######## multicycle_control ########
multicycle_control/metal_stack.png
Bar = 20 um.
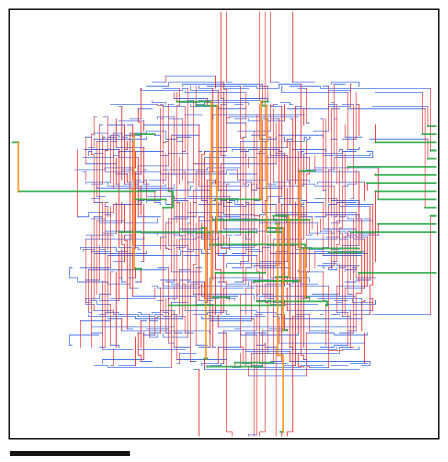

## src/rtl/multicycle_control.sv

```systemverilog
// Multicycle datapath controller FSM with per-access wait timeout and sticky error state.
// Define MULTICYCLE_CONTROL_ADDI_EN to add the addi execute/writeback states (ADDIEX, ADDIWB).
module multicycle_control #(
  parameter int unsigned TIMEOUT = 15
) (
  input  logic       clock,
  input  logic       reset,
  input  logic [5:0] opcode,
  input  logic       mem_ready,
  output logic       PCWrite,
  output logic       PCWriteCond,
  output logic       IorD,
  output logic       MemRead,
  output logic       MemWrite,
  output logic       IRWrite,
  output logic       MemtoReg,
  output logic       ALUSrcA,
  output logic       RegWrite,
  output logic       RegDst,
  output logic [1:0] PCSource,
  output logic [1:0] ALUSrcB,
  output logic [1:0] ALUOp,
  output logic       erro,
  output logic [3:0] estado
);

  localparam logic [3:0] S_FETCH    = 4'd0;
  localparam logic [3:0] S_DECODE   = 4'd1;
  localparam logic [3:0] S_MEMADR   = 4'd2;
  localparam logic [3:0] S_MEMREAD  = 4'd3;
  localparam logic [3:0] S_MEMWB    = 4'd4;
  localparam logic [3:0] S_MEMWRITE = 4'd5;
  localparam logic [3:0] S_EXECUTE  = 4'd6;
  localparam logic [3:0] S_ALUWB    = 4'd7;
  localparam logic [3:0] S_BRANCH   = 4'd8;
  localparam logic [3:0] S_JUMP     = 4'd9;
`ifdef MULTICYCLE_CONTROL_ADDI_EN
  localparam logic [3:0] S_ADDIEX   = 4'd10;
  localparam logic [3:0] S_ADDIWB   = 4'd11;
`endif
  localparam logic [3:0] S_ERROR    = 4'd15;

  localparam logic [7:0] LP_LAST_WAIT = 8'(TIMEOUT - 1);

  logic [3:0] r_state;
  logic [3:0] w_next;
  logic [7:0] r_wait;
  logic       r_erro;
  logic       w_waiting;
  logic       w_expired;

  always_comb begin
    w_waiting = (r_state == S_FETCH) || (r_state == S_MEMREAD) || (r_state == S_MEMWRITE);
    w_expired = w_waiting && !mem_ready && (r_wait == LP_LAST_WAIT);
    w_next    = S_ERROR;
    case (r_state)
      S_FETCH:    w_next = mem_ready ? S_DECODE : S_FETCH;
      S_DECODE: begin
        case (opcode)
          6'd0:         w_next = S_EXECUTE;
          6'd35, 6'd43: w_next = S_MEMADR;
          6'd4:         w_next = S_BRANCH;
          6'd2:         w_next = S_JUMP;
`ifdef MULTICYCLE_CONTROL_ADDI_EN
          6'd8:         w_next = S_ADDIEX;
`endif
          default:      w_next = S_ERROR;
        endcase
      end
      S_MEMADR: begin
        if (opcode == 6'd35)      w_next = S_MEMREAD;
        else if (opcode == 6'd43) w_next = S_MEMWRITE;
        else                      w_next = S_ERROR;
      end
      S_MEMREAD:  w_next = mem_ready ? S_MEMWB : S_MEMREAD;
      S_MEMWB:    w_next = S_FETCH;
      S_MEMWRITE: w_next = mem_ready ? S_FETCH : S_MEMWRITE;
      S_EXECUTE:  w_next = S_ALUWB;
      S_ALUWB:    w_next = S_FETCH;
      S_BRANCH:   w_next = S_FETCH;
      S_JUMP:     w_next = S_FETCH;
`ifdef MULTICYCLE_CONTROL_ADDI_EN
      S_ADDIEX:   w_next = S_ADDIWB;
      S_ADDIWB:   w_next = S_FETCH;
`endif
      default:    w_next = S_ERROR;
    endcase
    if (w_expired) w_next = S_ERROR;
  end

  // Any state change clears the counter, which covers entry into every wait state.
  always_ff @(posedge clock) begin
    if (!reset) begin
      r_state <= S_FETCH;
      r_wait  <= '0;
      r_erro  <= 1'b0;
    end else begin
      r_state <= w_next;
      if (w_next != r_state)
        r_wait <= '0;
      else if (w_waiting && !mem_ready)
        r_wait <= r_wait + 8'd1;
      if (w_next == S_ERROR)
        r_erro <= 1'b1;
    end
  end

  always_comb begin
    PCWrite     = 1'b0;
    PCWriteCond = 1'b0;
    IorD        = 1'b0;
    MemRead     = 1'b0;
    MemWrite    = 1'b0;
    IRWrite     = 1'b0;
    MemtoReg    = 1'b0;
    ALUSrcA     = 1'b0;
    RegWrite    = 1'b0;
    RegDst      = 1'b0;
    PCSource    = '0;
    ALUSrcB     = '0;
    ALUOp       = '0;
    erro        = 1'b0;
    estado      = '0;
    if (reset) begin
      erro   = r_erro;
      estado = r_state;
      case (r_state)
        S_FETCH: begin
          MemRead = 1'b1;
          ALUSrcB = 2'd1;
          PCWrite = mem_ready;
          IRWrite = mem_ready;
        end
        S_DECODE:   ALUSrcB = 2'd3;
        S_MEMADR: begin
          ALUSrcA = 1'b1;
          ALUSrcB = 2'd2;
        end
        S_MEMREAD: begin
          MemRead = 1'b1;
          IorD    = 1'b1;
        end
        S_MEMWB: begin
          RegWrite = 1'b1;
          MemtoReg = 1'b1;
        end
        S_MEMWRITE: begin
          MemWrite = 1'b1;
          IorD     = 1'b1;
        end
        S_EXECUTE: begin
          ALUSrcA = 1'b1;
          ALUOp   = 2'd2;
        end
        S_ALUWB: begin
          RegWrite = 1'b1;
          RegDst   = 1'b1;
        end
        S_BRANCH: begin
          ALUSrcA     = 1'b1;
          ALUOp       = 2'd1;
          PCWriteCond = 1'b1;
          PCSource    = 2'd1;
        end
        S_JUMP: begin
          PCWrite  = 1'b1;
          PCSource = 2'd2;
        end
`ifdef MULTICYCLE_CONTROL_ADDI_EN
        S_ADDIEX: begin
          ALUSrcA = 1'b1;
          ALUSrcB = 2'd2;
        end
        S_ADDIWB:   RegWrite = 1'b1;
`endif
        default: ;
      endcase
    end
  end

endmodule

```

## config.mk

```make
export PLATFORM = sky130hd
export DESIGN_NAME = multicycle_control
export DESIGN_NICKNAME = d
export VERILOG_FILES = /design/src/rtl/multicycle_control.sv
export SDC_FILE = /design/constraint.sdc
export NUM_CORES = 1
export LEC_CHECK = 0
export CAP_MARGIN = 20
export CORE_MARGIN = 10
export CORE_UTILIZATION = 44
export CTS_CLUSTER_DIAMETER = 80
export DETAILED_ROUTE_END_ITERATION = 8
export PLACE_DENSITY = 0.76
export SLEW_MARGIN = 0
export SYNTH_ARGS = -nofsm -noshare
export SYNTH_HDL_FRONTEND = slang
export SYNTH_SLANG_ARGS = --single-unit
```

## constraint.sdc

```tcl
create_clock -name clock -period 2 [get_ports clock]
set_clock_uncertainty 0.2 [all_clocks]
set_input_delay 0.3 -clock clock [delete_from_list [all_inputs] [get_ports clock]]
set_output_delay 0.3 -clock clock [all_outputs]
set_load 0.02 [all_outputs]
```

######## parking_timer_flat ########
===== src/rtl/parking_pkg.sv =====
// Shared constants for the parking bay timer and the fee stage downstream.
package parking_pkg;

    // Width of the elapsed-seconds count handed to the fee stage.
    localparam int unsigned CNT_W = 21;

    // Seconds per fee step; the fee stage divides the frozen count by this.
    localparam int unsigned FEE_STEP = 600;

    // Saturation value of the elapsed count.
    localparam logic [CNT_W-1:0] CNT_MAX = '1;

    // Bay state encoding; 2'd3 is unused and falls back to IDLE.
    localparam logic [1:0] IDLE   = 2'd0;
    localparam logic [1:0] PARKED = 2'd1;
    localparam logic [1:0] BILL   = 2'd2;

endpackage


===== src/rtl/parking_timer_if.sv =====
// Bay-side signal bundle: sensors and payment in, frozen stay count and status out.
interface parking_timer_if;
    import parking_pkg::*;

    logic             car_in;
    logic             car_out;
    logic             pay_ack;
    logic [CNT_W-1:0] counterp;
    logic             busy;
    logic             bill_valid;

    // Bay controller / test driver side.
    modport master (
        output car_in,
        output car_out,
        output pay_ack,
        input  counterp,
        input  busy,
        input  bill_valid
    );

    // Timer side.
    modport slave (
        input  car_in,
        input  car_out,
        input  pay_ack,
        output counterp,
        output busy,
        output bill_valid
    );

endinterface


===== src/rtl/tick_gen.sv =====
// One-second prescaler: pulses tick for one cycle every TICK_DIV enabled cycles.
module tick_gen #(
    parameter int unsigned TICK_DIV = 50_000_000
) (
    input  logic clk,
    input  logic rst,
    input  logic en,
    input  logic clr,
    output logic tick
);

    localparam int unsigned PW = (TICK_DIV > 1) ? $clog2(TICK_DIV) : 1;
    localparam logic [PW-1:0] PRE_LAST = PW'(TICK_DIV - 1);

    logic [PW-1:0] pre_q;

    assign tick = en && (pre_q == PRE_LAST);

    // Count while enabled, wrap after the last cycle of a second; clr restarts a full second.
    always_ff @(posedge clk or negedge rst) begin
        if (!rst) begin
            pre_q <= '0;
        end else if (clr) begin
            pre_q <= '0;
        end else if (en) begin
            pre_q <= tick ? '0 : pre_q + 1'b1;
        end
    end

endmodule


===== src/rtl/parking_timer.sv =====
// Per-bay stay timer: counts seconds from entry to exit and holds the result for billing.
module parking_timer import parking_pkg::*; #(
    parameter int unsigned TICK_DIV = 50_000_000
) (
    input  logic           clk,
    input  logic           rst,
    parking_timer_if.slave bus
);

    logic [2:0]       in_sync_q;
    logic [2:0]       out_sync_q;
    logic             in_ev;
    logic             out_ev;
    logic             tick;
    logic             park_start;
    logic [1:0]       state_q;
    logic [1:0]       state_d;
    logic [CNT_W-1:0] counterp_q;
    logic [CNT_W-1:0] counterp_d;

    // Two synchronizer flops plus one history flop per raw sensor.
    always_ff @(posedge clk or negedge rst) begin
        if (!rst) begin
            in_sync_q  <= '0;
            out_sync_q <= '0;
        end else begin
            in_sync_q  <= {in_sync_q[1:0], bus.car_in};
            out_sync_q <= {out_sync_q[1:0], bus.car_out};
        end
    end

    // A held level yields a single event on its rising edge.
    assign in_ev  = in_sync_q[1] & ~in_sync_q[2];
    assign out_ev = out_sync_q[1] & ~out_sync_q[2];

    assign park_start = (state_q == IDLE) && in_ev;

    tick_gen #(
        .TICK_DIV (TICK_DIV)
    ) u_tick_gen (
        .clk  (clk),
        .rst  (rst),
        .en   (state_q == PARKED),
        .clr  (park_start),
        .tick (tick)
    );

    // Next state and count; a tick in the exit cycle is still counted.
    always_comb begin
        state_d    = state_q;
        counterp_d = counterp_q;
        case (state_q)
            IDLE: begin
                if (in_ev) begin
                    state_d    = PARKED;
                    counterp_d = '0;
                end
            end
            PARKED: begin
                if (tick && (counterp_q != CNT_MAX)) begin
                    counterp_d = counterp_q + 1'b1;
                end
                if (out_ev) begin
                    state_d = BILL;
                end
            end
            BILL: begin
                if (bus.pay_ack) begin
                    state_d    = IDLE;
                    counterp_d = '0;
                end
            end
            default: begin
                state_d    = IDLE;
                counterp_d = '0;
            end
        endcase
    end

    // State and count registers, cleared asynchronously.
    always_ff @(posedge clk or negedge rst) begin
        if (!rst) begin
            state_q    <= IDLE;
            counterp_q <= '0;
        end else begin
            state_q    <= state_d;
            counterp_q <= counterp_d;
        end
    end

    assign bus.counterp   = counterp_q;
    assign bus.busy       = (state_q == PARKED) || (state_q == BILL);
    assign bus.bill_valid = (state_q == BILL);

endmodule

===== src/flat_wrapper.sv =====
// flat-port wrapper written by rule: the top's interface ports become plain ports
module parking_timer_flat import parking_pkg::*;
#(
    parameter int unsigned TICK_DIV = 50_000_000
)
  (clk, rst, bus_car_in, bus_car_out, bus_pay_ack, bus_counterp, bus_busy, bus_bill_valid);
  parking_timer_if bus_i ();
  input  logic clk;
  input  logic rst;
  input wire logic [$bits(bus_i.car_in)-1:0] bus_car_in;
  input wire logic [$bits(bus_i.car_out)-1:0] bus_car_out;
  input wire logic [$bits(bus_i.pay_ack)-1:0] bus_pay_ack;
  output wire logic [$bits(bus_i.counterp)-1:0] bus_counterp;
  output wire logic [$bits(bus_i.busy)-1:0] bus_busy;
  output wire logic [$bits(bus_i.bill_valid)-1:0] bus_bill_valid;
  assign bus_i.car_in = bus_car_in;
  assign bus_i.car_out = bus_car_out;
  assign bus_i.pay_ack = bus_pay_ack;
  assign bus_counterp = bus_i.counterp;
  assign bus_busy = bus_i.busy;
  assign bus_bill_valid = bus_i.bill_valid;
  parking_timer #(.TICK_DIV(TICK_DIV)) u_core (.clk(clk), .rst(rst), .bus(bus_i));
endmodule

===== config.mk =====
export PLATFORM = sky130hd
export DESIGN_NAME = parking_timer_flat
export DESIGN_NICKNAME = d
export VERILOG_FILES = /design/src/rtl/parking_pkg.sv /design/src/rtl/parking_timer_if.sv /design/src/rtl/tick_gen.sv /design/src/rtl/parking_timer.sv /design/src/flat_wrapper.sv
export SDC_FILE = /design/constraint.sdc
export NUM_CORES = 1
export LEC_CHECK = 0
export CAP_MARGIN = 0
export CORE_MARGIN = 2
export CORE_UTILIZATION = 49
export DETAILED_ROUTE_END_ITERATION = 8
export PLACE_DENSITY = 0.7
export SLEW_MARGIN = 20
export SYNTH_ARGS = -nofsm -noshare
export SYNTH_HDL_FRONTEND = slang
export SYNTH_SLANG_ARGS = --single-unit

===== constraint.sdc =====
create_clock -name clk -period 3.7 [get_ports clk]
set_clock_uncertainty 0.15 [all_clocks]
set_input_delay 0.555 -clock clk [delete_from_list [all_inputs] [get_ports clk]]
set_output_delay 0.555 -clock clk [all_outputs]
set_load 0.01 [all_outputs]

parking_timer_flat/metal_stack.png
Bar = 20 um.
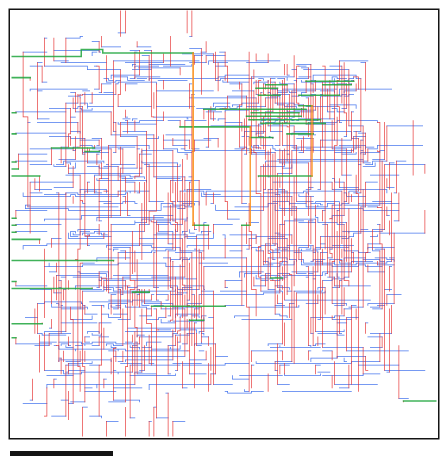
| colour | layer | wire length |
|---|---|---|
| blue | met1 | 3,240 um |
| green | met3 | 279 um |
| orange | met4 | 66.0 um |
| red | met2 | 3,360 um |

==> GITHUB_STEP_SUMMARY, parking_timer_flat <==
## Synthesis and layout report

| Metric | Value |
|---|---|
| Unique cell type count in the Yosys netlist | 49 |
| Bufs w/o clock | 30 |
| TritonCTS clock tree | built |
| P_seq | about 0.00066 W |
| Total chip power | 0.00148 W |
| Mapped Nets | 330 |
| Htree depth | 2 |
| Clock-cell share of area | 2.95% |
| Max reg flops | 26 |
| Comb area share | 45.4% |
| Ys async rst share | 100% |
| Status | finished clean |
| Final WS setup | 1.02 ns |
| Vias in the first global route | 2,461 |
| Antenna Violating Nets Remaining | 0 |
| Synth logic family | simple AND/OR/NAND/NOR gates |
==> parking_timer_flat: final timing paths <==
check | startpoint | end | slack [ns] | cells after the start
worst max-delay path | u_core.u_tick_gen.pre_q[18] | u_core.bus.counterp[14] | 1.02 | 5
worst min-delay path | rst | u_core.u_tick_gen.pre_q[5] | 0.17 | 1
worst max register to register | u_core.u_tick_gen.pre_q[18] | u_core.bus.counterp[14] | 1.02 | 5
worst min register to register | u_core.out_sync_q[0] | u_core.out_sync_q[1] | 0.21 | 0
max in group asynchronous | rst | u_core.in_sync_q[0] | 2.45 | 2
min in group clk | u_core.out_sync_q[0] | u_core.out_sync_q[1] | 0.21 | 0
==> parking_timer_flat: kinds of logic (layout without fill, tap and decap cells) <==
kind of cell,after synthesis,count (layout)
adder cells (fa/ha/maj),5,5
AND/OR/NAND/NOR,159,159
multiplexers,4,4
XOR/XNOR,17,17
flip-flops,55,55
buffers and inverters,19,47
AND-OR/OR-AND,61,61
==> parking_timer_flat: worst max-delay path, stage by stage (launching register included) <==
cell,delay [ns]
dfrtp_1,0.50
or4_1,0.62
nor4_4,0.34
o311ai_4,0.25
a21o_1,0.37
a211o_1,0.33
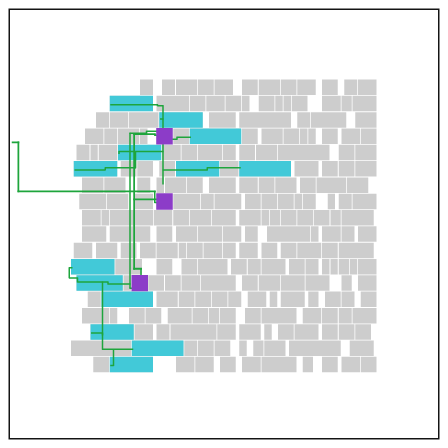
multicycle_control/clock_map.png
[purple] cells driving clock nets | count: 3
[green] clock wires | length: 206 um
[cyan] flip-flops | count: 13
routed clock nets: 4
clock share of power: 5.1%
Worst-Skew Late Latency: 0.29 ns
clk pwr: 0.000173 W

About multicycle_control/metal_stack.png:
| colour | layer | wire length |
|---|---|---|
| red | met2 | 2,700 um |
| blue | met1 | 2,150 um |
| orange | met4 | 233 um |
| green | met3 | 318 um |
wire per inst: 20.5 um
total wire length: 5400 um

==> GITHUB_STEP_SUMMARY, multicycle_control <==
## Synthesis and layout report

| Metric | Value |
|---|---|
| Status | complete, but fails checks |
| Failing checks | negative setup slack |
| Critical Path Fanout Max | 11 |
| Maximum clock frequency | 0.454 GHz |
| Drt first pass iters | 4 |
| Final GP Congestion | 0.859 |
| Ys async rst share | 0% |
| Mapped Nets | ~160 |
| Tool warnings | 30 |
| Critical Path, Cell by Cell | buf_4, or2b_1, o311a_1, nor2_2, a32oi_2, buf_6, a2111oi_4 |
| Hold Path End | r_erro |
| DR WL met2 | 2700 um |
| Setup violators final | 18 |
| Clock sink count | 13 |
| DR vias/cell | 5.76 |
| Top-area cell share | 22.4% |
| R2R depth | 7 |
| Worst min-delay path class | reg -> reg |
| Final WS setup | -0.203 ns |
| Die y size | 71.4 um |
| Power Density | between 1500 and 2000 nW/um^2 |
| # rows | 18 |
| Cts bufs inserted | 3 |
| Post-CTS sizing | 104 |
| Worst path max stage delay | 0.41 ns |
| Comb area | ~1000 um^2 |
| Min Tclk post-route | 2.20 ns |
| R2R Path Start | r_state[1] |
## multicycle_control: area by class of cell
cell class                 count  share of cell area, %
multi-input combinational    115                   47.1
timing repair buffer          95                   36.5
sequential                    13                   12.5
tap                           30                   1.70
clock buffer                   4                   1.19
inverter                       6                   1.02
## multicycle_control: cell families after synthesis
group | count (synthesis) | share of synthesized area [%]
xor+xnor | 10 | 7.54
compound gates | 33 | 24.0
fa+ha+maj | 2 | 2.15
buf+inv | 17 | 7.22
flops | 13 | 22.4
simple gates | 70 | 36.6
## multicycle_control: power groups by stage
stage | clock network [W] | logic [W] | registers, W
4_1_cts | 0.000167 | 0.00226 | 0.000450
3_5_place_dp | 0 | 0.00183 | 0.000432
3_3_place_gp | 0 | 0.00177 | 0.000429
2_1_floorplan | 0 | 0.00109 | 0.000345
6_report | 0.000173 | 0.00274 | 0.000448
5_1_grt | 0.000184 | 0.00286 | 0.000454
## multicycle_control: cell usage after synthesis (all sizes together), types with 3 or more instances
master	count
nand2b	4
dfxtp	13
nor3	12
clkbuf	3
o21ai	3
inv	6
o311a	3
nor4b	5
a21oi	5
xor2	6
nand4	4
nand2	9
and3	4
xnor2	4
nor2	10
nor2b	7
buf	8
and2	4

######## r200_memarb ########
r200_memarb/port_nets.png
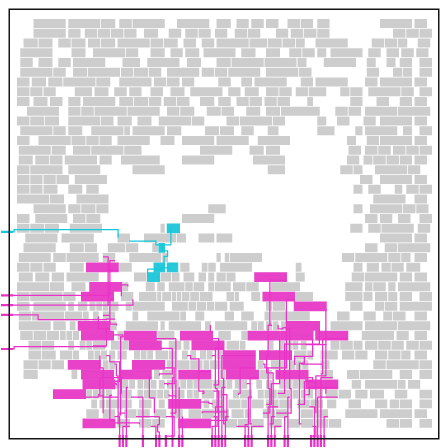

File: src/rtl/r200_memarb.sv
// r200_memarb: arbiter for the single shared memory port of the r200 pipeline.
// Serialises instruction fetch (if_*) and data (dm_*) accesses onto mem_*.
// Data requests win by default. After STARVE_MAX data grants made while a
// fetch is waiting, the fetch is forced through.
// Ports:
//   clk, rst          clock, asynchronous active-high reset
//   if_req/addr/kill  fetch request, address, redirect kill
//   if_ack/rdata      fetch completion pulse and registered instruction
//   dm_req/we/addr/wdata  data request bundle
//   dm_ack/rdata      data completion pulse and registered load data
//   mem_req/we/addr/wdata  registered request to memory
//   mem_rdata/ack     memory response
module r200_memarb #(
    parameter int AW         = 32,
    parameter int DW         = 32,
    parameter int STARVE_MAX = 4
) (
    input  logic          clk,
    input  logic          rst,
    input  logic          if_req,
    input  logic [AW-1:0] if_addr,
    input  logic          if_kill,
    output logic          if_ack,
    output logic [DW-1:0] if_rdata,
    input  logic          dm_req,
    input  logic          dm_we,
    input  logic [AW-1:0] dm_addr,
    input  logic [DW-1:0] dm_wdata,
    output logic          dm_ack,
    output logic [DW-1:0] dm_rdata,
    output logic          mem_req,
    output logic          mem_we,
    output logic [AW-1:0] mem_addr,
    output logic [DW-1:0] mem_wdata,
    input  logic [DW-1:0] mem_rdata,
    input  logic          mem_ack
);

    localparam int SW = $clog2(STARVE_MAX + 1);
    localparam logic [SW-1:0] SMAX = SW'(STARVE_MAX);

    typedef enum logic [1:0] {
        IDLE,
        GNT_I,
        GNT_D
    } state_t;

    state_t        state_q;
    logic [SW-1:0] starve_q;
    logic          kill_q;
    logic          if_ack_q;
    logic [DW-1:0] if_rdata_q;
    logic          dm_ack_q;
    logic [DW-1:0] dm_rdata_q;
    logic          mem_req_q;
    logic          mem_we_q;
    logic [AW-1:0] mem_addr_q;
    logic [DW-1:0] mem_wdata_q;

    logic win_i;
    logic grant_i;
    logic grant_d;

    // Priority is resolved on the live requests first; the winner is then
    // held off while its own ack is still high, so a requester that keeps
    // its request up through the ack cycle cannot be granted twice and
    // the other side does not jump the queue because of that mask.
    always_comb begin
        win_i   = 1'b0;
        grant_i = 1'b0;
        grant_d = 1'b0;
        if (state_q == IDLE) begin
            win_i   = if_req && !if_kill && (!dm_req || starve_q == SMAX);
            grant_i = win_i && !if_ack_q;
            grant_d = dm_req && !win_i && !dm_ack_q;
        end
    end

    always_ff @(posedge clk or posedge rst) begin
        if (rst) begin
            state_q     <= IDLE;
            starve_q    <= '0;
            kill_q      <= 1'b0;
            if_ack_q    <= 1'b0;
            if_rdata_q  <= '0;
            dm_ack_q    <= 1'b0;
            dm_rdata_q  <= '0;
            mem_req_q   <= 1'b0;
            mem_we_q    <= 1'b0;
            mem_addr_q  <= '0;
            mem_wdata_q <= '0;
        end else begin
            if_ack_q <= 1'b0;
            dm_ack_q <= 1'b0;
            unique case (state_q)
                IDLE: begin
                    if (grant_i) begin
                        state_q     <= GNT_I;
                        mem_req_q   <= 1'b1;
                        mem_we_q    <= 1'b0;
                        mem_addr_q  <= if_addr;
                        mem_wdata_q <= '0;
                        starve_q    <= '0;
                    end else if (grant_d) begin
                        state_q     <= GNT_D;
                        mem_req_q   <= 1'b1;
                        mem_we_q    <= dm_we;
                        mem_addr_q  <= dm_addr;
                        mem_wdata_q <= dm_wdata;
                        if (if_req && starve_q != SMAX) begin
                            starve_q <= starve_q + SW'(1);
                        end
                    end
                    if (!if_req) begin
                        starve_q <= '0;
                    end
                end
                GNT_I: begin
                    if (if_kill) begin
                        kill_q <= 1'b1;
                    end
                    if (mem_ack) begin
                        state_q   <= IDLE;
                        mem_req_q <= 1'b0;
                        kill_q    <= 1'b0;
                        // A redirect seen at any point of the access,
                        // including the completion edge, drops the data.
                        if (!kill_q && !if_kill) begin
                            if_ack_q   <= 1'b1;
                            if_rdata_q <= mem_rdata;
                        end
                    end
                end
                GNT_D: begin
                    if (mem_ack) begin
                        state_q   <= IDLE;
                        mem_req_q <= 1'b0;
                        dm_ack_q  <= 1'b1;
                        if (!mem_we_q) begin
                            dm_rdata_q <= mem_rdata;
                        end
                    end
                end
                default: begin
                    state_q   <= IDLE;
                    mem_req_q <= 1'b0;
                end
            endcase
        end
    end

    assign if_ack    = if_ack_q;
    assign if_rdata  = if_rdata_q;
    assign dm_ack    = dm_ack_q;
    assign dm_rdata  = dm_rdata_q;
    assign mem_req   = mem_req_q;
    assign mem_we    = mem_we_q;
    assign mem_addr  = mem_addr_q;
    assign mem_wdata = mem_wdata_q;

endmodule

File: config.mk
export PLATFORM = sky130hd
export DESIGN_NAME = r200_memarb
export DESIGN_NICKNAME = d
export VERILOG_FILES = /design/src/rtl/r200_memarb.sv
export SDC_FILE = /design/constraint.sdc
export NUM_CORES = 1
export LEC_CHECK = 0
export CORE_MARGIN = 1.5
export CORE_UTILIZATION = 43
export CTS_BUF_LIST = sky130_fd_sc_hd__clkbuf_2 sky130_fd_sc_hd__clkbuf_4 sky130_fd_sc_hd__clkbuf_8
export CTS_CLUSTER_DIAMETER = 100
export CTS_CLUSTER_SIZE = 25
export DETAILED_ROUTE_END_ITERATION = 12
export GPL_TIMING_DRIVEN = 1
export PLACE_DENSITY = 0.91
export SYNTH_ARGS = -nofsm -noshare
export SYNTH_HDL_FRONTEND = slang
export SYNTH_SLANG_ARGS = --single-unit
File: constraint.sdc
create_clock -name clk -period 4.59 [get_ports clk]
set_input_delay 0.459 -clock clk [delete_from_list [all_inputs] [get_ports clk]]
set_output_delay 0.459 -clock clk [all_outputs]
set_load 0.05 [all_outputs]
######## pipeline_hazard_ctrl ########
==> config.mk <==
export PLATFORM = sky130hd
export DESIGN_NAME = pipeline_hazard_ctrl
export DESIGN_NICKNAME = d
export VERILOG_FILES = /design/src/rtl/pipeline_hazard_ctrl.sv
export SDC_FILE = /design/constraint.sdc
export NUM_CORES = 1
export LEC_CHECK = 0
export CORE_ASPECT_RATIO = 1.2
export CORE_MARGIN = 5
export CORE_UTILIZATION = 35
export CTS_BUF_LIST = sky130_fd_sc_hd__clkbuf_8
export DETAILED_ROUTE_END_ITERATION = 10
export PLACE_DENSITY = 0.66
export SLEW_MARGIN = 20
export SYNTH_ARGS = -nofsm -noshare
export SYNTH_HDL_FRONTEND = slang
export SYNTH_SLANG_ARGS = --single-unit
==> constraint.sdc <==
create_clock -name clk -period 4.7 [get_ports clk]
set_input_delay 0.94 -clock clk [delete_from_list [all_inputs] [get_ports clk]]
set_output_delay 0.94 -clock clk [all_outputs]
set_load 0.01 [all_outputs]
==> src/rtl/pipeline_hazard_ctrl.sv <==
// Decode-side interlock: shadows in-flight destinations, withholds d_pass on RAW/PC hazards,
// and counts stall cycles. Define HAZARD_FLAGS_EN to also interlock flag readers on flag writers.
module pipeline_hazard_ctrl #(
    parameter int DEPTH = 3,
    parameter int CNT_W = 16
) (
    input  logic             clk,
    input  logic             rst,
    input  logic             d_valid,
    input  logic [4:0]       d_rs1,
    input  logic [4:0]       d_rs2,
    input  logic             d_rs1_use,
    input  logic             d_rs2_use,
    input  logic [4:0]       d_wa1,
    input  logic [4:0]       d_wa2,
    input  logic             d_we1,
    input  logic             d_we2,
    input  logic             d_is_cond,
    input  logic [3:0]       d_write_flags,
    input  logic             d_pc_write,
    output logic             d_pass,
    output logic             d_pcincr,
    output logic [CNT_W-1:0] stall_cycles
);

    logic [DEPTH-1:0] slot_valid;
    logic [DEPTH-1:0] slot_we1;
    logic [DEPTH-1:0] slot_we2;
    logic [4:0]       slot_wa1 [DEPTH];
    logic [4:0]       slot_wa2 [DEPTH];
`ifdef HAZARD_FLAGS_EN
    logic [DEPTH-1:0] slot_fwr;
`endif
    logic [2:0]       pc_pend;
    logic             raw;
    logic             flag_haz;
    logic             pass_int;

    always_comb begin
        // NOTE: default before the loop so every path assigns raw and no latch is inferred.
        raw = 1'b0;
        for (int k = 0; k < DEPTH; k++) begin
            if (slot_valid[k]) begin
                if (d_rs1_use && ((slot_we1[k] && slot_wa1[k] == d_rs1) ||
                                  (slot_we2[k] && slot_wa2[k] == d_rs1)))
                    raw = 1'b1;
                if (d_rs2_use && ((slot_we1[k] && slot_wa1[k] == d_rs2) ||
                                  (slot_we2[k] && slot_wa2[k] == d_rs2)))
                    raw = 1'b1;
            end
        end
    end

`ifdef HAZARD_FLAGS_EN
    assign flag_haz = d_valid & d_is_cond & (|(slot_valid & slot_fwr));
`else
    // Flag correctness is left to the ALU bypass in this build.
    logic unused_flag_inputs;
    assign unused_flag_inputs = ^{d_is_cond, d_write_flags};
    assign flag_haz = 1'b0;
`endif

    assign pass_int = d_valid & ~raw & ~flag_haz & (pc_pend == 3'd0);
    assign d_pass   = ~rst & pass_int;
    assign d_pcincr = rst | ((pc_pend == 3'd0) & (pass_int | ~d_valid));

    always_ff @(posedge clk or posedge rst) begin
        if (rst) begin
            slot_valid   <= '0;
            pc_pend      <= 3'd0;
            stall_cycles <= '0;
        end else begin
            // NOTE: non-blocking so every slot samples its neighbour's pre-edge value.
            for (int k = DEPTH - 1; k > 0; k--)
                slot_valid[k] <= slot_valid[k-1];
            slot_valid[0] <= pass_int;

            if (pass_int && d_pc_write)
                pc_pend <= 3'(DEPTH);
            else if (pc_pend != 3'd0)
                pc_pend <= pc_pend - 3'd1;

            if (d_valid && !pass_int && stall_cycles != {CNT_W{1'b1}})
                stall_cycles <= stall_cycles + 1'b1;
        end
    end

    // NOTE: payload is only meaningful under slot_valid, so it carries no reset.
    always_ff @(posedge clk) begin
        for (int k = DEPTH - 1; k > 0; k--) begin
            slot_wa1[k] <= slot_wa1[k-1];
            slot_wa2[k] <= slot_wa2[k-1];
            slot_we1[k] <= slot_we1[k-1];
            slot_we2[k] <= slot_we2[k-1];
`ifdef HAZARD_FLAGS_EN
            slot_fwr[k] <= slot_fwr[k-1];
`endif
        end
        slot_wa1[0] <= d_wa1;
        slot_wa2[0] <= d_wa2;
        slot_we1[0] <= d_we1;
        slot_we2[0] <= d_we2;
`ifdef HAZARD_FLAGS_EN
        slot_fwr[0] <= |d_write_flags;
`endif
    end

endmodule

######## vga_timing_gen ########
==> src/rtl/vga_timing_gen.sv <==
// vga_timing_gen: 640x480@60 raster counters, sync, blank and frame markers.
//   clk          : system clock
//   resetN       : asynchronous active-low reset
//   pixelEn      : pixel-rate tick; counters and activeVideo advance only when high
//   pixelX/Y     : registered raster counters (0..H_TOTAL-1 / 0..V_TOTAL-1)
//   activeVideo  : visible-area flag, aligned with pixelX/pixelY
//   hsyncN/vsyncN/blankN : active-low sync and blank, delayed PIPE_DELAY clk
//   startOfFrame : one-clk pulse when the counters wrap to (0,0)
//   endOfFrame   : one-clk pulse when the counters first hold (H_ACTIVE, V_ACTIVE-1)
//   frameCnt     : frame counter, steps with startOfFrame
module vga_timing_gen #(
    parameter int H_ACTIVE   = 640,
    parameter int H_FP       = 16,
    parameter int H_SYNC     = 96,
    parameter int H_BP       = 48,
    parameter int V_ACTIVE   = 480,
    parameter int V_FP       = 10,
    parameter int V_SYNC     = 2,
    parameter int V_BP       = 33,
    parameter int PIPE_DELAY = 1
) (
    input  logic        clk,
    input  logic        resetN,
    input  logic        pixelEn,
    output logic [10:0] pixelX,
    output logic [10:0] pixelY,
    output logic        activeVideo,
    output logic        hsyncN,
    output logic        vsyncN,
    output logic        blankN,
    output logic        startOfFrame,
    output logic        endOfFrame,
    output logic [7:0]  frameCnt
);
    localparam int H_TOTAL = H_ACTIVE + H_FP + H_SYNC + H_BP;
    localparam int V_TOTAL = V_ACTIVE + V_FP + V_SYNC + V_BP;
    localparam logic [10:0] H_LAST   = 11'(H_TOTAL - 1);
    localparam logic [10:0] V_LAST   = 11'(V_TOTAL - 1);
    localparam logic [10:0] X_ACT    = 11'(H_ACTIVE);
    localparam logic [10:0] Y_ACT    = 11'(V_ACTIVE);
    localparam logic [10:0] X_EOF    = 11'(H_ACTIVE - 1);
    localparam logic [10:0] Y_EOF    = 11'(V_ACTIVE - 1);
    localparam logic [10:0] HS_START = 11'(H_ACTIVE + H_FP);
    localparam logic [10:0] HS_END   = 11'(H_ACTIVE + H_FP + H_SYNC);
    localparam logic [10:0] VS_START = 11'(V_ACTIVE + V_FP);
    localparam logic [10:0] VS_END   = 11'(V_ACTIVE + V_FP + V_SYNC);

    logic [10:0] pixel_x_q, pixel_x_d, pixel_y_q, pixel_y_d;
    logic [7:0]  frame_cnt_q, frame_cnt_d;
    logic        run_q, run_d, active_q, active_d, sof_q, sof_d, eof_q, eof_d;
    logic        adv, x_wrap, y_wrap, hs, vs, bl;

    // The first enabled tick after reset only arms the raster (run_q), so
    // (0,0) is presented with activeVideo=1 before the counters start moving.
    always_comb begin
        adv         = pixelEn && run_q;
        x_wrap      = pixel_x_q == H_LAST;
        y_wrap      = pixel_y_q == V_LAST;
        pixel_x_d   = adv ? (x_wrap ? 11'd0 : pixel_x_q + 11'd1) : pixel_x_q;
        pixel_y_d   = (adv && x_wrap) ? (y_wrap ? 11'd0 : pixel_y_q + 11'd1) : pixel_y_q;
        run_d       = run_q || pixelEn;
        active_d    = pixelEn ? (pixel_x_d < X_ACT && pixel_y_d < Y_ACT) : active_q;
        sof_d       = adv && x_wrap && y_wrap;
        eof_d       = adv && pixel_x_q == X_EOF && pixel_y_q == Y_EOF;
        frame_cnt_d = sof_d ? frame_cnt_q + 8'd1 : frame_cnt_q;
        hs          = !(pixel_x_q >= HS_START && pixel_x_q < HS_END);
        vs          = !(pixel_y_q >= VS_START && pixel_y_q < VS_END);
        bl          = active_q;
    end

    always_ff @(posedge clk or negedge resetN) begin
        if (!resetN) begin
            pixel_x_q   <= '0;
            pixel_y_q   <= '0;
            frame_cnt_q <= '0;
            run_q       <= 1'b0;
            active_q    <= 1'b0;
            sof_q       <= 1'b0;
            eof_q       <= 1'b0;
        end else begin
            pixel_x_q   <= pixel_x_d;
            pixel_y_q   <= pixel_y_d;
            frame_cnt_q <= frame_cnt_d;
            run_q       <= run_d;
            active_q    <= active_d;
            sof_q       <= sof_d;
            eof_q       <= eof_d;
        end
    end

    // Sync/blank delay line runs every clk so it tracks the downstream
    // registered RGB pipeline, independent of the pixel tick.
    generate
        if (PIPE_DELAY == 0) begin : g_nodly
            assign {hsyncN, vsyncN, blankN} = {hs, vs, bl};
        end else begin : g_dly
            logic [2:0] dly_q [PIPE_DELAY];
            logic [2:0] dly_d [PIPE_DELAY];
            always_comb begin
                dly_d[0] = {hs, vs, bl};
                for (int i = 1; i < PIPE_DELAY; i++) dly_d[i] = dly_q[i-1];
            end
            always_ff @(posedge clk or negedge resetN) begin
                if (!resetN) begin
                    for (int i = 0; i < PIPE_DELAY; i++) dly_q[i] <= 3'b110;
                end else begin
                    for (int i = 0; i < PIPE_DELAY; i++) dly_q[i] <= dly_d[i];
                end
            end
            assign {hsyncN, vsyncN, blankN} = dly_q[PIPE_DELAY-1];
        end
    endgenerate

    assign pixelX       = pixel_x_q;
    assign pixelY       = pixel_y_q;
    assign activeVideo  = active_q;
    assign startOfFrame = sof_q;
    assign endOfFrame   = eof_q;
    assign frameCnt     = frame_cnt_q;
endmodule

==> config.mk <==
export PLATFORM = sky130hd
export DESIGN_NAME = vga_timing_gen
export DESIGN_NICKNAME = d
export VERILOG_FILES = /design/src/rtl/vga_timing_gen.sv
export SDC_FILE = /design/constraint.sdc
export NUM_CORES = 1
export LEC_CHECK = 0
export ABC_AREA = 0
export CORE_ASPECT_RATIO = 0.7
export CORE_MARGIN = 1.5
export CORE_UTILIZATION = 46
export DETAILED_ROUTE_END_ITERATION = 10
export GPL_ROUTABILITY_DRIVEN = 0
export PLACE_DENSITY = 0.77
export SLEW_MARGIN = 10
export SYNTH_ARGS = -nofsm -noshare
export SYNTH_HDL_FRONTEND = slang
export SYNTH_SLANG_ARGS = --single-unit
==> constraint.sdc <==
create_clock -name clk -period 2.1 [get_ports clk]
set_input_delay 0.42 -clock clk [delete_from_list [all_inputs] [get_ports clk]]
set_output_delay 0.42 -clock clk [all_outputs]
set_load 0.05 [all_outputs]
r200_memarb/final_placement.png
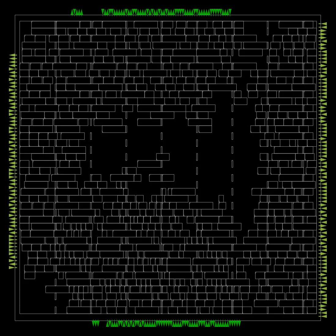
final core utilization: 67.6%
fin cells: 894
flip-flops: 138
# rows: 42

Notes on r200_memarb/port_nets.png above:
| colour | port | bits | direction | end cells | wire |
|---|---|---|---|---|---|
| magenta | `mem_wdata` | 32 | output | 32 | 1,080 um |
| cyan | `if_kill` | 1 | input | 5 | 67.1 um |

==> GITHUB_STEP_SUMMARY, r200_memarb <==
## Synthesis and layout report

| Metric | Value |
|---|---|
| Clk pwr | 0.00101 W |
| Yosys Instances | 454 |
| Crit path DRT | about 5 ns |
| Power Combinational | 0.00419 W |
| Status | finished clean |
| R2R depth | 5 |
| Antenna Violating Nets Remaining | 0 |
| Floorplan Utilization | 44.0% |
| Critical Path AT | 3.14 ns |
| Maximum clock frequency | ~0.36 GHz |
| Min Tclk post-route | 2.81 ns |
| Die width | 119 um |
| Setup TNS | 0 ns |
| Maxcap violations | 0 |
| HPWL after detailed placement | around 12,000 um |
r200_memarb: layer usage:
metal / GRT usage, % / up-vias / part of all wire, %
met5: 0 / - / 0
met4: 7.74 / 0 / 1.4
met3: 11.2 / 22 / 10
met2: 41.5 / 233 / 51
met1: 26.1 / 2459 / 38
li1: - / 2188 / -
r200_memarb: through the flow:
stage	total power [W]	instances	hold slack [ns]	utilization (%)	setup slack [ns]
final	0.00730	894	0.504	67.6	1.78
after global routing	0.00761	894	0.519	67.6	1.57
after CTS	0.00735	894	0.509	67.6	1.80
after detailed placement	0.00630	864	0.493	64.5	1.64
after global placement	0.00618	864	0.480	64.5	1.77
after floorplan	0.00485	454	0.492	-	0.435
r200_memarb: synthesized netlist by cell type, types with 2 or more instances:
library cell,count
clkbuf_1,18
nand2b_1,4
o221ai_1,2
buf_6,5
ha_1,5
buf_2,6
nand3b_1,2
and3_2,27
mux2_2,64
buf_1,3
clkbuf_2,2
inv_1,6
dfrtp_1,138
a221o_1,30
and2_1,2
nand3_1,33
buf_4,2
o21ai_0,35
and3_1,5
nor3_1,2
nand2_1,3
a21oi_1,37
clkbuf_8,2
o211ai_1,3
a221o_2,2
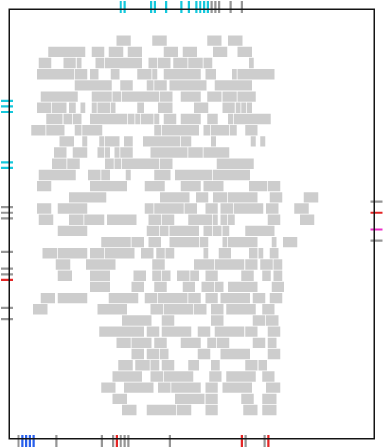
pipeline_hazard_ctrl/pins.png
Pins as bars across the die edge, other pins in grey.
| colour | port | pins | direction | edge |
|---|---|---|---|---|
| red | `d_rs1` | 5 | input | 3 bottom, 1 left, 1 right |
| blue | `d_write_flags` | 4 | input | bottom |
| cyan | `stall_cycles` | 16 | output | 11 top, 5 left |
| magenta | `d_rs1_use` | 1 | input | right |
I/O Buffers: 45
die y size: 104 um
die width: 88.3 um

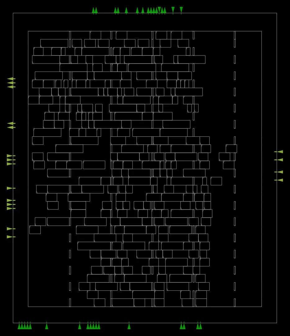
pipeline_hazard_ctrl/final_placement.png
fin cells: 376
final core utilization: 45.6%

==> GITHUB_STEP_SUMMARY, pipeline_hazard_ctrl <==
## Synthesis and layout report

| Metric | Value |
|---|---|
| Synthesis Warnings | 0 |
| Detailed router's first-iteration violation count | 80 |
| Mapped Nets | 268 |
| CTS root buffer | clkbuf_8 |
| Status | finished clean |
| Antenna diodes | 0 |
| Crit path DRT | roughly 3.8 ns |
| Flip-flops | 58 |
| Flop share of the area | 38.5% |
| Clock share of power | 33.5% |
| Share of layout cells above drive strength 1 | 9.79% |
| CP Capture Type | output pin |
| Post-synth regs | 58 |
| Largest net degree at the start of global routing | 19 |
| Area fraction in compound gates | 3.20% |
[pipeline_hazard_ctrl: sequential cells by signal, indices dropped and copies added, names as in the netlist]
register / flops
slot_valid: 3
slot_wa2: 15
slot_we2: 3
slot_wa1: 15
stall_cycles: 16
slot_we1: 3
pc_pend: 3
[pipeline_hazard_ctrl: worst max-delay path, stage by stage]
cell,delay [ns]
clkdlybuf4s50_1,0.64
xnor2_1,0.24
nand4_1,0.13
o22ai_1,0.12
a311o_1,0.40
o31a_4,0.36
o21ai_1,0.12
clkdlybuf4s50_1,0.56
[pipeline_hazard_ctrl: power by group through the flow]
stage | logic (W) | clock network (W) | registers (W)
6_report | 0.000320 | 0.000479 | 0.000628
5_1_grt | 0.000353 | 0.000517 | 0.000638
4_1_cts | 0.000327 | 0.000492 | 0.000628
3_5_place_dp | 0.000324 | 0 | 0.000638
3_3_place_gp | 0.000316 | 0 | 0.000634
2_1_floorplan | 0.000192 | 0 | 0.000635
[pipeline_hazard_ctrl: layer usage]
metal | vias up | GRT usage (%)
li1 | 885 | -
met1 | 844 | 15.5
met2 | 33 | 21.6
met3 | 7 | 2.61
met4 | 0 | 7.13
met5 | - | 0
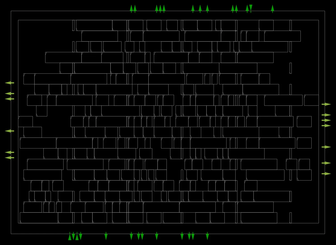
vga_timing_gen/final_placement.png
flop share of the area: 34.1%
Tap Count: 52
FILL cells: 317
fin cells: 314

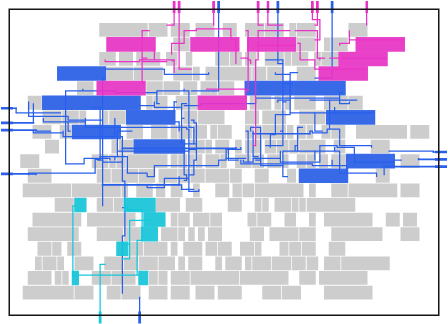
vga_timing_gen/port_nets.png
| colour | port | bits | direction | end cells | wire |
|---|---|---|---|---|---|
| cyan | `pixelEn` | 1 | input | 7 | 67.4 um |
| blue | `pixelY` | 11 | output | 11 | 793 um |
| magenta | `frameCnt` | 8 | output | 8 | 214 um |
I/O Buffers: 38
Ports: 39

==> GITHUB_STEP_SUMMARY, vga_timing_gen <==
## Synthesis and layout report

| Metric | Value |
|---|---|
| Unrepaired setup endpoints after global routing | true |
| Htree depth | 2 |
| Status | finished clean |
| Setup TNS | 0 ns |
| # rows | 19 |
| Dpl cell area | 2540 um^2 |
| Yosys Instances | 187 |
| R2R Path Start | pixelY[5] |
| Clock share of power | 26.9% |
| Worst reg2reg endpoint | frameCnt[6] |
| Crit Path Class | reg -> reg |
| Synth Seq Share | approximately half |
| Leading cell kind | combinational gates |
| Yosys Chip Area | 1900 um^2 |
| Mapped Nets | 196 |
| CORE AREA | a little under 4000 um^2 |
==> vga_timing_gen: how the worst max path moves through the flow <==
stage | from | to | slack, ns | depth (start not counted)
floorplan | pixelY[5] | frameCnt[7] | -0.14 | 7
CTS | pixelX[8] | pixelX[8] | 0.03 | 1
global route | pixelX[3] | activeVideo | -0.05 | 6
finish | pixelY[5] | frameCnt[6] | 0.03 | 6
detailed placement | pixelEn | activeVideo | -0.20 | 7
global placement | pixelEn | activeVideo | -0.13 | 7
==> vga_timing_gen: synth_stat cells (2+ instances only) <==
master,count
dfrtp_1,35
nor2_1,19
nand2_1,18
xor2_1,12
xnor2_1,11
nand4_1,9
inv_1,8
nor3_1,8
and3_1,6
ha_1,6
nand3_1,6
o21ai_0,6
clkbuf_1,4
a21oi_1,3
and2b_2,3
mux2_2,3
nor4_1,3
o31ai_1,3
dfstp_2,2
nand4b_1,2
nor2b_1,2
==> vga_timing_gen: per-layer routing <==
metal / up-vias / wire [um] / track usage [%] / share of wire [%]
li1: 797 / - / - / -
met1: 789 / 2290 / 36.0 / 51
met2: 60 / 1890 / 27.6 / 42
met3: 9 / 301 / 4.23 / 6.6
met4: 0 / 54 / 5.42 / 1.2
met5: - / 0 / 0 / 0

## Gallery

Clock wires, drivers and flops.
image #1
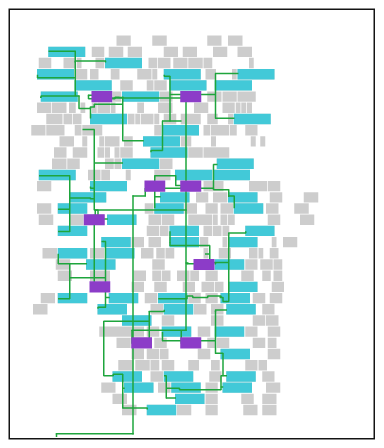
image #2
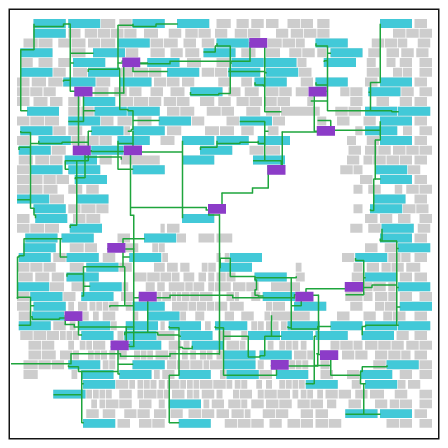
image #3
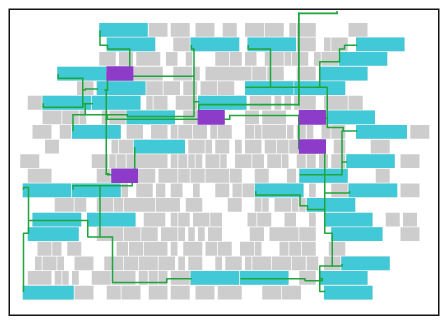
- most sequential cells: image #2
Image #1 is pipeline_hazard_ctrl.
Image #2 is r200_memarb.
Image #3 is vga_timing_gen.

Key to image #1:
[purple] cells driving clock nets | count: 9
[green] clock wires | length: 721 um
[cyan] flip-flops | count: 58
routed clock nets: 10


######## uart_tx_serializer_flat ########
uart_tx_serializer_flat/pins.png
Pins as bars across the die edge, other pins in grey.
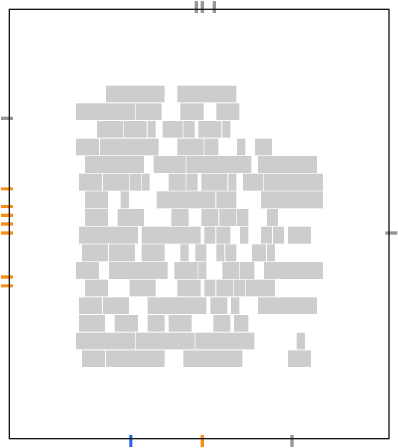

--- src/rtl/uart_tx_serializer_if.sv ---
// Byte handoff channel between upstream logic and the UART transmit serializer.
// Ports (signals):
//   tx_data  - byte to send, sampled when tx_valid && tx_ready at a clk edge
//   tx_valid - upstream has a byte ready
//   tx_ready - serializer can accept a byte
// Modports: master (upstream producer), slave (serializer).
interface uart_tx_serializer_if #(
  parameter int unsigned DATA_BITS = 32'd8
) ();
  logic [DATA_BITS-1:0] tx_data;
  logic                 tx_valid;
  logic                 tx_ready;

  modport master (output tx_data, output tx_valid, input tx_ready);
  modport slave  (input tx_data, input tx_valid, output tx_ready);
endinterface

--- src/rtl/uart_tx_serializer.sv ---
// UART transmit serializer. Uses the baud divider's square wave as a bit-time
// reference (synchronized, rising-edge detected) and shifts one byte per frame
// onto txd: start bit, LSB-first data, optional parity, one or two stop bits.
// Ports:
//   clk     - system clock
//   res     - asynchronous active-high reset
//   baud_in - divider square wave, treated as data
//   up      - byte handoff channel (slave side: tx_data, tx_valid, tx_ready)
//   txd     - serial line, idles high
//   busy    - a frame is pending or in progress
module uart_tx_serializer #(
  parameter int unsigned DATA_BITS = 32'd8,
  parameter int unsigned PARITY    = 32'd0,
  parameter int unsigned STOP_BITS = 32'd1
) (
  input  logic                 clk,
  input  logic                 res,
  input  logic                 baud_in,
  uart_tx_serializer_if.slave  up,
  output logic                 txd,
  output logic                 busy
);

  localparam logic [2:0] LAST_BIT  = 3'(DATA_BITS - 32'd1);
  // Value of stop_cnt_r on the tick that ends the last stop bit.
  localparam logic       STOP_LAST = (STOP_BITS == 32'd2);

  typedef enum logic [2:0] {
    IDLE  = 3'd0,
    ARM   = 3'd1,
    START = 3'd2,
    DATA  = 3'd3,
    PAR   = 3'd4,
    STOP  = 3'd5
  } state_t;

  // Even parity is the XOR of the data bits; odd parity is its inverse.
  function automatic logic calc_parity(input logic [DATA_BITS-1:0] d);
    return (PARITY == 32'd2) ? ~(^d) : (^d);
  endfunction

  logic                 baud_meta_r, baud_sync_r, baud_prev_r;
  logic                 tick_s, accept_s;
  state_t               state_r, state_nxt_s;
  logic [DATA_BITS-1:0] shift_r, shift_nxt_s;
  logic [2:0]           bit_cnt_r, bit_cnt_nxt_s;
  logic                 stop_cnt_r, stop_cnt_nxt_s;
  logic                 parity_r, parity_nxt_s;
  logic                 txd_r, txd_nxt_s;
  logic                 tx_ready_r;
  logic                 busy_r;

  assign tick_s   = baud_sync_r & ~baud_prev_r;
  assign accept_s = up.tx_valid & tx_ready_r;

  assign txd         = txd_r;
  assign busy        = busy_r;
  assign up.tx_ready = tx_ready_r;

  // Two-flop synchronizer plus edge-detect flop for the baud reference.
  always_ff @(posedge clk or posedge res) begin
    if (res) begin
      baud_meta_r <= 1'b0;
      baud_sync_r <= 1'b0;
      baud_prev_r <= 1'b0;
    end else begin
      baud_meta_r <= baud_in;
      baud_sync_r <= baud_meta_r;
      baud_prev_r <= baud_sync_r;
    end
  end

  // Next-state, datapath and next txd value for the frame sequencer.
  always_comb begin
    state_nxt_s    = state_r;
    shift_nxt_s    = shift_r;
    bit_cnt_nxt_s  = bit_cnt_r;
    stop_cnt_nxt_s = stop_cnt_r;
    parity_nxt_s   = parity_r;
    txd_nxt_s      = txd_r;
    case (state_r)
      IDLE: begin
        txd_nxt_s = 1'b1;
        // Ticks are ignored here; a tick coinciding with accept is not consumed.
        if (accept_s) begin
          shift_nxt_s  = up.tx_data;
          parity_nxt_s = calc_parity(up.tx_data);
          state_nxt_s  = ARM;
        end else begin
          state_nxt_s = IDLE;
        end
      end
      ARM: begin
        if (tick_s) begin
          txd_nxt_s   = 1'b0;
          state_nxt_s = START;
        end else begin
          txd_nxt_s = 1'b1;
        end
      end
      START: begin
        if (tick_s) begin
          txd_nxt_s     = shift_r[0];
          bit_cnt_nxt_s = 3'd0;
          state_nxt_s   = DATA;
        end else begin
          state_nxt_s = START;
        end
      end
      DATA: begin
        if (tick_s) begin
          if (bit_cnt_r < LAST_BIT) begin
            shift_nxt_s   = {1'b0, shift_r[DATA_BITS-1:1]};
            txd_nxt_s     = shift_r[1];
            bit_cnt_nxt_s = bit_cnt_r + 3'd1;
          end else if (PARITY != 32'd0) begin
            txd_nxt_s   = parity_r;
            state_nxt_s = PAR;
          end else begin
            txd_nxt_s      = 1'b1;
            stop_cnt_nxt_s = 1'b0;
            state_nxt_s    = STOP;
          end
        end else begin
          state_nxt_s = DATA;
        end
      end
      PAR: begin
        if (tick_s) begin
          txd_nxt_s      = 1'b1;
          stop_cnt_nxt_s = 1'b0;
          state_nxt_s    = STOP;
        end else begin
          state_nxt_s = PAR;
        end
      end
      STOP: begin
        txd_nxt_s = 1'b1;
        if (tick_s) begin
          if (stop_cnt_r == STOP_LAST) begin
            state_nxt_s = IDLE;
          end else begin
            stop_cnt_nxt_s = 1'b1;
          end
        end else begin
          state_nxt_s = STOP;
        end
      end
      default: begin
        txd_nxt_s   = 1'b1;
        state_nxt_s = IDLE;
      end
    endcase
  end

  // State, datapath and registered outputs; ready/busy follow the next state.
  always_ff @(posedge clk or posedge res) begin
    if (res) begin
      state_r    <= IDLE;
      shift_r    <= '0;
      bit_cnt_r  <= 3'd0;
      stop_cnt_r <= 1'b0;
      parity_r   <= 1'b0;
      txd_r      <= 1'b1;
      tx_ready_r <= 1'b0;
      busy_r     <= 1'b0;
    end else begin
      state_r    <= state_nxt_s;
      shift_r    <= shift_nxt_s;
      bit_cnt_r  <= bit_cnt_nxt_s;
      stop_cnt_r <= stop_cnt_nxt_s;
      parity_r   <= parity_nxt_s;
      txd_r      <= txd_nxt_s;
      tx_ready_r <= (state_nxt_s == IDLE);
      busy_r     <= (state_nxt_s != IDLE);
    end
  end

endmodule

--- src/flat_wrapper.sv ---
// flat-port wrapper written by rule: the top's interface ports become plain ports
module uart_tx_serializer_flat 
#(
  parameter int unsigned DATA_BITS = 32'd8,
  parameter int unsigned PARITY    = 32'd0,
  parameter int unsigned STOP_BITS = 32'd1
)
  (clk, res, baud_in, txd, busy, up_tx_data, up_tx_valid, up_tx_ready);
  uart_tx_serializer_if #(.DATA_BITS(DATA_BITS)) up_i ();
  input  logic clk;
  input  logic res;
  input  logic baud_in;
  output logic txd;
  output logic busy;
  input wire logic [$bits(up_i.tx_data)-1:0] up_tx_data;
  input wire logic [$bits(up_i.tx_valid)-1:0] up_tx_valid;
  output wire logic [$bits(up_i.tx_ready)-1:0] up_tx_ready;
  assign up_i.tx_data = up_tx_data;
  assign up_i.tx_valid = up_tx_valid;
  assign up_tx_ready = up_i.tx_ready;
  uart_tx_serializer #(.DATA_BITS(DATA_BITS), .PARITY(PARITY), .STOP_BITS(STOP_BITS)) u_core (.clk(clk), .res(res), .baud_in(baud_in), .up(up_i), .txd(txd), .busy(busy));
endmodule
--- config.mk ---
export PLATFORM = sky130hd
export DESIGN_NAME = uart_tx_serializer_flat
export DESIGN_NICKNAME = d
export VERILOG_FILES = /design/src/rtl/uart_tx_serializer_if.sv /design/src/rtl/uart_tx_serializer.sv /design/src/flat_wrapper.sv
export SDC_FILE = /design/constraint.sdc
export NUM_CORES = 1
export LEC_CHECK = 0
export CAP_MARGIN = 25
export CORE_ASPECT_RATIO = 1.2
export CORE_MARGIN = 10
export CORE_UTILIZATION = 55
export CTS_CLUSTER_SIZE = 8
export DETAILED_ROUTE_END_ITERATION = 10
export GPL_ROUTABILITY_DRIVEN = 0
export PLACE_DENSITY = 0.81
export SLEW_MARGIN = 30
export SYNTH_ARGS = -nofsm -noshare
export SYNTH_HDL_FRONTEND = slang
export SYNTH_SLANG_ARGS = --single-unit
--- constraint.sdc ---
create_clock -name clk -period 2.7 [get_ports clk]
set_input_delay 0.27 -clock clk [delete_from_list [all_inputs] [get_ports clk]]
set_output_delay 0.27 -clock clk [all_outputs]
set_load 0.01 [all_outputs]
######## dcu_smu_resp ########
<file path="config.mk">
export PLATFORM = sky130hd
export DESIGN_NAME = dcu_smu_resp
export DESIGN_NICKNAME = d
export VERILOG_FILES = /design/src/rtl/dcu_smu_resp.sv
export SDC_FILE = /design/constraint.sdc
export NUM_CORES = 1
export LEC_CHECK = 0
export CAP_MARGIN = 20
export CORE_ASPECT_RATIO = 1.1
export CORE_UTILIZATION = 50
export CTS_BUF_LIST = sky130_fd_sc_hd__clkbuf_8
export CTS_CLUSTER_DIAMETER = 30
export DETAILED_ROUTE_END_ITERATION = 8
export GPL_ROUTABILITY_DRIVEN = 0
export GPL_TIMING_DRIVEN = 0
export PLACE_DENSITY = 0.76
export SYNTH_ARGS = -nofsm -noshare
export SYNTH_HDL_FRONTEND = slang
export SYNTH_SLANG_ARGS = --single-unit
</file>
<file path="constraint.sdc">
create_clock -name clk -period 4.7 [get_ports clk]
set_clock_uncertainty 0.1 [all_clocks]
set_input_delay 1.41 -clock clk [delete_from_list [all_inputs] [get_ports clk]]
set_output_delay 1.41 -clock clk [all_outputs]
set_load 0.01 [all_outputs]
</file>
<file path="src/rtl/dcu_smu_resp.sv">
// DCU-side responder for SMU spill/fill traffic: an in-order request queue feeding
// the dcache array port, with at most one fill outstanding and flush of unissued work.
module dcu_smu_resp #(
  parameter int DEPTH = 4
) (
  input  logic        clk,
  input  logic        reset,
  input  logic        smu_ld,
  input  logic        smu_st,
  input  logic        smu_na_st,
  input  logic [31:0] smu_addr,
  input  logic [31:0] smu_data,
  input  logic        smu_flush,
  output logic        smu_stall,
  output logic        smu_data_vld,
  output logic [31:0] dcu_data,
  output logic        dc_req,
  output logic        dc_we,
  output logic        dc_na,
  output logic [31:0] dc_addr,
  output logic [31:0] dc_wdata,
  input  logic        dc_gnt,
  input  logic        dc_rvld,
  input  logic [31:0] dc_rdata
);

  localparam int PTR_W = $clog2(DEPTH);
  localparam int CNT_W = $clog2(DEPTH + 1);

  typedef struct packed {
    logic        we;
    logic        na;
    logic [31:0] addr;
    logic [31:0] data;
  } entry_t;

  entry_t             queue_q [DEPTH];
  entry_t             head;
  logic [PTR_W-1:0]   wr_ptr;
  logic [PTR_W-1:0]   rd_ptr;
  logic [CNT_W-1:0]   count;
  logic               ld_pend;
  logic               drop;
  logic               accept;
  logic               pop;
  logic               fill_done;
  logic               deliver;

  // Stall is a function of registered state only, so the SMU sees it early in the cycle.
  assign smu_stall = (count >= CNT_W'(DEPTH - 1)) | (ld_pend && (count != '0));
  assign accept    = (smu_ld | smu_st) && !smu_stall && !smu_flush;

  assign head      = queue_q[rd_ptr];
  assign dc_req    = (count != '0) && !ld_pend;
  assign pop       = dc_req && dc_gnt;
  assign fill_done = dc_rvld && ld_pend;
  assign deliver   = fill_done && !drop && !smu_flush;

  // Array-side fields are qualified by dc_req so they read as zero while idle.
  assign dc_we    = dc_req & head.we;
  assign dc_na    = dc_req & head.na;
  assign dc_addr  = dc_req ? head.addr : '0;
  assign dc_wdata = dc_req ? head.data : '0;

  // NOTE: queue storage is deliberately not reset; count/pointers define validity.
  always_ff @(posedge clk) begin
    if (accept) begin
      queue_q[wr_ptr] <= '{we: smu_st && !smu_ld, na: smu_na_st, addr: smu_addr, data: smu_data};
    end
  end

  always_ff @(posedge clk) begin
    if (reset) begin
      wr_ptr       <= '0;
      rd_ptr       <= '0;
      count        <= '0;
      ld_pend      <= 1'b0;
      drop         <= 1'b0;
      smu_data_vld <= 1'b0;
      dcu_data     <= '0;
    end else begin
      smu_data_vld <= deliver;
      if (deliver) dcu_data <= dc_rdata;

      if (accept) wr_ptr <= wr_ptr + PTR_W'(1);

      // Flush empties the queue; a grant seen in the same cycle has already left it.
      if (smu_flush) begin
        count  <= '0;
        rd_ptr <= wr_ptr;
      end else begin
        if (pop) rd_ptr <= rd_ptr + PTR_W'(1);
        case ({accept, pop})
          2'b10:   count <= count + CNT_W'(1);
          2'b01:   count <= count - CNT_W'(1);
          default: count <= count;
        endcase
      end

      if (pop && !head.we)  ld_pend <= 1'b1;
      else if (fill_done)   ld_pend <= 1'b0;

      // A flushed fill is still awaited so the array handshake stays balanced.
      if (fill_done)                 drop <= 1'b0;
      else if (smu_flush && ld_pend) drop <= 1'b1;
    end
  end

endmodule

</file>
uart_tx_serializer_flat/port_nets.png
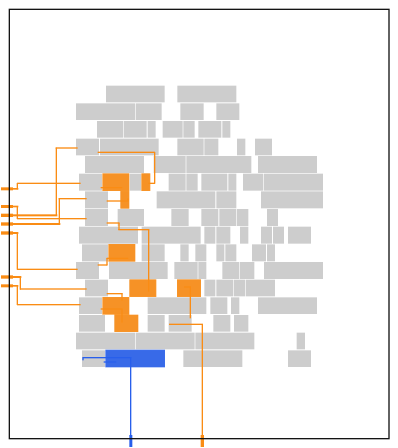
| colour | port | bits | direction | end cells | wire |
|---|---|---|---|---|---|
| orange | `up_tx_data` | 8 | input | 8 | 182 um |
| blue | `baud_in` | 1 | input | 1 | 21.6 um |
I/O Buffers: 14
Ports: 15

## Picture notes: uart_tx_serializer_flat/pins.png
| colour | port | pins | direction | edge |
|---|---|---|---|---|
| blue | `baud_in` | 1 | input | bottom |
| orange | `up_tx_data` | 8 | input | 7 left, 1 bottom |

==> GITHUB_STEP_SUMMARY, uart_tx_serializer_flat <==
## Synthesis and layout report

| Metric | Value |
|---|---|
| Status | finished clean |
| Clock skew | 0.00159 ns |
| Top-area cell share | 49.0% |
| Die Size | 3850 um^2 |
| Min Tclk post-route | 1.80 ns |
| Critical Path, Cell by Cell | nand3b_1, mux2_2, mux2_2 |
| Sw Pwr | approximately 0.00036 W |
| Worst-Skew Late Latency | 0.30 ns |
| Crit path DRT | around 2.9 ns |
| Share of layout cells above drive strength 1 | 19.8% |
| Detailed router's first-iteration violation count | 3 |
| Most flop-heavy register | u_core.shift_r |
| Final WS setup | 0.899 ns |
| Total wire length | 1730 um |
| Yosys Instances | 82 |
| Tool warnings | 26 |
| Dominant flop cell | dfrtp_1 |
| Tap Count | 18 |
| Worst Path Buf+Inv | 0 |
| Comb area share | 36.9% |
| Multi-Input Combinational | 54 |
| Ys async rst share | 100% |
| Cts bufs inserted | 3 |
| Synthesis-to-layout area growth | 16.9% |
| Top power group | sequential cells |
| Startpoint Class | flip-flop |
| Non-clk invs | 4 |
[uart_tx_serializer_flat: routing by layer]
| layer | wire length [um] | global-route usage, % | vias to the layer above | share of wire, % |
|---|---|---|---|---|
| met5 | 0 | 0 | - | 0 |
| met4 | 34 | 5.29 | 0 | 2.0 |
| met3 | 56 | 2.31 | 5 | 3.2 |
| met2 | 873 | 16.2 | 12 | 51 |
| met1 | 761 | 10.3 | 312 | 44 |
| li1 | - | - | 318 | - |
[uart_tx_serializer_flat: final timing paths]
path,endpoint,slack (ns),from,depth (start not counted)
setup / recovery,u_core.shift_r[5],0.90,u_core.state_r[2],3
hold / removal,u_core.bit_cnt_r[1],0.38,res,2
setup reg to reg,u_core.shift_r[5],0.90,u_core.state_r[2],3
hold reg to reg,u_core.baud_sync_r,0.39,u_core.baud_meta_r,0
max in group asynchronous,u_core.up.tx_ready,1.87,res,2
min in group clk,u_core.baud_sync_r,0.39,u_core.baud_meta_r,0
[uart_tx_serializer_flat: worst register-to-register path, stage by stage (launching register included)]
cell and delay [ns]:
dfrtp_1 0.49, nand3b_1 0.51, mux2_2 0.43, mux2_2 0.27
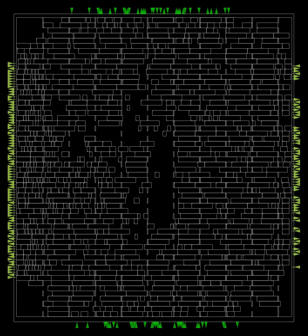
dcu_smu_resp/final_placement.png
flop share of the area: 57.5%
flip-flops: 308
CORE AREA: 22,900 um^2
Tap Count: 300

==> GITHUB_STEP_SUMMARY, dcu_smu_resp <==
## Synthesis and layout report

| Metric | Value |
|---|---|
| Status | finished clean |
| Main area contributors | edfxtp_1 (68%), mux4_2 (13%), dfxtp_1 (7.5%) |
| Top-area cell share | 67.8% |
| Synthesis-to-layout area growth | 30.9% |
| Sequential share of power | between 50 and 60% |
| Maximum clock frequency | 0.231 GHz |
| TritonCTS clock tree | built |
| Top Layout Cells | edfxtp_1 (264), clkdlybuf4s50_1 (203), mux4_2 (66), and2_1 (66), nand2_1 (65) |
| Synth Seq Share | 75.3% |
| FILL cells | 1,628 |
| Most frequent logic cell in the layout | edfxtp_1 |
| Via count | 6,415 |
| Slew @ Worst Pin | 0.662 ns |
| Hold Path End | dcu_data[24] |
| Synthesis Warnings | 0 |
| Comb area share | 17.7% |
| CP Capture Type | output pin |
| Ports | 205 |
| Dominant flop cell | edfxtp_1 |
dcu_smu_resp: cells by family (layout without fill, tap and decap cells):
group	after synthesis	in the layout	synth area share, %
flip-flops	308	308	75.3
AND/OR/NAND/NOR	156	156	7.06
multiplexers	68	68	12.9
AND-OR/OR-AND	44	44	2.09
buffers and inverters	44	347	1.70
adder cells (fa/ha/maj)	7	7	0.802
XOR/XNOR	2	2	0.150
dcu_smu_resp: layer usage:
| metal | global-route usage [%] | routed length, um | vias to the layer above |
|---|---|---|---|
| met5 | 0 | 0 | - |
| met4 | 5.81 | 357 | 0 |
| met3 | 6.05 | 1790 | 39 |
| met2 | 33.8 | 11400 | 234 |
| met1 | 24.3 | 9290 | 3177 |
| li1 | - | - | 2965 |
dcu_smu_resp: how the worst max path moves through the flow:
stage,to,slack [ns]
2_1_floorplan,queue_q[0][0],0.58
3_3_place_gp,queue_q[1][54],-1.20
3_5_place_dp,queue_q[1][53],0.76
4_1_cts,dc_wdata[20],0.24
5_1_grt,dc_wdata[16],0.15
6_report,dc_wdata[20],0.37

==> screenshots <==
Clock wires, drivers and flops.
(a)
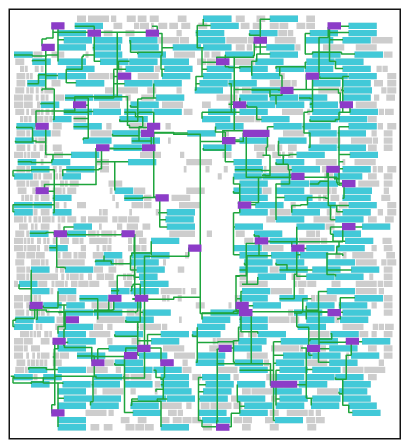
(b)
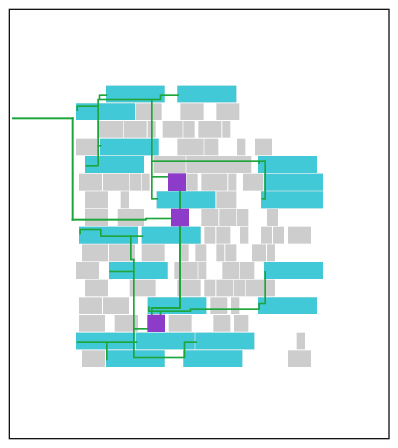
- most sequential cells: (a)
(b) -> uart_tx_serializer_flat
(a) -> dcu_smu_resp


######## counter_updown_mod ########
counter_updown_mod/pins.png
Pins as bars across the die edge, other pins in grey.
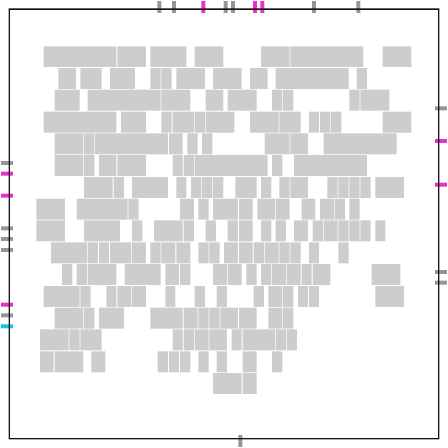

**src/rtl/counter_updown_mod.sv**
```systemverilog
`default_nettype none
// ============================================================================
// Module      : counter_updown_mod
// Description : Up/down counter over 0..MODULUS-1 with synchronous clamped
//               load, wrap or saturate at the boundaries, combinational
//               terminal count and a registered one-cycle wrap pulse.
//               Optional enabled-cycle prescaler: define COUNTER_PRESCALE_EN.
// Revision    : 1.0 - initial release
// ============================================================================
module counter_updown_mod #(
    parameter int WIDTH    = 8,
    parameter int MODULUS  = 256,
    parameter int PRESCALE = 4
) (
    input  logic             clk,
    input  logic             reset,
    input  logic             ena,
    input  logic             load,
    input  logic [WIDTH-1:0] load_val,
    input  logic             up_dn,
    input  logic             sat_mode,
    output logic [WIDTH-1:0] result,
    output logic             tc,
    output logic             wrap
);

    localparam logic [WIDTH-1:0] MAX = WIDTH'(MODULUS - 1);

    // ------------------------------------------------------------------
    // Elaboration-time parameter legality
    // ------------------------------------------------------------------
    if (MODULUS < 2 || longint'(MODULUS) > (64'd1 << WIDTH)) begin : g_bad_modulus
        $error("counter_updown_mod: MODULUS must lie in 2..2**WIDTH");
    end

    if (PRESCALE < 2) begin : g_bad_prescale
        $error("counter_updown_mod: PRESCALE must be at least 2");
    end

    // ------------------------------------------------------------------
    // State
    // ------------------------------------------------------------------
    logic [WIDTH-1:0] count_q;
    logic [WIDTH-1:0] count_d;
    logic             wrap_q;
    logic             wrap_d;
    logic             step;
    logic             at_max;
    logic             at_zero;
    logic [WIDTH-1:0] load_clamped;

    assign at_max  = (count_q == MAX);
    assign at_zero = (count_q == '0);

    // A full-range modulus cannot be exceeded, so the clamp only exists
    // when some load values lie above MAX.
    if (longint'(MODULUS) < (64'd1 << WIDTH)) begin : g_clamp
        assign load_clamped = (load_val > MAX) ? MAX : load_val;
    end else begin : g_no_clamp
        assign load_clamped = load_val;
    end

    // ------------------------------------------------------------------
    // Step qualification
    // ------------------------------------------------------------------
`ifdef COUNTER_PRESCALE_EN
    localparam int             DIV_W    = $clog2(PRESCALE);
    localparam logic [DIV_W-1:0] DIV_LAST = DIV_W'(PRESCALE - 1);

    logic [DIV_W-1:0] div_q;
    logic [DIV_W-1:0] div_d;

    always_comb begin
        div_d = div_q;
        if (load) begin
            div_d = '0;
        end else if (ena) begin
            div_d = (div_q == DIV_LAST) ? '0 : div_q + 1'b1;
        end
    end

    assign step = ena && !load && (div_q == DIV_LAST);

    always_ff @(posedge clk or negedge reset) begin
        if (!reset) begin
            div_q <= '0;
        end else begin
            div_q <= div_d;
        end
    end
`else
    assign step = ena && !load;
`endif

    // ------------------------------------------------------------------
    // Next-state: load > step > hold
    // ------------------------------------------------------------------
    always_comb begin
        count_d = count_q;
        wrap_d  = 1'b0;
        if (load) begin
            count_d = load_clamped;
        end else if (step) begin
            if (up_dn) begin
                if (!at_max) begin
                    count_d = count_q + 1'b1;
                end else if (!sat_mode) begin
                    count_d = '0;
                    wrap_d  = 1'b1;
                end
            end else begin
                if (!at_zero) begin
                    count_d = count_q - 1'b1;
                end else if (!sat_mode) begin
                    count_d = MAX;
                    wrap_d  = 1'b1;
                end
            end
        end
    end

    always_ff @(posedge clk or negedge reset) begin
        if (!reset) begin
            count_q <= '0;
            wrap_q  <= 1'b0;
        end else begin
            count_q <= count_d;
            wrap_q  <= wrap_d;
        end
    end

    // ------------------------------------------------------------------
    // Outputs
    // ------------------------------------------------------------------
    assign result = count_q;
    assign wrap   = wrap_q;
    assign tc     = up_dn ? at_max : at_zero;

endmodule
`default_nettype wire
```
**config.mk**
```make
export PLATFORM = sky130hd
export DESIGN_NAME = counter_updown_mod
export DESIGN_NICKNAME = d
export VERILOG_FILES = /design/src/rtl/counter_updown_mod.sv
export SDC_FILE = /design/constraint.sdc
export NUM_CORES = 1
export LEC_CHECK = 0
export ABC_AREA = 1
export CORE_MARGIN = 3
export CORE_UTILIZATION = 45
export CTS_CLUSTER_DIAMETER = 120
export CTS_CLUSTER_SIZE = 24
export DETAILED_ROUTE_END_ITERATION = 10
export PLACE_DENSITY = 0.74
export SLEW_MARGIN = 20
export SYNTH_ARGS = -nofsm -noshare
export SYNTH_HDL_FRONTEND = slang
export SYNTH_SLANG_ARGS = --single-unit
export TNS_END_PERCENT = 5
```
**constraint.sdc**
```tcl
create_clock -name clk -period 2.5 [get_ports clk]
set_input_delay 0.375 -clock clk [delete_from_list [all_inputs] [get_ports clk]]
set_output_delay 0.375 -clock clk [all_outputs]
set_load 0.02 [all_outputs]
```
######## mlp_feature_loader ########
==> config.mk <==
export PLATFORM = sky130hd
export DESIGN_NAME = mlp_feature_loader
export DESIGN_NICKNAME = d
export VERILOG_FILES = /design/src/rtl/mlp_feature_loader.sv
export SDC_FILE = /design/constraint.sdc
export NUM_CORES = 1
export LEC_CHECK = 0
export CAP_MARGIN = 15
export CORE_ASPECT_RATIO = 0.7
export CORE_MARGIN = 1.5
export CORE_UTILIZATION = 45
export DETAILED_ROUTE_END_ITERATION = 12
export MAX_ROUTING_LAYER = met4
export PLACE_DENSITY = 0.79
export SYNTH_ARGS = -nofsm -noshare
export SYNTH_HDL_FRONTEND = slang
export SYNTH_SLANG_ARGS = --single-unit
==> constraint.sdc <==
create_clock -name clk -period 2.72 [get_ports clk]
set_input_delay 0.544 -clock clk [delete_from_list [all_inputs] [get_ports clk]]
set_output_delay 0.544 -clock clk [all_outputs]
set_load 0.01 [all_outputs]
==> src/rtl/mlp_feature_loader.sv <==
// mlp_feature_loader: serial feature assembler, settle timer and result capture for a printed MLP regressor
module mlp_feature_loader #(
  parameter int N_FEAT        = 6,
  parameter int FEAT_W        = 5,
  parameter int OUT_W         = 20,
  parameter int SETTLE_CYCLES = 4,
  parameter int CNT_W         = 3
) (
  input  logic                     clk,
  input  logic                     rst,
  input  logic                     feat_valid,
  input  logic [FEAT_W-1:0]        feat_data,
  output logic                     feat_ready,
  output logic [N_FEAT*FEAT_W-1:0] inp,
  input  logic [OUT_W-1:0]         mlp_out,
  output logic                     res_valid,
  output logic [OUT_W-1:0]         res_data,
  input  logic                     res_ready,
  output logic                     busy
);
  localparam int SC_W = $clog2(SETTLE_CYCLES + 1);
  typedef enum logic [1:0] {LOAD, SETTLE, HOLD} state_t;
  state_t                   r_state, w_next;
  logic [CNT_W-1:0]         r_k;
  logic [SC_W-1:0]          r_cnt;
  logic [N_FEAT*FEAT_W-1:0] r_inp;
  logic [OUT_W-1:0]         r_res;
  logic                     w_accept, w_last, w_cap, w_take;
  assign w_accept = feat_valid && r_state == LOAD;
  assign w_last   = r_k == CNT_W'(N_FEAT - 1);
  assign w_cap    = r_state == SETTLE && r_cnt == SC_W'(SETTLE_CYCLES - 1);
  assign w_take   = r_state == HOLD && res_ready;
  assign inp      = r_inp;
  assign res_data = r_res;
  // state register
  always_ff @(posedge clk)
    r_state <= rst ? LOAD : w_next;
  // next state and handshake outputs, all decoded from registered state
  always_comb begin
    w_next     = (w_accept && w_last) ? SETTLE : w_cap ? HOLD : w_take ? LOAD : r_state;
    feat_ready = r_state == LOAD;
    busy       = r_state != LOAD;
    res_valid  = r_state == HOLD;
  end
  // feature slice writes, settle timer and result capture
  always_ff @(posedge clk)
    if (rst) begin
      r_k   <= '0;
      r_cnt <= '0;
      r_inp <= '0;
      r_res <= '0;
    end else begin
      if (w_accept) begin
        r_inp[r_k*FEAT_W +: FEAT_W] <= feat_data;
        r_k <= w_last ? '0 : r_k + 1'b1;
      end
      r_cnt <= r_state == SETTLE ? r_cnt + 1'b1 : '0;
      if (w_cap) r_res <= mlp_out;
    end
endmodule


==> gallery <==
Wiring by layer.
Bar = 20 um.
panel A
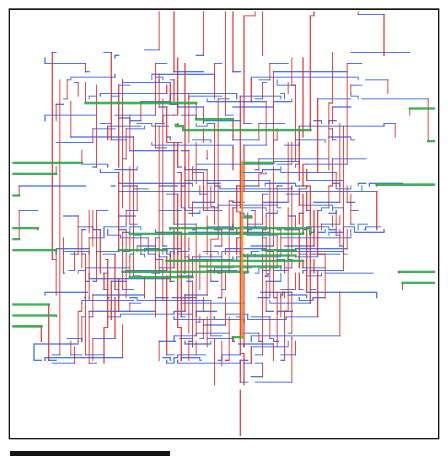
panel B
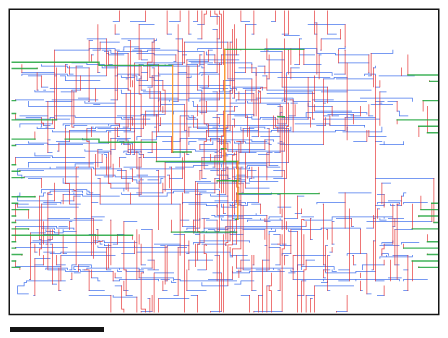
counter_updown_mod: panel A
mlp_feature_loader: panel B
- most wire: panel B
- largest die: panel B

Key to panel B:
| colour | layer | wire length |
|---|---|---|
| orange | met4 | 54.4 um |
| blue | met1 | 2,810 um |
| green | met3 | 263 um |
| red | met2 | 2,320 um |

counter_updown_mod/port_nets.png
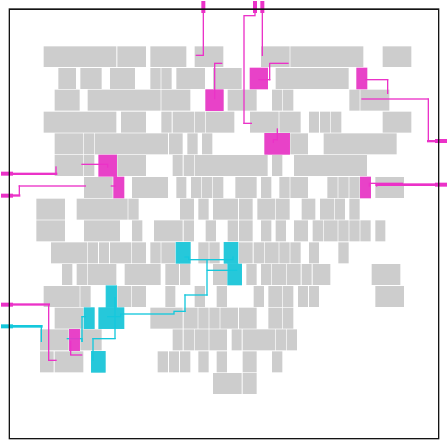
| colour | port | bits | direction | end cells | wire |
|---|---|---|---|---|---|
| cyan | `up_dn` | 1 | input | 7 | 51.5 um |
| magenta | `load_val` | 8 | input | 8 | 107 um |

About counter_updown_mod/pins.png:
| colour | port | pins | direction | edge |
|---|---|---|---|---|
| cyan | `up_dn` | 1 | input | left |
| magenta | `load_val` | 8 | input | 3 left, 3 top, 2 right |

==> GITHUB_STEP_SUMMARY, counter_updown_mod <==
## Synthesis and layout report

| Metric | Value |
|---|---|
| Worst reg2reg endpoint | result[0] |
| # hold bufs at CTS | 0 |
| Yosys Chip Area | just over 1000 um^2 |
| Die y size | about 53 um |
| Placed Cells | 206 |
| Met3 wire length | 205 um |
| Clock-cell share of area | 2.05% |
| Status | finished clean |
| Comb area share | 50.9% |
| Top Layout Cells | nand2_1 (52), clkdlybuf4s50_1 (22), inv_1 (20), nand3_1 (18), nor2_1 (11) |
| CTS root buffer | clkbuf_4 |
| Bufs w/o clock | 26 |
| Slowest CP cell | dfrtp_1 |
| Sw Pwr | 0.000268 W |
| Synthesis-to-layout area growth | 26.5% |
| Comb area | 652 um^2 |
| Largest net degree at the start of global routing | 12 |
| Metal-1 WL | between 1000 and 1500 um |
| Pre-CTS WS | roughly 0.20 ns |
| Leading cell kind | combinational gates |
| Setup violators final | 0 |
| Setup TNS | 0 ns |
| Die Size | 2850 um^2 |
| Maximum clock frequency | 0.475 GHz |
| Startpoint Class | flip-flop |
| Top Metal Used | met4 |
| First-pass GRT wire length | 4410 um |
| Unique cell type count in the Yosys netlist | 26 |
| Final WS setup | 0.396 ns |
-- counter_updown_mod: cells by family after synthesis --
| kind of cell | count (synthesis) | share of synthesized area, % |
|---|---|---|
| compound gates | 15 | 8.53 |
| xor+xnor | 2 | 1.73 |
| fa+ha+maj | 3 | 3.71 |
| buf+inv | 28 | 13.3 |
| flops | 9 | 22.3 |
| simple gates | 102 | 50.4 |
-- counter_updown_mod: cells in the mapped netlist (all sizes together) --
master   n  area share, %
clkbuf   1           0.49
dfrtp    9             22
or2      3            1.9
nor2    17            8.8
inv     22            8.7
o21ai   12            7.0
nor4     1            1.2
xor2     2            1.7
nand3   24             16
a21oi    3            1.5
nand4    2            1.9
buf      5            4.2
ha       3            3.7
nand2   55             21
-- counter_updown_mod: power groups by stage --
stage | combinational, W | clock [W] | sequential, W
after CTS | 0.000309 | 0.000114 | 0.000206
after detailed placement | 0.000307 | 0 | 0.000209
after floorplan | 0.000197 | 0 | 0.000215
after global placement | 0.000301 | 0 | 0.000207
after global routing | 0.000344 | 0.000122 | 0.000211
final | 0.000307 | 0.000110 | 0.000207
-- counter_updown_mod: state kept, by name (all words and copies together), names as in the netlist --
name,flops
result,8
wrap,1
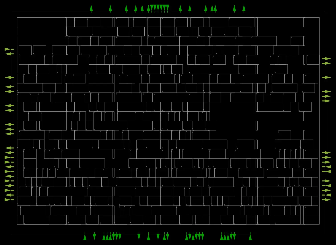
mlp_feature_loader/final_placement.png
final core utilization: 65.6%
fin cells: 416
flop share of the area: 33.8%

==> GITHUB_STEP_SUMMARY, mlp_feature_loader <==
## Synthesis and layout report

| Metric | Value |
|---|---|
| Switching Share | approximately a quarter |
| Flop2flop setup slack | 0.63 ns |
| Ports | 82 |
| Synthesis Warnings | 0 |
| Yosys top cell by area | dfxtp_1 |
| Worst Path Buf+Inv | 1 |
| Maxcap violations | 0 |
| Power Combinational | 0.000156 W |
| Setup crit start | r_state[0] |
| Hold Path End | r_cnt[0] |
| Crit path DRT | about 2.2 ns |
| Main area contributors | dfxtp_1 (48%), mux2i_1 (10%), nand2b_1 (8.0%) |
| Worst min-delay path class | reg -> reg |
| Ys async rst share | 0% |
| Global route hottest layer | met2 |
| Met3 usage | 7.39% |
| Dpl cell area | 3260 um^2 |
| Status | finished clean |
| Synth top cell by count | dfxtp_1 |
| Power Density | 498 nW/um^2 |
| Antenna diodes | 0 |
| DR WL met2 | approximately 2300 um |
| VDD IR-drop max | 0.303 mV |
[mlp_feature_loader: flip-flops by register name (all words and copies together) (netlist names)]
signal and count:
inp 30, r_cnt 3, r_k 3, r_state 2
res_data 20
[mlp_feature_loader: per-stage QoR]
step	std cells	hold slack, ns	setup WS [ns]
after floorplan	264	0.397	0.501
after global placement	401	0.407	0.407
after detailed placement	401	0.418	0.372
after CTS	416	0.426	0.574
after global routing	416	0.456	0.475
final	416	0.419	0.592
[mlp_feature_loader: cell type report]
type	instances	area (um^2)
inverter	7	26.3
sequential	58	1160
clock buffer	12	155
clock inverter	3	15.0
multi-input combinational	181	1160
timing repair buffer	83	821
tap	72	90.1
fill	445	1800
[mlp_feature_loader: layout by cell type (no fill, tap or decap), types with 2 or more instances in the layout]
master,instances
a21oi_1,30
clkbuf_8,11
mux2i_1,25
nand4_1,7
nand3_1,4
nand4b_1,5
buf_4,2
nor2b_1,2
inv_1,7
nand2b_1,31
nand2_1,44
clkdlybuf4s50_1,80
dfxtp_1,58
nor2_1,5
clkinv_2,3
nand3b_1,2
o21ai_0,8
ha_1,6

######## db_arbiter ########
db_arbiter/metal_stack.png
Bar = 20 um.
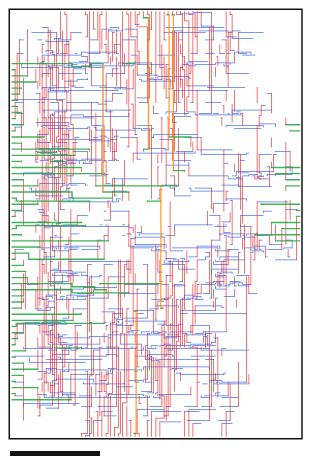

$ cat config.mk
export PLATFORM = sky130hd
export DESIGN_NAME = db_arbiter
export DESIGN_NICKNAME = d
export VERILOG_FILES = /design/src/rtl/db_arbiter_pkg.sv /design/src/rtl/db_pick.sv /design/src/rtl/db_arbiter.sv
export SDC_FILE = /design/constraint.sdc
export NUM_CORES = 1
export LEC_CHECK = 0
export ABC_AREA = 1
export CORE_ASPECT_RATIO = 1.5
export CORE_MARGIN = 2
export CORE_UTILIZATION = 43
export DETAILED_ROUTE_END_ITERATION = 8
export PLACE_DENSITY = 0.84
export SLEW_MARGIN = 20
export SYNTH_ARGS = -nofsm -noshare
export SYNTH_HDL_FRONTEND = slang
export SYNTH_HIERARCHICAL = 1
export SYNTH_SLANG_ARGS = --single-unit
$ cat constraint.sdc
create_clock -name clk -period 3.1 [get_ports clk]
set_input_delay 0.31 -clock clk [delete_from_list [all_inputs] [get_ports clk]]
set_output_delay 0.31 -clock clk [all_outputs]
set_load 0.005 [all_outputs]
$ cat src/rtl/db_arbiter_pkg.sv
// Shared definitions for the data-break arbiter.
// CPU major-state encodings for the break cycles, default bus widths and
// the arbiter FSM state type.
package db_arbiter_pkg;

    localparam int unsigned STATE_W = 5;

    // CPU major-state encodings for the three data-break cycles
    localparam logic [STATE_W-1:0] ST_DB0 = 5'd12;
    localparam logic [STATE_W-1:0] ST_DB1 = 5'd13;
    localparam logic [STATE_W-1:0] ST_DB2 = 5'd14;

    localparam int unsigned AW_DEF = 15;
    localparam int unsigned DW_DEF = 12;

    typedef enum logic [1:0] {
        ARB_IDLE = 2'd0,
        ARB_REQ  = 2'd1,
        ARB_XFER = 2'd2,
        ARB_DONE = 2'd3
    } arb_state_e;

endpackage

$ cat src/rtl/db_pick.sv
// Combinational winner selector for the data-break arbiter.
// Build option: DB_ROUND_ROBIN_EN selects round-robin search starting at ptr;
// without it, fixed priority with index 0 highest and no ptr port.
// Ports: req (pending requests), ptr (round-robin start, RR build only),
//        onehot_c / idx_c (winner), any_c (some request pending).
module db_pick #(
    parameter int unsigned NREQ = 2,
    parameter int unsigned IW   = 1
) (
    input  logic [NREQ-1:0] req,
`ifdef DB_ROUND_ROBIN_EN
    input  logic [IW-1:0]   ptr,
`endif
    output logic [NREQ-1:0] onehot_c,
    output logic [IW-1:0]   idx_c,
    output logic            any_c
);

    // First pending request in search order wins
    always_comb begin
        int  j;
        logic found;
        onehot_c = '0;
        idx_c    = '0;
        found    = 1'b0;
        j        = 0;
        for (int k = 0; k < int'(NREQ); k++) begin
`ifdef DB_ROUND_ROBIN_EN
            j = (int'(ptr) + k) % int'(NREQ);
`else
            j = k;
`endif
            if (!found && req[j]) begin
                found       = 1'b1;
                onehot_c[j] = 1'b1;
                idx_c       = IW'(j);
            end
        end
        any_c = found;
    end

endmodule

$ cat src/rtl/db_arbiter.sv
// Data-break (DMA) arbiter: shares the CPU data-break path between NREQ
// peripheral requesters (requester 0 is the RK8E disk).
// Build option: DB_ROUND_ROBIN_EN enables round-robin arbitration with a
// rotating pointer; default build uses fixed priority (index 0 highest).
// Ports: clk, reset (async active-low), state (CPU major state),
//        req/req_write/req_addr/req_wdata (per-requester, flattened),
//        mem_rdata (memory read bus), db_read/db_write/db_addr/db_wdata
//        (toward the state machine), gnt/done/rdata (back to requesters), busy.
module db_arbiter
    import db_arbiter_pkg::*;
#(
    parameter int unsigned NREQ = 2,
    parameter int unsigned AW   = AW_DEF,
    parameter int unsigned DW   = DW_DEF
) (
    input  logic                 clk,
    input  logic                 reset,
    input  logic [STATE_W-1:0]   state,
    input  logic [NREQ-1:0]      req,
    input  logic [NREQ-1:0]      req_write,
    input  logic [NREQ*AW-1:0]   req_addr,
    input  logic [NREQ*DW-1:0]   req_wdata,
    input  logic [DW-1:0]        mem_rdata,
    output logic                 db_read,
    output logic                 db_write,
    output logic [AW-1:0]        db_addr,
    output logic [DW-1:0]        db_wdata,
    output logic [NREQ-1:0]      gnt,
    output logic [NREQ-1:0]      done,
    output logic [DW-1:0]        rdata,
    output logic                 busy
);

    localparam int unsigned IW = (NREQ > 1) ? $clog2(NREQ) : 1;

    arb_state_e      fsm_q;
    logic [IW-1:0]   owner_q;
    logic            dir_write_q;
    logic            prev_db2_q;

    logic [NREQ-1:0] pick_onehot_c;
    logic [IW-1:0]   pick_idx_c;
    logic            pick_any_c;

`ifdef DB_ROUND_ROBIN_EN
    logic [IW-1:0] rr_ptr_q;

    db_pick #(.NREQ(NREQ), .IW(IW)) u_pick (
        .req      (req),
        .ptr      (rr_ptr_q),
        .onehot_c (pick_onehot_c),
        .idx_c    (pick_idx_c),
        .any_c    (pick_any_c)
    );

    // Pointer moves past the owner only when a break completes
    always_ff @(posedge clk or negedge reset) begin
        if (!reset) begin
            rr_ptr_q <= '0;
        end else if (fsm_q == ARB_DONE) begin
            rr_ptr_q <= IW'((int'(owner_q) + 1) % int'(NREQ));
        end
    end
`else
    db_pick #(.NREQ(NREQ), .IW(IW)) u_pick (
        .req      (req),
        .onehot_c (pick_onehot_c),
        .idx_c    (pick_idx_c),
        .any_c    (pick_any_c)
    );
`endif

    // Break sequencer: IDLE latch -> REQ until DB0 -> XFER through DB2 -> DONE
    always_ff @(posedge clk or negedge reset) begin
        if (!reset) begin
            fsm_q       <= ARB_IDLE;
            owner_q     <= '0;
            dir_write_q <= 1'b0;
            prev_db2_q  <= 1'b0;
            db_read     <= 1'b0;
            db_write    <= 1'b0;
            db_addr     <= '0;
            db_wdata    <= '0;
            gnt         <= '0;
            done        <= '0;
            rdata       <= '0;
            busy        <= 1'b0;
        end else begin
            case (fsm_q)
                ARB_IDLE: begin
                    if (pick_any_c) begin
                        fsm_q       <= ARB_REQ;
                        busy        <= 1'b1;
                        owner_q     <= pick_idx_c;
                        gnt         <= pick_onehot_c;
                        dir_write_q <= req_write[pick_idx_c];
                        db_addr     <= req_addr[pick_idx_c*AW +: AW];
                        db_wdata    <= req_wdata[pick_idx_c*DW +: DW];
                    end
                end
                ARB_REQ: begin
                    if (state == ST_DB0) begin
                        // Committed: from here the owner cannot abort
                        fsm_q      <= ARB_XFER;
                        db_read    <= 1'b0;
                        db_write   <= 1'b0;
                        prev_db2_q <= 1'b0;
                    end else if (!req[owner_q]) begin
                        fsm_q    <= ARB_IDLE;
                        busy     <= 1'b0;
                        gnt      <= '0;
                        db_read  <= 1'b0;
                        db_write <= 1'b0;
                    end else begin
                        db_read  <= ~dir_write_q;
                        db_write <= dir_write_q;
                    end
                end
                ARB_XFER: begin
                    prev_db2_q <= (state == ST_DB2);
                    if ((state == ST_DB2) && !dir_write_q) begin
                        rdata <= mem_rdata;
                    end
                    // Falling edge of DB2 marks the end of the break
                    if (prev_db2_q && (state != ST_DB2)) begin
                        fsm_q <= ARB_DONE;
                        done  <= gnt;
                    end
                end
                ARB_DONE: begin
                    fsm_q <= ARB_IDLE;
                    done  <= '0;
                    gnt   <= '0;
                    busy  <= 1'b0;
                end
                default: fsm_q <= ARB_IDLE;
            endcase
        end
    end

endmodule

######## truth_table_sweeper ########
## src/rtl/truth_table_pkg.sv

```systemverilog
// Shared types and constants for the truth-table sweeper.
// The sweeper drives all eight rows of a 3-input gate and rebuilds
// its 8-bit function word in gate-naming order (row 000 -> bit 7).
package truth_table_pkg;

  // Sweep controller states.
  typedef enum logic [1:0] {
    IDLE  = 2'd0,
    DRIVE = 2'd1,
    DONE  = 2'd2
  } tt_state_t;

  // Number of input combinations of a 3-input gate.
  localparam int TT_ROWS = 8;

  // Function word of the m0xF8 gate.
  localparam logic [7:0] TT_DEFAULT_EXPECTED = 8'hF8;

  // Row idx lands in table bit 7-idx, so row 000 is the MSB.
  function automatic logic [2:0] tt_bit_index(input logic [2:0] idx);
    return 3'd7 - idx;
  endfunction

endpackage

```

## src/rtl/tt_sync2.sv

```systemverilog
// Two-flop synchronizer for a single-bit asynchronous or off-chip signal.
// Synchronous active-high reset clears both stages to 0.
module tt_sync2 (
  input  logic clk,
  input  logic rst,
  input  logic d,
  output logic q
);

  logic meta;

  // Two back-to-back flops give metastability a full cycle to resolve.
  always_ff @(posedge clk) begin
    if (rst) begin
      meta <= 1'b0;
      q    <= 1'b0;
    end else begin
      meta <= d;
      q    <= meta;
    end
  end

endmodule

```

## src/rtl/truth_table_sweeper.sv

```systemverilog
// Truth-table sweeper: drives in1/in2/in3 through rows 000..111, holds each
// row for DWELL cycles, captures the gate output at the end of each dwell,
// and compares the assembled word with EXPECTED.
//
// Build option: define TT_SYNC_EN to route gate_out through a two-flop
// synchronizer (adds one cycle of sample latency, needs DWELL >= 4).
// Without it a single capture register is used (needs DWELL >= 2).
//
// Start/done handshake: start is a request sampled only while idle (busy=0,
// done=0); it is ignored in DRIVE and DONE and never queued. done is a
// single-cycle pulse; table_q, mismatch and match stay valid from that
// pulse until the next accepted start or reset.
module truth_table_sweeper
  import truth_table_pkg::*;
#(
  parameter int         DWELL    = 16,
  parameter logic [7:0] EXPECTED = TT_DEFAULT_EXPECTED
) (
  input  logic       clk,
  input  logic       rst,
  input  logic       start,
  input  logic       gate_out,
  output logic       in1,
  output logic       in2,
  output logic       in3,
  output logic       busy,
  output logic       done,
  output logic [7:0] table_q,
  output logic [7:0] mismatch,
  output logic       match,
  output logic [1:0] dbg_state
);

  localparam int             CW       = $clog2(DWELL);
  localparam logic [CW-1:0]  CNT_LAST = CW'(DWELL - 1);

  tt_state_t     state;
  tt_state_t     state_nx;
  logic [2:0]    idx;
  logic [CW-1:0] cnt;
  logic          sample;
  logic          capture;
  logic          last_row;
  logic          res_valid;

  // ---------------------------------------------------------------------
  // Gate sample path
  // ---------------------------------------------------------------------
`ifdef TT_SYNC_EN
  if (DWELL < 4) begin : g_bad_dwell
    $error("truth_table_sweeper: DWELL must be >= 4 with the synchronizer");
  end

  tt_sync2 u_sync (
    .clk (clk),
    .rst (rst),
    .d   (gate_out),
    .q   (sample)
  );
`else
  if (DWELL < 2) begin : g_bad_dwell
    $error("truth_table_sweeper: DWELL must be >= 2");
  end

  // Single capture register: the value used at the capture cycle is the
  // gate output seen one cycle earlier.
  always_ff @(posedge clk) begin
    if (rst) sample <= 1'b0;
    else     sample <= gate_out;
  end
`endif

  // The last dwell cycle of a row is the capture cycle.
  assign capture  = (state == DRIVE) && (cnt == CNT_LAST);
  assign last_row = capture && (idx == 3'(TT_ROWS - 1));

  // ---------------------------------------------------------------------
  // Controller
  // ---------------------------------------------------------------------

  // State register.
  always_ff @(posedge clk) begin
    if (rst) state <= IDLE;
    else     state <= state_nx;
  end

  // Next-state logic: one sweep per accepted start, DONE lasts one cycle.
  always_comb begin
    state_nx = state;
    case (state)
      IDLE:    if (start)    state_nx = DRIVE;
      DRIVE:   if (last_row) state_nx = DONE;
      DONE:                  state_nx = IDLE;
      default:               state_nx = IDLE;
    endcase
  end

  // State-decoded outputs.
  always_comb begin
    busy      = (state == DRIVE);
    done      = (state == DONE);
    dbg_state = state;
  end

  // ---------------------------------------------------------------------
  // Datapath: row index, dwell counter, gate drive and table capture
  // ---------------------------------------------------------------------

  // Row/dwell bookkeeping; gate inputs are registered so they only move on
  // row boundaries and cannot glitch.
  always_ff @(posedge clk) begin
    if (rst) begin
      idx             <= '0;
      cnt             <= '0;
      {in1, in2, in3} <= 3'b000;
      table_q         <= '0;
      res_valid       <= 1'b0;
    end else begin
      case (state)
        IDLE: begin
          if (start) begin
            idx             <= '0;
            cnt             <= '0;
            {in1, in2, in3} <= 3'b000;
            table_q         <= '0;
            res_valid       <= 1'b0;
          end
        end
        DRIVE: begin
          if (capture) begin
            table_q[tt_bit_index(idx)] <= sample;
            cnt                        <= '0;
            if (last_row) begin
              // Sweep ends here: park inputs at 000 and publish the result.
              idx             <= '0;
              {in1, in2, in3} <= 3'b000;
              res_valid       <= 1'b1;
            end else begin
              idx             <= idx + 3'd1;
              {in1, in2, in3} <= idx + 3'd1;
            end
          end else begin
            cnt <= cnt + 1'b1;
          end
        end
        DONE: begin
          {in1, in2, in3} <= 3'b000;
        end
        default: begin
          idx             <= '0;
          cnt             <= '0;
          {in1, in2, in3} <= 3'b000;
        end
      endcase
    end
  end

  // Comparison result is only meaningful once a full table has been built.
  always_comb begin
    mismatch = res_valid ? (table_q ^ EXPECTED) : 8'h00;
    match    = res_valid && (table_q == EXPECTED);
  end

endmodule

```

## config.mk

```make
export PLATFORM = sky130hd
export DESIGN_NAME = truth_table_sweeper
export DESIGN_NICKNAME = d
export VERILOG_FILES = /design/src/rtl/truth_table_pkg.sv /design/src/rtl/tt_sync2.sv /design/src/rtl/truth_table_sweeper.sv
export SDC_FILE = /design/constraint.sdc
export NUM_CORES = 1
export LEC_CHECK = 0
export CORE_MARGIN = 5
export CORE_UTILIZATION = 31
export DETAILED_ROUTE_END_ITERATION = 12
export GPL_TIMING_DRIVEN = 0
export PLACE_DENSITY = 0.53
export SLEW_MARGIN = 20
export SYNTH_ARGS = -nofsm -noshare
export SYNTH_HDL_FRONTEND = slang
export SYNTH_SLANG_ARGS = --single-unit
```

## constraint.sdc

```tcl
create_clock -name clk -period 1.59 [get_ports clk]
set_input_delay 0.159 -clock clk [delete_from_list [all_inputs] [get_ports clk]]
set_output_delay 0.159 -clock clk [all_outputs]
set_load 0.02 [all_outputs]
```

truth_table_sweeper/port_nets.png
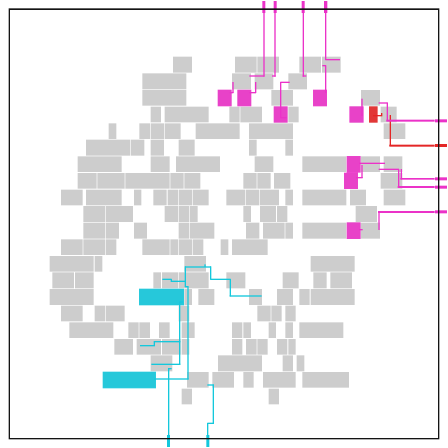
| colour | port | bits | direction | end cells | wire |
|---|---|---|---|---|---|
| cyan | `dbg_state` | 2 | output | 2 | 89.9 um |
| red | `match` | 1 | output | 1 | 13.8 um |
| magenta | `mismatch` | 8 | output | 8 | 115 um |

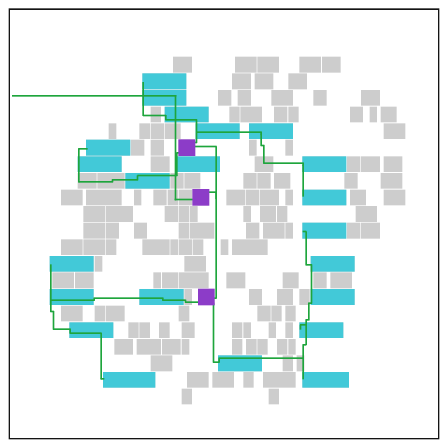
truth_table_sweeper/clock_map.png
[purple] cells driving clock nets | count: 3
[green] clock wires | length: 271 um
[cyan] flip-flops | count: 22
routed clock nets: 4

==> GITHUB_STEP_SUMMARY, truth_table_sweeper <==
## Synthesis and layout report

| Metric | Value |
|---|---|
| Status | finished clean |
| CP Depth | 1 |
| DRC errors left | 0 |
| Share of layout cells above drive strength 1 | around 17% |
| Yosys Chip Area | 1120 um^2 |
| Cells after Synth | roughly 130 |
| Clock skew | 0.00718 ns |
| Final WS setup | 0.0842 ns |
| Pint | just under 0.0007 W |
| Worst path max stage delay | 0.63 ns |
| Worst Path Buf+Inv | 1 |
| Total wire length | 2860 um |
| Synth top cell by count | dfxtp_1 |
| R2R Path Start | idx[1] |
| Logic pwr share | a little under an eighth |
| Setup violators final | 0 |
| Crit path DRT | 1.43 ns |
| CTS Buffer Depth | 2 |
| Placed Cells | 200 |
| Detailed router's first-iteration violation count | 20 |
| Main area contributors | dfxtp_1 (39%), a21oi_1 (5.4%), nor2b_1 (5.0%) |
| Flop share of the area | 30.2% |
| Post-CTS Setup Repair Bufs | 0 |
| Initial antenna violation count | 0 |
| Comb area share | 43.5% |
| Clk pwr | 0.000245 W |
| Die width | 70.2 um |
[truth_table_sweeper: state kept, by name, summed over array words and instances (netlist names)]
register and cells:
in3 1, table_q 8, in2 1, idx 3
in1 1, res_valid 1, sample 1, cnt 4
dbg_state 2
[truth_table_sweeper: layer usage]
layer / track usage, % / part of all wire, % / wire length [um]
met1: 15.1 / 47 / 1360
met2: 19.3 / 48 / 1370
met3: 2.44 / 4.1 / 117
met4: 4.47 / 0.59 / 17
met5: 0 / 0 / 0
[truth_table_sweeper: worst max path at each step]
stage	from	to	slack, ns
floorplan	dbg_state[0]	table_q[3]	0.24
global placement	dbg_state[0]	busy	-0.08
detailed placement	dbg_state[0]	busy	-0.08
CTS	table_q[1]	match	0.001
global route	cnt[1]	idx[1]	0.008
finish	table_q[4]	table_q[4]	0.08
[truth_table_sweeper: cell usage in the layout, fill, tap and decap left out, types with 4 or more instances in the layout]
cell type        Yosys  layout
dfxtp_1             22      20
clkdlybuf4s50_1      0      16
a21oi_1             12      11
nor2_1               9       9
nor2b_1              9       9
dlygate4sd2_1        0       8
nor3_1               7       7
nand2_1              8       6
a32oi_1              5       5
and2_1               4       4
a22oi_1              4       4
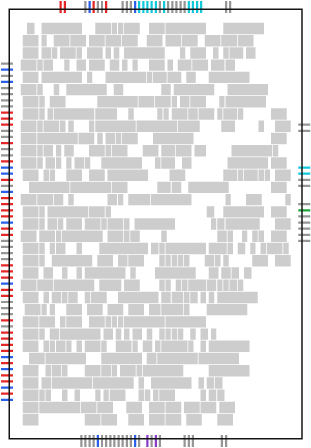
db_arbiter/pins.png
Pins as bars across the die edge, other pins in grey.
| colour | port | pins | direction | edge |
|---|---|---|---|---|
| red | `req_addr` | 30 | input | 26 left, 4 top |
| blue | `db_addr` | 15 | output | 11 left, 2 top, 2 bottom |
| cyan | `mem_rdata` | 12 | input | 10 top, 2 right |
| purple | `req` | 2 | input | bottom |
| green | `db_write` | 1 | output | right |
die width: 64.8 um
die y size: 95.2 um

Notes on db_arbiter/metal_stack.png above:
| colour | layer | wire length |
|---|---|---|
| orange | met4 | 174 um |
| blue | met1 | 2,130 um |
| green | met3 | 544 um |
| red | met2 | 3,110 um |

==> GITHUB_STEP_SUMMARY, db_arbiter <==
## Synthesis and layout report

| Metric | Value |
|---|---|
| Status | finished clean |
| Clock sink count | around 51 |
| Final GP Congestion | between 0.7 and 0.8 |
| Min Tclk post-route | 1.72 ns |
| HPWL after detailed placement | ~4500 um |
| Post-synth regs | between 50 and 60 |
| Startpoint Class | input port |
| Register area | 1280 um^2 |
| Floorplan Utilization | 44.1% |
| Dominant flop cell | dfrtp_1 |
| Htree depth | 2 |
| Maximum clock frequency | between 0.5 and 0.6 GHz |
| Most used cell along the critical path | inv_1 |
| Cells after Synth | 278 |
| Worst min-delay path class | in -> async |
| Main area contributors | dfrtp_1 (53%), nand2_1 (13%), a31oi_1 (7.3%) |
| Max_slew headroom | 50.2% |
| Most flop-heavy register | db_addr |
| R2R depth | 5 |
| CP Depth | 8 |
| Final critical-path share of the clock period | 55.6% |
| Setup TNS | 0 ns |
| GRT Overall Usage | around 20% |
| Synth top cell by count | nand2_1 |
| Fin area | 3730 um^2 |
| Flip-flops | 51 |
| Post-synth top cells | nand2_1 (83), dfrtp_1 (51), nor2_1 (32), a31oi_1 (28), inv_1 (22) |
| Sw Pwr | 0.000792 W |
| Drt first pass iters | 4 |
| Mapped Nets | 355 |
## db_arbiter: layer usage
| layer | up-vias | share of wire, % | global-route usage (%) |
|---|---|---|---|
| met2 | 91 | 52 | 34.9 |
| met3 | 14 | 9.1 | 7.79 |
| li1 | 1115 | - | - |
| met5 | - | 0 | 0 |
| met4 | 0 | 2.9 | 9.04 |
| met1 | 1016 | 36 | 20.2 |
## db_arbiter: kinds of logic after synthesis
family / synth area share [%]
flops: 53.5
compound gates: 13.2
buf+inv: 8.02
simple gates: 25.3
## db_arbiter: per-stage QoR
stage | power (W) | worst slack (ns)
floorplan | 0.00148 | 1.81
global placement | 0.00207 | 1.14
detailed placement | 0.00209 | 1.09
CTS | 0.00255 | 1.38
global route | 0.00269 | 1.21
finish | 0.00252 | 1.38
## db_arbiter: layout by cell type, fill, tap and decap left out
master             n
nand3_1            6
o21ai_1            2
nand2_2           10
clkbuf_1           1
inv_2              5
o21ai_2           12
dfrtp_1           51
bufinv_16          1
buf_2              1
clkbuf_8           5
o21ai_0            5
a31oi_1           28
nor2_2             3
nor2_4             2
buf_4              3
nor2_1            31
inv_1             22
nand4_1            1
nand2_1           83
nand4_4            1
clkdlybuf4s50_1  121
nor3_4             1

## Gallery

Cell placement.
Plate I
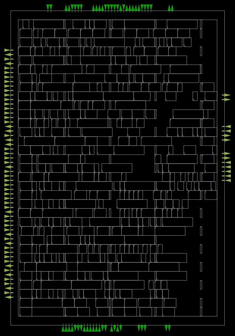
Plate II
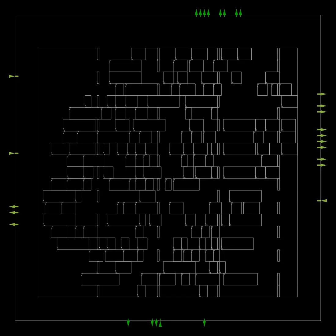
Of these, most sequential cells: Plate I
Plate I comes from db_arbiter.
Plate II comes from truth_table_sweeper.


######## arm_shift_pipe ########
arm_shift_pipe/final_placement.png
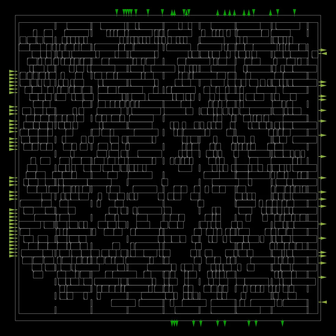

**config.mk**
```make
export PLATFORM = sky130hd
export DESIGN_NAME = arm_shift_pipe
export DESIGN_NICKNAME = d
export VERILOG_FILES = /design/src/rtl/arm_shift_pkg.sv /design/src/rtl/arm_shift_stage.sv /design/src/rtl/arm_shift_pipe.sv
export SDC_FILE = /design/constraint.sdc
export NUM_CORES = 1
export LEC_CHECK = 0
export CAP_MARGIN = 20
export CORE_UTILIZATION = 53
export CTS_BUF_LIST = sky130_fd_sc_hd__clkbuf_8
export DETAILED_ROUTE_END_ITERATION = 6
export DONT_BUFFER_PORTS = 1
export PLACE_DENSITY = 0.75
export SLEW_MARGIN = 20
export SYNTH_ARGS = -nofsm -noshare
export SYNTH_HDL_FRONTEND = slang
export SYNTH_SLANG_ARGS = --single-unit
```
**constraint.sdc**
```tcl
create_clock -name clk -period 4.6 [get_ports clk]
set_input_delay 0.69 -clock clk [delete_from_list [all_inputs] [get_ports clk]]
set_output_delay 0.69 -clock clk [all_outputs]
set_load 0.01 [all_outputs]
```
**src/rtl/arm_shift_pkg.sv**
```systemverilog
// arm_shift_pkg: shared shift-type codes, level-count helper and the
// pipeline payload structs for arm_shift_pipe.
package arm_shift_pkg;

  localparam logic [2:0] SH_LSL = 3'd0;
  localparam logic [2:0] SH_LSR = 3'd1;
  localparam logic [2:0] SH_ASR = 3'd2;
  localparam logic [2:0] SH_ROR = 3'd3;
  localparam logic [2:0] SH_RRX = 3'd4;

  // Number of 2:1 mux levels needed to shift an n-bit word by 0..n-1.
  function automatic int lvl_count(input int n);
    int r;
    r = 0;
    for (int i = 0; i < 31; i++) begin
      if ((1 << i) < n) r = i + 1;
    end
    return r;
  endfunction

  // Payload geometry; arm_shift_pipe defaults its width parameters to these.
  localparam int PAY_DATA_W = 32;
  localparam int PAY_TAG_W  = 4;
  localparam int PAY_R_W    = lvl_count(PAY_DATA_W);

  // Stage-A payload: partially shifted data (bit-reversed for LSL), the last
  // bit shifted out so far, amount class flags, R = amount mod N, and sideband.
  typedef struct packed {
    logic [PAY_DATA_W-1:0] data;
    logic                  guard;
    logic                  zero;
    logic                  eq_n;
    logic                  gt_n;
    logic [PAY_R_W-1:0]    r;
    logic [2:0]            typ;
    logic                  cin;
    logic [PAY_TAG_W-1:0]  tag;
  } pay_a_t;

  // Stage-B payload: final result as presented on out_*.
  typedef struct packed {
    logic [PAY_DATA_W-1:0] data;
    logic                  cout;
    logic [PAY_TAG_W-1:0]  tag;
  } pay_b_t;

endpackage

```
**src/rtl/arm_shift_stage.sv**
```systemverilog
// arm_shift_stage: one valid/ready pipeline register slice.
// load = !valid || down_ready; flush empties the slice on the next edge.
module arm_shift_stage #(
  parameter int W = 8
) (
  input  logic         clk,
  input  logic         rst_n,
  input  logic         flush,
  input  logic         up_valid,
  input  logic [W-1:0] up_data,
  input  logic         down_ready,
  output logic         load,
  output logic         valid,
  output logic [W-1:0] data
);

  logic         valid_d, valid_q;
  logic [W-1:0] data_d, data_q;

  assign load  = !valid_q || down_ready;
  assign valid = valid_q;
  assign data  = data_q;

  // Next-state: flush wins, otherwise take a new beat when the slice may load.
  always_comb begin
    valid_d = valid_q;
    data_d  = data_q;
    if (flush) begin
      valid_d = 1'b0;
    end else if (load) begin
      valid_d = up_valid;
      if (up_valid) data_d = up_data;
    end
  end

  // Slice registers with asynchronous clear.
  always_ff @(posedge clk or negedge rst_n) begin
    if (!rst_n) begin
      valid_q <= 1'b0;
      data_q  <= '0;
    end else begin
      valid_q <= valid_d;
      data_q  <= data_d;
    end
  end

endmodule

```
**src/rtl/arm_shift_pipe.sv**
```systemverilog
// arm_shift_pipe: 2-stage ARM shifter-operand unit (LSL/LSR/ASR/ROR/RRX).
// Define ARM_SHIFT_PIPE_ROT_EN to build ROR and RRX; otherwise types 3/4
// pass the data through with cout = cin, like the reserved types.
// Handshake: a beat moves into a stage when its upstream valid is high and
// the stage loads (empty, or its downstream accepts this cycle); in_ready
// is !flush && stage A can load, and never looks at in_valid.
module arm_shift_pipe
  import arm_shift_pkg::*;
#(
  parameter int DATA_W = PAY_DATA_W,
  parameter int AMT_W  = 8,
  parameter int TAG_W  = PAY_TAG_W
) (
  input  logic              clk,
  input  logic              rst_n,
  input  logic              flush,
  input  logic              in_valid,
  output logic              in_ready,
  input  logic [DATA_W-1:0] in_data,
  input  logic [AMT_W-1:0]  in_amt,
  input  logic [2:0]        in_type,
  input  logic              in_cin,
  input  logic [TAG_W-1:0]  in_tag,
  output logic              out_valid,
  input  logic              out_ready,
  output logic [DATA_W-1:0] out_data,
  output logic              out_cout,
  output logic [TAG_W-1:0]  out_tag
);

  localparam int L  = lvl_count(DATA_W);
  localparam int LA = (L + 1) / 2;   // mux levels done before the stage-A register

`ifdef ARM_SHIFT_PIPE_ROT_EN
  localparam bit ROT_EN = 1'b1;
`else
  localparam bit ROT_EN = 1'b0;
`endif

  pay_a_t pay_a_d, pay_a_q;
  pay_b_t pay_b_d, pay_b_q;
  logic   a_valid, b_valid, a_load, b_load, a_take;

  logic [DATA_W-1:0] a_cur, b_cur, b_lin, b_res;
  logic              a_guard, a_rot, a_shift_en, a_fill;
  logic              b_guard, b_rot, b_shift_en, b_fill, b_msb, b_cout;
  logic [31:0]       amt_u;

  function automatic logic [DATA_W-1:0] bit_rev(input logic [DATA_W-1:0] v);
    logic [DATA_W-1:0] r;
    for (int i = 0; i < DATA_W; i++) r[i] = v[DATA_W-1-i];
    return r;
  endfunction

  // One right-shift level by k: returns {last bit shifted out, shifted word}.
  function automatic logic [DATA_W:0] shift_lvl(input logic [DATA_W-1:0] v,
                                                input int k, input logic rot,
                                                input logic fill);
    logic [DATA_W-1:0] n;
    for (int i = 0; i < DATA_W; i++)
      n[i] = (i + k < DATA_W || rot) ? v[(i + k) % DATA_W] : fill;
    return {v[k-1], n};
  endfunction

  assign a_take   = in_valid && in_ready;
  assign in_ready = a_load && !flush;

  // Stage A: classify the amount and run the low mux levels. LSL is done as
  // a right shift of the bit-reversed word so carry-out logic is shared.
  always_comb begin
    amt_u      = 32'(in_amt);
    a_rot      = ROT_EN && (in_type == SH_ROR);
    a_shift_en = (in_type == SH_LSL) || (in_type == SH_LSR) ||
                 (in_type == SH_ASR) || a_rot;
    a_fill     = (in_type == SH_ASR) && in_data[DATA_W-1];
    a_cur      = (in_type == SH_LSL) ? bit_rev(in_data) : in_data;
    a_guard    = 1'b0;
    for (int lvl = 0; lvl < LA; lvl++) begin
      if (a_shift_en && in_amt[lvl])
        {a_guard, a_cur} = shift_lvl(a_cur, 1 << lvl, a_rot, a_fill);
    end
    pay_a_d.data  = a_cur;
    pay_a_d.guard = a_guard;
    pay_a_d.zero  = (amt_u == 32'd0);
    pay_a_d.eq_n  = (amt_u == 32'(DATA_W));
    pay_a_d.gt_n  = (amt_u > 32'(DATA_W));
    pay_a_d.r     = in_amt[PAY_R_W-1:0];
    pay_a_d.typ   = in_type;
    pay_a_d.cin   = in_cin;
    pay_a_d.tag   = in_tag;
  end

  arm_shift_stage #(.W($bits(pay_a_t))) u_stage_a (
    .clk        (clk),
    .rst_n      (rst_n),
    .flush      (flush),
    .up_valid   (a_take),
    .up_data    (pay_a_d),
    .down_ready (b_load),
    .load       (a_load),
    .valid      (a_valid),
    .data       (pay_a_q)
  );

  // Stage B: remaining mux levels, undo the LSL reversal, then pick the
  // result and carry from the amount class.
  always_comb begin
    b_msb      = pay_a_q.data[DATA_W-1];
    b_rot      = ROT_EN && (pay_a_q.typ == SH_ROR);
    b_shift_en = (pay_a_q.typ == SH_LSL) || (pay_a_q.typ == SH_LSR) ||
                 (pay_a_q.typ == SH_ASR) || b_rot;
    b_fill     = (pay_a_q.typ == SH_ASR) && b_msb;
    b_cur      = pay_a_q.data;
    b_guard    = pay_a_q.guard;
    for (int lvl = LA; lvl < L; lvl++) begin
      if (b_shift_en && pay_a_q.r[lvl])
        {b_guard, b_cur} = shift_lvl(b_cur, 1 << lvl, b_rot, b_fill);
    end
    b_lin  = (pay_a_q.typ == SH_LSL) ? bit_rev(b_cur) : b_cur;
    b_res  = pay_a_q.data;
    b_cout = pay_a_q.cin;
    case (pay_a_q.typ)
      SH_LSL, SH_LSR: begin
        if (pay_a_q.zero) begin
          b_res = b_lin;  b_cout = pay_a_q.cin;
        end else if (pay_a_q.gt_n) begin
          b_res = '0;     b_cout = 1'b0;
        end else if (pay_a_q.eq_n) begin
          b_res = '0;     b_cout = b_msb;  // original bit0 for LSL, bit N-1 for LSR
        end else begin
          b_res = b_lin;  b_cout = b_guard;
        end
      end
      SH_ASR: begin
        if (pay_a_q.zero) begin
          b_res = b_lin;  b_cout = pay_a_q.cin;
        end else if (pay_a_q.eq_n || pay_a_q.gt_n) begin
          b_res = {DATA_W{b_msb}};  b_cout = b_msb;
        end else begin
          b_res = b_lin;  b_cout = b_guard;
        end
      end
`ifdef ARM_SHIFT_PIPE_ROT_EN
      SH_ROR: begin
        if (pay_a_q.zero) begin
          b_res = b_lin;  b_cout = pay_a_q.cin;
        end else if (pay_a_q.r == '0) begin
          b_res = pay_a_q.data;  b_cout = b_msb;
        end else begin
          b_res = b_lin;  b_cout = b_guard;
        end
      end
      SH_RRX: begin
        b_res  = {pay_a_q.cin, pay_a_q.data[DATA_W-1:1]};
        b_cout = pay_a_q.data[0];
      end
`endif
      default: ;
    endcase
    pay_b_d.data = b_res;
    pay_b_d.cout = b_cout;
    pay_b_d.tag  = pay_a_q.tag;
  end

  arm_shift_stage #(.W($bits(pay_b_t))) u_stage_b (
    .clk        (clk),
    .rst_n      (rst_n),
    .flush      (flush),
    .up_valid   (a_valid),
    .up_data    (pay_b_d),
    .down_ready (out_ready),
    .load       (b_load),
    .valid      (b_valid),
    .data       (pay_b_q)
  );

  assign out_valid = b_valid;
  assign out_data  = pay_b_q.data;
  assign out_cout  = pay_b_q.cout;
  assign out_tag   = pay_b_q.tag;

endmodule

```
######## ins_prog_loader_flat ########
**src/rtl/ins_prog_loader_if.sv**
```systemverilog
// Host load and core fetch signals for ins_prog_loader; the loader uses the slave modport,
// and the host/core side uses the master modport.
interface ins_prog_loader_if #(
  parameter int INS_W  = 19,
  parameter int ADDR_W = 8
) ();
  logic              load_start;
  logic [ADDR_W:0]   ld_len;
  logic              ld_valid;
  logic [INS_W-1:0]  ld_data;
  logic              ld_ready;
  logic              ld_done;
  logic              ld_err;
  logic [ADDR_W-1:0] ins_addr;
  logic [INS_W-1:0]  ins_out;
  logic              core_enable;

  modport master (
    output load_start, ld_len, ld_valid, ld_data, ins_addr,
    input  ld_ready, ld_done, ld_err, ins_out, core_enable
  );

  modport slave (
    input  load_start, ld_len, ld_valid, ld_data, ins_addr,
    output ld_ready, ld_done, ld_err, ins_out, core_enable
  );
endinterface

```
**src/rtl/ins_prog_loader.sv**
```systemverilog
// Writable instruction store: streams a length-checked program in, then releases the core.
// Optional trailing XOR checksum beat when LOADER_CHKSUM_EN is defined.
module ins_prog_loader #(
  parameter int INS_W  = 19,
  parameter int ADDR_W = 8,
  parameter int DEPTH  = 256
) (
  input  logic              clk_i,
  input  logic              rst_ni,
  ins_prog_loader_if.slave  bus_if
);

  localparam logic [2:0] IDLE  = 3'd0;
  localparam logic [2:0] LOAD  = 3'd1;
`ifdef LOADER_CHKSUM_EN
  localparam logic [2:0] CHECK = 3'd2;
`endif
  localparam logic [2:0] RUN   = 3'd3;
  localparam logic [2:0] ERR   = 3'd4;

  localparam logic [ADDR_W:0] DEPTH_L = (ADDR_W+1)'(DEPTH);
  localparam logic [ADDR_W:0] ONE_L   = (ADDR_W+1)'(1);

  logic [2:0]       state_q, state_d;
  logic [ADDR_W:0]  wptr_q, wptr_d;
  logic [ADDR_W:0]  len_q, len_d;
  logic             ready_q, ready_d;
  logic             done_q, done_d;
  logic             err_q, err_d;
  logic             en_q, en_d;
  logic             wr_en;
  logic             beat;
  logic             len_ok;
  logic             last_word;
  logic [INS_W-1:0] mem_q [DEPTH];
`ifdef LOADER_CHKSUM_EN
  logic [INS_W-1:0] chk_q, chk_d;
`endif

  assign beat      = bus_if.ld_valid & ready_q;
  assign len_ok    = (bus_if.ld_len != '0) && (bus_if.ld_len <= DEPTH_L);
  assign last_word = (wptr_q == (len_q - ONE_L));

  always_comb begin
    state_d = state_q;
    wptr_d  = wptr_q;
    len_d   = len_q;
    ready_d = ready_q;
    done_d  = done_q;
    err_d   = err_q;
    en_d    = en_q;
    wr_en   = 1'b0;
`ifdef LOADER_CHKSUM_EN
    chk_d   = chk_q;
`endif
    // A restart wins over everything, including a beat presented in the same cycle.
    if (bus_if.load_start) begin
      wptr_d = '0;
      done_d = 1'b0;
      en_d   = 1'b0;
`ifdef LOADER_CHKSUM_EN
      chk_d  = '0;
`endif
      if (len_ok) begin
        state_d = LOAD;
        len_d   = bus_if.ld_len;
        ready_d = 1'b1;
        err_d   = 1'b0;
      end else begin
        state_d = ERR;
        ready_d = 1'b0;
        err_d   = 1'b1;
      end
    end else begin
      case (state_q)
        LOAD: begin
          if (beat) begin
            wr_en  = 1'b1;
            wptr_d = wptr_q + ONE_L;
`ifdef LOADER_CHKSUM_EN
            chk_d  = chk_q ^ bus_if.ld_data;
            if (last_word) begin
              state_d = CHECK;
            end
`else
            if (last_word) begin
              state_d = RUN;
              ready_d = 1'b0;
              done_d  = 1'b1;
              en_d    = 1'b1;
            end
`endif
          end
        end
`ifdef LOADER_CHKSUM_EN
        CHECK: begin
          if (beat) begin
            ready_d = 1'b0;
            if (bus_if.ld_data == chk_q) begin
              state_d = RUN;
              done_d  = 1'b1;
              en_d    = 1'b1;
            end else begin
              state_d = ERR;
              err_d   = 1'b1;
            end
          end
        end
`endif
        default: begin
        end
      endcase
    end
  end

  always_ff @(posedge clk_i) begin
    if (!rst_ni) begin
      state_q <= IDLE;
      wptr_q  <= '0;
      len_q   <= '0;
      ready_q <= 1'b0;
      done_q  <= 1'b0;
      err_q   <= 1'b0;
      en_q    <= 1'b0;
`ifdef LOADER_CHKSUM_EN
      chk_q   <= '0;
`endif
    end else begin
      state_q <= state_d;
      wptr_q  <= wptr_d;
      len_q   <= len_d;
      ready_q <= ready_d;
      done_q  <= done_d;
      err_q   <= err_d;
      en_q    <= en_d;
`ifdef LOADER_CHKSUM_EN
      chk_q   <= chk_d;
`endif
    end
  end

  // Storage is deliberately not reset; reads stay gated until a full load completes.
  always_ff @(posedge clk_i) begin
    if (wr_en && rst_ni) begin
      mem_q[wptr_q[ADDR_W-1:0]] <= bus_if.ld_data;
    end
  end

  assign bus_if.ins_out     = ((state_q == RUN) && ({1'b0, bus_if.ins_addr} < len_q))
                              ? mem_q[bus_if.ins_addr] : '0;
  assign bus_if.ld_ready    = ready_q;
  assign bus_if.ld_done     = done_q;
  assign bus_if.ld_err      = err_q;
  assign bus_if.core_enable = en_q;

endmodule

```
**src/flat_wrapper.sv**
```systemverilog
// flat-port wrapper written by rule: the top's interface ports become plain ports
module ins_prog_loader_flat 
#(
  parameter int INS_W  = 19,
  parameter int ADDR_W = 8,
  parameter int DEPTH  = 256
)
  (clk_i, rst_ni, bus_if_load_start, bus_if_ld_len, bus_if_ld_valid, bus_if_ld_data, bus_if_ins_addr, bus_if_ld_ready, bus_if_ld_done, bus_if_ld_err, bus_if_ins_out, bus_if_core_enable);
  ins_prog_loader_if #(.INS_W(INS_W), .ADDR_W(ADDR_W)) bus_if_i ();
  input  logic clk_i;
  input  logic rst_ni;
  input wire logic [$bits(bus_if_i.load_start)-1:0] bus_if_load_start;
  input wire logic [$bits(bus_if_i.ld_len)-1:0] bus_if_ld_len;
  input wire logic [$bits(bus_if_i.ld_valid)-1:0] bus_if_ld_valid;
  input wire logic [$bits(bus_if_i.ld_data)-1:0] bus_if_ld_data;
  input wire logic [$bits(bus_if_i.ins_addr)-1:0] bus_if_ins_addr;
  output wire logic [$bits(bus_if_i.ld_ready)-1:0] bus_if_ld_ready;
  output wire logic [$bits(bus_if_i.ld_done)-1:0] bus_if_ld_done;
  output wire logic [$bits(bus_if_i.ld_err)-1:0] bus_if_ld_err;
  output wire logic [$bits(bus_if_i.ins_out)-1:0] bus_if_ins_out;
  output wire logic [$bits(bus_if_i.core_enable)-1:0] bus_if_core_enable;
  assign bus_if_i.load_start = bus_if_load_start;
  assign bus_if_i.ld_len = bus_if_ld_len;
  assign bus_if_i.ld_valid = bus_if_ld_valid;
  assign bus_if_i.ld_data = bus_if_ld_data;
  assign bus_if_i.ins_addr = bus_if_ins_addr;
  assign bus_if_ld_ready = bus_if_i.ld_ready;
  assign bus_if_ld_done = bus_if_i.ld_done;
  assign bus_if_ld_err = bus_if_i.ld_err;
  assign bus_if_ins_out = bus_if_i.ins_out;
  assign bus_if_core_enable = bus_if_i.core_enable;
  ins_prog_loader #(.INS_W(INS_W), .ADDR_W(ADDR_W), .DEPTH(DEPTH)) u_core (.clk_i(clk_i), .rst_ni(rst_ni), .bus_if(bus_if_i));
endmodule
```
**config.mk**
```make
export PLATFORM = sky130hd
export DESIGN_NAME = ins_prog_loader_flat
export DESIGN_NICKNAME = d
export VERILOG_FILES = /design/src/rtl/ins_prog_loader_if.sv /design/src/rtl/ins_prog_loader.sv /design/src/flat_wrapper.sv
export SDC_FILE = /design/constraint.sdc
export NUM_CORES = 2
export LEC_CHECK = 0
export CORE_MARGIN = 8
export CORE_UTILIZATION = 40
export DETAILED_ROUTE_END_ITERATION = 10
export PLACE_DENSITY = 0.61
export SLEW_MARGIN = 20
export SYNTH_ARGS = -nofsm -noshare
export SYNTH_HDL_FRONTEND = slang
export SYNTH_MEMORY_MAX_BITS = 65536
export SYNTH_SLANG_ARGS = --single-unit
```
**constraint.sdc**
```tcl
create_clock -name clk_i -period 3.9 [get_ports clk_i]
set_input_delay 0.975 -clock clk_i [delete_from_list [all_inputs] [get_ports clk_i]]
set_output_delay 0.975 -clock clk_i [all_outputs]
set_load 0.02 [all_outputs]
```
arm_shift_pipe/clock_map.png
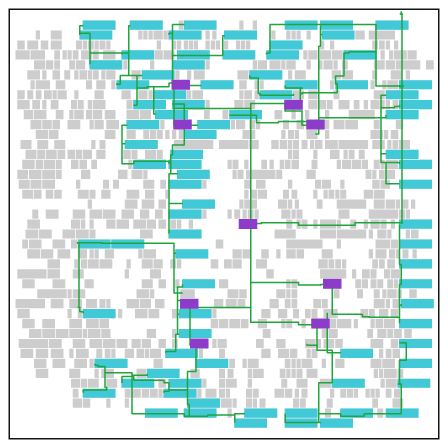
[green] clock wires | length: 1,130 um
[cyan] flip-flops | count: 85
[purple] cells driving clock nets | count: 9
flops lie: widely spread

Notes on arm_shift_pipe/final_placement.png above:
FILL cells: 1,188
flop share of the area: 29.6%
Tap Count: 172
final core utilization: 56.3%
CORE AREA: 12,800 um^2

==> GITHUB_STEP_SUMMARY, arm_shift_pipe <==
## Synthesis and layout report

| Metric | Value |
|---|---|
| Yosys Chip Area | around 7000 um^2 |
| Synthesis-to-layout area growth | 2.57% |
| Final Hold Violation Tally | 0 |
| R2R depth | 6 |
| Status | finished clean |
| Final WS setup | 1.71 ns |
| Cells after Synth | 866 |
| Detailed router's first-iteration violation count | about 860 |
| Pre-CTS WS | around 1.8 ns |
| Ys async rst share | 100% |
| Share of layout cells above drive strength 1 | 8.11% |
| HPWL after detailed placement | 18,200 um |
| Min Tclk post-route | 2.89 ns |
| VDD IR-drop max | 0.150 mV |
| Logic pwr share | 33.7% |
| Cts bufs inserted | 9 |
| Max_slew headroom | 34.1% |
| Post-Synth Simple-Gate Area | 20.5% |
| Clock skew | 0.0119 ns |
| Critical Path Fanout Max | 22 |
| Comb area | 4480 um^2 |
| Total wire length | 25,400 um |
| Pleak | 2.92 nW |
-- arm_shift_pipe: power by group through the flow --
stage	Clock [W]	Combinational, W	Sequential [W]
4_1_cts	0.000584	0.000875	0.00118
3_5_place_dp	0	0.000854	0.00120
2_1_floorplan	0	0.000712	0.00107
3_3_place_gp	0	0.000842	0.00119
5_1_grt	0.000619	0.000979	0.00121
6_report	0.000585	0.000903	0.00119
-- arm_shift_pipe: synthesized netlist by cell type (all sizes together), types with 3 or more instances --
master	instances	area (um^2)
nand2	123	467
nor2	88	359
dfrtp	85	2130
a21oi	83	415
mux2i	70	751
o21ai	47	235
buf	42	256
clkbuf	39	146
a211oi	32	245
a22oi	29	218
a31oi	23	144
a221oi	22	193
nand3	15	75.1
and3	11	68.8
nor3	11	65.1
o211ai	9	67.6
o31a	9	78.8
and2	8	50.1
o221ai	8	70.1
o22ai	8	50.1
o32ai	8	70.1
or4	8	60.1
a32oi	7	61.3
inv	7	26.3
mux4	6	135
nor2b	5	31.3
o41ai	5	43.8
or2	5	31.3
nand2b	4	25.0
a22o	3	26.3
or3	3	18.8
or3b	3	26.3
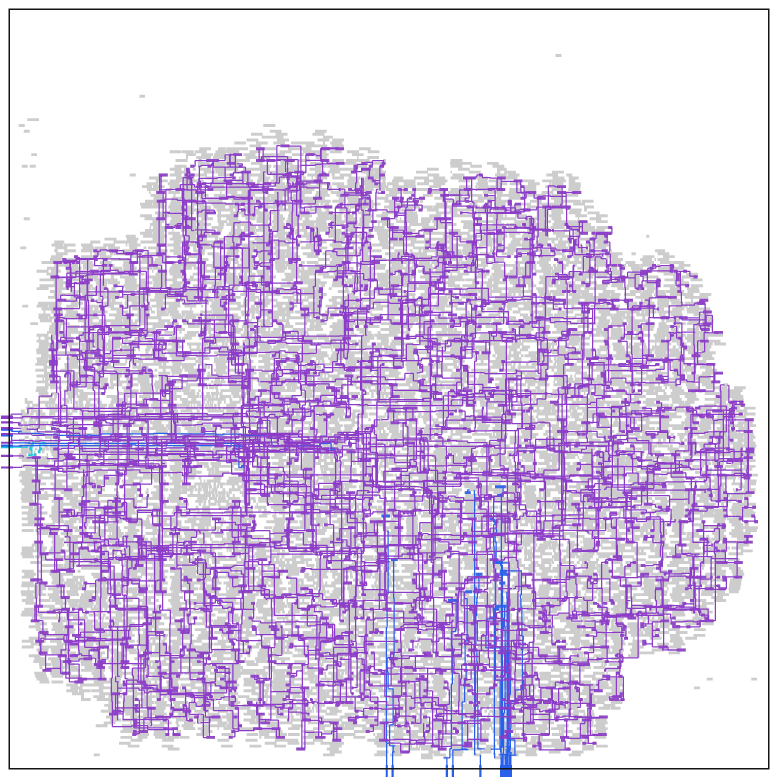
ins_prog_loader_flat/port_nets.png
| colour | port | bits | direction | end cells | wire |
|---|---|---|---|---|---|
| blue | `bus_if_ins_out` | 19 | output | 19 | 4,130 um |
| cyan | `bus_if_load_start` | 1 | input | 7 | 57.9 um |
| purple | `bus_if_ins_addr` | 8 | input | 2,452 | 78.3 mm |
Ports: 63
I/O Buffers: 62

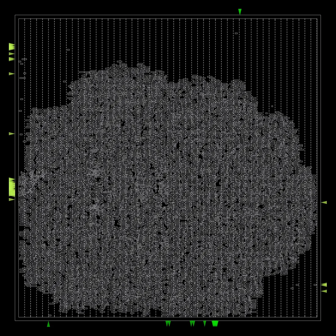
ins_prog_loader_flat/final_placement.png
# rows: 254
flop share of the area: 62.6%

==> GITHUB_STEP_SUMMARY, ins_prog_loader_flat <==
## Synthesis and layout report

| Metric | Value |
|---|---|
| Multi-Input Combinational | 3,931 |
| Non-clk invs | 16 |
| Final #Nets | 11,100 |
| CTS root buffer | clkbuf_16 |
| Clock-cell share of area | between 6 and 7% |
| Total gr overflow | 0 |
| Xor+xnor area frac | less than 1% |
| Setup violators final | 19 |
| Total wire length | 610,000 um |
| Critical Path AT | 4.20 ns |
| Post-Synth Simple-Gate Area | between 2 and 2.5% |
| TritonCTS clock tree | built |
| Cell Area, Synth | 191,000 um^2 |
| Post-synth top cells | edfxtp_1 (4,864), mux2i_1 (1,037), mux4_2 (665), nor2_1 (336), a221oi_1 (320) |
| Final WS setup | -1.27 ns |
| Logic pwr share | 7.0% |
| Die y size | 708 um |
| Initial antenna violation count | 27 |
| Worst Path Buf+Inv | 11 |
| DR vias/cell | around 6 |
| Worst hold slack | 0.290 ns |
| Tool warnings | 54 |
| Maximum clock frequency | a little under 0.2 GHz |
| Synth logic family | multiplexers |
| Status | complete, but fails checks |
| Failing checks | negative setup slack |
-- ins_prog_loader_flat: final timing paths --
| check | from | endpoint | slack (ns) | cells after the start |
|---|---|---|---|---|
| max | bus_if_ins_addr[0] | bus_if_ins_out[12] | -1.27 | 18 |
| max reg2reg | u_core.wptr_q[3] | u_core.mem_q[85][10] | 0.95 | 5 |
| min | bus_if_ld_data[9] | u_core.mem_q[37][9] | 0.29 | 1 |
| min reg2reg | u_core.state_q[0] | u_core.state_q[0] | 0.48 | 2 |
-- ins_prog_loader_flat: power by group through the flow --
stage,combinational [W],clock [W],sequential (W)
finish,0.00764,0.0442,0.0577
global route,0.00784,0.0466,0.0577
CTS,0.00723,0.0447,0.0577
detailed placement,0.00665,0,0.0589
global placement,0.00654,0,0.0589
floorplan,0.00295,0,0.0589
-- ins_prog_loader_flat: routing by layer --
metal	global-route usage, %	routed length (um)
met4	10.7	32800
met5	0	104
met2	36.7	281000
met1	31.4	233000
met3	4.96	62900
-- ins_prog_loader_flat: what timing repair did --
item / CTS / global route
setup endpoints to repair: 19 / 19
buffers inserted: 124 / 122
hold buffers: 0 / 0
resized: 479 / 299
pin swaps: 80 / 115
cloned: 25 / 12
endpoints found under the hold margin: 0 / 0

==> layout pictures side by side <==
I/O pins on the die edge.
Pins as bars across the die edge, other pins in grey.
shot_01.png
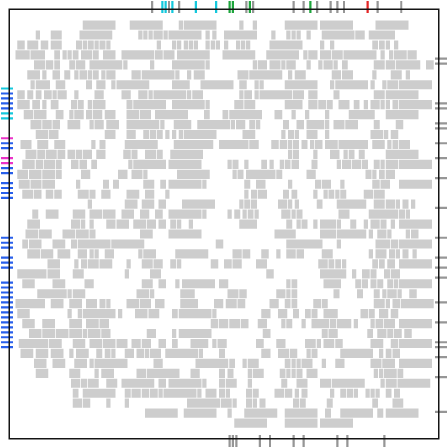
shot_02.png
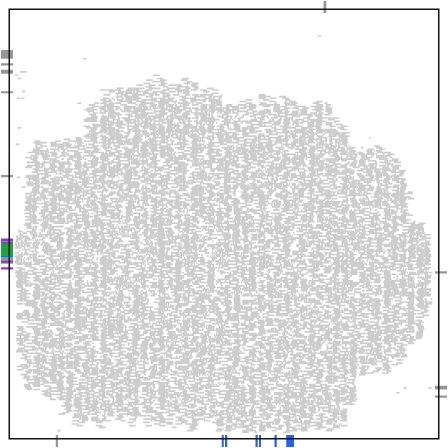
arm_shift_pipe: shot_01.png
ins_prog_loader_flat: shot_02.png


######## mips_debug_ctrl ########
## config.mk

```make
export PLATFORM = sky130hd
export DESIGN_NAME = mips_debug_ctrl
export DESIGN_NICKNAME = d
export VERILOG_FILES = /design/src/rtl/mips_debug_ctrl_pkg.sv /design/src/rtl/mips_debug_ctrl_frame_tx.sv /design/src/rtl/mips_debug_ctrl.sv
export SDC_FILE = /design/constraint.sdc
export NUM_CORES = 1
export LEC_CHECK = 0
export CAP_MARGIN = 10
export CORE_UTILIZATION = 47
export CTS_BUF_LIST = sky130_fd_sc_hd__clkbuf_8
export DETAILED_ROUTE_END_ITERATION = 7
export GPL_TIMING_DRIVEN = 0
export HOLD_SLACK_MARGIN = 0.03
export PLACE_DENSITY = 0.86
export REMOVE_ABC_BUFFERS = 1
export SKIP_CTS_REPAIR_TIMING = 1
export SLEW_MARGIN = 0
export SYNTH_ARGS = -nofsm -noshare
export SYNTH_HDL_FRONTEND = slang
export SYNTH_HIERARCHICAL = 1
export SYNTH_SLANG_ARGS = --single-unit
export TNS_END_PERCENT = 50
```

## constraint.sdc

```tcl
create_clock -name clock -period 2.52 [get_ports clock]
set_clock_uncertainty 0.2 [all_clocks]
set_input_delay 0.504 -clock clock [delete_from_list [all_inputs] [get_ports clock]]
set_output_delay 0.504 -clock clock [all_outputs]
set_load 0.01 [all_outputs]
```

## src/rtl/mips_debug_ctrl_pkg.sv

```systemverilog
// ============================================================================
// Module   : mips_debug_ctrl_pkg
// Brief    : Shared definitions for the MIPS debug/run controller: debug bus
//            width, command codes and FSM state encoding.
// Revision : 1.0
// Note     : MIPS_DBG_CYCLE_COUNT_EN appends a 4-byte cycle count to each dump.
// ============================================================================
`default_nettype none

package mips_debug_ctrl_pkg;

    localparam int DEBUG_W_DEF = 322;
    localparam int CNT_BYTES   = 4;

    localparam logic [7:0] CMD_RUN  = 8'h63;
    localparam logic [7:0] CMD_STEP = 8'h73;
    localparam logic [7:0] CMD_DUMP = 8'h64;

    typedef enum logic [2:0] {
        ST_IDLE   = 3'd0,
        ST_DECODE = 3'd1,
        ST_RUN    = 3'd2,
        ST_STEP   = 3'd3,
        ST_SETTLE = 3'd4,
        ST_LATCH  = 3'd5,
        ST_SEND   = 3'd6
    } state_t;

    function automatic int nbytes(input int w);
        return (w + 7) / 8;
    endfunction

endpackage

`default_nettype wire

```

## src/rtl/mips_debug_ctrl_frame_tx.sv

```systemverilog
// ============================================================================
// Module   : dbg_frame_tx
// Brief    : Latches a frame on i_start and streams it LSB-byte-first into the
//            UART tx FIFO, stalling while the FIFO reports full.
// Revision : 1.0
// ============================================================================
`default_nettype none

module dbg_frame_tx #(
    parameter int NBYTES = 41
) (
    input  logic                  clk,
    input  logic                  rst,
    input  logic                  i_start,
    input  logic [8*NBYTES-1:0]   i_data,
    input  logic                  i_tx_full,
    output logic                  o_wr,
    output logic [7:0]            o_data,
    output logic                  o_done
);

    localparam int                 IDX_W = (NBYTES > 1) ? $clog2(NBYTES) : 1;
    localparam logic [IDX_W-1:0]   C_LAST = IDX_W'(NBYTES - 1);

    logic [8*NBYTES-1:0] r_snap;
    logic [IDX_W-1:0]    r_idx;
    logic                r_busy;
    logic                r_wr;
    logic [7:0]          r_data;
    logic                r_done;

    always_ff @(posedge clk) begin
        if (rst) begin
            r_snap <= '0;
            r_idx  <= '0;
            r_busy <= 1'b0;
            r_wr   <= 1'b0;
            r_data <= 8'h00;
            r_done <= 1'b0;
        end else begin
            r_wr   <= 1'b0;
            r_done <= 1'b0;
            if (i_start) begin
                r_snap <= i_data;
                r_idx  <= '0;
                r_busy <= 1'b1;
            end else if (r_busy && !i_tx_full) begin
                // Index only advances on an actual push, so a full FIFO never skips a byte.
                r_wr   <= 1'b1;
                r_data <= r_snap[{r_idx, 3'b000} +: 8];
                if (r_idx == C_LAST) begin
                    r_busy <= 1'b0;
                    r_done <= 1'b1;
                end else begin
                    r_idx <= r_idx + 1'b1;
                end
            end
        end
    end

    assign o_wr   = r_wr;
    assign o_data = r_data;
    assign o_done = r_done;

endmodule

`default_nettype wire

```

## src/rtl/mips_debug_ctrl.sv

```systemverilog
// ============================================================================
// Module   : mips_debug_ctrl
// Brief    : Command FSM between the UART FIFOs and the MIPS core: gates the
//            core enable for run/step and dumps the debug bus byte-serially.
// Revision : 1.0
// Note     : MIPS_DBG_CYCLE_COUNT_EN adds an enabled-cycle counter to the dump.
// ============================================================================
`default_nettype none

module mips_debug_ctrl
    import mips_debug_ctrl_pkg::*;
#(
    parameter int DEBUG_W = DEBUG_W_DEF
) (
    input  logic               clock,
    input  logic               reset,
    input  logic [7:0]         rx_data,
    input  logic               rx_empty,
    output logic               rd,
    input  logic               tx_full,
    output logic               wr,
    output logic [7:0]         w_data,
    input  logic               halt,
    input  logic [DEBUG_W-1:0] debug_signal,
    output logic               enable
);

    localparam int NB = nbytes(DEBUG_W);
`ifdef MIPS_DBG_CYCLE_COUNT_EN
    localparam int FRAME_BYTES = NB + CNT_BYTES;
`else
    localparam int FRAME_BYTES = NB;
`endif

    state_t                   r_state;
    logic [7:0]               r_cmd;
    logic                     r_rd;
    logic                     r_enable;
    logic [8*NB-1:0]          w_pad;
    logic [8*FRAME_BYTES-1:0] w_frame;
    logic                     w_start;
    logic                     w_done;

    always_comb begin
        w_pad                = '0;
        w_pad[DEBUG_W-1:0]   = debug_signal;
    end

`ifdef MIPS_DBG_CYCLE_COUNT_EN
    logic [31:0] r_cycles;

    always_ff @(posedge clock) begin
        if (reset) begin
            r_cycles <= 32'd0;
        end else if (r_enable) begin
            r_cycles <= r_cycles + 32'd1;
        end
    end

    assign w_frame = {r_cycles, w_pad};
`else
    assign w_frame = w_pad;
`endif

    // Enable is raised one cycle after entering RUN/STEP and always drops on
    // the edge that leaves them, so it is high only while in those states.
    always_ff @(posedge clock) begin
        if (reset) begin
            r_state  <= ST_IDLE;
            r_cmd    <= 8'h00;
            r_rd     <= 1'b0;
            r_enable <= 1'b0;
        end else begin
            r_rd <= 1'b0;
            unique case (r_state)
                ST_IDLE: begin
                    if (!rx_empty) begin
                        r_cmd   <= rx_data;
                        r_rd    <= 1'b1;
                        r_state <= ST_DECODE;
                    end
                end
                ST_DECODE: begin
                    if (r_cmd == CMD_RUN) begin
                        r_state <= halt ? ST_SETTLE : ST_RUN;
                    end else if (r_cmd == CMD_STEP) begin
                        r_state <= ST_STEP;
                    end else if (r_cmd == CMD_DUMP) begin
                        r_state <= ST_SETTLE;
                    end else begin
                        r_state <= ST_IDLE;
                    end
                end
                ST_RUN: begin
                    if (halt) begin
                        r_enable <= 1'b0;
                        r_state  <= ST_SETTLE;
                    end else begin
                        r_enable <= 1'b1;
                    end
                end
                ST_STEP: begin
                    if (!r_enable) begin
                        r_enable <= 1'b1;
                    end else begin
                        r_enable <= 1'b0;
                        r_state  <= ST_SETTLE;
                    end
                end
                ST_SETTLE: r_state <= ST_LATCH;
                ST_LATCH:  r_state <= ST_SEND;
                ST_SEND: begin
                    if (w_done) begin
                        r_state <= ST_IDLE;
                    end
                end
                default: begin
                    r_enable <= 1'b0;
                    r_state  <= ST_IDLE;
                end
            endcase
        end
    end

    assign w_start = (r_state == ST_LATCH);

    dbg_frame_tx #(
        .NBYTES (FRAME_BYTES)
    ) u_frame_tx (
        .clk       (clock),
        .rst       (reset),
        .i_start   (w_start),
        .i_data    (w_frame),
        .i_tx_full (tx_full),
        .o_wr      (wr),
        .o_data    (w_data),
        .o_done    (w_done)
    );

    assign rd     = r_rd;
    assign enable = r_enable;

endmodule

`default_nettype wire

```

######## codec_cfg_arbiter ########
--- config.mk ---
export PLATFORM = sky130hd
export DESIGN_NAME = codec_cfg_arbiter
export DESIGN_NICKNAME = d
export VERILOG_FILES = /design/src/rtl/codec_cfg_pkg.sv /design/src/rtl/rr_arbiter.sv /design/src/rtl/codec_cfg_arbiter.sv
export SDC_FILE = /design/constraint.sdc
export NUM_CORES = 1
export LEC_CHECK = 0
export CAP_MARGIN = 5
export CELL_PAD_IN_SITES_DETAIL_PLACEMENT = 1
export CELL_PAD_IN_SITES_GLOBAL_PLACEMENT = 1
export CORE_MARGIN = 2
export CORE_UTILIZATION = 41
export CTS_BUF_LIST = sky130_fd_sc_hd__clkbuf_4 sky130_fd_sc_hd__clkbuf_8
export DETAILED_ROUTE_END_ITERATION = 10
export GPL_TIMING_DRIVEN = 0
export PLACE_DENSITY_LB_ADDON = 0.1
export SYNTH_ARGS = -nofsm -noshare
export SYNTH_HDL_FRONTEND = slang
export SYNTH_HIERARCHICAL = 1
export SYNTH_SLANG_ARGS = --single-unit
export TNS_END_PERCENT = 5
--- constraint.sdc ---
create_clock -name CLOCK -period 6.1 [get_ports CLOCK]
set_input_delay 1.22 -clock CLOCK [delete_from_list [all_inputs] [get_ports CLOCK]]
set_output_delay 1.22 -clock CLOCK [all_outputs]
set_load 0.01 [all_outputs]
--- src/rtl/codec_cfg_pkg.sv ---
// Shared types and constants for the codec configuration-write arbiter.
// Also provides a helper that packs a codec register address and value into one 16-bit word.
package codec_cfg_pkg;

  typedef enum logic [2:0] {IDLE, GRANT, START, WAIT, GAP} cfg_state_e;

  localparam logic [7:0] DEF_SLAVE_ADDR = 8'h34;

  // Codec register map (7-bit addresses)
  localparam logic [6:0] REG_LINVOL = 7'h00;
  localparam logic [6:0] REG_RINVOL = 7'h01;
  localparam logic [6:0] REG_LHPVOL = 7'h02;
  localparam logic [6:0] REG_RHPVOL = 7'h03;
  localparam logic [6:0] REG_APATH  = 7'h04;
  localparam logic [6:0] REG_DPATH  = 7'h05;
  localparam logic [6:0] REG_PWR    = 7'h06;
  localparam logic [6:0] REG_DFMT   = 7'h07;
  localparam logic [6:0] REG_SRATE  = 7'h08;
  localparam logic [6:0] REG_ACTIVE = 7'h09;
  localparam logic [6:0] REG_RESET  = 7'h0F;

  typedef struct packed {
    logic [6:0] addr;
    logic [8:0] val;
  } cfg_word_t;

  function automatic logic [15:0] pack_word(input logic [6:0] addr, input logic [8:0] val);
    return {addr, val};
  endfunction

endpackage

--- src/rtl/rr_arbiter.sv ---
// Round-robin priority search over N_REQ requests, starting just above the last grant.
// The pointer register only moves when the owner commits a grant.
module rr_arbiter #(
  parameter int N_REQ = 3,
  parameter int IW    = $clog2(N_REQ)
) (
  input  logic             CLOCK,
  input  logic             rst_n,
  input  logic [N_REQ-1:0] req_i,
  input  logic             upd_en_i,
  input  logic [IW-1:0]    upd_idx_i,
  output logic             gnt_any_o,
  output logic [IW-1:0]    gnt_idx_o
);

  logic [IW-1:0] ptr_q;
  logic [IW:0]   sum;

  // Walk from farthest to nearest so the nearest hit above the pointer wins.
  always_comb begin
    gnt_any_o = 1'b0;
    gnt_idx_o = '0;
    sum       = '0;
    for (int k = N_REQ; k >= 1; k--) begin
      sum = {1'b0, ptr_q} + (IW+1)'(k);
      if (sum >= (IW+1)'(N_REQ)) sum = sum - (IW+1)'(N_REQ);
      if (req_i[sum[IW-1:0]]) begin
        gnt_any_o = 1'b1;
        gnt_idx_o = sum[IW-1:0];
      end
    end
  end

  always_ff @(posedge CLOCK or negedge rst_n) begin
    if (!rst_n)        ptr_q <= IW'(N_REQ - 1);
    else if (upd_en_i) ptr_q <= upd_idx_i;
  end

endmodule

--- src/rtl/codec_cfg_arbiter.sv ---
// Shares one I2C register-write engine among N_REQ requesters: round-robin grant,
// slave-address prefix, gap-spaced starts, retry on NACK/timeout, done/err reporting.
module codec_cfg_arbiter
  import codec_cfg_pkg::*;
#(
  parameter int         N_REQ       = 3,
  parameter logic [7:0] SLAVE_ADDR  = DEF_SLAVE_ADDR,
  parameter int         MAX_RETRY   = 3,
  parameter int         TIMEOUT_CYC = 1000000,
  parameter int         GAP_CYC     = 64
) (
  input  logic                   CLOCK,
  input  logic                   rst_n,
  input  logic [N_REQ-1:0]       req_valid,
  input  logic [N_REQ-1:0][15:0] req_data,
  output logic [N_REQ-1:0]       req_ready,
  output logic [N_REQ-1:0]       req_done,
  output logic [N_REQ-1:0]       req_err,
  output logic [23:0]            i2c_data,
  output logic                   i2c_go,
  input  logic                   i2c_end,
  input  logic                   i2c_ack,
  output logic                   busy,
  output logic [7:0]             err_count
);

  localparam int IW = $clog2(N_REQ);
  localparam int TW = (TIMEOUT_CYC > 1) ? $clog2(TIMEOUT_CYC) : 1;
  localparam int GW = (GAP_CYC > 1) ? $clog2(GAP_CYC) : 1;
  localparam int RW = (MAX_RETRY > 0) ? $clog2(MAX_RETRY + 1) : 1;
  localparam logic [TW-1:0] TMO_LAST = TW'(TIMEOUT_CYC - 1);
  localparam logic [GW-1:0] GAP_LAST = GW'(GAP_CYC - 1);
  localparam logic [RW-1:0] RTY_MAX  = RW'(MAX_RETRY);

  cfg_state_e       state_q;
  logic [IW-1:0]    g_q;
  logic [TW-1:0]    tmo_q;
  logic [GW-1:0]    gap_q;
  logic [RW-1:0]    rty_q;
  logic             resend_q;
  logic [23:0]      data_q;
  logic             go_q;
  logic [N_REQ-1:0] ready_q, done_q, err_q;
  logic [7:0]       err_cnt_q;
  logic             arb_any;
  logic [IW-1:0]    arb_idx;

  rr_arbiter #(.N_REQ(N_REQ), .IW(IW)) u_arb (
    .CLOCK     (CLOCK),
    .rst_n     (rst_n),
    .req_i     (req_valid),
    .upd_en_i  (state_q == GRANT),
    .upd_idx_i (g_q),
    .gnt_any_o (arb_any),
    .gnt_idx_o (arb_idx)
  );

  always_ff @(posedge CLOCK or negedge rst_n) begin
    if (!rst_n) begin
      state_q   <= IDLE;
      g_q       <= '0;
      tmo_q     <= '0;
      gap_q     <= '0;
      rty_q     <= '0;
      resend_q  <= 1'b0;
      data_q    <= '0;
      go_q      <= 1'b0;
      ready_q   <= '0;
      done_q    <= '0;
      err_q     <= '0;
      err_cnt_q <= '0;
    end else begin
      ready_q <= '0;
      done_q  <= '0;
      err_q   <= '0;
      go_q    <= 1'b0;
      unique case (state_q)
        IDLE: if (arb_any) begin
          g_q              <= arb_idx;
          ready_q[arb_idx] <= 1'b1;
          // Word is captured here so i2c_data is already valid while ready is pulsed
          data_q           <= {SLAVE_ADDR, req_data[arb_idx]};
          state_q          <= GRANT;
        end
        GRANT: begin
          rty_q    <= '0;
          resend_q <= 1'b0;
          go_q     <= 1'b1;
          state_q  <= START;
        end
        START: begin
          tmo_q   <= '0;
          state_q <= WAIT;
        end
        WAIT: begin
          tmo_q <= tmo_q + 1'b1;
          // A completion pulse beats a coincident timeout
          if (i2c_end && i2c_ack) begin
            done_q[g_q] <= 1'b1;
            resend_q    <= 1'b0;
            gap_q       <= '0;
            state_q     <= GAP;
          end else if (i2c_end || tmo_q == TMO_LAST) begin
            if (rty_q < RTY_MAX) begin
              rty_q    <= rty_q + 1'b1;
              resend_q <= 1'b1;
            end else begin
              err_q[g_q] <= 1'b1;
              resend_q   <= 1'b0;
              if (err_cnt_q != 8'hFF) err_cnt_q <= err_cnt_q + 8'd1;
            end
            gap_q   <= '0;
            state_q <= GAP;
          end
        end
        GAP: begin
          if (gap_q == GAP_LAST) begin
            go_q    <= resend_q;
            state_q <= resend_q ? START : IDLE;
          end else begin
            gap_q <= gap_q + 1'b1;
          end
        end
        default: state_q <= IDLE;
      endcase
    end
  end

  assign req_ready = ready_q;
  assign req_done  = done_q;
  assign req_err   = err_q;
  assign i2c_data  = data_q;
  assign i2c_go    = go_q;
  assign busy      = (state_q != IDLE);
  assign err_count = err_cnt_q;

endmodule

mips_debug_ctrl/pins.png
Pins as bars across the die edge, other pins in grey.
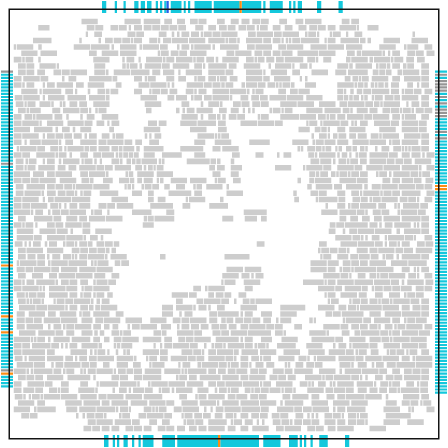
| colour | port | pins | direction | edge |
|---|---|---|---|---|
| orange | `w_data` | 8 | output | 4 left, 2 right, 1 top, 1 bottom |
| cyan | `debug_signal` | 322 | input | 93 left, 88 right, 77 bottom, 64 top |
| blue | `wr` | 1 | output | top |
all pins by edge: 102 right, 100 left, 78 bottom, 66 top

==> GITHUB_STEP_SUMMARY, mips_debug_ctrl <==
## Synthesis and layout report

| Metric | Value |
|---|---|
| Maximum clock frequency | 0.398 GHz |
| Vias in the first global route | 12,700 |
| Crit Path Class | reg -> reg |
| Global route hottest layer | met2 |
| Worst-Skew Late Latency | 0.61 ns |
| P_seq | 0.00568 W |
| Sequential share of power | ~48% |
| CTS root buffer | clkbuf_8 |
| Post-synth EDFFs | 0 |
| Dpl cell area | 19,400 um^2 |
| GRT Overall Usage | around 26% |
| # rows | ~65 |
| Xor+xnor area frac | less than 1% |
| Worst hold slack | 0.0665 ns |
| Area fraction in compound gates | approximately 4.8% |
| Critical Path Fanout Max | 9 |
| Adder share | less than 1% |
| Setup violators final | 0 |
| Largest net degree at the start of global routing | 164 |
| Worst path max stage delay | roughly 0.52 ns |
| Clock sink count | 358 |
| Power Density | 553 nW/um^2 |
| Status | finished clean |
[mips_debug_ctrl: logic make-up after synthesis]
kind of cell	count (synthesis)
AND/OR/NAND/NOR	421
buffers and inverters	123
XOR/XNOR	5
AND-OR/OR-AND	104
multiplexers	450
adder cells (fa/ha/maj)	2
flip-flops	358
other	1
[mips_debug_ctrl: cell type report]
| cell class | instances | area (um^2) | area share (%) |
|---|---|---|---|
| timing repair buffer | 402 | 4330 | 20.4 |
| antenna | 8 | 20.0 | 0.0942 |
| clock buffer | 78 | 1070 | 5.05 |
| inverter | 7 | 37.5 | 0.177 |
| timing repair inverter | 1 | 7.51 | 0.0353 |
| multi-input combinational | 988 | 7850 | 36.9 |
| tap | 435 | 544 | 2.56 |
| clock inverter | 29 | 198 | 0.930 |
| sequential | 358 | 7190 | 33.8 |
[mips_debug_ctrl: flip-flops by register name (all words and copies together) (netlist names), 3 cells and up]
| register | count |
|---|---|
| r_cmd | 8 |
| u_frame_tx/o_data | 8 |
| u_frame_tx/r_snap | 328 |
| u_frame_tx/r_idx | 6 |
| r_state | 3 |
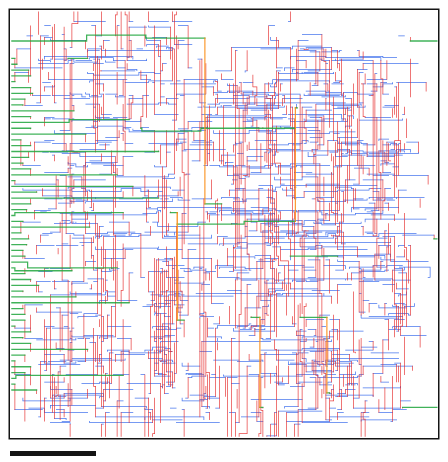
codec_cfg_arbiter/metal_stack.png
Bar = 20 um.
| colour | layer | wire length |
|---|---|---|
| red | met2 | 4,790 um |
| green | met3 | 651 um |
| blue | met1 | 4,290 um |
| orange | met4 | 129 um |

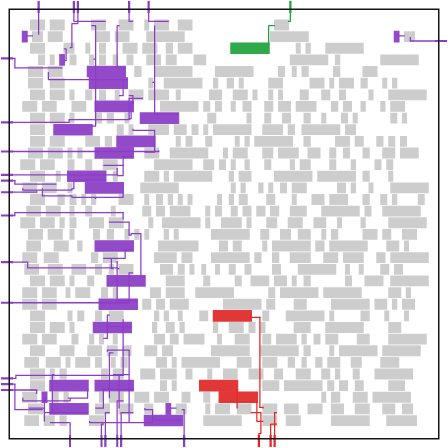
codec_cfg_arbiter/port_nets.png
| colour | port | bits | direction | end cells | wire |
|---|---|---|---|---|---|
| purple | `i2c_data` | 24 | output | 22 | 730 um |
| green | `i2c_go` | 1 | output | 1 | 8.50 um |
| red | `req_done` | 3 | output | 3 | 53.4 um |
I/O Buffers: 92
Ports: 98

==> GITHUB_STEP_SUMMARY, codec_cfg_arbiter <==
## Synthesis and layout report

| Metric | Value |
|---|---|
| Status | finished clean |
| Final critical-path share of the clock period | between 50 and 60% |
| Hold Path Origin | i2c_data[11] |
| Top Layout Cells | clkdlybuf4s50_1 (91), dfrtp_1 (70), nand2_1 (53), nor2_1 (49), o21ai_0 (40) |
| Cells after Synth | between 400 and 500 |
| Crit Path Class | in -> reg |
| Detailed router's first-iteration violation count | 52 |
| Total wire length | 9870 um |
| Most flop-heavy register | tmo_q |
| Global route hottest layer | met2 |
| Antenna Violating Nets Remaining | 0 |
| Fin area | 5050 um^2 |
| CTS root buffer | clkbuf_8 |
| Total gr overflow | 0 |
| Met3 wire length | ~650 um |
| Synth Seq Share | 47.0% |
| DR vias/cell | ~5.3 |
| Final Hold Violation Tally | 0 |
| Hold Path End | i2c_data[11] |
| Synth top cell by count | dfrtp_1 |
| Termination of the worst setup path | i2c_data[12] |
| Post-synth top cells | dfrtp_1 (70), nand2_1 (53), nor2_1 (49), o21ai_0 (40), mux2i_1 (26) |
[codec_cfg_arbiter: logic make-up after synthesis]
group           synth area share (%)
compound gates                  12.5
simple gates                    23.1
flops                           47.0
fa+ha+maj                       2.31
mux                             7.77
xor+xnor                        2.78
other cells                   0.0991
buf+inv                         4.46
[codec_cfg_arbiter: worst register-to-register path: cells and delay by family (launching register included)]
family                     cells  cell delay [ns]
AOI/OAI and AO/OA              3             0.41
buffers and inverters          4             1.03
muxes                          1             0.26
and+or+nand+nor                2             0.25
DFF                            1             0.43
adders and majority gates      1             0.42
[codec_cfg_arbiter: layout make-up]
cell class	count	area, um^2
multi-input combinational	315	1850
buffer	26	135
fill	1050	4060
inverter	9	33.8
clock inverter	3	20.0
tap	111	139
clock buffer	11	151
timing repair buffer	93	938
sequential	71	1780
[codec_cfg_arbiter: report_power, final]
group	internal (W)	switching (W)	leakage, nW	total, W
registers	0.000579	0.0000809	0.945	0.000660
logic	0.000362	0.000506	1.18	0.000868
clock network	0.000165	0.000178	0.0833	0.000343
total	0.00111	0.000765	2.21	0.00187

==> notes/layouts.md <==
Pictures saved along the way, in no particular order.

Clock wires, drivers and flops.
picture 1
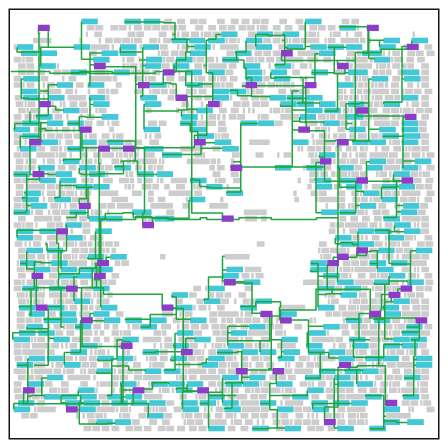
picture 2
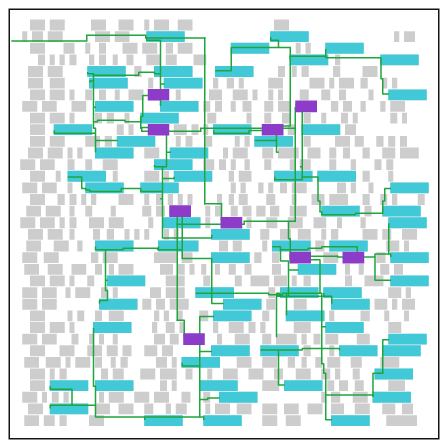
- mips_debug_ctrl = picture 1
- codec_cfg_arbiter = picture 2
Of these, most sequential cells: picture 1


######## reset_button_monitor ########
File: src/rtl/reset_button_monitor.sv
`default_nettype none
// ============================================================================
// Module   : reset_button_monitor
// Purpose  : Debounces the front-panel reset button and turns short and long
//            presses into timed active-low pulses on Reset1G / ResetOut_ox.
// Config   : RSTBTN_SHORT_PRESS_1G_EN builds the short-press (Reset1G) path.
// Revision : 1.0 - initial release
// ============================================================================
module reset_button_monitor #(
  parameter int TICK_DIV    = 33000,
  parameter int DEBOUNCE_MS = 20,
  parameter int HOLD_MS     = 4000,
  parameter int PULSE_MS    = 100
) (
  input  logic MCLKi,
  input  logic RSTi,
  input  logic SYS_RSTBTN_N,
  input  logic FM_PS_EN,
  output logic ResetOut_ox,
  output logic Reset1G,
  output logic BtnPressed
);

  localparam logic [15:0] C_PRESC_LAST = 16'(TICK_DIV - 1);
  localparam logic [11:0] C_DEB_LAST   = 12'(DEBOUNCE_MS - 1);
  localparam logic [11:0] C_HOLD_LAST  = 12'(HOLD_MS - 1);
  localparam logic [11:0] C_PULSE_LAST = 12'(PULSE_MS - 1);
  localparam logic [11:0] C_TIMER_MAX  = 12'hFFF;

  typedef enum logic [2:0] {
    S_IDLE      = 3'd0,
    S_DEB_PRESS = 3'd1,
    S_HELD      = 3'd2,
`ifdef RSTBTN_SHORT_PRESS_1G_EN
    S_PULSE_1G  = 3'd3,
`endif
    S_PULSE_SYS = 3'd4,
    S_WAIT_REL  = 3'd5
  } state_t;

  logic        r_btn_s1;
  logic        r_btn_s2;
  logic        r_fm_s1;
  logic        r_fm_s2;
  state_t      r_state;
  logic [15:0] r_presc;
  logic [11:0] r_timer;
  logic        r_rst_sys_n;
  logic        r_rst_1g_n;
  logic        r_btn_pressed;

  logic        w_tick;
  logic        w_deb_hit;
  logic        w_hold_hit;
  logic        w_pulse_hit;

  always_ff @(posedge MCLKi or posedge RSTi) begin
    if (RSTi) begin
      r_btn_s1 <= 1'b1;
      r_btn_s2 <= 1'b1;
      r_fm_s1  <= 1'b0;
      r_fm_s2  <= 1'b0;
    end else begin
      r_btn_s1 <= SYS_RSTBTN_N;
      r_btn_s2 <= r_btn_s1;
      r_fm_s1  <= FM_PS_EN;
      r_fm_s2  <= r_fm_s1;
    end
  end

  // A "hit" fires on the tick that carries the timer up to its target, so a
  // state lasts exactly target x TICK_DIV cycles.
  assign w_tick      = (r_presc == C_PRESC_LAST);
  assign w_deb_hit   = w_tick && (r_timer == C_DEB_LAST);
  assign w_hold_hit  = w_tick && (r_timer == C_HOLD_LAST);
  assign w_pulse_hit = w_tick && (r_timer == C_PULSE_LAST);

  always_ff @(posedge MCLKi or posedge RSTi) begin
    if (RSTi) begin
      r_state       <= S_IDLE;
      r_presc       <= '0;
      r_timer       <= '0;
      r_rst_sys_n   <= 1'b1;
      r_rst_1g_n    <= 1'b1;
      r_btn_pressed <= 1'b0;
    end else if (!r_fm_s2) begin
      r_state       <= S_IDLE;
      r_presc       <= '0;
      r_timer       <= '0;
      r_rst_sys_n   <= 1'b1;
      r_rst_1g_n    <= 1'b1;
      r_btn_pressed <= 1'b0;
    end else begin
      if (w_tick) begin
        r_presc <= '0;
        if (r_timer != C_TIMER_MAX) r_timer <= r_timer + 12'd1;
      end else begin
        r_presc <= r_presc + 16'd1;
      end

      r_rst_sys_n   <= (r_state != S_PULSE_SYS);
`ifdef RSTBTN_SHORT_PRESS_1G_EN
      r_rst_1g_n    <= (r_state != S_PULSE_1G);
`else
      r_rst_1g_n    <= 1'b1;
`endif
      r_btn_pressed <= (r_state == S_HELD) || (r_state == S_PULSE_SYS);

      // Every transition below also restarts the prescaler and the ms timer.
      case (r_state)
        S_IDLE: begin
          if (!r_btn_s2) begin
            r_state <= S_DEB_PRESS;
            r_presc <= '0;
            r_timer <= '0;
          end
        end
        S_DEB_PRESS: begin
          if (r_btn_s2) begin
            r_state <= S_IDLE;
            r_presc <= '0;
            r_timer <= '0;
          end else if (w_deb_hit) begin
            r_state <= S_HELD;
            r_presc <= '0;
            r_timer <= '0;
          end
        end
        S_HELD: begin
          if (w_hold_hit) begin
            r_state <= S_PULSE_SYS;
            r_presc <= '0;
            r_timer <= '0;
          end else if (r_btn_s2) begin
`ifdef RSTBTN_SHORT_PRESS_1G_EN
            r_state <= S_PULSE_1G;
`else
            r_state <= S_WAIT_REL;
`endif
            r_presc <= '0;
            r_timer <= '0;
          end
        end
`ifdef RSTBTN_SHORT_PRESS_1G_EN
        S_PULSE_1G: begin
          if (w_pulse_hit) begin
            r_state <= S_WAIT_REL;
            r_presc <= '0;
            r_timer <= '0;
          end
        end
`endif
        S_PULSE_SYS: begin
          if (w_pulse_hit) begin
            r_state <= S_WAIT_REL;
            r_presc <= '0;
            r_timer <= '0;
          end
        end
        S_WAIT_REL: begin
          if (!r_btn_s2) begin
            r_presc <= '0;
            r_timer <= '0;
          end else if (w_deb_hit) begin
            r_state <= S_IDLE;
            r_presc <= '0;
            r_timer <= '0;
          end
        end
        default: begin
          r_state <= S_IDLE;
          r_presc <= '0;
          r_timer <= '0;
        end
      endcase
    end
  end

  assign ResetOut_ox = r_rst_sys_n;
  assign BtnPressed  = r_btn_pressed;
`ifdef RSTBTN_SHORT_PRESS_1G_EN
  assign Reset1G     = r_rst_1g_n;
`else
  assign Reset1G     = 1'b1;
`endif

endmodule
`default_nettype wire

File: config.mk
export PLATFORM = sky130hd
export DESIGN_NAME = reset_button_monitor
export DESIGN_NICKNAME = d
export VERILOG_FILES = /design/src/rtl/reset_button_monitor.sv
export SDC_FILE = /design/constraint.sdc
export NUM_CORES = 1
export LEC_CHECK = 0
export CAP_MARGIN = 10
export CELL_PAD_IN_SITES_DETAIL_PLACEMENT = 1
export CELL_PAD_IN_SITES_GLOBAL_PLACEMENT = 1
export CORE_MARGIN = 2
export CORE_UTILIZATION = 40
export CTS_CLUSTER_DIAMETER = 100
export DETAILED_ROUTE_END_ITERATION = 16
export PLACE_DENSITY_LB_ADDON = 0.2
export SETUP_SLACK_MARGIN = 0.5
export SLEW_MARGIN = 10
export SYNTH_ARGS = -nofsm -noshare
export SYNTH_HDL_FRONTEND = slang
export SYNTH_SLANG_ARGS = --single-unit
export TNS_END_PERCENT = 30
File: constraint.sdc
create_clock -name MCLKi -period 3.2 [get_ports MCLKi]
set_input_delay 0.64 -clock MCLKi [delete_from_list [all_inputs] [get_ports MCLKi]]
set_output_delay 0.64 -clock MCLKi [all_outputs]
set_load 0.05 [all_outputs]
######## axis_pkt_rx_flat ########
## src/rtl/axis_pkt_pkg.sv

```systemverilog
// Shared types and widths for the packet-receive descriptor path.
package axis_pkt_pkg;

  localparam int LEN_W   = 16;
  localparam int BEATS_W = 12;
  localparam int CNT_W   = 32;

  typedef enum logic [0:0] {
    RECV = 1'b0,
    HOLD = 1'b1
  } state_e;

  typedef struct packed {
    logic [LEN_W-1:0]   len;
    logic [BEATS_W-1:0] beats;
    logic               err_oversize;
    logic               err_keep;
  } desc_t;

endpackage

```

## src/rtl/axi_stream_if.sv

```systemverilog
// Minimal AXI-Stream bundle (valid/ready/data/keep/last).
interface axi_stream_if #(
  parameter int DATA_WIDTH_BYTES = 8
) ();
  logic                          valid;
  logic                          ready;
  logic [8*DATA_WIDTH_BYTES-1:0] data;
  logic [DATA_WIDTH_BYTES-1:0]   keep;
  logic                          last;

  modport receiver (input valid, input data, input keep, input last, output ready);
  modport sender   (output valid, output data, output keep, output last, input ready);
endinterface

```

## src/rtl/axis_keep_popcount.sv

```systemverilog
// Combinational keep decode: number of set bytes, and whether keep is a
// low-aligned run of ones (2^n-1, including all-zero and all-ones).
module axis_keep_popcount #(
  parameter int KEEP_W = 8,
  parameter int CNT_W  = $clog2(KEEP_W + 1)
) (
  input  logic [KEEP_W-1:0] keep,
  output logic [CNT_W-1:0]  byte_cnt,
  output logic              contig
);

  logic [KEEP_W-1:0] keep_inc;

  // Count set keep bits.
  always_comb begin
    byte_cnt = '0;
    for (int i = 0; i < KEEP_W; i++) begin
      byte_cnt = byte_cnt + CNT_W'(keep[i]);
    end
  end

  // A run of ones from bit 0 has no bit in common with itself plus one.
  assign keep_inc = keep + KEEP_W'(1);
  assign contig   = ((keep & keep_inc) == '0);

endmodule

```

## src/rtl/axis_pkt_rx.sv

```systemverilog
// Packet receiver: counts bytes/beats of each inbound packet and hands a
// descriptor to a consumer. Optional keep-pattern checking is enabled with
// the macro AXIS_PKT_RX_KEEP_CHECK_EN.
//
// state | meaning
// RECV  | accepting beats (ready=1), accumulating the current packet
// HOLD  | descriptor presented, stream stalled until desc_ready
module axis_pkt_rx
  import axis_pkt_pkg::*;
#(
  parameter int DATA_WIDTH_BYTES = 8,
  parameter int MAX_PKT_BYTES    = 1518
) (
  input  logic               clk,
  input  logic               rst,
  axi_stream_if.receiver     s_axis,
  output logic               desc_valid,
  input  logic               desc_ready,
  output logic [LEN_W-1:0]   desc_len,
  output logic [BEATS_W-1:0] desc_beats,
  output logic               desc_err_oversize,
  output logic               desc_err_keep,
  output logic [CNT_W-1:0]   pkt_count
);

  localparam int             CNT_BITS = $clog2(DATA_WIDTH_BYTES + 1);
  localparam logic [LEN_W-1:0] MAX_LEN = LEN_W'(MAX_PKT_BYTES);
  localparam logic [0:0]     ST_RECV  = RECV;
  localparam logic [0:0]     ST_HOLD  = HOLD;

  logic [0:0]         state_q, state_d;
  logic               ready_q, ready_d;
  logic               desc_valid_q, desc_valid_d;
  desc_t              desc_q, desc_d;
  logic [LEN_W-1:0]   acc_len_q, acc_len_d;
  logic [BEATS_W-1:0] acc_beats_q, acc_beats_d;
  logic               acc_ov_q, acc_ov_d;
  logic               acc_ke_q, acc_ke_d;
  logic [CNT_W-1:0]   pkt_count_q, pkt_count_d;

  logic [CNT_BITS-1:0] keep_bytes;
  logic                keep_contig;
  logic                beat_acc;
  logic [LEN_W:0]      len_sum;
  logic [BEATS_W:0]    beat_sum;
  logic [LEN_W-1:0]    len_next;
  logic [BEATS_W-1:0]  beats_next;
  logic                ov_next;
  logic                ke_next;
  logic                unused_data;

  axis_keep_popcount #(
    .KEEP_W (DATA_WIDTH_BYTES),
    .CNT_W  (CNT_BITS)
  ) u_keep_popcount (
    .keep     (s_axis.keep),
    .byte_cnt (keep_bytes),
    .contig   (keep_contig)
  );

  // Payload bytes are never inspected, only keep/last.
  assign unused_data = ^s_axis.data;

  assign beat_acc   = s_axis.valid && ready_q;
  assign len_sum    = {1'b0, acc_len_q} + {{(LEN_W + 1 - CNT_BITS){1'b0}}, keep_bytes};
  assign beat_sum   = {1'b0, acc_beats_q} + {{BEATS_W{1'b0}}, 1'b1};
  assign len_next   = len_sum[LEN_W] ? '1 : len_sum[LEN_W-1:0];
  assign beats_next = beat_sum[BEATS_W] ? '1 : beat_sum[BEATS_W-1:0];
  assign ov_next    = acc_ov_q || (len_next > MAX_LEN);

`ifdef AXIS_PKT_RX_KEEP_CHECK_EN
  // Mid-packet beats must be full; the closing beat must be low-aligned.
  assign ke_next = acc_ke_q ||
                   (s_axis.last ? !keep_contig : (s_axis.keep != '1));
`else
  logic unused_contig;
  assign unused_contig = keep_contig;
  assign ke_next       = 1'b0;
`endif

  // Next-state, accumulator and descriptor update.
  always_comb begin
    state_d      = state_q;
    desc_valid_d = desc_valid_q;
    desc_d       = desc_q;
    acc_len_d    = acc_len_q;
    acc_beats_d  = acc_beats_q;
    acc_ov_d     = acc_ov_q;
    acc_ke_d     = acc_ke_q;
    pkt_count_d  = pkt_count_q;
    case (state_q)
      ST_RECV: begin
        if (beat_acc) begin
          if (s_axis.last) begin
            state_d             = ST_HOLD;
            desc_valid_d        = 1'b1;
            desc_d.len          = len_next;
            desc_d.beats        = beats_next;
            desc_d.err_oversize = ov_next;
            desc_d.err_keep     = ke_next;
            acc_len_d           = '0;
            acc_beats_d         = '0;
            acc_ov_d            = 1'b0;
            acc_ke_d            = 1'b0;
          end else begin
            acc_len_d   = len_next;
            acc_beats_d = beats_next;
            acc_ov_d    = ov_next;
            acc_ke_d    = ke_next;
          end
        end
      end
      ST_HOLD: begin
        if (desc_valid_q && desc_ready) begin
          state_d      = ST_RECV;
          desc_valid_d = 1'b0;
          pkt_count_d  = pkt_count_q + CNT_W'(1);
        end
      end
      default: state_d = ST_RECV;
    endcase
    // ready is registered from the next state so desc_ready never reaches it combinationally.
    ready_d = (state_d == ST_RECV);
  end

  // State and datapath registers with synchronous reset.
  always_ff @(posedge clk) begin
    if (rst) begin
      state_q      <= ST_RECV;
      ready_q      <= 1'b0;
      desc_valid_q <= 1'b0;
      desc_q       <= '0;
      acc_len_q    <= '0;
      acc_beats_q  <= '0;
      acc_ov_q     <= 1'b0;
      acc_ke_q     <= 1'b0;
      pkt_count_q  <= '0;
    end else begin
      state_q      <= state_d;
      ready_q      <= ready_d;
      desc_valid_q <= desc_valid_d;
      desc_q       <= desc_d;
      acc_len_q    <= acc_len_d;
      acc_beats_q  <= acc_beats_d;
      acc_ov_q     <= acc_ov_d;
      acc_ke_q     <= acc_ke_d;
      pkt_count_q  <= pkt_count_d;
    end
  end

  assign s_axis.ready      = ready_q;
  assign desc_valid        = desc_valid_q;
  assign desc_len          = desc_q.len;
  assign desc_beats        = desc_q.beats;
  assign desc_err_oversize = desc_q.err_oversize;
  assign desc_err_keep     = desc_q.err_keep;
  assign pkt_count         = pkt_count_q;

endmodule

```

## src/flat_wrapper.sv

```systemverilog
// flat-port wrapper written by rule: the top's interface ports become plain ports
module axis_pkt_rx_flat import axis_pkt_pkg::*;
#(
  parameter int DATA_WIDTH_BYTES = 8,
  parameter int MAX_PKT_BYTES    = 1518
)
  (clk, rst, desc_valid, desc_ready, desc_len, desc_beats, desc_err_oversize, desc_err_keep, pkt_count, s_axis_valid, s_axis_data, s_axis_keep, s_axis_last, s_axis_ready);
  axi_stream_if #(.DATA_WIDTH_BYTES(DATA_WIDTH_BYTES)) s_axis_i ();
  input  logic clk;
  input  logic rst;
  output logic desc_valid;
  input  logic desc_ready;
  output logic [LEN_W-1:0] desc_len;
  output logic [BEATS_W-1:0] desc_beats;
  output logic desc_err_oversize;
  output logic desc_err_keep;
  output logic [CNT_W-1:0] pkt_count;
  input wire logic [$bits(s_axis_i.valid)-1:0] s_axis_valid;
  input wire logic [$bits(s_axis_i.data)-1:0] s_axis_data;
  input wire logic [$bits(s_axis_i.keep)-1:0] s_axis_keep;
  input wire logic [$bits(s_axis_i.last)-1:0] s_axis_last;
  output wire logic [$bits(s_axis_i.ready)-1:0] s_axis_ready;
  assign s_axis_i.valid = s_axis_valid;
  assign s_axis_i.data = s_axis_data;
  assign s_axis_i.keep = s_axis_keep;
  assign s_axis_i.last = s_axis_last;
  assign s_axis_ready = s_axis_i.ready;
  axis_pkt_rx #(.DATA_WIDTH_BYTES(DATA_WIDTH_BYTES), .MAX_PKT_BYTES(MAX_PKT_BYTES)) u_core (.clk(clk), .rst(rst), .s_axis(s_axis_i), .desc_valid(desc_valid), .desc_ready(desc_ready), .desc_len(desc_len), .desc_beats(desc_beats), .desc_err_oversize(desc_err_oversize), .desc_err_keep(desc_err_keep), .pkt_count(pkt_count));
endmodule
```

## config.mk

```make
export PLATFORM = sky130hd
export DESIGN_NAME = axis_pkt_rx_flat
export DESIGN_NICKNAME = d
export VERILOG_FILES = /design/src/rtl/axis_pkt_pkg.sv /design/src/rtl/axi_stream_if.sv /design/src/rtl/axis_keep_popcount.sv /design/src/rtl/axis_pkt_rx.sv /design/src/flat_wrapper.sv
export SDC_FILE = /design/constraint.sdc
export NUM_CORES = 1
export LEC_CHECK = 0
export ABC_AREA = 1
export CAP_MARGIN = 20
export CORE_MARGIN = 10
export CORE_UTILIZATION = 30
export DETAILED_ROUTE_END_ITERATION = 8
export PLACE_DENSITY_LB_ADDON = 0.08
export SYNTH_ARGS = -nofsm -noshare
export SYNTH_HDL_FRONTEND = slang
export SYNTH_SLANG_ARGS = --single-unit
```

## constraint.sdc

```tcl
create_clock -name clk -period 3.9 [get_ports clk]
set_input_delay 0.975 -clock clk [delete_from_list [all_inputs] [get_ports clk]]
set_output_delay 0.975 -clock clk [all_outputs]
set_load 0.05 [all_outputs]
```

######## irq_ctrl_flat ########
<file path="config.mk">
export PLATFORM = sky130hd
export DESIGN_NAME = irq_ctrl_flat
export DESIGN_NICKNAME = d
export VERILOG_FILES = /design/src/rtl/irq_ctrl_if.sv /design/src/rtl/irq_ctrl.sv /design/src/flat_wrapper.sv
export SDC_FILE = /design/constraint.sdc
export NUM_CORES = 1
export LEC_CHECK = 0
export ABC_AREA = 1
export CAP_MARGIN = 20
export CORE_MARGIN = 1.5
export CORE_UTILIZATION = 35
export DETAILED_ROUTE_END_ITERATION = 10
export PLACE_DENSITY = 0.64
export SLEW_MARGIN = 20
export SYNTH_ARGS = -nofsm -noshare
export SYNTH_HDL_FRONTEND = slang
export SYNTH_SLANG_ARGS = --single-unit
</file>
<file path="constraint.sdc">
create_clock -name clock -period 3.1 [get_ports clock]
set_clock_uncertainty 0.15 [all_clocks]
set_input_delay 0.465 -clock clock [delete_from_list [all_inputs] [get_ports clock]]
set_output_delay 0.465 -clock clock [all_outputs]
set_load 0.02 [all_outputs]
</file>
<file path="src/rtl/irq_ctrl_if.sv">
// CPU-side register window bus for the interrupt controller.
// The CPU (master) drives select/strobe/address/data, the controller returns read data.
interface irq_ctrl_if;
  logic       cs_n;
  logic       rw;
  logic [1:0] addr;
  logic [7:0] wdata;
  logic [7:0] rdata;

  modport master (output cs_n, rw, addr, wdata, input rdata);
  modport slave  (input cs_n, rw, addr, wdata, output rdata);
endinterface

</file>
<file path="src/rtl/irq_ctrl.sv">
// Interrupt controller for the 6502 system: per-channel synchroniser, edge/level mode,
// pending latch, mask and lowest-index-wins priority, exposed as a 4-register window.
module irq_ctrl #(
  parameter int CHANNELS    = 6,
  parameter int SYNC_STAGES = 2
) (
  input  logic                clock,
  input  logic                reset,
  input  logic [CHANNELS-1:0] irq_in_n,
  irq_ctrl_if.slave           bus,
  output logic                irq_n
);

  logic [SYNC_STAGES-1:0][CHANNELS-1:0] sync_q, sync_d;
  logic [CHANNELS-1:0] hist_q;
  logic [CHANNELS-1:0] latch_q, latch_d;
  logic [CHANNELS-1:0] mask_q, mask_d;
  logic [CHANNELS-1:0] mode_q, mode_d;
  logic                wr_prev_q;
  logic                irq_n_q, irq_n_d;

  logic [CHANNELS-1:0] s, fe, clr, pend_eff, pend_qual, wdata_ch;
  logic                wr_req, wr_commit;
  logic [2:0]          act_idx;
  logic                act_none;
  logic [7:0]          pend8, mask8, mode8, rdata_c;
  logic                unused_wdata;

  assign s        = sync_q[SYNC_STAGES-1];
  assign fe       = hist_q & ~s;
  assign wdata_ch = bus.wdata[CHANNELS-1:0];
  assign unused_wdata = ^bus.wdata;

  // The bus holds a write for many clocks; only its first cycle commits.
  assign wr_req    = ~bus.cs_n & ~bus.rw;
  assign wr_commit = wr_req & ~wr_prev_q;

  always_comb begin
    sync_d[0] = irq_in_n;
    for (int i = 1; i < SYNC_STAGES; i++) begin
      sync_d[i] = sync_q[i-1];
    end
  end

  always_comb begin
    mask_d = mask_q;
    mode_d = mode_q;
    clr    = '0;
    if (wr_commit) begin
      case (bus.addr)
        2'd0:    clr    = wdata_ch;
        2'd1:    mask_d = wdata_ch;
        2'd2:    mode_d = wdata_ch;
        default: ;
      endcase
    end
    // A new edge beats a coincident write-1-to-clear.
    latch_d   = (latch_q & ~clr) | fe;
    pend_eff  = (mode_q & latch_q) | (~mode_q & ~s);
    pend_qual = pend_eff & mask_q;
    irq_n_d   = ~|pend_qual;
  end

  always_comb begin
    act_none = 1'b1;
    act_idx  = 3'd0;
    for (int i = CHANNELS - 1; i >= 0; i--) begin
      if (pend_qual[i]) begin
        act_none = 1'b0;
        act_idx  = 3'(i);
      end
    end
  end

  always_comb begin
    pend8 = '0;
    mask8 = '0;
    mode8 = '0;
    pend8[CHANNELS-1:0] = pend_eff;
    mask8[CHANNELS-1:0] = mask_q;
    mode8[CHANNELS-1:0] = mode_q;
    case (bus.addr)
      2'd0:    rdata_c = pend8;
      2'd1:    rdata_c = mask8;
      2'd2:    rdata_c = mode8;
      default: rdata_c = {act_none, 4'b0000, act_idx};
    endcase
  end

  assign bus.rdata = rdata_c;

  always_ff @(posedge clock) begin
    if (reset) begin
      sync_q    <= '1;
      hist_q    <= '1;
      latch_q   <= '0;
      mask_q    <= '0;
      mode_q    <= '0;
      wr_prev_q <= 1'b0;
      irq_n_q   <= 1'b1;
    end else begin
      sync_q    <= sync_d;
      hist_q    <= s;
      latch_q   <= latch_d;
      mask_q    <= mask_d;
      mode_q    <= mode_d;
      wr_prev_q <= wr_req;
      irq_n_q   <= irq_n_d;
    end
  end

  assign irq_n = irq_n_q;

endmodule

</file>
<file path="src/flat_wrapper.sv">
// flat-port wrapper written by rule: the top's interface ports become plain ports
module irq_ctrl_flat 
#(
  parameter int CHANNELS    = 6,
  parameter int SYNC_STAGES = 2
)
  (clock, reset, irq_in_n, irq_n, bus_cs_n, bus_rw, bus_addr, bus_wdata, bus_rdata);
  irq_ctrl_if bus_i ();
  input  logic clock;
  input  logic reset;
  input  logic [CHANNELS-1:0] irq_in_n;
  output logic irq_n;
  input wire logic [$bits(bus_i.cs_n)-1:0] bus_cs_n;
  input wire logic [$bits(bus_i.rw)-1:0] bus_rw;
  input wire logic [$bits(bus_i.addr)-1:0] bus_addr;
  input wire logic [$bits(bus_i.wdata)-1:0] bus_wdata;
  output wire logic [$bits(bus_i.rdata)-1:0] bus_rdata;
  assign bus_i.cs_n = bus_cs_n;
  assign bus_i.rw = bus_rw;
  assign bus_i.addr = bus_addr;
  assign bus_i.wdata = bus_wdata;
  assign bus_rdata = bus_i.rdata;
  irq_ctrl #(.CHANNELS(CHANNELS), .SYNC_STAGES(SYNC_STAGES)) u_core (.clock(clock), .reset(reset), .irq_in_n(irq_in_n), .bus(bus_i), .irq_n(irq_n));
endmodule
</file>
######## oflow_core_write_sequencer_flat ########
## src/rtl/oflow_core_write_sequencer_if.sv

```systemverilog
// Write sequencer handshake bundle.
// master: core FSM / MEM buffer side, slave: sequencer.
interface oflow_core_write_sequencer_if #(
  parameter int unsigned PE_NUM   = 24,
  parameter int unsigned GROUP    = 4,
  parameter int unsigned MAX_BBOX = 128
);
  localparam int unsigned BBOX_W = $clog2(MAX_BBOX + 1);
  localparam int unsigned GPR    = (PE_NUM + GROUP - 1) / GROUP;
  localparam int unsigned ROWS   = (MAX_BBOX + PE_NUM - 1) / PE_NUM;
  localparam int unsigned ROW_W  = (ROWS > 1) ? $clog2(ROWS) : 1;
  localparam int unsigned GRP_W  = (GPR > 1) ? $clog2(GPR) : 1;

  logic              start_write;
  logic [BBOX_W-1:0] num_of_bbox;
  logic              abort;
  logic              buf_ack;
  logic              write_req;
  logic [ROW_W-1:0]  row_sel;
  logic [GRP_W-1:0]  pe_grp_sel;
  logic [GROUP-1:0]  lane_mask;
  logic              busy;
  logic              done;

  modport master (
    output start_write, num_of_bbox, abort, buf_ack,
    input  write_req, row_sel, pe_grp_sel, lane_mask,
    input  busy, done
  );

  modport slave (
    input  start_write, num_of_bbox, abort, buf_ack,
    output write_req, row_sel, pe_grp_sel, lane_mask,
    output busy, done
  );
endinterface

```

## src/rtl/oflow_core_write_sequencer.sv

```systemverilog
// Core PE-array write sequencer: walks bbox rows and
// PE groups, one req/ack beat per group, then pulses done.
module oflow_core_write_sequencer #(
  parameter int unsigned PE_NUM   = 24,
  parameter int unsigned GROUP    = 4,
  parameter int unsigned MAX_BBOX = 128,
  parameter int unsigned BEAT_GAP = 3
) (
  input logic clk,
  input logic reset_N,
  oflow_core_write_sequencer_if.slave bus
);
  localparam int unsigned BBOX_W = $clog2(MAX_BBOX + 1);
  localparam int unsigned GPR    = (PE_NUM + GROUP - 1) / GROUP;
  localparam int unsigned ROWS   = (MAX_BBOX + PE_NUM - 1) / PE_NUM;
  localparam int unsigned ROW_W  = (ROWS > 1) ? $clog2(ROWS) : 1;
  localparam int unsigned GRP_W  = (GPR > 1) ? $clog2(GPR) : 1;
  localparam int unsigned GAP_W  = (BEAT_GAP > 1) ? $clog2(BEAT_GAP) : 1;

  localparam logic [1:0] S_IDLE   = 2'd0;
  localparam logic [1:0] S_SETTLE = 2'd1;
  localparam logic [1:0] S_REQ    = 2'd2;
  localparam logic [1:0] S_DONE   = 2'd3;
  localparam logic [1:0] S_GO = (BEAT_GAP == 0) ? S_REQ : S_SETTLE;

  localparam logic [GAP_W-1:0] GAP_LAST =
    GAP_W'((BEAT_GAP > 0) ? BEAT_GAP - 1 : 0);
  localparam logic [GRP_W-1:0] GRP_LAST = GRP_W'(GPR - 1);
  localparam logic [BBOX_W-1:0] MAX_N = BBOX_W'(MAX_BBOX);

  logic [1:0]        state;
  logic [GAP_W-1:0]  gap_cnt;
  logic [BBOX_W-1:0] num_q;
  logic [ROW_W-1:0]  row_q;
  logic [GRP_W-1:0]  grp_q;
  logic [GROUP-1:0]  mask_q;

  logic [BBOX_W-1:0] start_num;
  logic              wrap;
  logic [ROW_W-1:0]  nrow;
  logic [GRP_W-1:0]  ngrp;
  logic [31:0]       next_base;
  logic              last;
  logic [GROUP-1:0]  mask_start;
  logic [GROUP-1:0]  mask_next;

  function automatic logic [GROUP-1:0] lanes_f(
    input logic [31:0] num,
    input logic [31:0] row,
    input logic [31:0] grp
  );
    logic [31:0] base;
    logic [31:0] rem;
    logic [31:0] room;
    logic [31:0] lanes;
    logic [GROUP-1:0] m;
    base  = row * PE_NUM + grp * GROUP;
    rem   = (num > base) ? num - base : 32'd0;
    room  = PE_NUM - grp * GROUP;
    lanes = GROUP;
    if (rem < lanes) lanes = rem;
    if (room < lanes) lanes = room;
    m = '0;
    for (int i = 0; i < GROUP; i++)
      m[i] = (32'(i) < lanes);
    return m;
  endfunction

  // Next-beat position, last-beat detect and lane masks.
  always_comb begin
    start_num = (bus.num_of_bbox > MAX_N) ?
                MAX_N : bus.num_of_bbox;
    wrap = (grp_q == GRP_LAST);
    nrow = wrap ? row_q + ROW_W'(1) : row_q;
    ngrp = wrap ? '0 : grp_q + GRP_W'(1);
    if (wrap)
      next_base = (32'(row_q) + 32'd1) * PE_NUM;
    else
      next_base = 32'(row_q) * PE_NUM +
                  (32'(grp_q) + 32'd1) * GROUP;
    last = (32'(num_q) <= next_base);
    mask_start = lanes_f(32'(start_num), 32'd0, 32'd0);
    mask_next  = lanes_f(32'(num_q), 32'(nrow), 32'(ngrp));
  end

  // Sequencer state, beat position and registered selects.
  always_ff @(posedge clk or negedge reset_N) begin
    if (!reset_N) begin
      state   <= S_IDLE;
      gap_cnt <= '0;
      num_q   <= '0;
      row_q   <= '0;
      grp_q   <= '0;
      mask_q  <= '0;
    end else if (bus.abort && state != S_IDLE) begin
      state   <= S_IDLE;
      gap_cnt <= '0;
      num_q   <= '0;
      row_q   <= '0;
      grp_q   <= '0;
      mask_q  <= '0;
    end else begin
      case (state)
        S_IDLE: begin
          if (bus.start_write) begin
            num_q   <= start_num;
            row_q   <= '0;
            grp_q   <= '0;
            gap_cnt <= '0;
            mask_q  <= mask_start;
            state   <= (start_num == '0) ? S_DONE : S_GO;
          end
        end
        S_SETTLE: begin
          if (gap_cnt == GAP_LAST) begin
            gap_cnt <= '0;
            state   <= S_REQ;
          end else begin
            gap_cnt <= gap_cnt + GAP_W'(1);
          end
        end
        S_REQ: begin
          if (bus.buf_ack) begin
            if (last) begin
              row_q  <= '0;
              grp_q  <= '0;
              mask_q <= '0;
              state  <= S_DONE;
            end else begin
              row_q  <= nrow;
              grp_q  <= ngrp;
              mask_q <= mask_next;
              state  <= S_GO;
            end
          end
        end
        default: begin
          num_q <= '0;
          state <= S_IDLE;
        end
      endcase
    end
  end

  assign bus.write_req  = (state == S_REQ);
  assign bus.busy       = (state != S_IDLE);
  assign bus.done       = (state == S_DONE);
  assign bus.row_sel    = row_q;
  assign bus.pe_grp_sel = grp_q;
  assign bus.lane_mask  = mask_q;
endmodule
```

## src/flat_wrapper.sv

```systemverilog
// flat-port wrapper written by rule: the top's interface ports become plain ports
module oflow_core_write_sequencer_flat 
#(
  parameter int unsigned PE_NUM   = 24,
  parameter int unsigned GROUP    = 4,
  parameter int unsigned MAX_BBOX = 128,
  parameter int unsigned BEAT_GAP = 3
)
  (clk, reset_N, bus_start_write, bus_num_of_bbox, bus_abort, bus_buf_ack, bus_write_req, bus_row_sel, bus_pe_grp_sel, bus_lane_mask, bus_busy, bus_done);
  oflow_core_write_sequencer_if #(.PE_NUM(PE_NUM), .GROUP(GROUP), .MAX_BBOX(MAX_BBOX)) bus_i ();
  input logic clk;
  input logic reset_N;
  input wire logic [$bits(bus_i.start_write)-1:0] bus_start_write;
  input wire logic [$bits(bus_i.num_of_bbox)-1:0] bus_num_of_bbox;
  input wire logic [$bits(bus_i.abort)-1:0] bus_abort;
  input wire logic [$bits(bus_i.buf_ack)-1:0] bus_buf_ack;
  output wire logic [$bits(bus_i.write_req)-1:0] bus_write_req;
  output wire logic [$bits(bus_i.row_sel)-1:0] bus_row_sel;
  output wire logic [$bits(bus_i.pe_grp_sel)-1:0] bus_pe_grp_sel;
  output wire logic [$bits(bus_i.lane_mask)-1:0] bus_lane_mask;
  output wire logic [$bits(bus_i.busy)-1:0] bus_busy;
  output wire logic [$bits(bus_i.done)-1:0] bus_done;
  assign bus_i.start_write = bus_start_write;
  assign bus_i.num_of_bbox = bus_num_of_bbox;
  assign bus_i.abort = bus_abort;
  assign bus_i.buf_ack = bus_buf_ack;
  assign bus_write_req = bus_i.write_req;
  assign bus_row_sel = bus_i.row_sel;
  assign bus_pe_grp_sel = bus_i.pe_grp_sel;
  assign bus_lane_mask = bus_i.lane_mask;
  assign bus_busy = bus_i.busy;
  assign bus_done = bus_i.done;
  oflow_core_write_sequencer #(.PE_NUM(PE_NUM), .GROUP(GROUP), .MAX_BBOX(MAX_BBOX), .BEAT_GAP(BEAT_GAP)) u_core (.clk(clk), .reset_N(reset_N), .bus(bus_i));
endmodule
```

## config.mk

```make
export PLATFORM = sky130hd
export DESIGN_NAME = oflow_core_write_sequencer_flat
export DESIGN_NICKNAME = d
export VERILOG_FILES = /design/src/rtl/oflow_core_write_sequencer_if.sv /design/src/rtl/oflow_core_write_sequencer.sv /design/src/flat_wrapper.sv
export SDC_FILE = /design/constraint.sdc
export NUM_CORES = 1
export LEC_CHECK = 0
export CORE_UTILIZATION = 25
export CTS_CLUSTER_DIAMETER = 150
export DETAILED_ROUTE_END_ITERATION = 16
export PLACE_DENSITY_LB_ADDON = 0.12
export REMOVE_ABC_BUFFERS = 1
export SETUP_SLACK_MARGIN = 0.15
export SKIP_CTS_REPAIR_TIMING = 1
export SYNTH_ARGS = -nofsm -noshare
export SYNTH_HDL_FRONTEND = slang
export SYNTH_SLANG_ARGS = --single-unit
```

## constraint.sdc

```tcl
create_clock -name clk -period 5.1 [get_ports clk]
set_input_delay 0.765 -clock clk [delete_from_list [all_inputs] [get_ports clk]]
set_output_delay 0.765 -clock clk [all_outputs]
set_load 0.02 [all_outputs]
```


==> gallery <==
I/O pins on the die edge.
Pins as bars across the die edge, other pins in grey.
picture 1
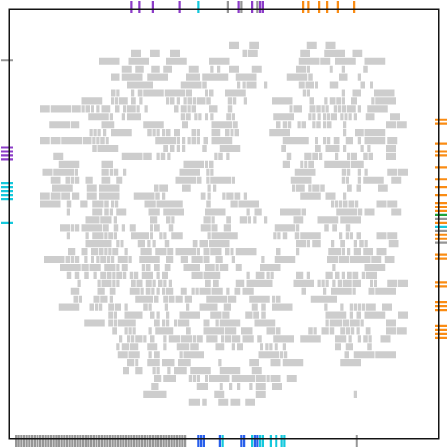
picture 2
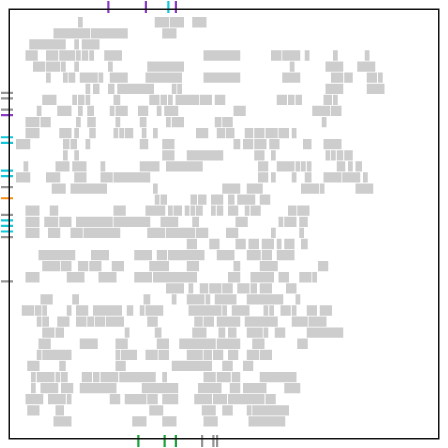
picture 3
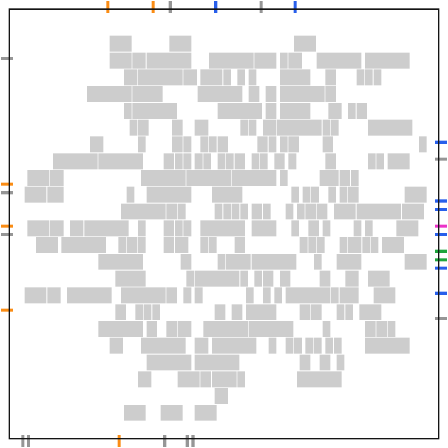
- most pins: picture 1
| from | picture |
|---|---|
| axis_pkt_rx_flat | picture 1 |
| irq_ctrl_flat | picture 3 |
| oflow_core_write_sequencer_flat | picture 2 |

Key to picture 1:
| colour | port | pins | direction | edge |
|---|---|---|---|---|
| blue | `s_axis_keep` | 8 | input | bottom |
| green | `s_axis_ready` | 1 | output | right |
| cyan | `desc_len` | 16 | output | 8 bottom, 6 left, 1 top, 1 right |
| purple | `desc_beats` | 12 | output | 8 top, 4 left |
| orange | `pkt_count` | 32 | output | 26 right, 6 top |
all pins by edge: 81 bottom, 31 right, 18 top, 11 left

reset_button_monitor/final_placement.png
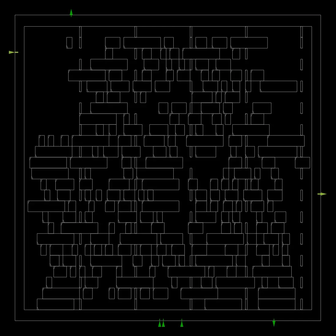
flip-flops: 37
final core utilization: 45.1%
# rows: 26
FILL cells: 610
CORE AREA: 5070 um^2

==> GITHUB_STEP_SUMMARY, reset_button_monitor <==
## Synthesis and layout report

| Metric | Value |
|---|---|
| Status | finished clean |
| TritonCTS clock tree | built |
| Fin cells | approximately 290 |
| Final #Nets | between 200 and 250 |
| Worst path max stage delay | a little under 0.8 ns |
| Non-clk invs | 6 |
| Final critical-path share of the clock period | between 70% and 80% |
| Top Metal Used | met4 |
| Multi-Input Combinational | 160 |
| DRC errors left | 0 |
| Htree depth | 2 |
| Clock-cell share of area | 3.93% |
| Initial antenna violation count | 0 |
| Post-Synth Simple-Gate Area | 28.8% |
| Final Max Slew Viols | 0 |
| Total gr overflow | 0 |
| Crit Path Class | reg -> reg |
| First-pass GRT wire length | between 8000 and 9000 um |
| Hold Path End | r_fm_s2 |
| Max reg flops | 16 |
| Bufs w/o clock | 8 |
| Slew @ Worst Pin | slightly below 1 ns |
| Synth logic family | simple AND/OR/NAND/NOR gates |
| Detailed router's first-iteration violation count | 40 |
| Tap Count | 70 |
| Hold Path Origin | r_fm_s1 |
| Met1 usage | 21.4% |
| Synth Seq Share | 44.5% |
==> reset_button_monitor: stage by stage <==
| step | util, % | cell area [um^2] | worst slack [ns] | hold slack, ns |
|---|---|---|---|---|
| after detailed placement | 43.2 | 2190 | 0.843 | 0.338 |
| after CTS | 45.0 | 2280 | 0.820 | 0.354 |
| after global routing | 45.1 | 2290 | 0.608 | 0.361 |
| final | 45.1 | 2290 | 0.878 | 0.351 |
| after floorplan | - | 2090 | 1.47 | 0.331 |
| after global placement | 43.2 | 2190 | 0.873 | 0.333 |
==> reset_button_monitor: worst max path at each step <==
stage / from / end / slack, ns / depth (start not counted)
2_1_floorplan: r_presc[0] / r_state[0] / 1.47 / 6
3_3_place_gp: r_presc[12] / r_timer[6] / 0.87 / 5
3_5_place_dp: r_presc[12] / r_timer[6] / 0.84 / 5
4_1_cts: r_presc[12] / r_timer[6] / 0.82 / 5
5_1_grt: r_presc[12] / r_timer[6] / 0.61 / 5
6_report: r_presc[12] / r_timer[5] / 0.88 / 5
==> reset_button_monitor: synth_stat cells (all sizes together) (7+ instances only) <==
library cell and number:
dfrtp 34, nor2 27, nand2 14, xnor2 14, nor3 10, a21oi 9, and3 9, nand3 9
o21ai 8, xor2 8, buf 7, nand4 7
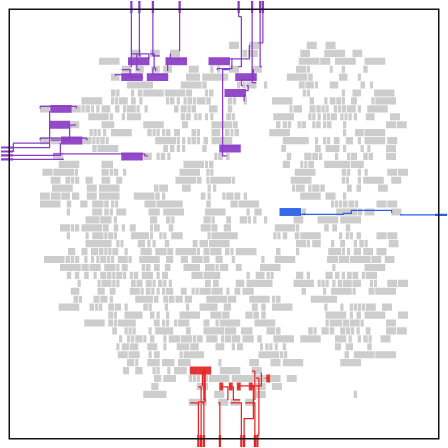
axis_pkt_rx_flat/port_nets.png
| colour | port | bits | direction | end cells | wire |
|---|---|---|---|---|---|
| red | `s_axis_keep` | 8 | input | 6 | 199 um |
| blue | `s_axis_ready` | 1 | output | 1 | 46.1 um |
| purple | `desc_beats` | 12 | output | 12 | 439 um |
Ports: 141
I/O Buffers: 75

==> GITHUB_STEP_SUMMARY, axis_pkt_rx_flat <==
## Synthesis and layout report

| Metric | Value |
|---|---|
| Top power group | sequential cells |
| TritonCTS clock tree | built |
| Setup violators final | 5 |
| Yosys Chip Area | 4820 um^2 |
| Total chip power | 0.00217 W |
| Flop2flop setup slack | 0.75 ns |
| Cells after Synth | 683 |
| Status | complete, but fails checks |
| Final WS setup | -0.107 ns |
| Detailed router's first-iteration violation count | 248 |
| Power Combinational | around 0.00032 W |
| Critical Path, Cell by Cell | buf_6, fa_1, inv_1, fa_1, fa_1, fa_2, inv_2, fa_2, nand3_2, nand3_4, nand3_4, buf_12, nand3_4, nand2_2, nand3_2, nor2_4, nand2_1, nand2_1, nand2_1 |
| Switching Share | 26.2% |
| DR vias/cell | 4.65 |
| Die y size | approximately 150 um |
| Failing checks | negative setup slack |
| Final GP Congestion | 0.887 |
## axis_pkt_rx_flat: layout make-up
| cell class | count | share of cell area [%] |
|---|---|---|
| Timing Repair Buffer | 122 | 17.2 |
| Multi-Input combinational cell | 490 | 42.4 |
| Sequential cell | 93 | 27.6 |
| Clock buffer | 14 | 4.20 |
| Tap cell | 216 | 4.00 |
| Inverter | 80 | 4.48 |
| Clock inverter | 2 | 0.204 |
## axis_pkt_rx_flat: worst min-delay path, cell delays in order, from the launching register on
cell,delay (ns)
dfxtp_1,0.31
nand2_1,0.06
nand2_1,0.05
## axis_pkt_rx_flat: placed cells by master (no fill, tap or decap), types with 4 or more instances in the layout
cell	instances
buf_4	32
xor2_1	11
xnor2_1	7
o21ai_2	6
o21ai_1	8
nor3_1	9
nor2_1	58
clkbuf_16	9
a21oi_2	5
nand2_2	24
buf_6	16
inv_1	73
a21oi_1	45
dfxtp_1	93
nand2_4	4
ha_1	8
a22o_1	10
o21ai_0	25
clkbuf_8	4
nand3_2	10
o21a_1	4
nor2_2	11
nor2_4	11
inv_2	6
nand4_1	14
nand3_4	6
nand2_1	147
nand3_1	38
nor3_2	4
clkdlybuf4s50_1	71
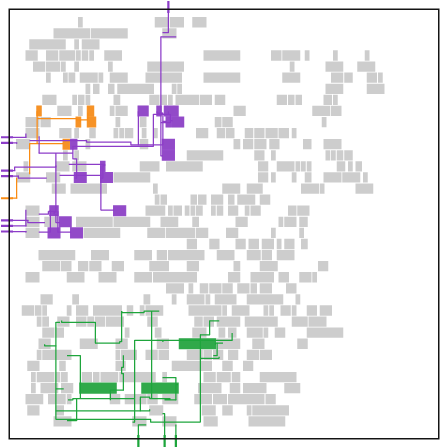
oflow_core_write_sequencer_flat/port_nets.png
| colour | port | bits | direction | end cells | wire |
|---|---|---|---|---|---|
| purple | `bus_num_of_bbox` | 8 | input | 16 | 274 um |
| orange | `bus_abort` | 1 | input | 5 | 44.5 um |
| green | `bus_row_sel` | 3 | output | 3 | 325 um |

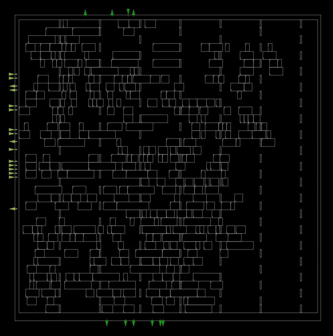
oflow_core_write_sequencer_flat/final_placement.png
flop share of the area: 15.2%
FILL cells: 1,071
fin cells: 515

==> GITHUB_STEP_SUMMARY, oflow_core_write_sequencer_flat <==
## Synthesis and layout report

| Metric | Value |
|---|---|
| Die width | approximately 110 um |
| Final critical-path share of the clock period | 95.3% |
| Met3 wire length | 129 um |
| Via count | 2,420 |
| Ys async rst share | 100% |
| Status | finished clean |
| Final core utilization | 35.1% |
| Clock sink count | 22 |
| DRC errors left | 0 |
| Synthesis Warnings | 0 |
| Final GP Congestion | 0.808 |
| Synth Seq Share | 20.8% |
| Top power group | combinational cells |
| Die y size | 105 um |
| Drt first pass iters | 4 |
| GRT Overall Usage | 13.7% |
| HPWL after detailed placement | 5960 um |
| Tool warnings | 38 |
| Clock transition at the registers of the reported paths | 0.09 ns |
| R2R Path Start | u_core.bus.pe_grp_sel[0] |
| Unique cell type count in the Yosys netlist | 53 |
| Worst hold stages | 1 |
| Comb area share | 60.5% |
| Antenna diodes | 0 |
| Syn Area/Cell | roughly 8.6 um^2 |
==> oflow_core_write_sequencer_flat: cell families (layout without fill, tap and decap cells) <==
logic type                 Yosys count  after routing  synth area share [%]
muxes                                3              3                  1.18
and+or+nand+nor                     89             89                  16.1
xor gates and xnor gates            21             21                  7.22
other                                1             12                 0.141
buffers and inverters               31             91                  4.58
DFF                                 22             22                  20.8
adders and majority gates           53             53                  26.4
AOI/OAI and AO/OA                   88             88                  23.6
==> oflow_core_write_sequencer_flat: sequential cells by signal, summed over array words and instances (netlist names) <==
signal                 cells
u_core.gap_cnt             2
u_core.num_q               8
u_core.bus.pe_grp_sel      3
u_core.state               2
u_core.bus.row_sel         3
u_core.bus.lane_mask       4
==> oflow_core_write_sequencer_flat: cells in the mapped netlist (3+ instances only) <==
master and n:
xnor2_1 12, nor4_1 3, clkbuf_1 4, o21a_1 4, nand4_1 3, nor2_1 31
nand2_1 22, nor3_1 3, a21o_1 11, nor2b_1 4, o21ai_0 10, and2_1 4
ha_1 48, inv_1 25, nand3_1 6, and3_1 5, fa_1 5, dfrtp_1 22
o31ai_1 3, a22o_1 16, a21oi_1 23, xor2_1 8
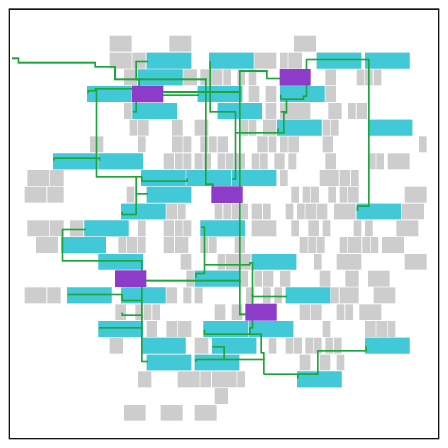
irq_ctrl_flat/clock_map.png
[cyan] flip-flops | count: 38
[purple] cells driving clock nets | count: 5
[green] clock wires | length: 461 um
routed clock nets: 6
clock share of power: 35.9%
clk pwr: 0.000346 W
Worst-Skew Late Latency: 0.29 ns

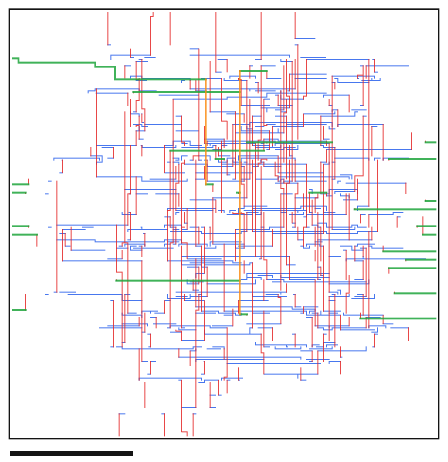
irq_ctrl_flat/metal_stack.png
Bar = 20 um.
| colour | layer | wire length |
|---|---|---|
| orange | met4 | 56.4 um |
| blue | met1 | 1,520 um |
| red | met2 | 1,370 um |
| green | met3 | 194 um |
total wire length: 3140 um
wire per inst: 11.1 um
GRT Overall Usage: 13.6%
via count: 1,286

==> GITHUB_STEP_SUMMARY, irq_ctrl_flat <==
## Synthesis and layout report

| Metric | Value |
|---|---|
| Status | finished clean |
| Post-Synth Simple-Gate Area | 29.7% |
| CP Depth | 7 |
| Crit path DRT | 2.48 ns |
| Synth logic family | simple AND/OR/NAND/NOR gates |
| Top power group | sequential cells |
| Tap Count | 50 |
| I/O Buffers | 25 |
| Htree depth | 2 |
| Adder share | 0% |
| Flop2flop setup slack | between 1.5 and 2 ns |
| Comb area share | a little over a third |
| Power Density | around 500 nW/um^2 |
| Metal-1 WL | 1520 um |
| DRC errors left | 0 |
| Bufs w/o clock | 26 |
| Cells after Synth | a little over 200 |
| # rows | 23 |
| R2R depth | 6 |
| Total gr overflow | 0 |
| Area fraction in compound gates | 13.8% |
irq_ctrl_flat: flip-flops by register name, summed over array words and instances, names as in the netlist:
name              cells
u_core.s              6
u_core.mode_q         6
u_core.mask_q         6
u_core.sync_d         6
u_core.irq_n          1
u_core.wr_prev_q      1
u_core.hist_q         6
u_core.latch_q        6
irq_ctrl_flat: synthesized netlist by cell type, drive strengths merged:
library cell / number / share of area (%)
nand2: 57 / 15
nor3: 1 / 0.32
inv: 20 / 4.9
or2: 12 / 4.9
o221ai: 1 / 0.57
buf: 4 / 1.9
dfxtp: 38 / 49
a22o: 1 / 0.57
o21ai: 26 / 8.4
nor2: 25 / 7.7
a21oi: 13 / 4.2
conb: 1 / 0.24
clkbuf: 1 / 0.24
nand3: 4 / 1.3
irq_ctrl_flat: through the flow:
| step | util, % | setup WS (ns) | std cells |
|---|---|---|---|
| floorplan | - | 1.41 | 204 |
| global placement | 44.5 | 0.303 | 275 |
| detailed placement | 44.5 | 0.304 | 275 |
| CTS | 46.7 | 0.296 | 283 |
| global route | 46.7 | 0.224 | 283 |
| finish | 46.7 | 0.308 | 283 |

######## multicycle_controller ########
multicycle_controller/port_nets.png
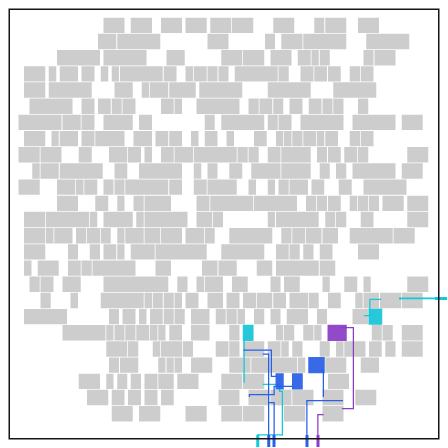

## config.mk

```make
export PLATFORM = sky130hd
export DESIGN_NAME = multicycle_controller
export DESIGN_NICKNAME = d
export VERILOG_FILES = /design/src/rtl/riscv_ctrl_pkg.sv /design/src/rtl/alu_decoder.sv /design/src/rtl/multicycle_controller.sv
export SDC_FILE = /design/constraint.sdc
export NUM_CORES = 1
export LEC_CHECK = 0
export CORE_MARGIN = 1
export CORE_UTILIZATION = 45
export DETAILED_ROUTE_END_ITERATION = 10
export PLACE_DENSITY = 0.8
export SLEW_MARGIN = 40
export SYNTH_ARGS = -nofsm -noshare
export SYNTH_HDL_FRONTEND = slang
export SYNTH_SLANG_ARGS = --single-unit
```

## constraint.sdc

```tcl
create_clock -name clk -period 3.2 [get_ports clk]
set_input_delay 0.48 -clock clk [delete_from_list [all_inputs] [get_ports clk]]
set_output_delay 0.48 -clock clk [all_outputs]
set_load 0.02 [all_outputs]
```

## src/rtl/riscv_ctrl_pkg.sv

```systemverilog
// rtl/riscv_ctrl_pkg.sv - shared types, opcodes and select encodings for the multicycle RV32I controller
package riscv_ctrl_pkg;

  typedef enum logic [3:0] {
    S_FETCH, S_DECODE, S_MEMADR, S_MEMREAD, S_MEMWB, S_MEMWRITE,
    S_EXECR, S_EXECI, S_ALUWB, S_BEQ, S_JAL, S_HALT
  } state_t;

  typedef enum logic [1:0] {ALUOP_ADD, ALUOP_SUB, ALUOP_FUNCT} alu_op_t;

  localparam logic [6:0] OP_LW  = 7'b0000011;
  localparam logic [6:0] OP_SW  = 7'b0100011;
  localparam logic [6:0] OP_R   = 7'b0110011;
  localparam logic [6:0] OP_I   = 7'b0010011;
  localparam logic [6:0] OP_BEQ = 7'b1100011;
  localparam logic [6:0] OP_JAL = 7'b1101111;

  localparam logic       ADR_PC     = 1'b0;
  localparam logic       ADR_ALUOUT = 1'b1;

  localparam logic [1:0] RES_ALUOUT    = 2'b00;
  localparam logic [1:0] RES_DATA      = 2'b01;
  localparam logic [1:0] RES_ALURESULT = 2'b10;

  localparam logic [1:0] SRCA_PC    = 2'b00;
  localparam logic [1:0] SRCA_OLDPC = 2'b01;
  localparam logic [1:0] SRCA_RS1   = 2'b10;

  localparam logic [1:0] SRCB_RS2  = 2'b00;
  localparam logic [1:0] SRCB_IMM  = 2'b01;
  localparam logic [1:0] SRCB_FOUR = 2'b10;

  localparam logic [2:0] ALU_ADD = 3'b000;
  localparam logic [2:0] ALU_SUB = 3'b001;
  localparam logic [2:0] ALU_AND = 3'b010;
  localparam logic [2:0] ALU_OR  = 3'b011;
  localparam logic [2:0] ALU_SLT = 3'b101;

  localparam logic [1:0] IMM_I = 2'b00;
  localparam logic [1:0] IMM_S = 2'b01;
  localparam logic [1:0] IMM_B = 2'b10;
  localparam logic [1:0] IMM_J = 2'b11;

endpackage

```

## src/rtl/alu_decoder.sv

```systemverilog
// rtl/alu_decoder.sv - maps ALUOp/funct fields to alu_control and flags unsupported funct3
module alu_decoder
  import riscv_ctrl_pkg::*;
(
  input  alu_op_t     alu_op,
  input  logic [2:0]  funct3,
  input  logic        op5,
  input  logic        funct7b5,
  output logic [2:0]  alu_control,
  output logic        illegal
);

  always_comb begin
    alu_control = ALU_ADD;
    illegal     = 1'b0;
    case (alu_op)
      ALUOP_SUB: alu_control = ALU_SUB;
      ALUOP_FUNCT: begin
        case (funct3)
          // op5 separates R-type sub from addi, which has no sub form
          3'b000:  alu_control = (op5 && funct7b5) ? ALU_SUB : ALU_ADD;
          3'b010:  alu_control = ALU_SLT;
          3'b110:  alu_control = ALU_OR;
          3'b111:  alu_control = ALU_AND;
          default: illegal = 1'b1;
        endcase
      end
      default: alu_control = ALU_ADD;
    endcase
  end

endmodule

```

## src/rtl/multicycle_controller.sv

```systemverilog
// rtl/multicycle_controller.sv - main control FSM for the shared-memory multicycle RV32I datapath
module multicycle_controller
  import riscv_ctrl_pkg::*;
#(
  parameter int RETIRE_CNT_W = 32
) (
  input  logic                    clk,
  input  logic                    system_rst,
  input  logic [6:0]              op,
  input  logic [2:0]              funct3,
  input  logic                    funct7b5,
  input  logic                    zero,
  input  logic                    mem_ready,
  output logic                    pc_write,
  output logic                    adr_src,
  output logic                    mem_write,
  output logic                    ir_write,
  output logic [1:0]              result_src,
  output logic [1:0]              alu_src_a,
  output logic [1:0]              alu_src_b,
  output logic [2:0]              alu_control,
  output logic [1:0]              imm_src,
  output logic                    reg_write,
  output logic                    halted,
  output logic                    instr_retired,
  output logic [RETIRE_CNT_W-1:0] retire_count
);

  state_t  state, state_next;
  alu_op_t alu_op;
  logic    alu_illegal;
  logic    pc_w, mem_w, ir_w, reg_w, retire, halt_c;

  always_ff @(posedge clk) begin
    if (system_rst) begin
      state        <= S_FETCH;
      retire_count <= '0;
    end else begin
      state <= state_next;
      if (instr_retired) retire_count <= retire_count + RETIRE_CNT_W'(1);
    end
  end

  // ALUOp depends on state alone so the illegal flag can feed next-state without a loop
  always_comb begin
    alu_op = ALUOP_ADD;
    if (state == S_EXECR || state == S_EXECI) alu_op = ALUOP_FUNCT;
    else if (state == S_BEQ)                  alu_op = ALUOP_SUB;
  end

  alu_decoder u_alu_decoder (
    .alu_op      (alu_op),
    .funct3      (funct3),
    .op5         (op[5]),
    .funct7b5    (funct7b5),
    .alu_control (alu_control),
    .illegal     (alu_illegal)
  );

  always_comb begin
    state_next = state;
    pc_w       = 1'b0;
    mem_w      = 1'b0;
    ir_w       = 1'b0;
    reg_w      = 1'b0;
    retire     = 1'b0;
    halt_c     = 1'b0;
    adr_src    = ADR_PC;
    result_src = RES_ALUOUT;
    alu_src_a  = SRCA_PC;
    alu_src_b  = SRCB_RS2;
    case (state)
      S_FETCH: begin
        alu_src_b  = SRCB_FOUR;
        result_src = RES_ALURESULT;
        if (mem_ready) begin
          ir_w       = 1'b1;
          pc_w       = 1'b1;
          state_next = S_DECODE;
        end
      end
      S_DECODE: begin
        alu_src_a = SRCA_OLDPC;
        alu_src_b = SRCB_IMM;
        case (op)
          OP_LW, OP_SW: state_next = S_MEMADR;
          OP_R:         state_next = S_EXECR;
          OP_I:         state_next = S_EXECI;
          OP_BEQ:       state_next = S_BEQ;
          OP_JAL:       state_next = S_JAL;
          default:      state_next = S_HALT;
        endcase
      end
      S_MEMADR: begin
        alu_src_a = SRCA_RS1;
        alu_src_b = SRCB_IMM;
        if (op == OP_LW)      state_next = S_MEMREAD;
        else if (op == OP_SW) state_next = S_MEMWRITE;
        else                  state_next = S_HALT;
      end
      S_MEMREAD: begin
        adr_src = ADR_ALUOUT;
        if (mem_ready) state_next = S_MEMWB;
      end
      S_MEMWB: begin
        result_src = RES_DATA;
        reg_w      = 1'b1;
        retire     = 1'b1;
        state_next = S_FETCH;
      end
      S_MEMWRITE: begin
        adr_src = ADR_ALUOUT;
        mem_w   = 1'b1;
        if (mem_ready) begin
          retire     = 1'b1;
          state_next = S_FETCH;
        end
      end
      S_EXECR, S_EXECI: begin
        alu_src_a  = SRCA_RS1;
        alu_src_b  = (state == S_EXECI) ? SRCB_IMM : SRCB_RS2;
        state_next = alu_illegal ? S_HALT : S_ALUWB;
      end
      S_ALUWB: begin
        reg_w      = 1'b1;
        retire     = 1'b1;
        state_next = S_FETCH;
      end
      S_BEQ: begin
        alu_src_a = SRCA_RS1;
        if (funct3 == 3'b000) begin
          pc_w       = zero;
          retire     = 1'b1;
          state_next = S_FETCH;
        end else begin
          state_next = S_HALT;
        end
      end
      S_JAL: begin
        alu_src_a  = SRCA_OLDPC;
        alu_src_b  = SRCB_FOUR;
        pc_w       = 1'b1;
        state_next = S_ALUWB;
      end
      S_HALT:  halt_c = 1'b1;
      default: state_next = S_FETCH;
    endcase
  end

  always_comb begin
    case (op)
      OP_SW:   imm_src = IMM_S;
      OP_BEQ:  imm_src = IMM_B;
      OP_JAL:  imm_src = IMM_J;
      default: imm_src = IMM_I;
    endcase
  end

  // Reset masks every side effect so a reset landing mid-instruction writes nothing
  assign pc_write      = pc_w   & ~system_rst;
  assign mem_write     = mem_w  & ~system_rst;
  assign ir_write      = ir_w   & ~system_rst;
  assign reg_write     = reg_w  & ~system_rst;
  assign instr_retired = retire & ~system_rst;
  assign halted        = halt_c & ~system_rst;

endmodule

```

######## qoi_stream_framer_flat ########
## src/rtl/qoi_stream_framer_if.sv

```systemverilog
// Handshake and control bundle for qoi_stream_framer: start/config, encoder byte
// input stream, framed byte output stream and status.
interface qoi_stream_framer_if;
    logic        start;
    logic [31:0] img_width;
    logic [31:0] img_height;
    logic        colorspace;
    logic [7:0]  in_data;
    logic        in_valid;
    logic        in_last;
    logic        in_ready;
    logic [7:0]  out_data;
    logic        out_valid;
    logic        out_ready;
    logic        out_last;
    logic        busy;
    logic [31:0] frame_bytes;

    modport slave (
        input  start, img_width, img_height, colorspace,
        input  in_data, in_valid, in_last, out_ready,
        output in_ready, out_data, out_valid, out_last, busy, frame_bytes
    );

    modport master (
        output start, img_width, img_height, colorspace,
        output in_data, in_valid, in_last, out_ready,
        input  in_ready, out_data, out_valid, out_last, busy, frame_bytes
    );
endinterface

```

## src/rtl/qoi_stream_framer.sv

```systemverilog
// Wraps an encoded QOI chunk stream with the 14-byte header and 8-byte end marker.
// Optional QOI_FRAMER_COUNT_EN adds the frame_bytes transfer counter.
//
// state   | meaning
// IDLE    | waiting for start; output register empty
// HEADER  | loading header bytes 0..13 into the output register
// BODY    | passing encoder bytes through until in_last is accepted
// TRAILER | loading 7 x 0x00 then 0x01; idx 8 waits for the final transfer
module qoi_stream_framer #(
    parameter int COMPONENTS = 4
) (
    input  logic             clk,
    input  logic             rst,
    qoi_stream_framer_if.slave s
);

    typedef enum logic [1:0] {IDLE, HEADER, BODY, TRAILER} state_t;

    state_t      state_q, state_d;
    logic [3:0]  idx_q, idx_d;
    logic [31:0] width_q, width_d;
    logic [31:0] height_q, height_d;
    logic        cs_q, cs_d;
    logic [7:0]  out_data_q, out_data_d;
    logic        out_valid_q, out_valid_d;
    logic        out_last_q, out_last_d;

    logic        xfer;
    logic        out_free;
    logic        in_ready_c;
    logic [7:0]  hdr_byte;

    assign xfer     = out_valid_q && s.out_ready;
    assign out_free = !out_valid_q || s.out_ready;

    always_comb begin
        hdr_byte = 8'h00;
        case (idx_q)
            4'd0:    hdr_byte = 8'h71;
            4'd1:    hdr_byte = 8'h6F;
            4'd2:    hdr_byte = 8'h69;
            4'd3:    hdr_byte = 8'h66;
            4'd4:    hdr_byte = width_q[31:24];
            4'd5:    hdr_byte = width_q[23:16];
            4'd6:    hdr_byte = width_q[15:8];
            4'd7:    hdr_byte = width_q[7:0];
            4'd8:    hdr_byte = height_q[31:24];
            4'd9:    hdr_byte = height_q[23:16];
            4'd10:   hdr_byte = height_q[15:8];
            4'd11:   hdr_byte = height_q[7:0];
            4'd12:   hdr_byte = 8'(COMPONENTS);
            4'd13:   hdr_byte = {7'b0, cs_q};
            default: hdr_byte = 8'h00;
        endcase
    end

    // A new byte is loaded only when the register is empty or draining this cycle,
    // so the index steps exactly once per transferred byte.
    always_comb begin
        state_d     = state_q;
        idx_d       = idx_q;
        width_d     = width_q;
        height_d    = height_q;
        cs_d        = cs_q;
        out_data_d  = out_data_q;
        out_valid_d = out_valid_q;
        out_last_d  = out_last_q;
        in_ready_c  = 1'b0;

        if (xfer) begin
            out_valid_d = 1'b0;
            out_last_d  = 1'b0;
        end

        case (state_q)
            IDLE: begin
                if (s.start) begin
                    state_d  = HEADER;
                    idx_d    = 4'd0;
                    width_d  = s.img_width;
                    height_d = s.img_height;
                    cs_d     = s.colorspace;
                end
            end
            HEADER: begin
                if (out_free) begin
                    out_data_d  = hdr_byte;
                    out_valid_d = 1'b1;
                    if (idx_q == 4'd13) begin
                        idx_d   = 4'd0;
                        state_d = BODY;
                    end else begin
                        idx_d = idx_q + 4'd1;
                    end
                end
            end
            BODY: begin
                in_ready_c = out_free;
                if (out_free && s.in_valid) begin
                    out_data_d  = s.in_data;
                    out_valid_d = 1'b1;
                    if (s.in_last) begin
                        idx_d   = 4'd0;
                        state_d = TRAILER;
                    end
                end
            end
            TRAILER: begin
                if (idx_q == 4'd8) begin
                    if (xfer) begin
                        idx_d   = 4'd0;
                        state_d = IDLE;
                    end
                end else if (out_free) begin
                    out_data_d  = (idx_q == 4'd7) ? 8'h01 : 8'h00;
                    out_valid_d = 1'b1;
                    out_last_d  = (idx_q == 4'd7);
                    idx_d       = idx_q + 4'd1;
                end
            end
            default: state_d = IDLE;
        endcase
    end

    always_ff @(posedge clk or posedge rst) begin
        if (rst) begin
            state_q     <= IDLE;
            idx_q       <= 4'd0;
            width_q     <= 32'd0;
            height_q    <= 32'd0;
            cs_q        <= 1'b0;
            out_data_q  <= 8'h00;
            out_valid_q <= 1'b0;
            out_last_q  <= 1'b0;
        end else begin
            state_q     <= state_d;
            idx_q       <= idx_d;
            width_q     <= width_d;
            height_q    <= height_d;
            cs_q        <= cs_d;
            out_data_q  <= out_data_d;
            out_valid_q <= out_valid_d;
            out_last_q  <= out_last_d;
        end
    end

`ifdef QOI_FRAMER_COUNT_EN
    logic [31:0] frame_bytes_q, frame_bytes_d;

    always_comb begin
        frame_bytes_d = frame_bytes_q;
        if (state_q == IDLE && s.start) begin
            frame_bytes_d = 32'd0;
        end else if (xfer) begin
            frame_bytes_d = frame_bytes_q + 32'd1;
        end
    end

    always_ff @(posedge clk or posedge rst) begin
        if (rst) begin
            frame_bytes_q <= 32'd0;
        end else begin
            frame_bytes_q <= frame_bytes_d;
        end
    end

    assign s.frame_bytes = frame_bytes_q;
`else
    assign s.frame_bytes = 32'd0;
`endif

    assign s.in_ready  = in_ready_c;
    assign s.out_data  = out_data_q;
    assign s.out_valid = out_valid_q;
    assign s.out_last  = out_last_q;
    assign s.busy      = (state_q != IDLE);

endmodule

```

## src/flat_wrapper.sv

```systemverilog
// flat-port wrapper written by rule: the top's interface ports become plain ports
module qoi_stream_framer_flat 
#(
    parameter int COMPONENTS = 4
)
  (clk, rst, s_start, s_img_width, s_img_height, s_colorspace, s_in_data, s_in_valid, s_in_last, s_out_ready, s_in_ready, s_out_data, s_out_valid, s_out_last, s_busy, s_frame_bytes);
  qoi_stream_framer_if s_i ();
  input  logic clk;
  input  logic rst;
  input wire logic [$bits(s_i.start)-1:0] s_start;
  input wire logic [$bits(s_i.img_width)-1:0] s_img_width;
  input wire logic [$bits(s_i.img_height)-1:0] s_img_height;
  input wire logic [$bits(s_i.colorspace)-1:0] s_colorspace;
  input wire logic [$bits(s_i.in_data)-1:0] s_in_data;
  input wire logic [$bits(s_i.in_valid)-1:0] s_in_valid;
  input wire logic [$bits(s_i.in_last)-1:0] s_in_last;
  input wire logic [$bits(s_i.out_ready)-1:0] s_out_ready;
  output wire logic [$bits(s_i.in_ready)-1:0] s_in_ready;
  output wire logic [$bits(s_i.out_data)-1:0] s_out_data;
  output wire logic [$bits(s_i.out_valid)-1:0] s_out_valid;
  output wire logic [$bits(s_i.out_last)-1:0] s_out_last;
  output wire logic [$bits(s_i.busy)-1:0] s_busy;
  output wire logic [$bits(s_i.frame_bytes)-1:0] s_frame_bytes;
  assign s_i.start = s_start;
  assign s_i.img_width = s_img_width;
  assign s_i.img_height = s_img_height;
  assign s_i.colorspace = s_colorspace;
  assign s_i.in_data = s_in_data;
  assign s_i.in_valid = s_in_valid;
  assign s_i.in_last = s_in_last;
  assign s_i.out_ready = s_out_ready;
  assign s_in_ready = s_i.in_ready;
  assign s_out_data = s_i.out_data;
  assign s_out_valid = s_i.out_valid;
  assign s_out_last = s_i.out_last;
  assign s_busy = s_i.busy;
  assign s_frame_bytes = s_i.frame_bytes;
  qoi_stream_framer #(.COMPONENTS(COMPONENTS)) u_core (.clk(clk), .rst(rst), .s(s_i));
endmodule
```

## config.mk

```make
export PLATFORM = sky130hd
export DESIGN_NAME = qoi_stream_framer_flat
export DESIGN_NICKNAME = d
export VERILOG_FILES = /design/src/rtl/qoi_stream_framer_if.sv /design/src/rtl/qoi_stream_framer.sv /design/src/flat_wrapper.sv
export SDC_FILE = /design/constraint.sdc
export NUM_CORES = 1
export LEC_CHECK = 0
export CAP_MARGIN = 20
export CORE_MARGIN = 2
export CORE_UTILIZATION = 52
export DETAILED_ROUTE_END_ITERATION = 10
export PLACE_DENSITY = 0.82
export REMOVE_ABC_BUFFERS = 1
export SYNTH_ARGS = -nofsm -noshare
export SYNTH_HDL_FRONTEND = slang
export SYNTH_SLANG_ARGS = --single-unit
```

## constraint.sdc

```tcl
create_clock -name clk -period 7.61 [get_ports clk]
set_input_delay 1.9025 -clock clk [delete_from_list [all_inputs] [get_ports clk]]
set_output_delay 1.9025 -clock clk [all_outputs]
set_load 0.01 [all_outputs]
```

multicycle_controller/final_placement.png
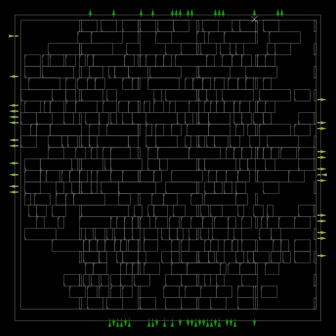
flip-flops: 36
# rows: 25
fin cells: 422

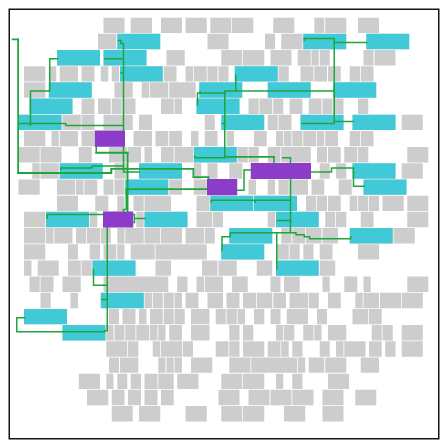
multicycle_controller/clock_map.png
[green] clock wires | length: 427 um
[purple] cells driving clock nets | count: 5
[cyan] flip-flops | count: 36
routed clock nets: 6

Notes on multicycle_controller/port_nets.png above:
| colour | port | bits | direction | end cells | wire |
|---|---|---|---|---|---|
| cyan | `result_src` | 2 | output | 2 | 34.9 um |
| blue | `alu_control` | 3 | output | 3 | 57.0 um |
| purple | `zero` | 1 | input | 1 | 22.2 um |

==> GITHUB_STEP_SUMMARY, multicycle_controller <==
## Synthesis and layout report

| Metric | Value |
|---|---|
| Post-CTS Setup Repair Bufs | 0 |
| Non-clk invs | 4 |
| Setup crit start | funct3[2] |
| FILL cells | 424 |
| Mapped Nets | 309 |
| Most frequent logic cell in the layout | clkdlybuf4s50_1 |
| Ports | 65 |
| Htree depth | 2 |
| Worst hold slack | 0.495 ns |
| Die y size | 71.9 um |
| Area fraction in compound gates | around a fifth |
| Cell Area, Synth | 2200 um^2 |
| Pre-CTS WS | ~0.33 ns |
| Status | complete, but fails checks |
| Xor+xnor area frac | ~6.4% |
| DRC errors left | 2 |
| Failing checks | design-rule violations |
| Final GP Congestion | just under 0.9 |
| CP Capture Type | output pin |
| Crit path DRT | 2.72 ns |
| Metal-1 WL | between 2000 and 3000 um |
==> multicycle_controller: critical path, cell delays in order <==
cell and delay, ns:
clkdlybuf4s50_1 0.51, o311a_4 0.45, nor2_4 0.09, nand2_1 0.12, nor2_1 0.13, clkdlybuf4s50_1 0.62
==> multicycle_controller: sequential cells by signal, summed over array words and instances (netlist names) <==
register,count
state,4
retire_count,32
==> multicycle_controller: cell usage after synthesis, drive strengths merged <==
cell type,count
o22ai,1
and3,7
a2111oi,2
xnor2,1
nor3b,1
ha,1
nand2b,6
a31oi,4
nand4,18
o31ai,1
a31o,1
a21oi,26
nor3,12
buf,8
a211oi,3
a311oi,1
nor4,4
and4,1
o21ba,1
o21ai,25
nand2,17
o311a,1
a21o,2
a22o,1
or3,18
inv,4
and2,4
xor2,15
nor2,32
mux2i,1
clkbuf,10
or2,2
nor4b,2
o21bai,1
nand3b,1
nor2b,6
nand3,16
dfxtp,36
==> multicycle_controller: power by group <==
part / internal, W / leakage, nW / switching [W] / total, W
Combinational: 0.000349 / 0.655 / 0.000460 / 0.000808
Sequential: 0.000475 / 0.291 / 0.0000403 / 0.000515
Clock: 0.000275 / 0.0645 / 0.000157 / 0.000432
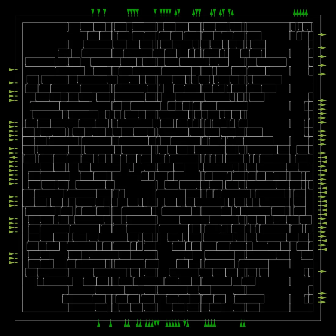
qoi_stream_framer_flat/final_placement.png
flop share of the area: 38.3%
Tap Count: 105
# rows: 33

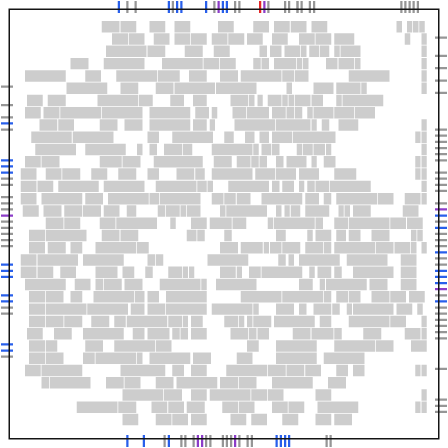
qoi_stream_framer_flat/pins.png
Pins as bars across the die edge, other pins in grey.
| colour | port | pins | direction | edge |
|---|---|---|---|---|
| purple | `s_in_data` | 8 | input | 3 bottom, 2 top, 2 right, 1 left |
| red | `s_out_last` | 1 | output | top |
| blue | `s_img_width` | 32 | input | 11 left, 7 top, 7 right, 7 bottom |
die width: 94.8 um
die y size: 94.8 um
I/O Buffers: 90

==> GITHUB_STEP_SUMMARY, qoi_stream_framer_flat <==
## Synthesis and layout report

| Metric | Value |
|---|---|
| Clock skew | 0.00941 ns |
| Cts bufs inserted | 9 |
| Pint | 0.00129 W |
| Yosys Chip Area | ~4300 um^2 |
| CTS Buffer Depth | 2 |
| Met3 usage | 6.70% |
| Tool warnings | 32 |
| Dpl cell area | 5060 um^2 |
| Status | finished clean |
| DRC errors left | 0 |
| Critical Path Fanout Max | 9 |
| Floorplan Utilization | 53.0% |
| Met1 usage | 28.0% |
| Mux area share | 17.6% |
| VDD IR-drop max | about 0.16 mV |
| First-pass GRT wire length | 15,200 um |
| Global route hottest layer | met2 |
| Syn Area/Cell | 11.6 um^2 |
| Crit path DRT | between 5 and 6 ns |
| Final GP Congestion | 0.831 |
## qoi_stream_framer_flat: per-stage QoR
stage | instances | total power [W] | setup WS, ns | utilization, % | hold slack (ns)
final | 559 | 0.00208 | 2.53 | 65.4 | 0.496
after global routing | 559 | 0.00222 | 2.47 | 65.4 | 0.527
after CTS | 558 | 0.00209 | 2.52 | 65.0 | 0.499
after detailed placement | 542 | 0.00177 | 2.53 | 62.6 | 0.479
after global placement | 542 | 0.00171 | 2.55 | 62.6 | 0.469
after floorplan | 344 | 0.00146 | 3.53 | - | 0.470
## qoi_stream_framer_flat: worst min path at each step
stage	slack, ns	endpoint	startpoint	cells past startpoint
6_report	0.50	u_core.s.out_data[5]	u_core.s.out_data[5]	2
5_1_grt	0.53	u_core.width_q[28]	u_core.width_q[28]	1
4_1_cts	0.50	u_core.s.out_data[5]	u_core.s.out_data[5]	2
3_5_place_dp	0.48	u_core.s.out_data[5]	u_core.s.out_data[5]	2
3_3_place_gp	0.47	u_core.s.out_data[5]	u_core.s.out_data[5]	2
2_1_floorplan	0.47	u_core.width_q[28]	u_core.width_q[28]	1

######## int_adder_arb ########
int_adder_arb/pins.png
Pins as bars across the die edge, other pins in grey.
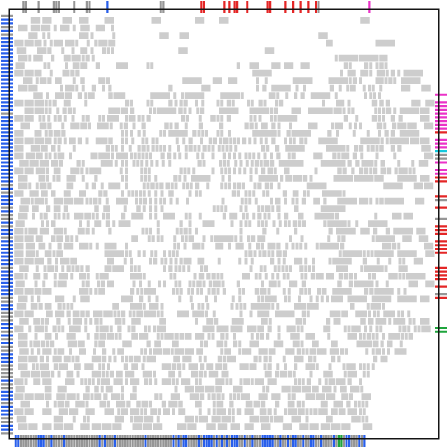

===== config.mk =====
export PLATFORM = sky130hd
export DESIGN_NAME = int_adder_arb
export DESIGN_NICKNAME = d
export VERILOG_FILES = /design/src/rtl/int_alu_pkg.sv /design/src/rtl/int_adder_comb.sv /design/src/rtl/int_adder_arb.sv
export SDC_FILE = /design/constraint.sdc
export NUM_CORES = 1
export LEC_CHECK = 0
export ABC_AREA = 1
export ABC_CLOCK_PERIOD_IN_PS = 5000
export CAP_MARGIN = 10
export CORE_UTILIZATION = 35
export DETAILED_ROUTE_END_ITERATION = 6
export PLACE_DENSITY = 0.7
export SLEW_MARGIN = 20
export SYNTH_ARGS = -nofsm -noshare
export SYNTH_HDL_FRONTEND = slang
export SYNTH_SLANG_ARGS = --single-unit

===== constraint.sdc =====
create_clock -name clk -period 5 [get_ports clk]
set_clock_uncertainty 0.15 [all_clocks]
set_input_delay 0.75 -clock clk [delete_from_list [all_inputs] [get_ports clk]]
set_output_delay 0.75 -clock clk [all_outputs]
set_load 0.01 [all_outputs]

===== src/rtl/int_alu_pkg.sv =====
// -----------------------------------------------------------------------------
// int_alu_pkg
// Shared definitions for the integer ALU arbiters.
//   DEFAULT_DATA_WIDTH / DEFAULT_CNT_WIDTH : default datapath and counter widths
//   RR_MAX_REQ / RR_IDX_W                  : largest requester count the
//                                            round-robin search supports
//   rr_grant_t                             : result of the round-robin search
//   rr_search()                            : rotating-priority first-set search
// -----------------------------------------------------------------------------
package int_alu_pkg;

    localparam int DEFAULT_DATA_WIDTH = 32;
    localparam int DEFAULT_CNT_WIDTH  = 16;
    localparam int RR_MAX_REQ         = 16;
    localparam int RR_IDX_W           = 4;

    typedef struct packed {
        logic                found;
        logic [RR_IDX_W-1:0] idx;
    } rr_grant_t;

    // Finds the first set bit of valid[n-1:0], starting at ptr and wrapping
    // n-1 -> 0. The loop runs from the farthest offset down to the nearest so
    // that the last hit written is the one closest to ptr.
    function automatic rr_grant_t rr_search(
        input logic [RR_IDX_W-1:0]   ptr,
        input logic [RR_MAX_REQ-1:0] valid,
        input int                    n
    );
        rr_grant_t r;
        int        idx;
        r.found = 1'b0;
        r.idx   = '0;
        for (int i = RR_MAX_REQ - 1; i >= 0; i--) begin
            if (i < n) begin
                idx = int'(ptr) + i;
                if (idx >= n) begin
                    idx = idx - n;
                end
                if (valid[idx]) begin
                    r.found = 1'b1;
                    r.idx   = RR_IDX_W'(idx);
                end
            end
        end
        return r;
    endfunction

endpackage


===== src/rtl/int_adder_comb.sv =====
// -----------------------------------------------------------------------------
// int_adder_comb
// Purely combinational unsigned adder with carry in/out.
//   a, b      : operands
//   carry_in  : carry into bit 0
//   sum       : a + b + carry_in, modulo 2^DATA_WIDTH
//   carry_out : carry out of the top bit
// -----------------------------------------------------------------------------
module int_adder_comb #(
    parameter int DATA_WIDTH = 32
) (
    input  logic [DATA_WIDTH-1:0] a,
    input  logic [DATA_WIDTH-1:0] b,
    input  logic                  carry_in,
    output logic [DATA_WIDTH-1:0] sum,
    output logic                  carry_out
);

    assign {carry_out, sum} = {1'b0, a} + {1'b0, b} + {{DATA_WIDTH{1'b0}}, carry_in};

endmodule


===== src/rtl/int_adder_arb.sv =====
// -----------------------------------------------------------------------------
// int_adder_arb
// Round-robin arbiter sharing one int_adder_comb between NUM_REQ requesters.
// The winner's sum is captured in a single result register and returned on a
// valid/ready channel tagged with the requester index.
//   clk, rst                : clock, synchronous active-high reset
//   req_valid / req_ready   : per-requester handshake (ready is one-hot or 0)
//   req_data_a / req_data_b : packed operands, requester i at [i*DW +: DW]
//   res_valid / res_ready   : result handshake
//   res_sum, res_carry_out  : registered sum and carry
//   res_id                  : requester that produced the held result
//   op_count                : saturating count of drained results
// -----------------------------------------------------------------------------
module int_adder_arb
    import int_alu_pkg::*;
#(
    parameter int DATA_WIDTH = DEFAULT_DATA_WIDTH,
    parameter int NUM_REQ    = 4,
    parameter int ID_WIDTH   = $clog2(NUM_REQ),
    parameter int CNT_WIDTH  = DEFAULT_CNT_WIDTH
) (
    input  logic                          clk,
    input  logic                          rst,
    input  logic [NUM_REQ-1:0]            req_valid,
    output logic [NUM_REQ-1:0]            req_ready,
    input  logic [NUM_REQ*DATA_WIDTH-1:0] req_data_a,
    input  logic [NUM_REQ*DATA_WIDTH-1:0] req_data_b,
    output logic                          res_valid,
    input  logic                          res_ready,
    output logic [DATA_WIDTH-1:0]         res_sum,
    output logic                          res_carry_out,
    output logic [ID_WIDTH-1:0]           res_id,
    output logic [CNT_WIDTH-1:0]          op_count
);

    logic                  res_valid_q, res_valid_d;
    logic [DATA_WIDTH-1:0] res_sum_q, res_sum_d;
    logic                  res_carry_q, res_carry_d;
    logic [ID_WIDTH-1:0]   res_id_q, res_id_d;
    logic [CNT_WIDTH-1:0]  op_count_q, op_count_d;
    logic [ID_WIDTH-1:0]   rr_ptr_q, rr_ptr_d;

    logic [DATA_WIDTH-1:0] a_arr [NUM_REQ];
    logic [DATA_WIDTH-1:0] b_arr [NUM_REQ];
    logic [DATA_WIDTH-1:0] add_sum;
    logic                  add_carry;
    rr_grant_t             grant;
    logic [ID_WIDTH-1:0]   g_id;
    logic                  can_accept;
    logic                  accept;
    logic                  drain;

    genvar gi;
    generate
        for (gi = 0; gi < NUM_REQ; gi++) begin : g_unpack
            assign a_arr[gi]     = req_data_a[gi*DATA_WIDTH +: DATA_WIDTH];
            assign b_arr[gi]     = req_data_b[gi*DATA_WIDTH +: DATA_WIDTH];
            assign req_ready[gi] = accept && (g_id == ID_WIDTH'(gi));
        end
    endgenerate

    assign grant      = rr_search(RR_IDX_W'(rr_ptr_q), RR_MAX_REQ'(req_valid), NUM_REQ);
    assign g_id       = grant.idx[ID_WIDTH-1:0];
    // The result slot is free if empty or being drained this cycle.
    assign can_accept = !res_valid_q || res_ready;
    // A found grant implies req_valid[g] is set, so accept needs no re-check.
    assign accept     = grant.found && can_accept;
    assign drain      = res_valid_q && res_ready;

    int_adder_comb #(
        .DATA_WIDTH (DATA_WIDTH)
    ) u_adder (
        .a         (a_arr[g_id]),
        .b         (b_arr[g_id]),
        .carry_in  (1'b0),
        .sum       (add_sum),
        .carry_out (add_carry)
    );

    always_comb begin
        res_valid_d = res_valid_q;
        res_sum_d   = res_sum_q;
        res_carry_d = res_carry_q;
        res_id_d    = res_id_q;
        rr_ptr_d    = rr_ptr_q;
        op_count_d  = op_count_q;

        if (drain) begin
            res_valid_d = 1'b0;
            if (op_count_q != {CNT_WIDTH{1'b1}}) begin
                op_count_d = op_count_q + CNT_WIDTH'(1);
            end
        end

        // Accept after drain so a same-cycle accept keeps res_valid high.
        if (accept) begin
            res_valid_d = 1'b1;
            res_sum_d   = add_sum;
            res_carry_d = add_carry;
            res_id_d    = g_id;
            if (g_id == ID_WIDTH'(NUM_REQ - 1)) begin
                rr_ptr_d = '0;
            end else begin
                rr_ptr_d = g_id + ID_WIDTH'(1);
            end
        end
    end

    always_ff @(posedge clk) begin
        if (rst) begin
            res_valid_q <= 1'b0;
            res_sum_q   <= '0;
            res_carry_q <= 1'b0;
            res_id_q    <= '0;
            rr_ptr_q    <= '0;
            op_count_q  <= '0;
        end else begin
            res_valid_q <= res_valid_d;
            res_sum_q   <= res_sum_d;
            res_carry_q <= res_carry_d;
            res_id_q    <= res_id_d;
            rr_ptr_q    <= rr_ptr_d;
            op_count_q  <= op_count_d;
        end
    end

    assign res_valid     = res_valid_q;
    assign res_sum       = res_sum_q;
    assign res_carry_out = res_carry_q;
    assign res_id        = res_id_q;
    assign op_count      = op_count_q;

endmodule


######## bram_loader_flat ########
===== src/rtl/bram_loader_if.sv =====
// Upstream word stream plus BRAM write port of the frame loader.
// The loader uses the slave modport; the data source and BRAM side use master.
interface bram_loader_if #(
   parameter int ADDR_W = 9
) ();
   logic [31:0]       s_data;
   logic              s_valid;
   logic              s_ready;
   logic [ADDR_W-1:0] bram_addr;
   logic [31:0]       bram_din;
   logic [3:0]        bram_we;
   logic              bram_en;

   modport slave (
      input  s_data, s_valid,
      output s_ready, bram_addr, bram_din, bram_we, bram_en
   );

   modport master (
      output s_data, s_valid,
      input  s_ready, bram_addr, bram_din, bram_we, bram_en
   );
endinterface


===== src/rtl/bram_loader.sv =====
// Loads one frame of stream words into a BRAM and then releases the user application for frame_len+RUN_SLACK cycles.
// Optional running checksum of accepted words is enabled by defining BRAM_LOADER_CHKSUM_EN.
module bram_loader #(
   parameter int ADDR_W    = 9,
   parameter int DEPTH     = 512,
   parameter int RUN_SLACK = 2
) (
   input  logic         clock,
   input  logic         resetn,
   input  logic         start,
   input  logic [9:0]   frame_len,
   bram_loader_if.slave bif,
   output logic         wr_wren,
   output logic         busy,
   output logic         done,
   output logic         err,
   output logic [9:0]   word_count,
   output logic [31:0]  checksum
);

   localparam int          CNT_W   = $clog2(DEPTH + RUN_SLACK + 1);
   localparam logic [31:0] DEPTH_U = 32'(DEPTH);

   typedef enum logic [1:0] {IDLE, LOAD, RELEASE} state_t;

   state_t            state_q, state_d;
   logic [9:0]        len_q, len_d;
   logic [9:0]        word_count_q, word_count_d;
   logic [CNT_W-1:0]  rel_cnt_q, rel_cnt_d;
   logic [ADDR_W-1:0] addr_q, addr_d;
   logic [31:0]       din_q, din_d;
   logic              en_q, en_d;
   logic              done_q, done_d;
   logic              err_q, err_d;

   logic len_legal, start_ok, start_bad, xfer, last_xfer, rel_last;

   assign len_legal = (frame_len != 10'd0) && ({22'd0, frame_len} <= DEPTH_U);
   assign start_ok  = (state_q == IDLE) && start && len_legal;
   assign start_bad = (state_q == IDLE) && start && !len_legal;
   assign xfer      = (state_q == LOAD) && bif.s_valid;
   assign last_xfer = xfer && (word_count_q == (len_q - 10'd1));
   assign rel_last  = (state_q == RELEASE) && (rel_cnt_q == CNT_W'(1));

   always_ff @(posedge clock or negedge resetn) begin
      if (!resetn) begin
         state_q      <= IDLE;
         len_q        <= '0;
         word_count_q <= '0;
         rel_cnt_q    <= '0;
         addr_q       <= '0;
         din_q        <= '0;
         en_q         <= 1'b0;
         done_q       <= 1'b0;
         err_q        <= 1'b0;
      end else begin
         state_q      <= state_d;
         len_q        <= len_d;
         word_count_q <= word_count_d;
         rel_cnt_q    <= rel_cnt_d;
         addr_q       <= addr_d;
         din_q        <= din_d;
         en_q         <= en_d;
         done_q       <= done_d;
         err_q        <= err_d;
      end
   end

   always_comb begin
      state_d = state_q;
      case (state_q)
         IDLE:    if (start_ok)  state_d = LOAD;
         LOAD:    if (last_xfer) state_d = RELEASE;
         RELEASE: if (rel_last)  state_d = IDLE;
         default:                state_d = IDLE;
      endcase
   end

   // Write port is registered: a word accepted on this edge is written on the next cycle.
   always_comb begin
      len_d        = len_q;
      word_count_d = word_count_q;
      rel_cnt_d    = rel_cnt_q;
      addr_d       = addr_q;
      din_d        = din_q;
      en_d         = 1'b0;
      done_d       = 1'b0;
      err_d        = start_bad;
      if (start_ok) begin
         len_d        = frame_len;
         word_count_d = '0;
      end
      if (xfer) begin
         addr_d       = ADDR_W'(word_count_q);
         din_d        = bif.s_data;
         en_d         = 1'b1;
         word_count_d = word_count_q + 10'd1;
      end
      // Counter is loaded so RELEASE lasts exactly frame_len+RUN_SLACK cycles.
      if (last_xfer) begin
         rel_cnt_d = CNT_W'(len_q) + CNT_W'(RUN_SLACK);
      end else if (state_q == RELEASE) begin
         rel_cnt_d = rel_cnt_q - CNT_W'(1);
      end
      if (rel_last) done_d = 1'b1;
   end

   always_comb begin
      bif.s_ready   = (state_q == LOAD);
      busy          = (state_q != IDLE);
      wr_wren       = (state_q != RELEASE);
      bif.bram_addr = addr_q;
      bif.bram_din  = din_q;
      bif.bram_en   = en_q;
      bif.bram_we   = {4{en_q}};
      done          = done_q;
      err           = err_q;
      word_count    = word_count_q;
   end

`ifdef BRAM_LOADER_CHKSUM_EN
   logic [31:0] checksum_q, checksum_d;

   always_comb begin
      checksum_d = checksum_q;
      if (start_ok) begin
         checksum_d = '0;
      end else if (xfer) begin
         checksum_d = checksum_q + bif.s_data;
      end
   end

   always_ff @(posedge clock or negedge resetn) begin
      if (!resetn) checksum_q <= '0;
      else         checksum_q <= checksum_d;
   end

   assign checksum = checksum_q;
`else
   assign checksum = '0;
`endif

endmodule


===== src/flat_wrapper.sv =====
// flat-port wrapper written by rule: the top's interface ports become plain ports
module bram_loader_flat 
#(
   parameter int ADDR_W    = 9,
   parameter int DEPTH     = 512,
   parameter int RUN_SLACK = 2
)
  (clock, resetn, start, frame_len, wr_wren, busy, done, err, word_count, checksum, bif_s_data, bif_s_valid, bif_s_ready, bif_bram_addr, bif_bram_din, bif_bram_we, bif_bram_en);
  bram_loader_if #(.ADDR_W(ADDR_W)) bif_i ();
  input  logic clock;
  input  logic resetn;
  input  logic start;
  input  logic [9:0] frame_len;
  output logic wr_wren;
  output logic busy;
  output logic done;
  output logic err;
  output logic [9:0] word_count;
  output logic [31:0] checksum;
  input wire logic [$bits(bif_i.s_data)-1:0] bif_s_data;
  input wire logic [$bits(bif_i.s_valid)-1:0] bif_s_valid;
  output wire logic [$bits(bif_i.s_ready)-1:0] bif_s_ready;
  output wire logic [$bits(bif_i.bram_addr)-1:0] bif_bram_addr;
  output wire logic [$bits(bif_i.bram_din)-1:0] bif_bram_din;
  output wire logic [$bits(bif_i.bram_we)-1:0] bif_bram_we;
  output wire logic [$bits(bif_i.bram_en)-1:0] bif_bram_en;
  assign bif_i.s_data = bif_s_data;
  assign bif_i.s_valid = bif_s_valid;
  assign bif_s_ready = bif_i.s_ready;
  assign bif_bram_addr = bif_i.bram_addr;
  assign bif_bram_din = bif_i.bram_din;
  assign bif_bram_we = bif_i.bram_we;
  assign bif_bram_en = bif_i.bram_en;
  bram_loader #(.ADDR_W(ADDR_W), .DEPTH(DEPTH), .RUN_SLACK(RUN_SLACK)) u_core (.clock(clock), .resetn(resetn), .start(start), .frame_len(frame_len), .bif(bif_i), .wr_wren(wr_wren), .busy(busy), .done(done), .err(err), .word_count(word_count), .checksum(checksum));
endmodule

===== config.mk =====
export PLATFORM = sky130hd
export DESIGN_NAME = bram_loader_flat
export DESIGN_NICKNAME = d
export VERILOG_FILES = /design/src/rtl/bram_loader_if.sv /design/src/rtl/bram_loader.sv /design/src/flat_wrapper.sv
export SDC_FILE = /design/constraint.sdc
export NUM_CORES = 1
export LEC_CHECK = 0
export CAP_MARGIN = 40
export CORE_UTILIZATION = 45
export DETAILED_ROUTE_END_ITERATION = 8
export HOLD_SLACK_MARGIN = 0.06
export PLACE_DENSITY_LB_ADDON = 0.3
export SLEW_MARGIN = 0
export SYNTH_ARGS = -nofsm -noshare
export SYNTH_HDL_FRONTEND = slang
export SYNTH_SLANG_ARGS = --single-unit

===== constraint.sdc =====
create_clock -name clock -period 3.1 [get_ports clock]
set_clock_uncertainty 0.2 [all_clocks]
set_input_delay 0.62 -clock clock [delete_from_list [all_inputs] [get_ports clock]]
set_output_delay 0.62 -clock clock [all_outputs]
set_load 0.01 [all_outputs]

bram_loader_flat/port_nets.png
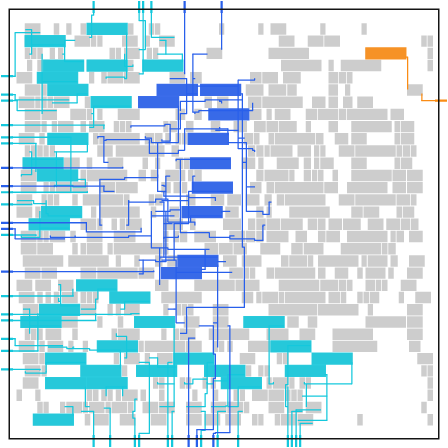
| colour | port | bits | direction | end cells | wire |
|---|---|---|---|---|---|
| orange | `err` | 1 | output | 1 | 12.3 um |
| cyan | `bif_bram_din` | 32 | output | 32 | 855 um |
| blue | `word_count` | 10 | output | 10 | 886 um |
Ports: 139
I/O Buffers: 106

==> GITHUB_STEP_SUMMARY, bram_loader_flat <==
## Synthesis and layout report

| Metric | Value |
|---|---|
| DR vias/cell | 4.86 |
| Post-CTS sizing | 0 |
| DR WL met2 | 4020 um |
| Critical Path, Cell by Cell | inv_1, ha_1, or4b_4, o21a_1, nor3_1, o21ai_1, a211o_1, buf_4, mux2i_1 |
| Antenna Violating Nets Remaining | 0 |
| Top-area cell share | about 49% |
| Adder share | between 1.5 and 2% |
| Final WS setup | 0.262 ns |
| Maxcap violations | 0 |
| FILL cells | 736 |
| Status | finished clean |
| Htree depth | 3 |
| Setup violators final | 0 |
| Dpl cell area | 4940 um^2 |
| Xor+xnor area frac | 6.26% |
| Unique cell type count in the Yosys netlist | 40 |
| Worst-Skew Late Latency | 0.34 ns |
| Worst hold stages | 2 |
| Max_slew headroom | 65.2% |
bram_loader_flat: layout by cell type (no fill, tap or decap), types with 3 or more instances in the layout:
cell / netlist / routed
nand2_1: 146 / 145
clkdlybuf4s50_1: 0 / 105
dfrtp_1: 76 / 76
conb_1: 1 / 32
nor2_1: 24 / 24
o21ai_0: 17 / 17
xnor2_1: 16 / 16
xor2_1: 12 / 12
nand3_1: 10 / 10
clkbuf_8: 0 / 10
inv_1: 9 / 9
mux2i_1: 8 / 8
nor3_1: 7 / 7
mux2_2: 7 / 7
buf_4: 36 / 7
ha_1: 6 / 6
and3_1: 5 / 5
nand4_1: 4 / 4
nand3b_1: 4 / 4
a21oi_1: 4 / 4
bufinv_16: 0 / 4
nor2b_1: 3 / 3
o21a_1: 3 / 3
o22ai_1: 3 / 3
bram_loader_flat: final cells by class:
| class | instances | area (um^2) | share of cell area (%) |
|---|---|---|---|
| Clock inverter | 4 | 120 | 2.30 |
| Timing Repair Buffer | 114 | 1140 | 21.9 |
| Sequential cell | 76 | 1900 | 36.5 |
| Multi-Input combinational cell | 329 | 1740 | 33.3 |
| Tap cell | 105 | 131 | 2.52 |
| Clock buffer | 12 | 145 | 2.78 |
| Inverter | 10 | 37.5 | 0.720 |
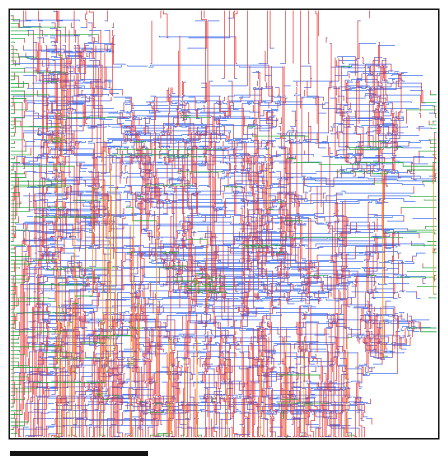
int_adder_arb/metal_stack.png
Bar = 50 um.
| colour | layer | wire length |
|---|---|---|
| red | met2 | 15,000 um |
| orange | met4 | 1,370 um |
| green | met3 | 1,630 um |
| blue | met1 | 13,900 um |

Notes on int_adder_arb/pins.png above:
| colour | port | pins | direction | edge |
|---|---|---|---|---|
| red | `res_sum` | 32 | output | 18 right, 14 top |
| cyan | `res_ready` | 1 | input | right |
| blue | `req_data_a` | 128 | input | 81 left, 46 bottom, 1 top |
| green | `req_valid` | 4 | input | 2 bottom, 2 right |
| magenta | `op_count` | 16 | output | 15 right, 1 top |
all pins by edge: 138 bottom, 112 left, 41 right, 28 top

==> GITHUB_STEP_SUMMARY, int_adder_arb <==
## Synthesis and layout report

| Metric | Value |
|---|---|
| Status | finished clean |
| Synthesis-to-layout area growth | 43.6% |
| TritonCTS clock tree | built |
| Final #Nets | 2,112 |
| Yosys top cell by area | nand2_1 |
| Worst min-delay path class | reg -> reg |
| Share of layout cells above drive strength 1 | 2.10% |
| Worst path max stage delay | 0.52 ns |
| CP Depth | 24 |
| Flip-flops | 54 |
| Buffering overhead | 28.8% |
| Post-synth regs | between 50 and 60 |
| Tool warnings | 33 |
| Flop share of the area | 9.22% |
| Wire per inst | 15.0 um |
| Top-area cell share | a little under a quarter |
## int_adder_arb: cells by family after synthesis
family          count (synthesis)  share of synthesized area (%)
compound gates                 83                           5.19
buf+inv                       383                           19.0
flops                          54                           13.2
simple gates                  948                           53.4
xor+xnor                       23                           2.47
fa+ha+maj                      43                           6.68
## int_adder_arb: per-layer routing
layer / global-route usage, % / vias to the layer above
met5: 0 / -
met4: 11.9 / 0
met3: 2.91 / 65
met2: 45.8 / 369
met1: 33.0 / 4509
li1: - / 5259
## int_adder_arb: per-stage QoR
step                      util (%)  instance area, um^2
after floorplan                  -                 8170
after global placement        50.8                11600
after detailed placement      50.8                11600
after CTS                     51.5                11700
after global routing          51.5                11700
final                         51.5                11700
## int_adder_arb: sequential cells by signal, indices dropped and copies added (netlist names)
signal,flops
res_id,2
rr_ptr_q,2
res_carry_out,1
op_count,16
res_sum,32
res_valid,1

## Gallery

Clock wires, drivers and flops.
Plate I
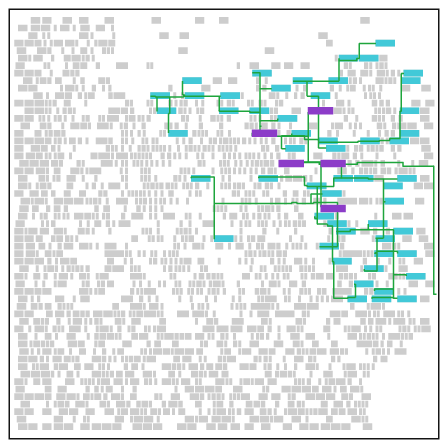
Plate II
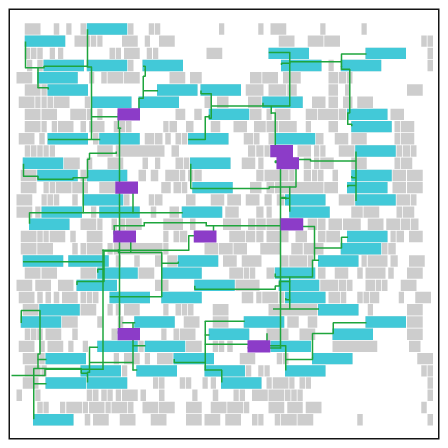
- most sequential cells: Plate II
bram_loader_flat: Plate II
int_adder_arb: Plate I



==> screenshots <==
Wires at chosen ports, followed through buffers.
picture 1
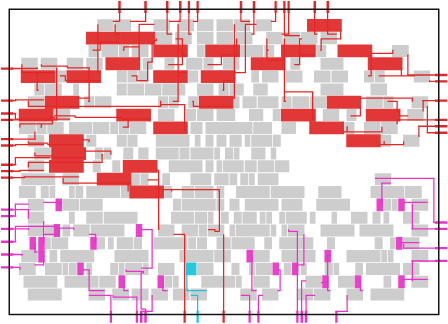
picture 2
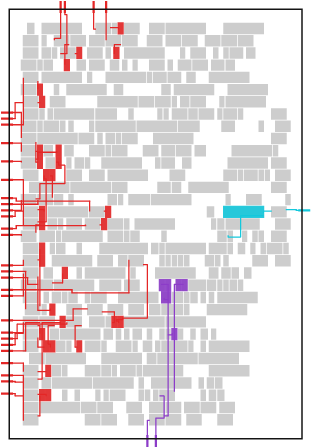
picture 3
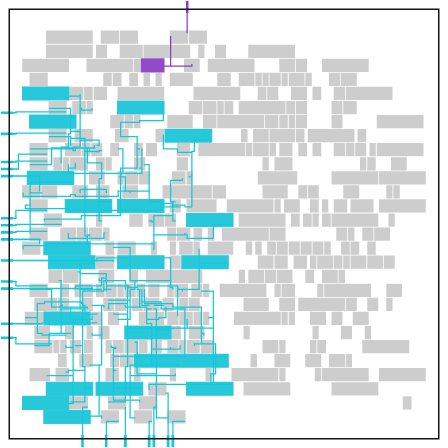
picture 4
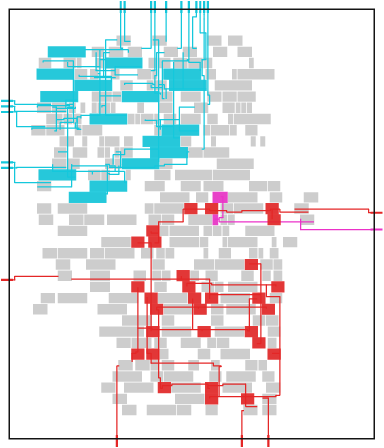
picture 5
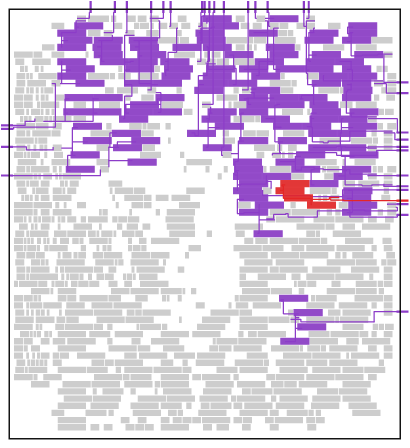
picture 6
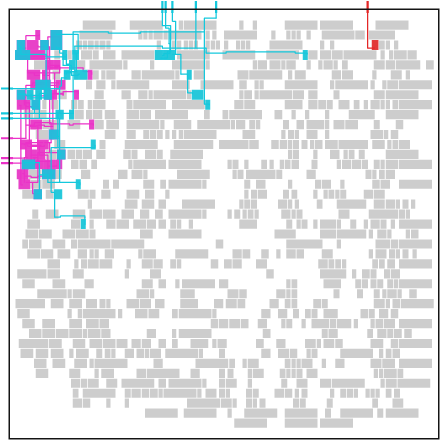
db_arbiter: picture 2
arm_shift_pipe: picture 6
pipeline_hazard_ctrl: picture 4
dcu_smu_resp: picture 5
parking_timer_flat: picture 3
mlp_feature_loader: picture 1

Key to picture 4:
| colour | port | bits | direction | end cells | wire |
|---|---|---|---|---|---|
| magenta | `d_rs1_use` | 1 | input | 2 | 51.3 um |
| cyan | `stall_cycles` | 16 | output | 16 | 700 um |
| red | `d_rs1` | 5 | input | 30 | 477 um |


==> gallery <==
Cell placement.
picture 1
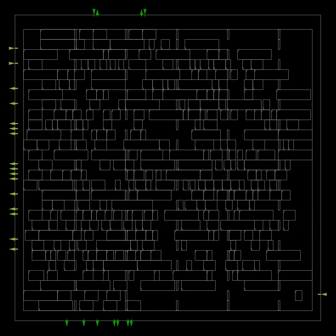
picture 2
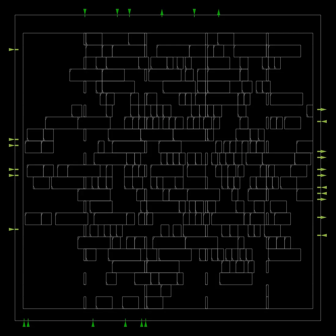
picture 3
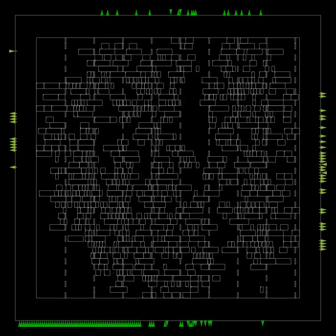
picture 4
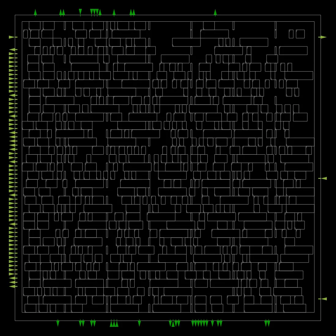
picture 5
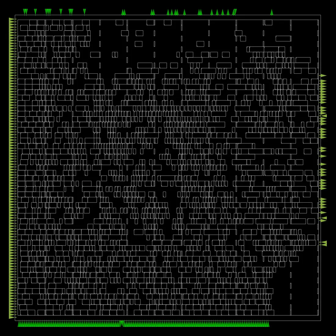
picture 6
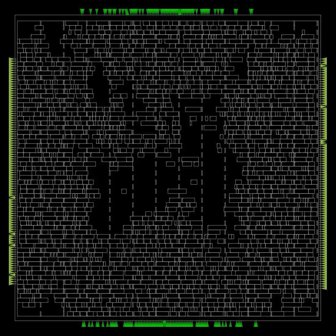
mips_debug_ctrl is picture 6.
int_adder_arb is picture 5.
axis_pkt_rx_flat is picture 3.
irq_ctrl_flat is picture 2.
parking_timer_flat is picture 1.
codec_cfg_arbiter is picture 4.
- fewest cells: picture 2

Power and IR drop assume default switching activity.
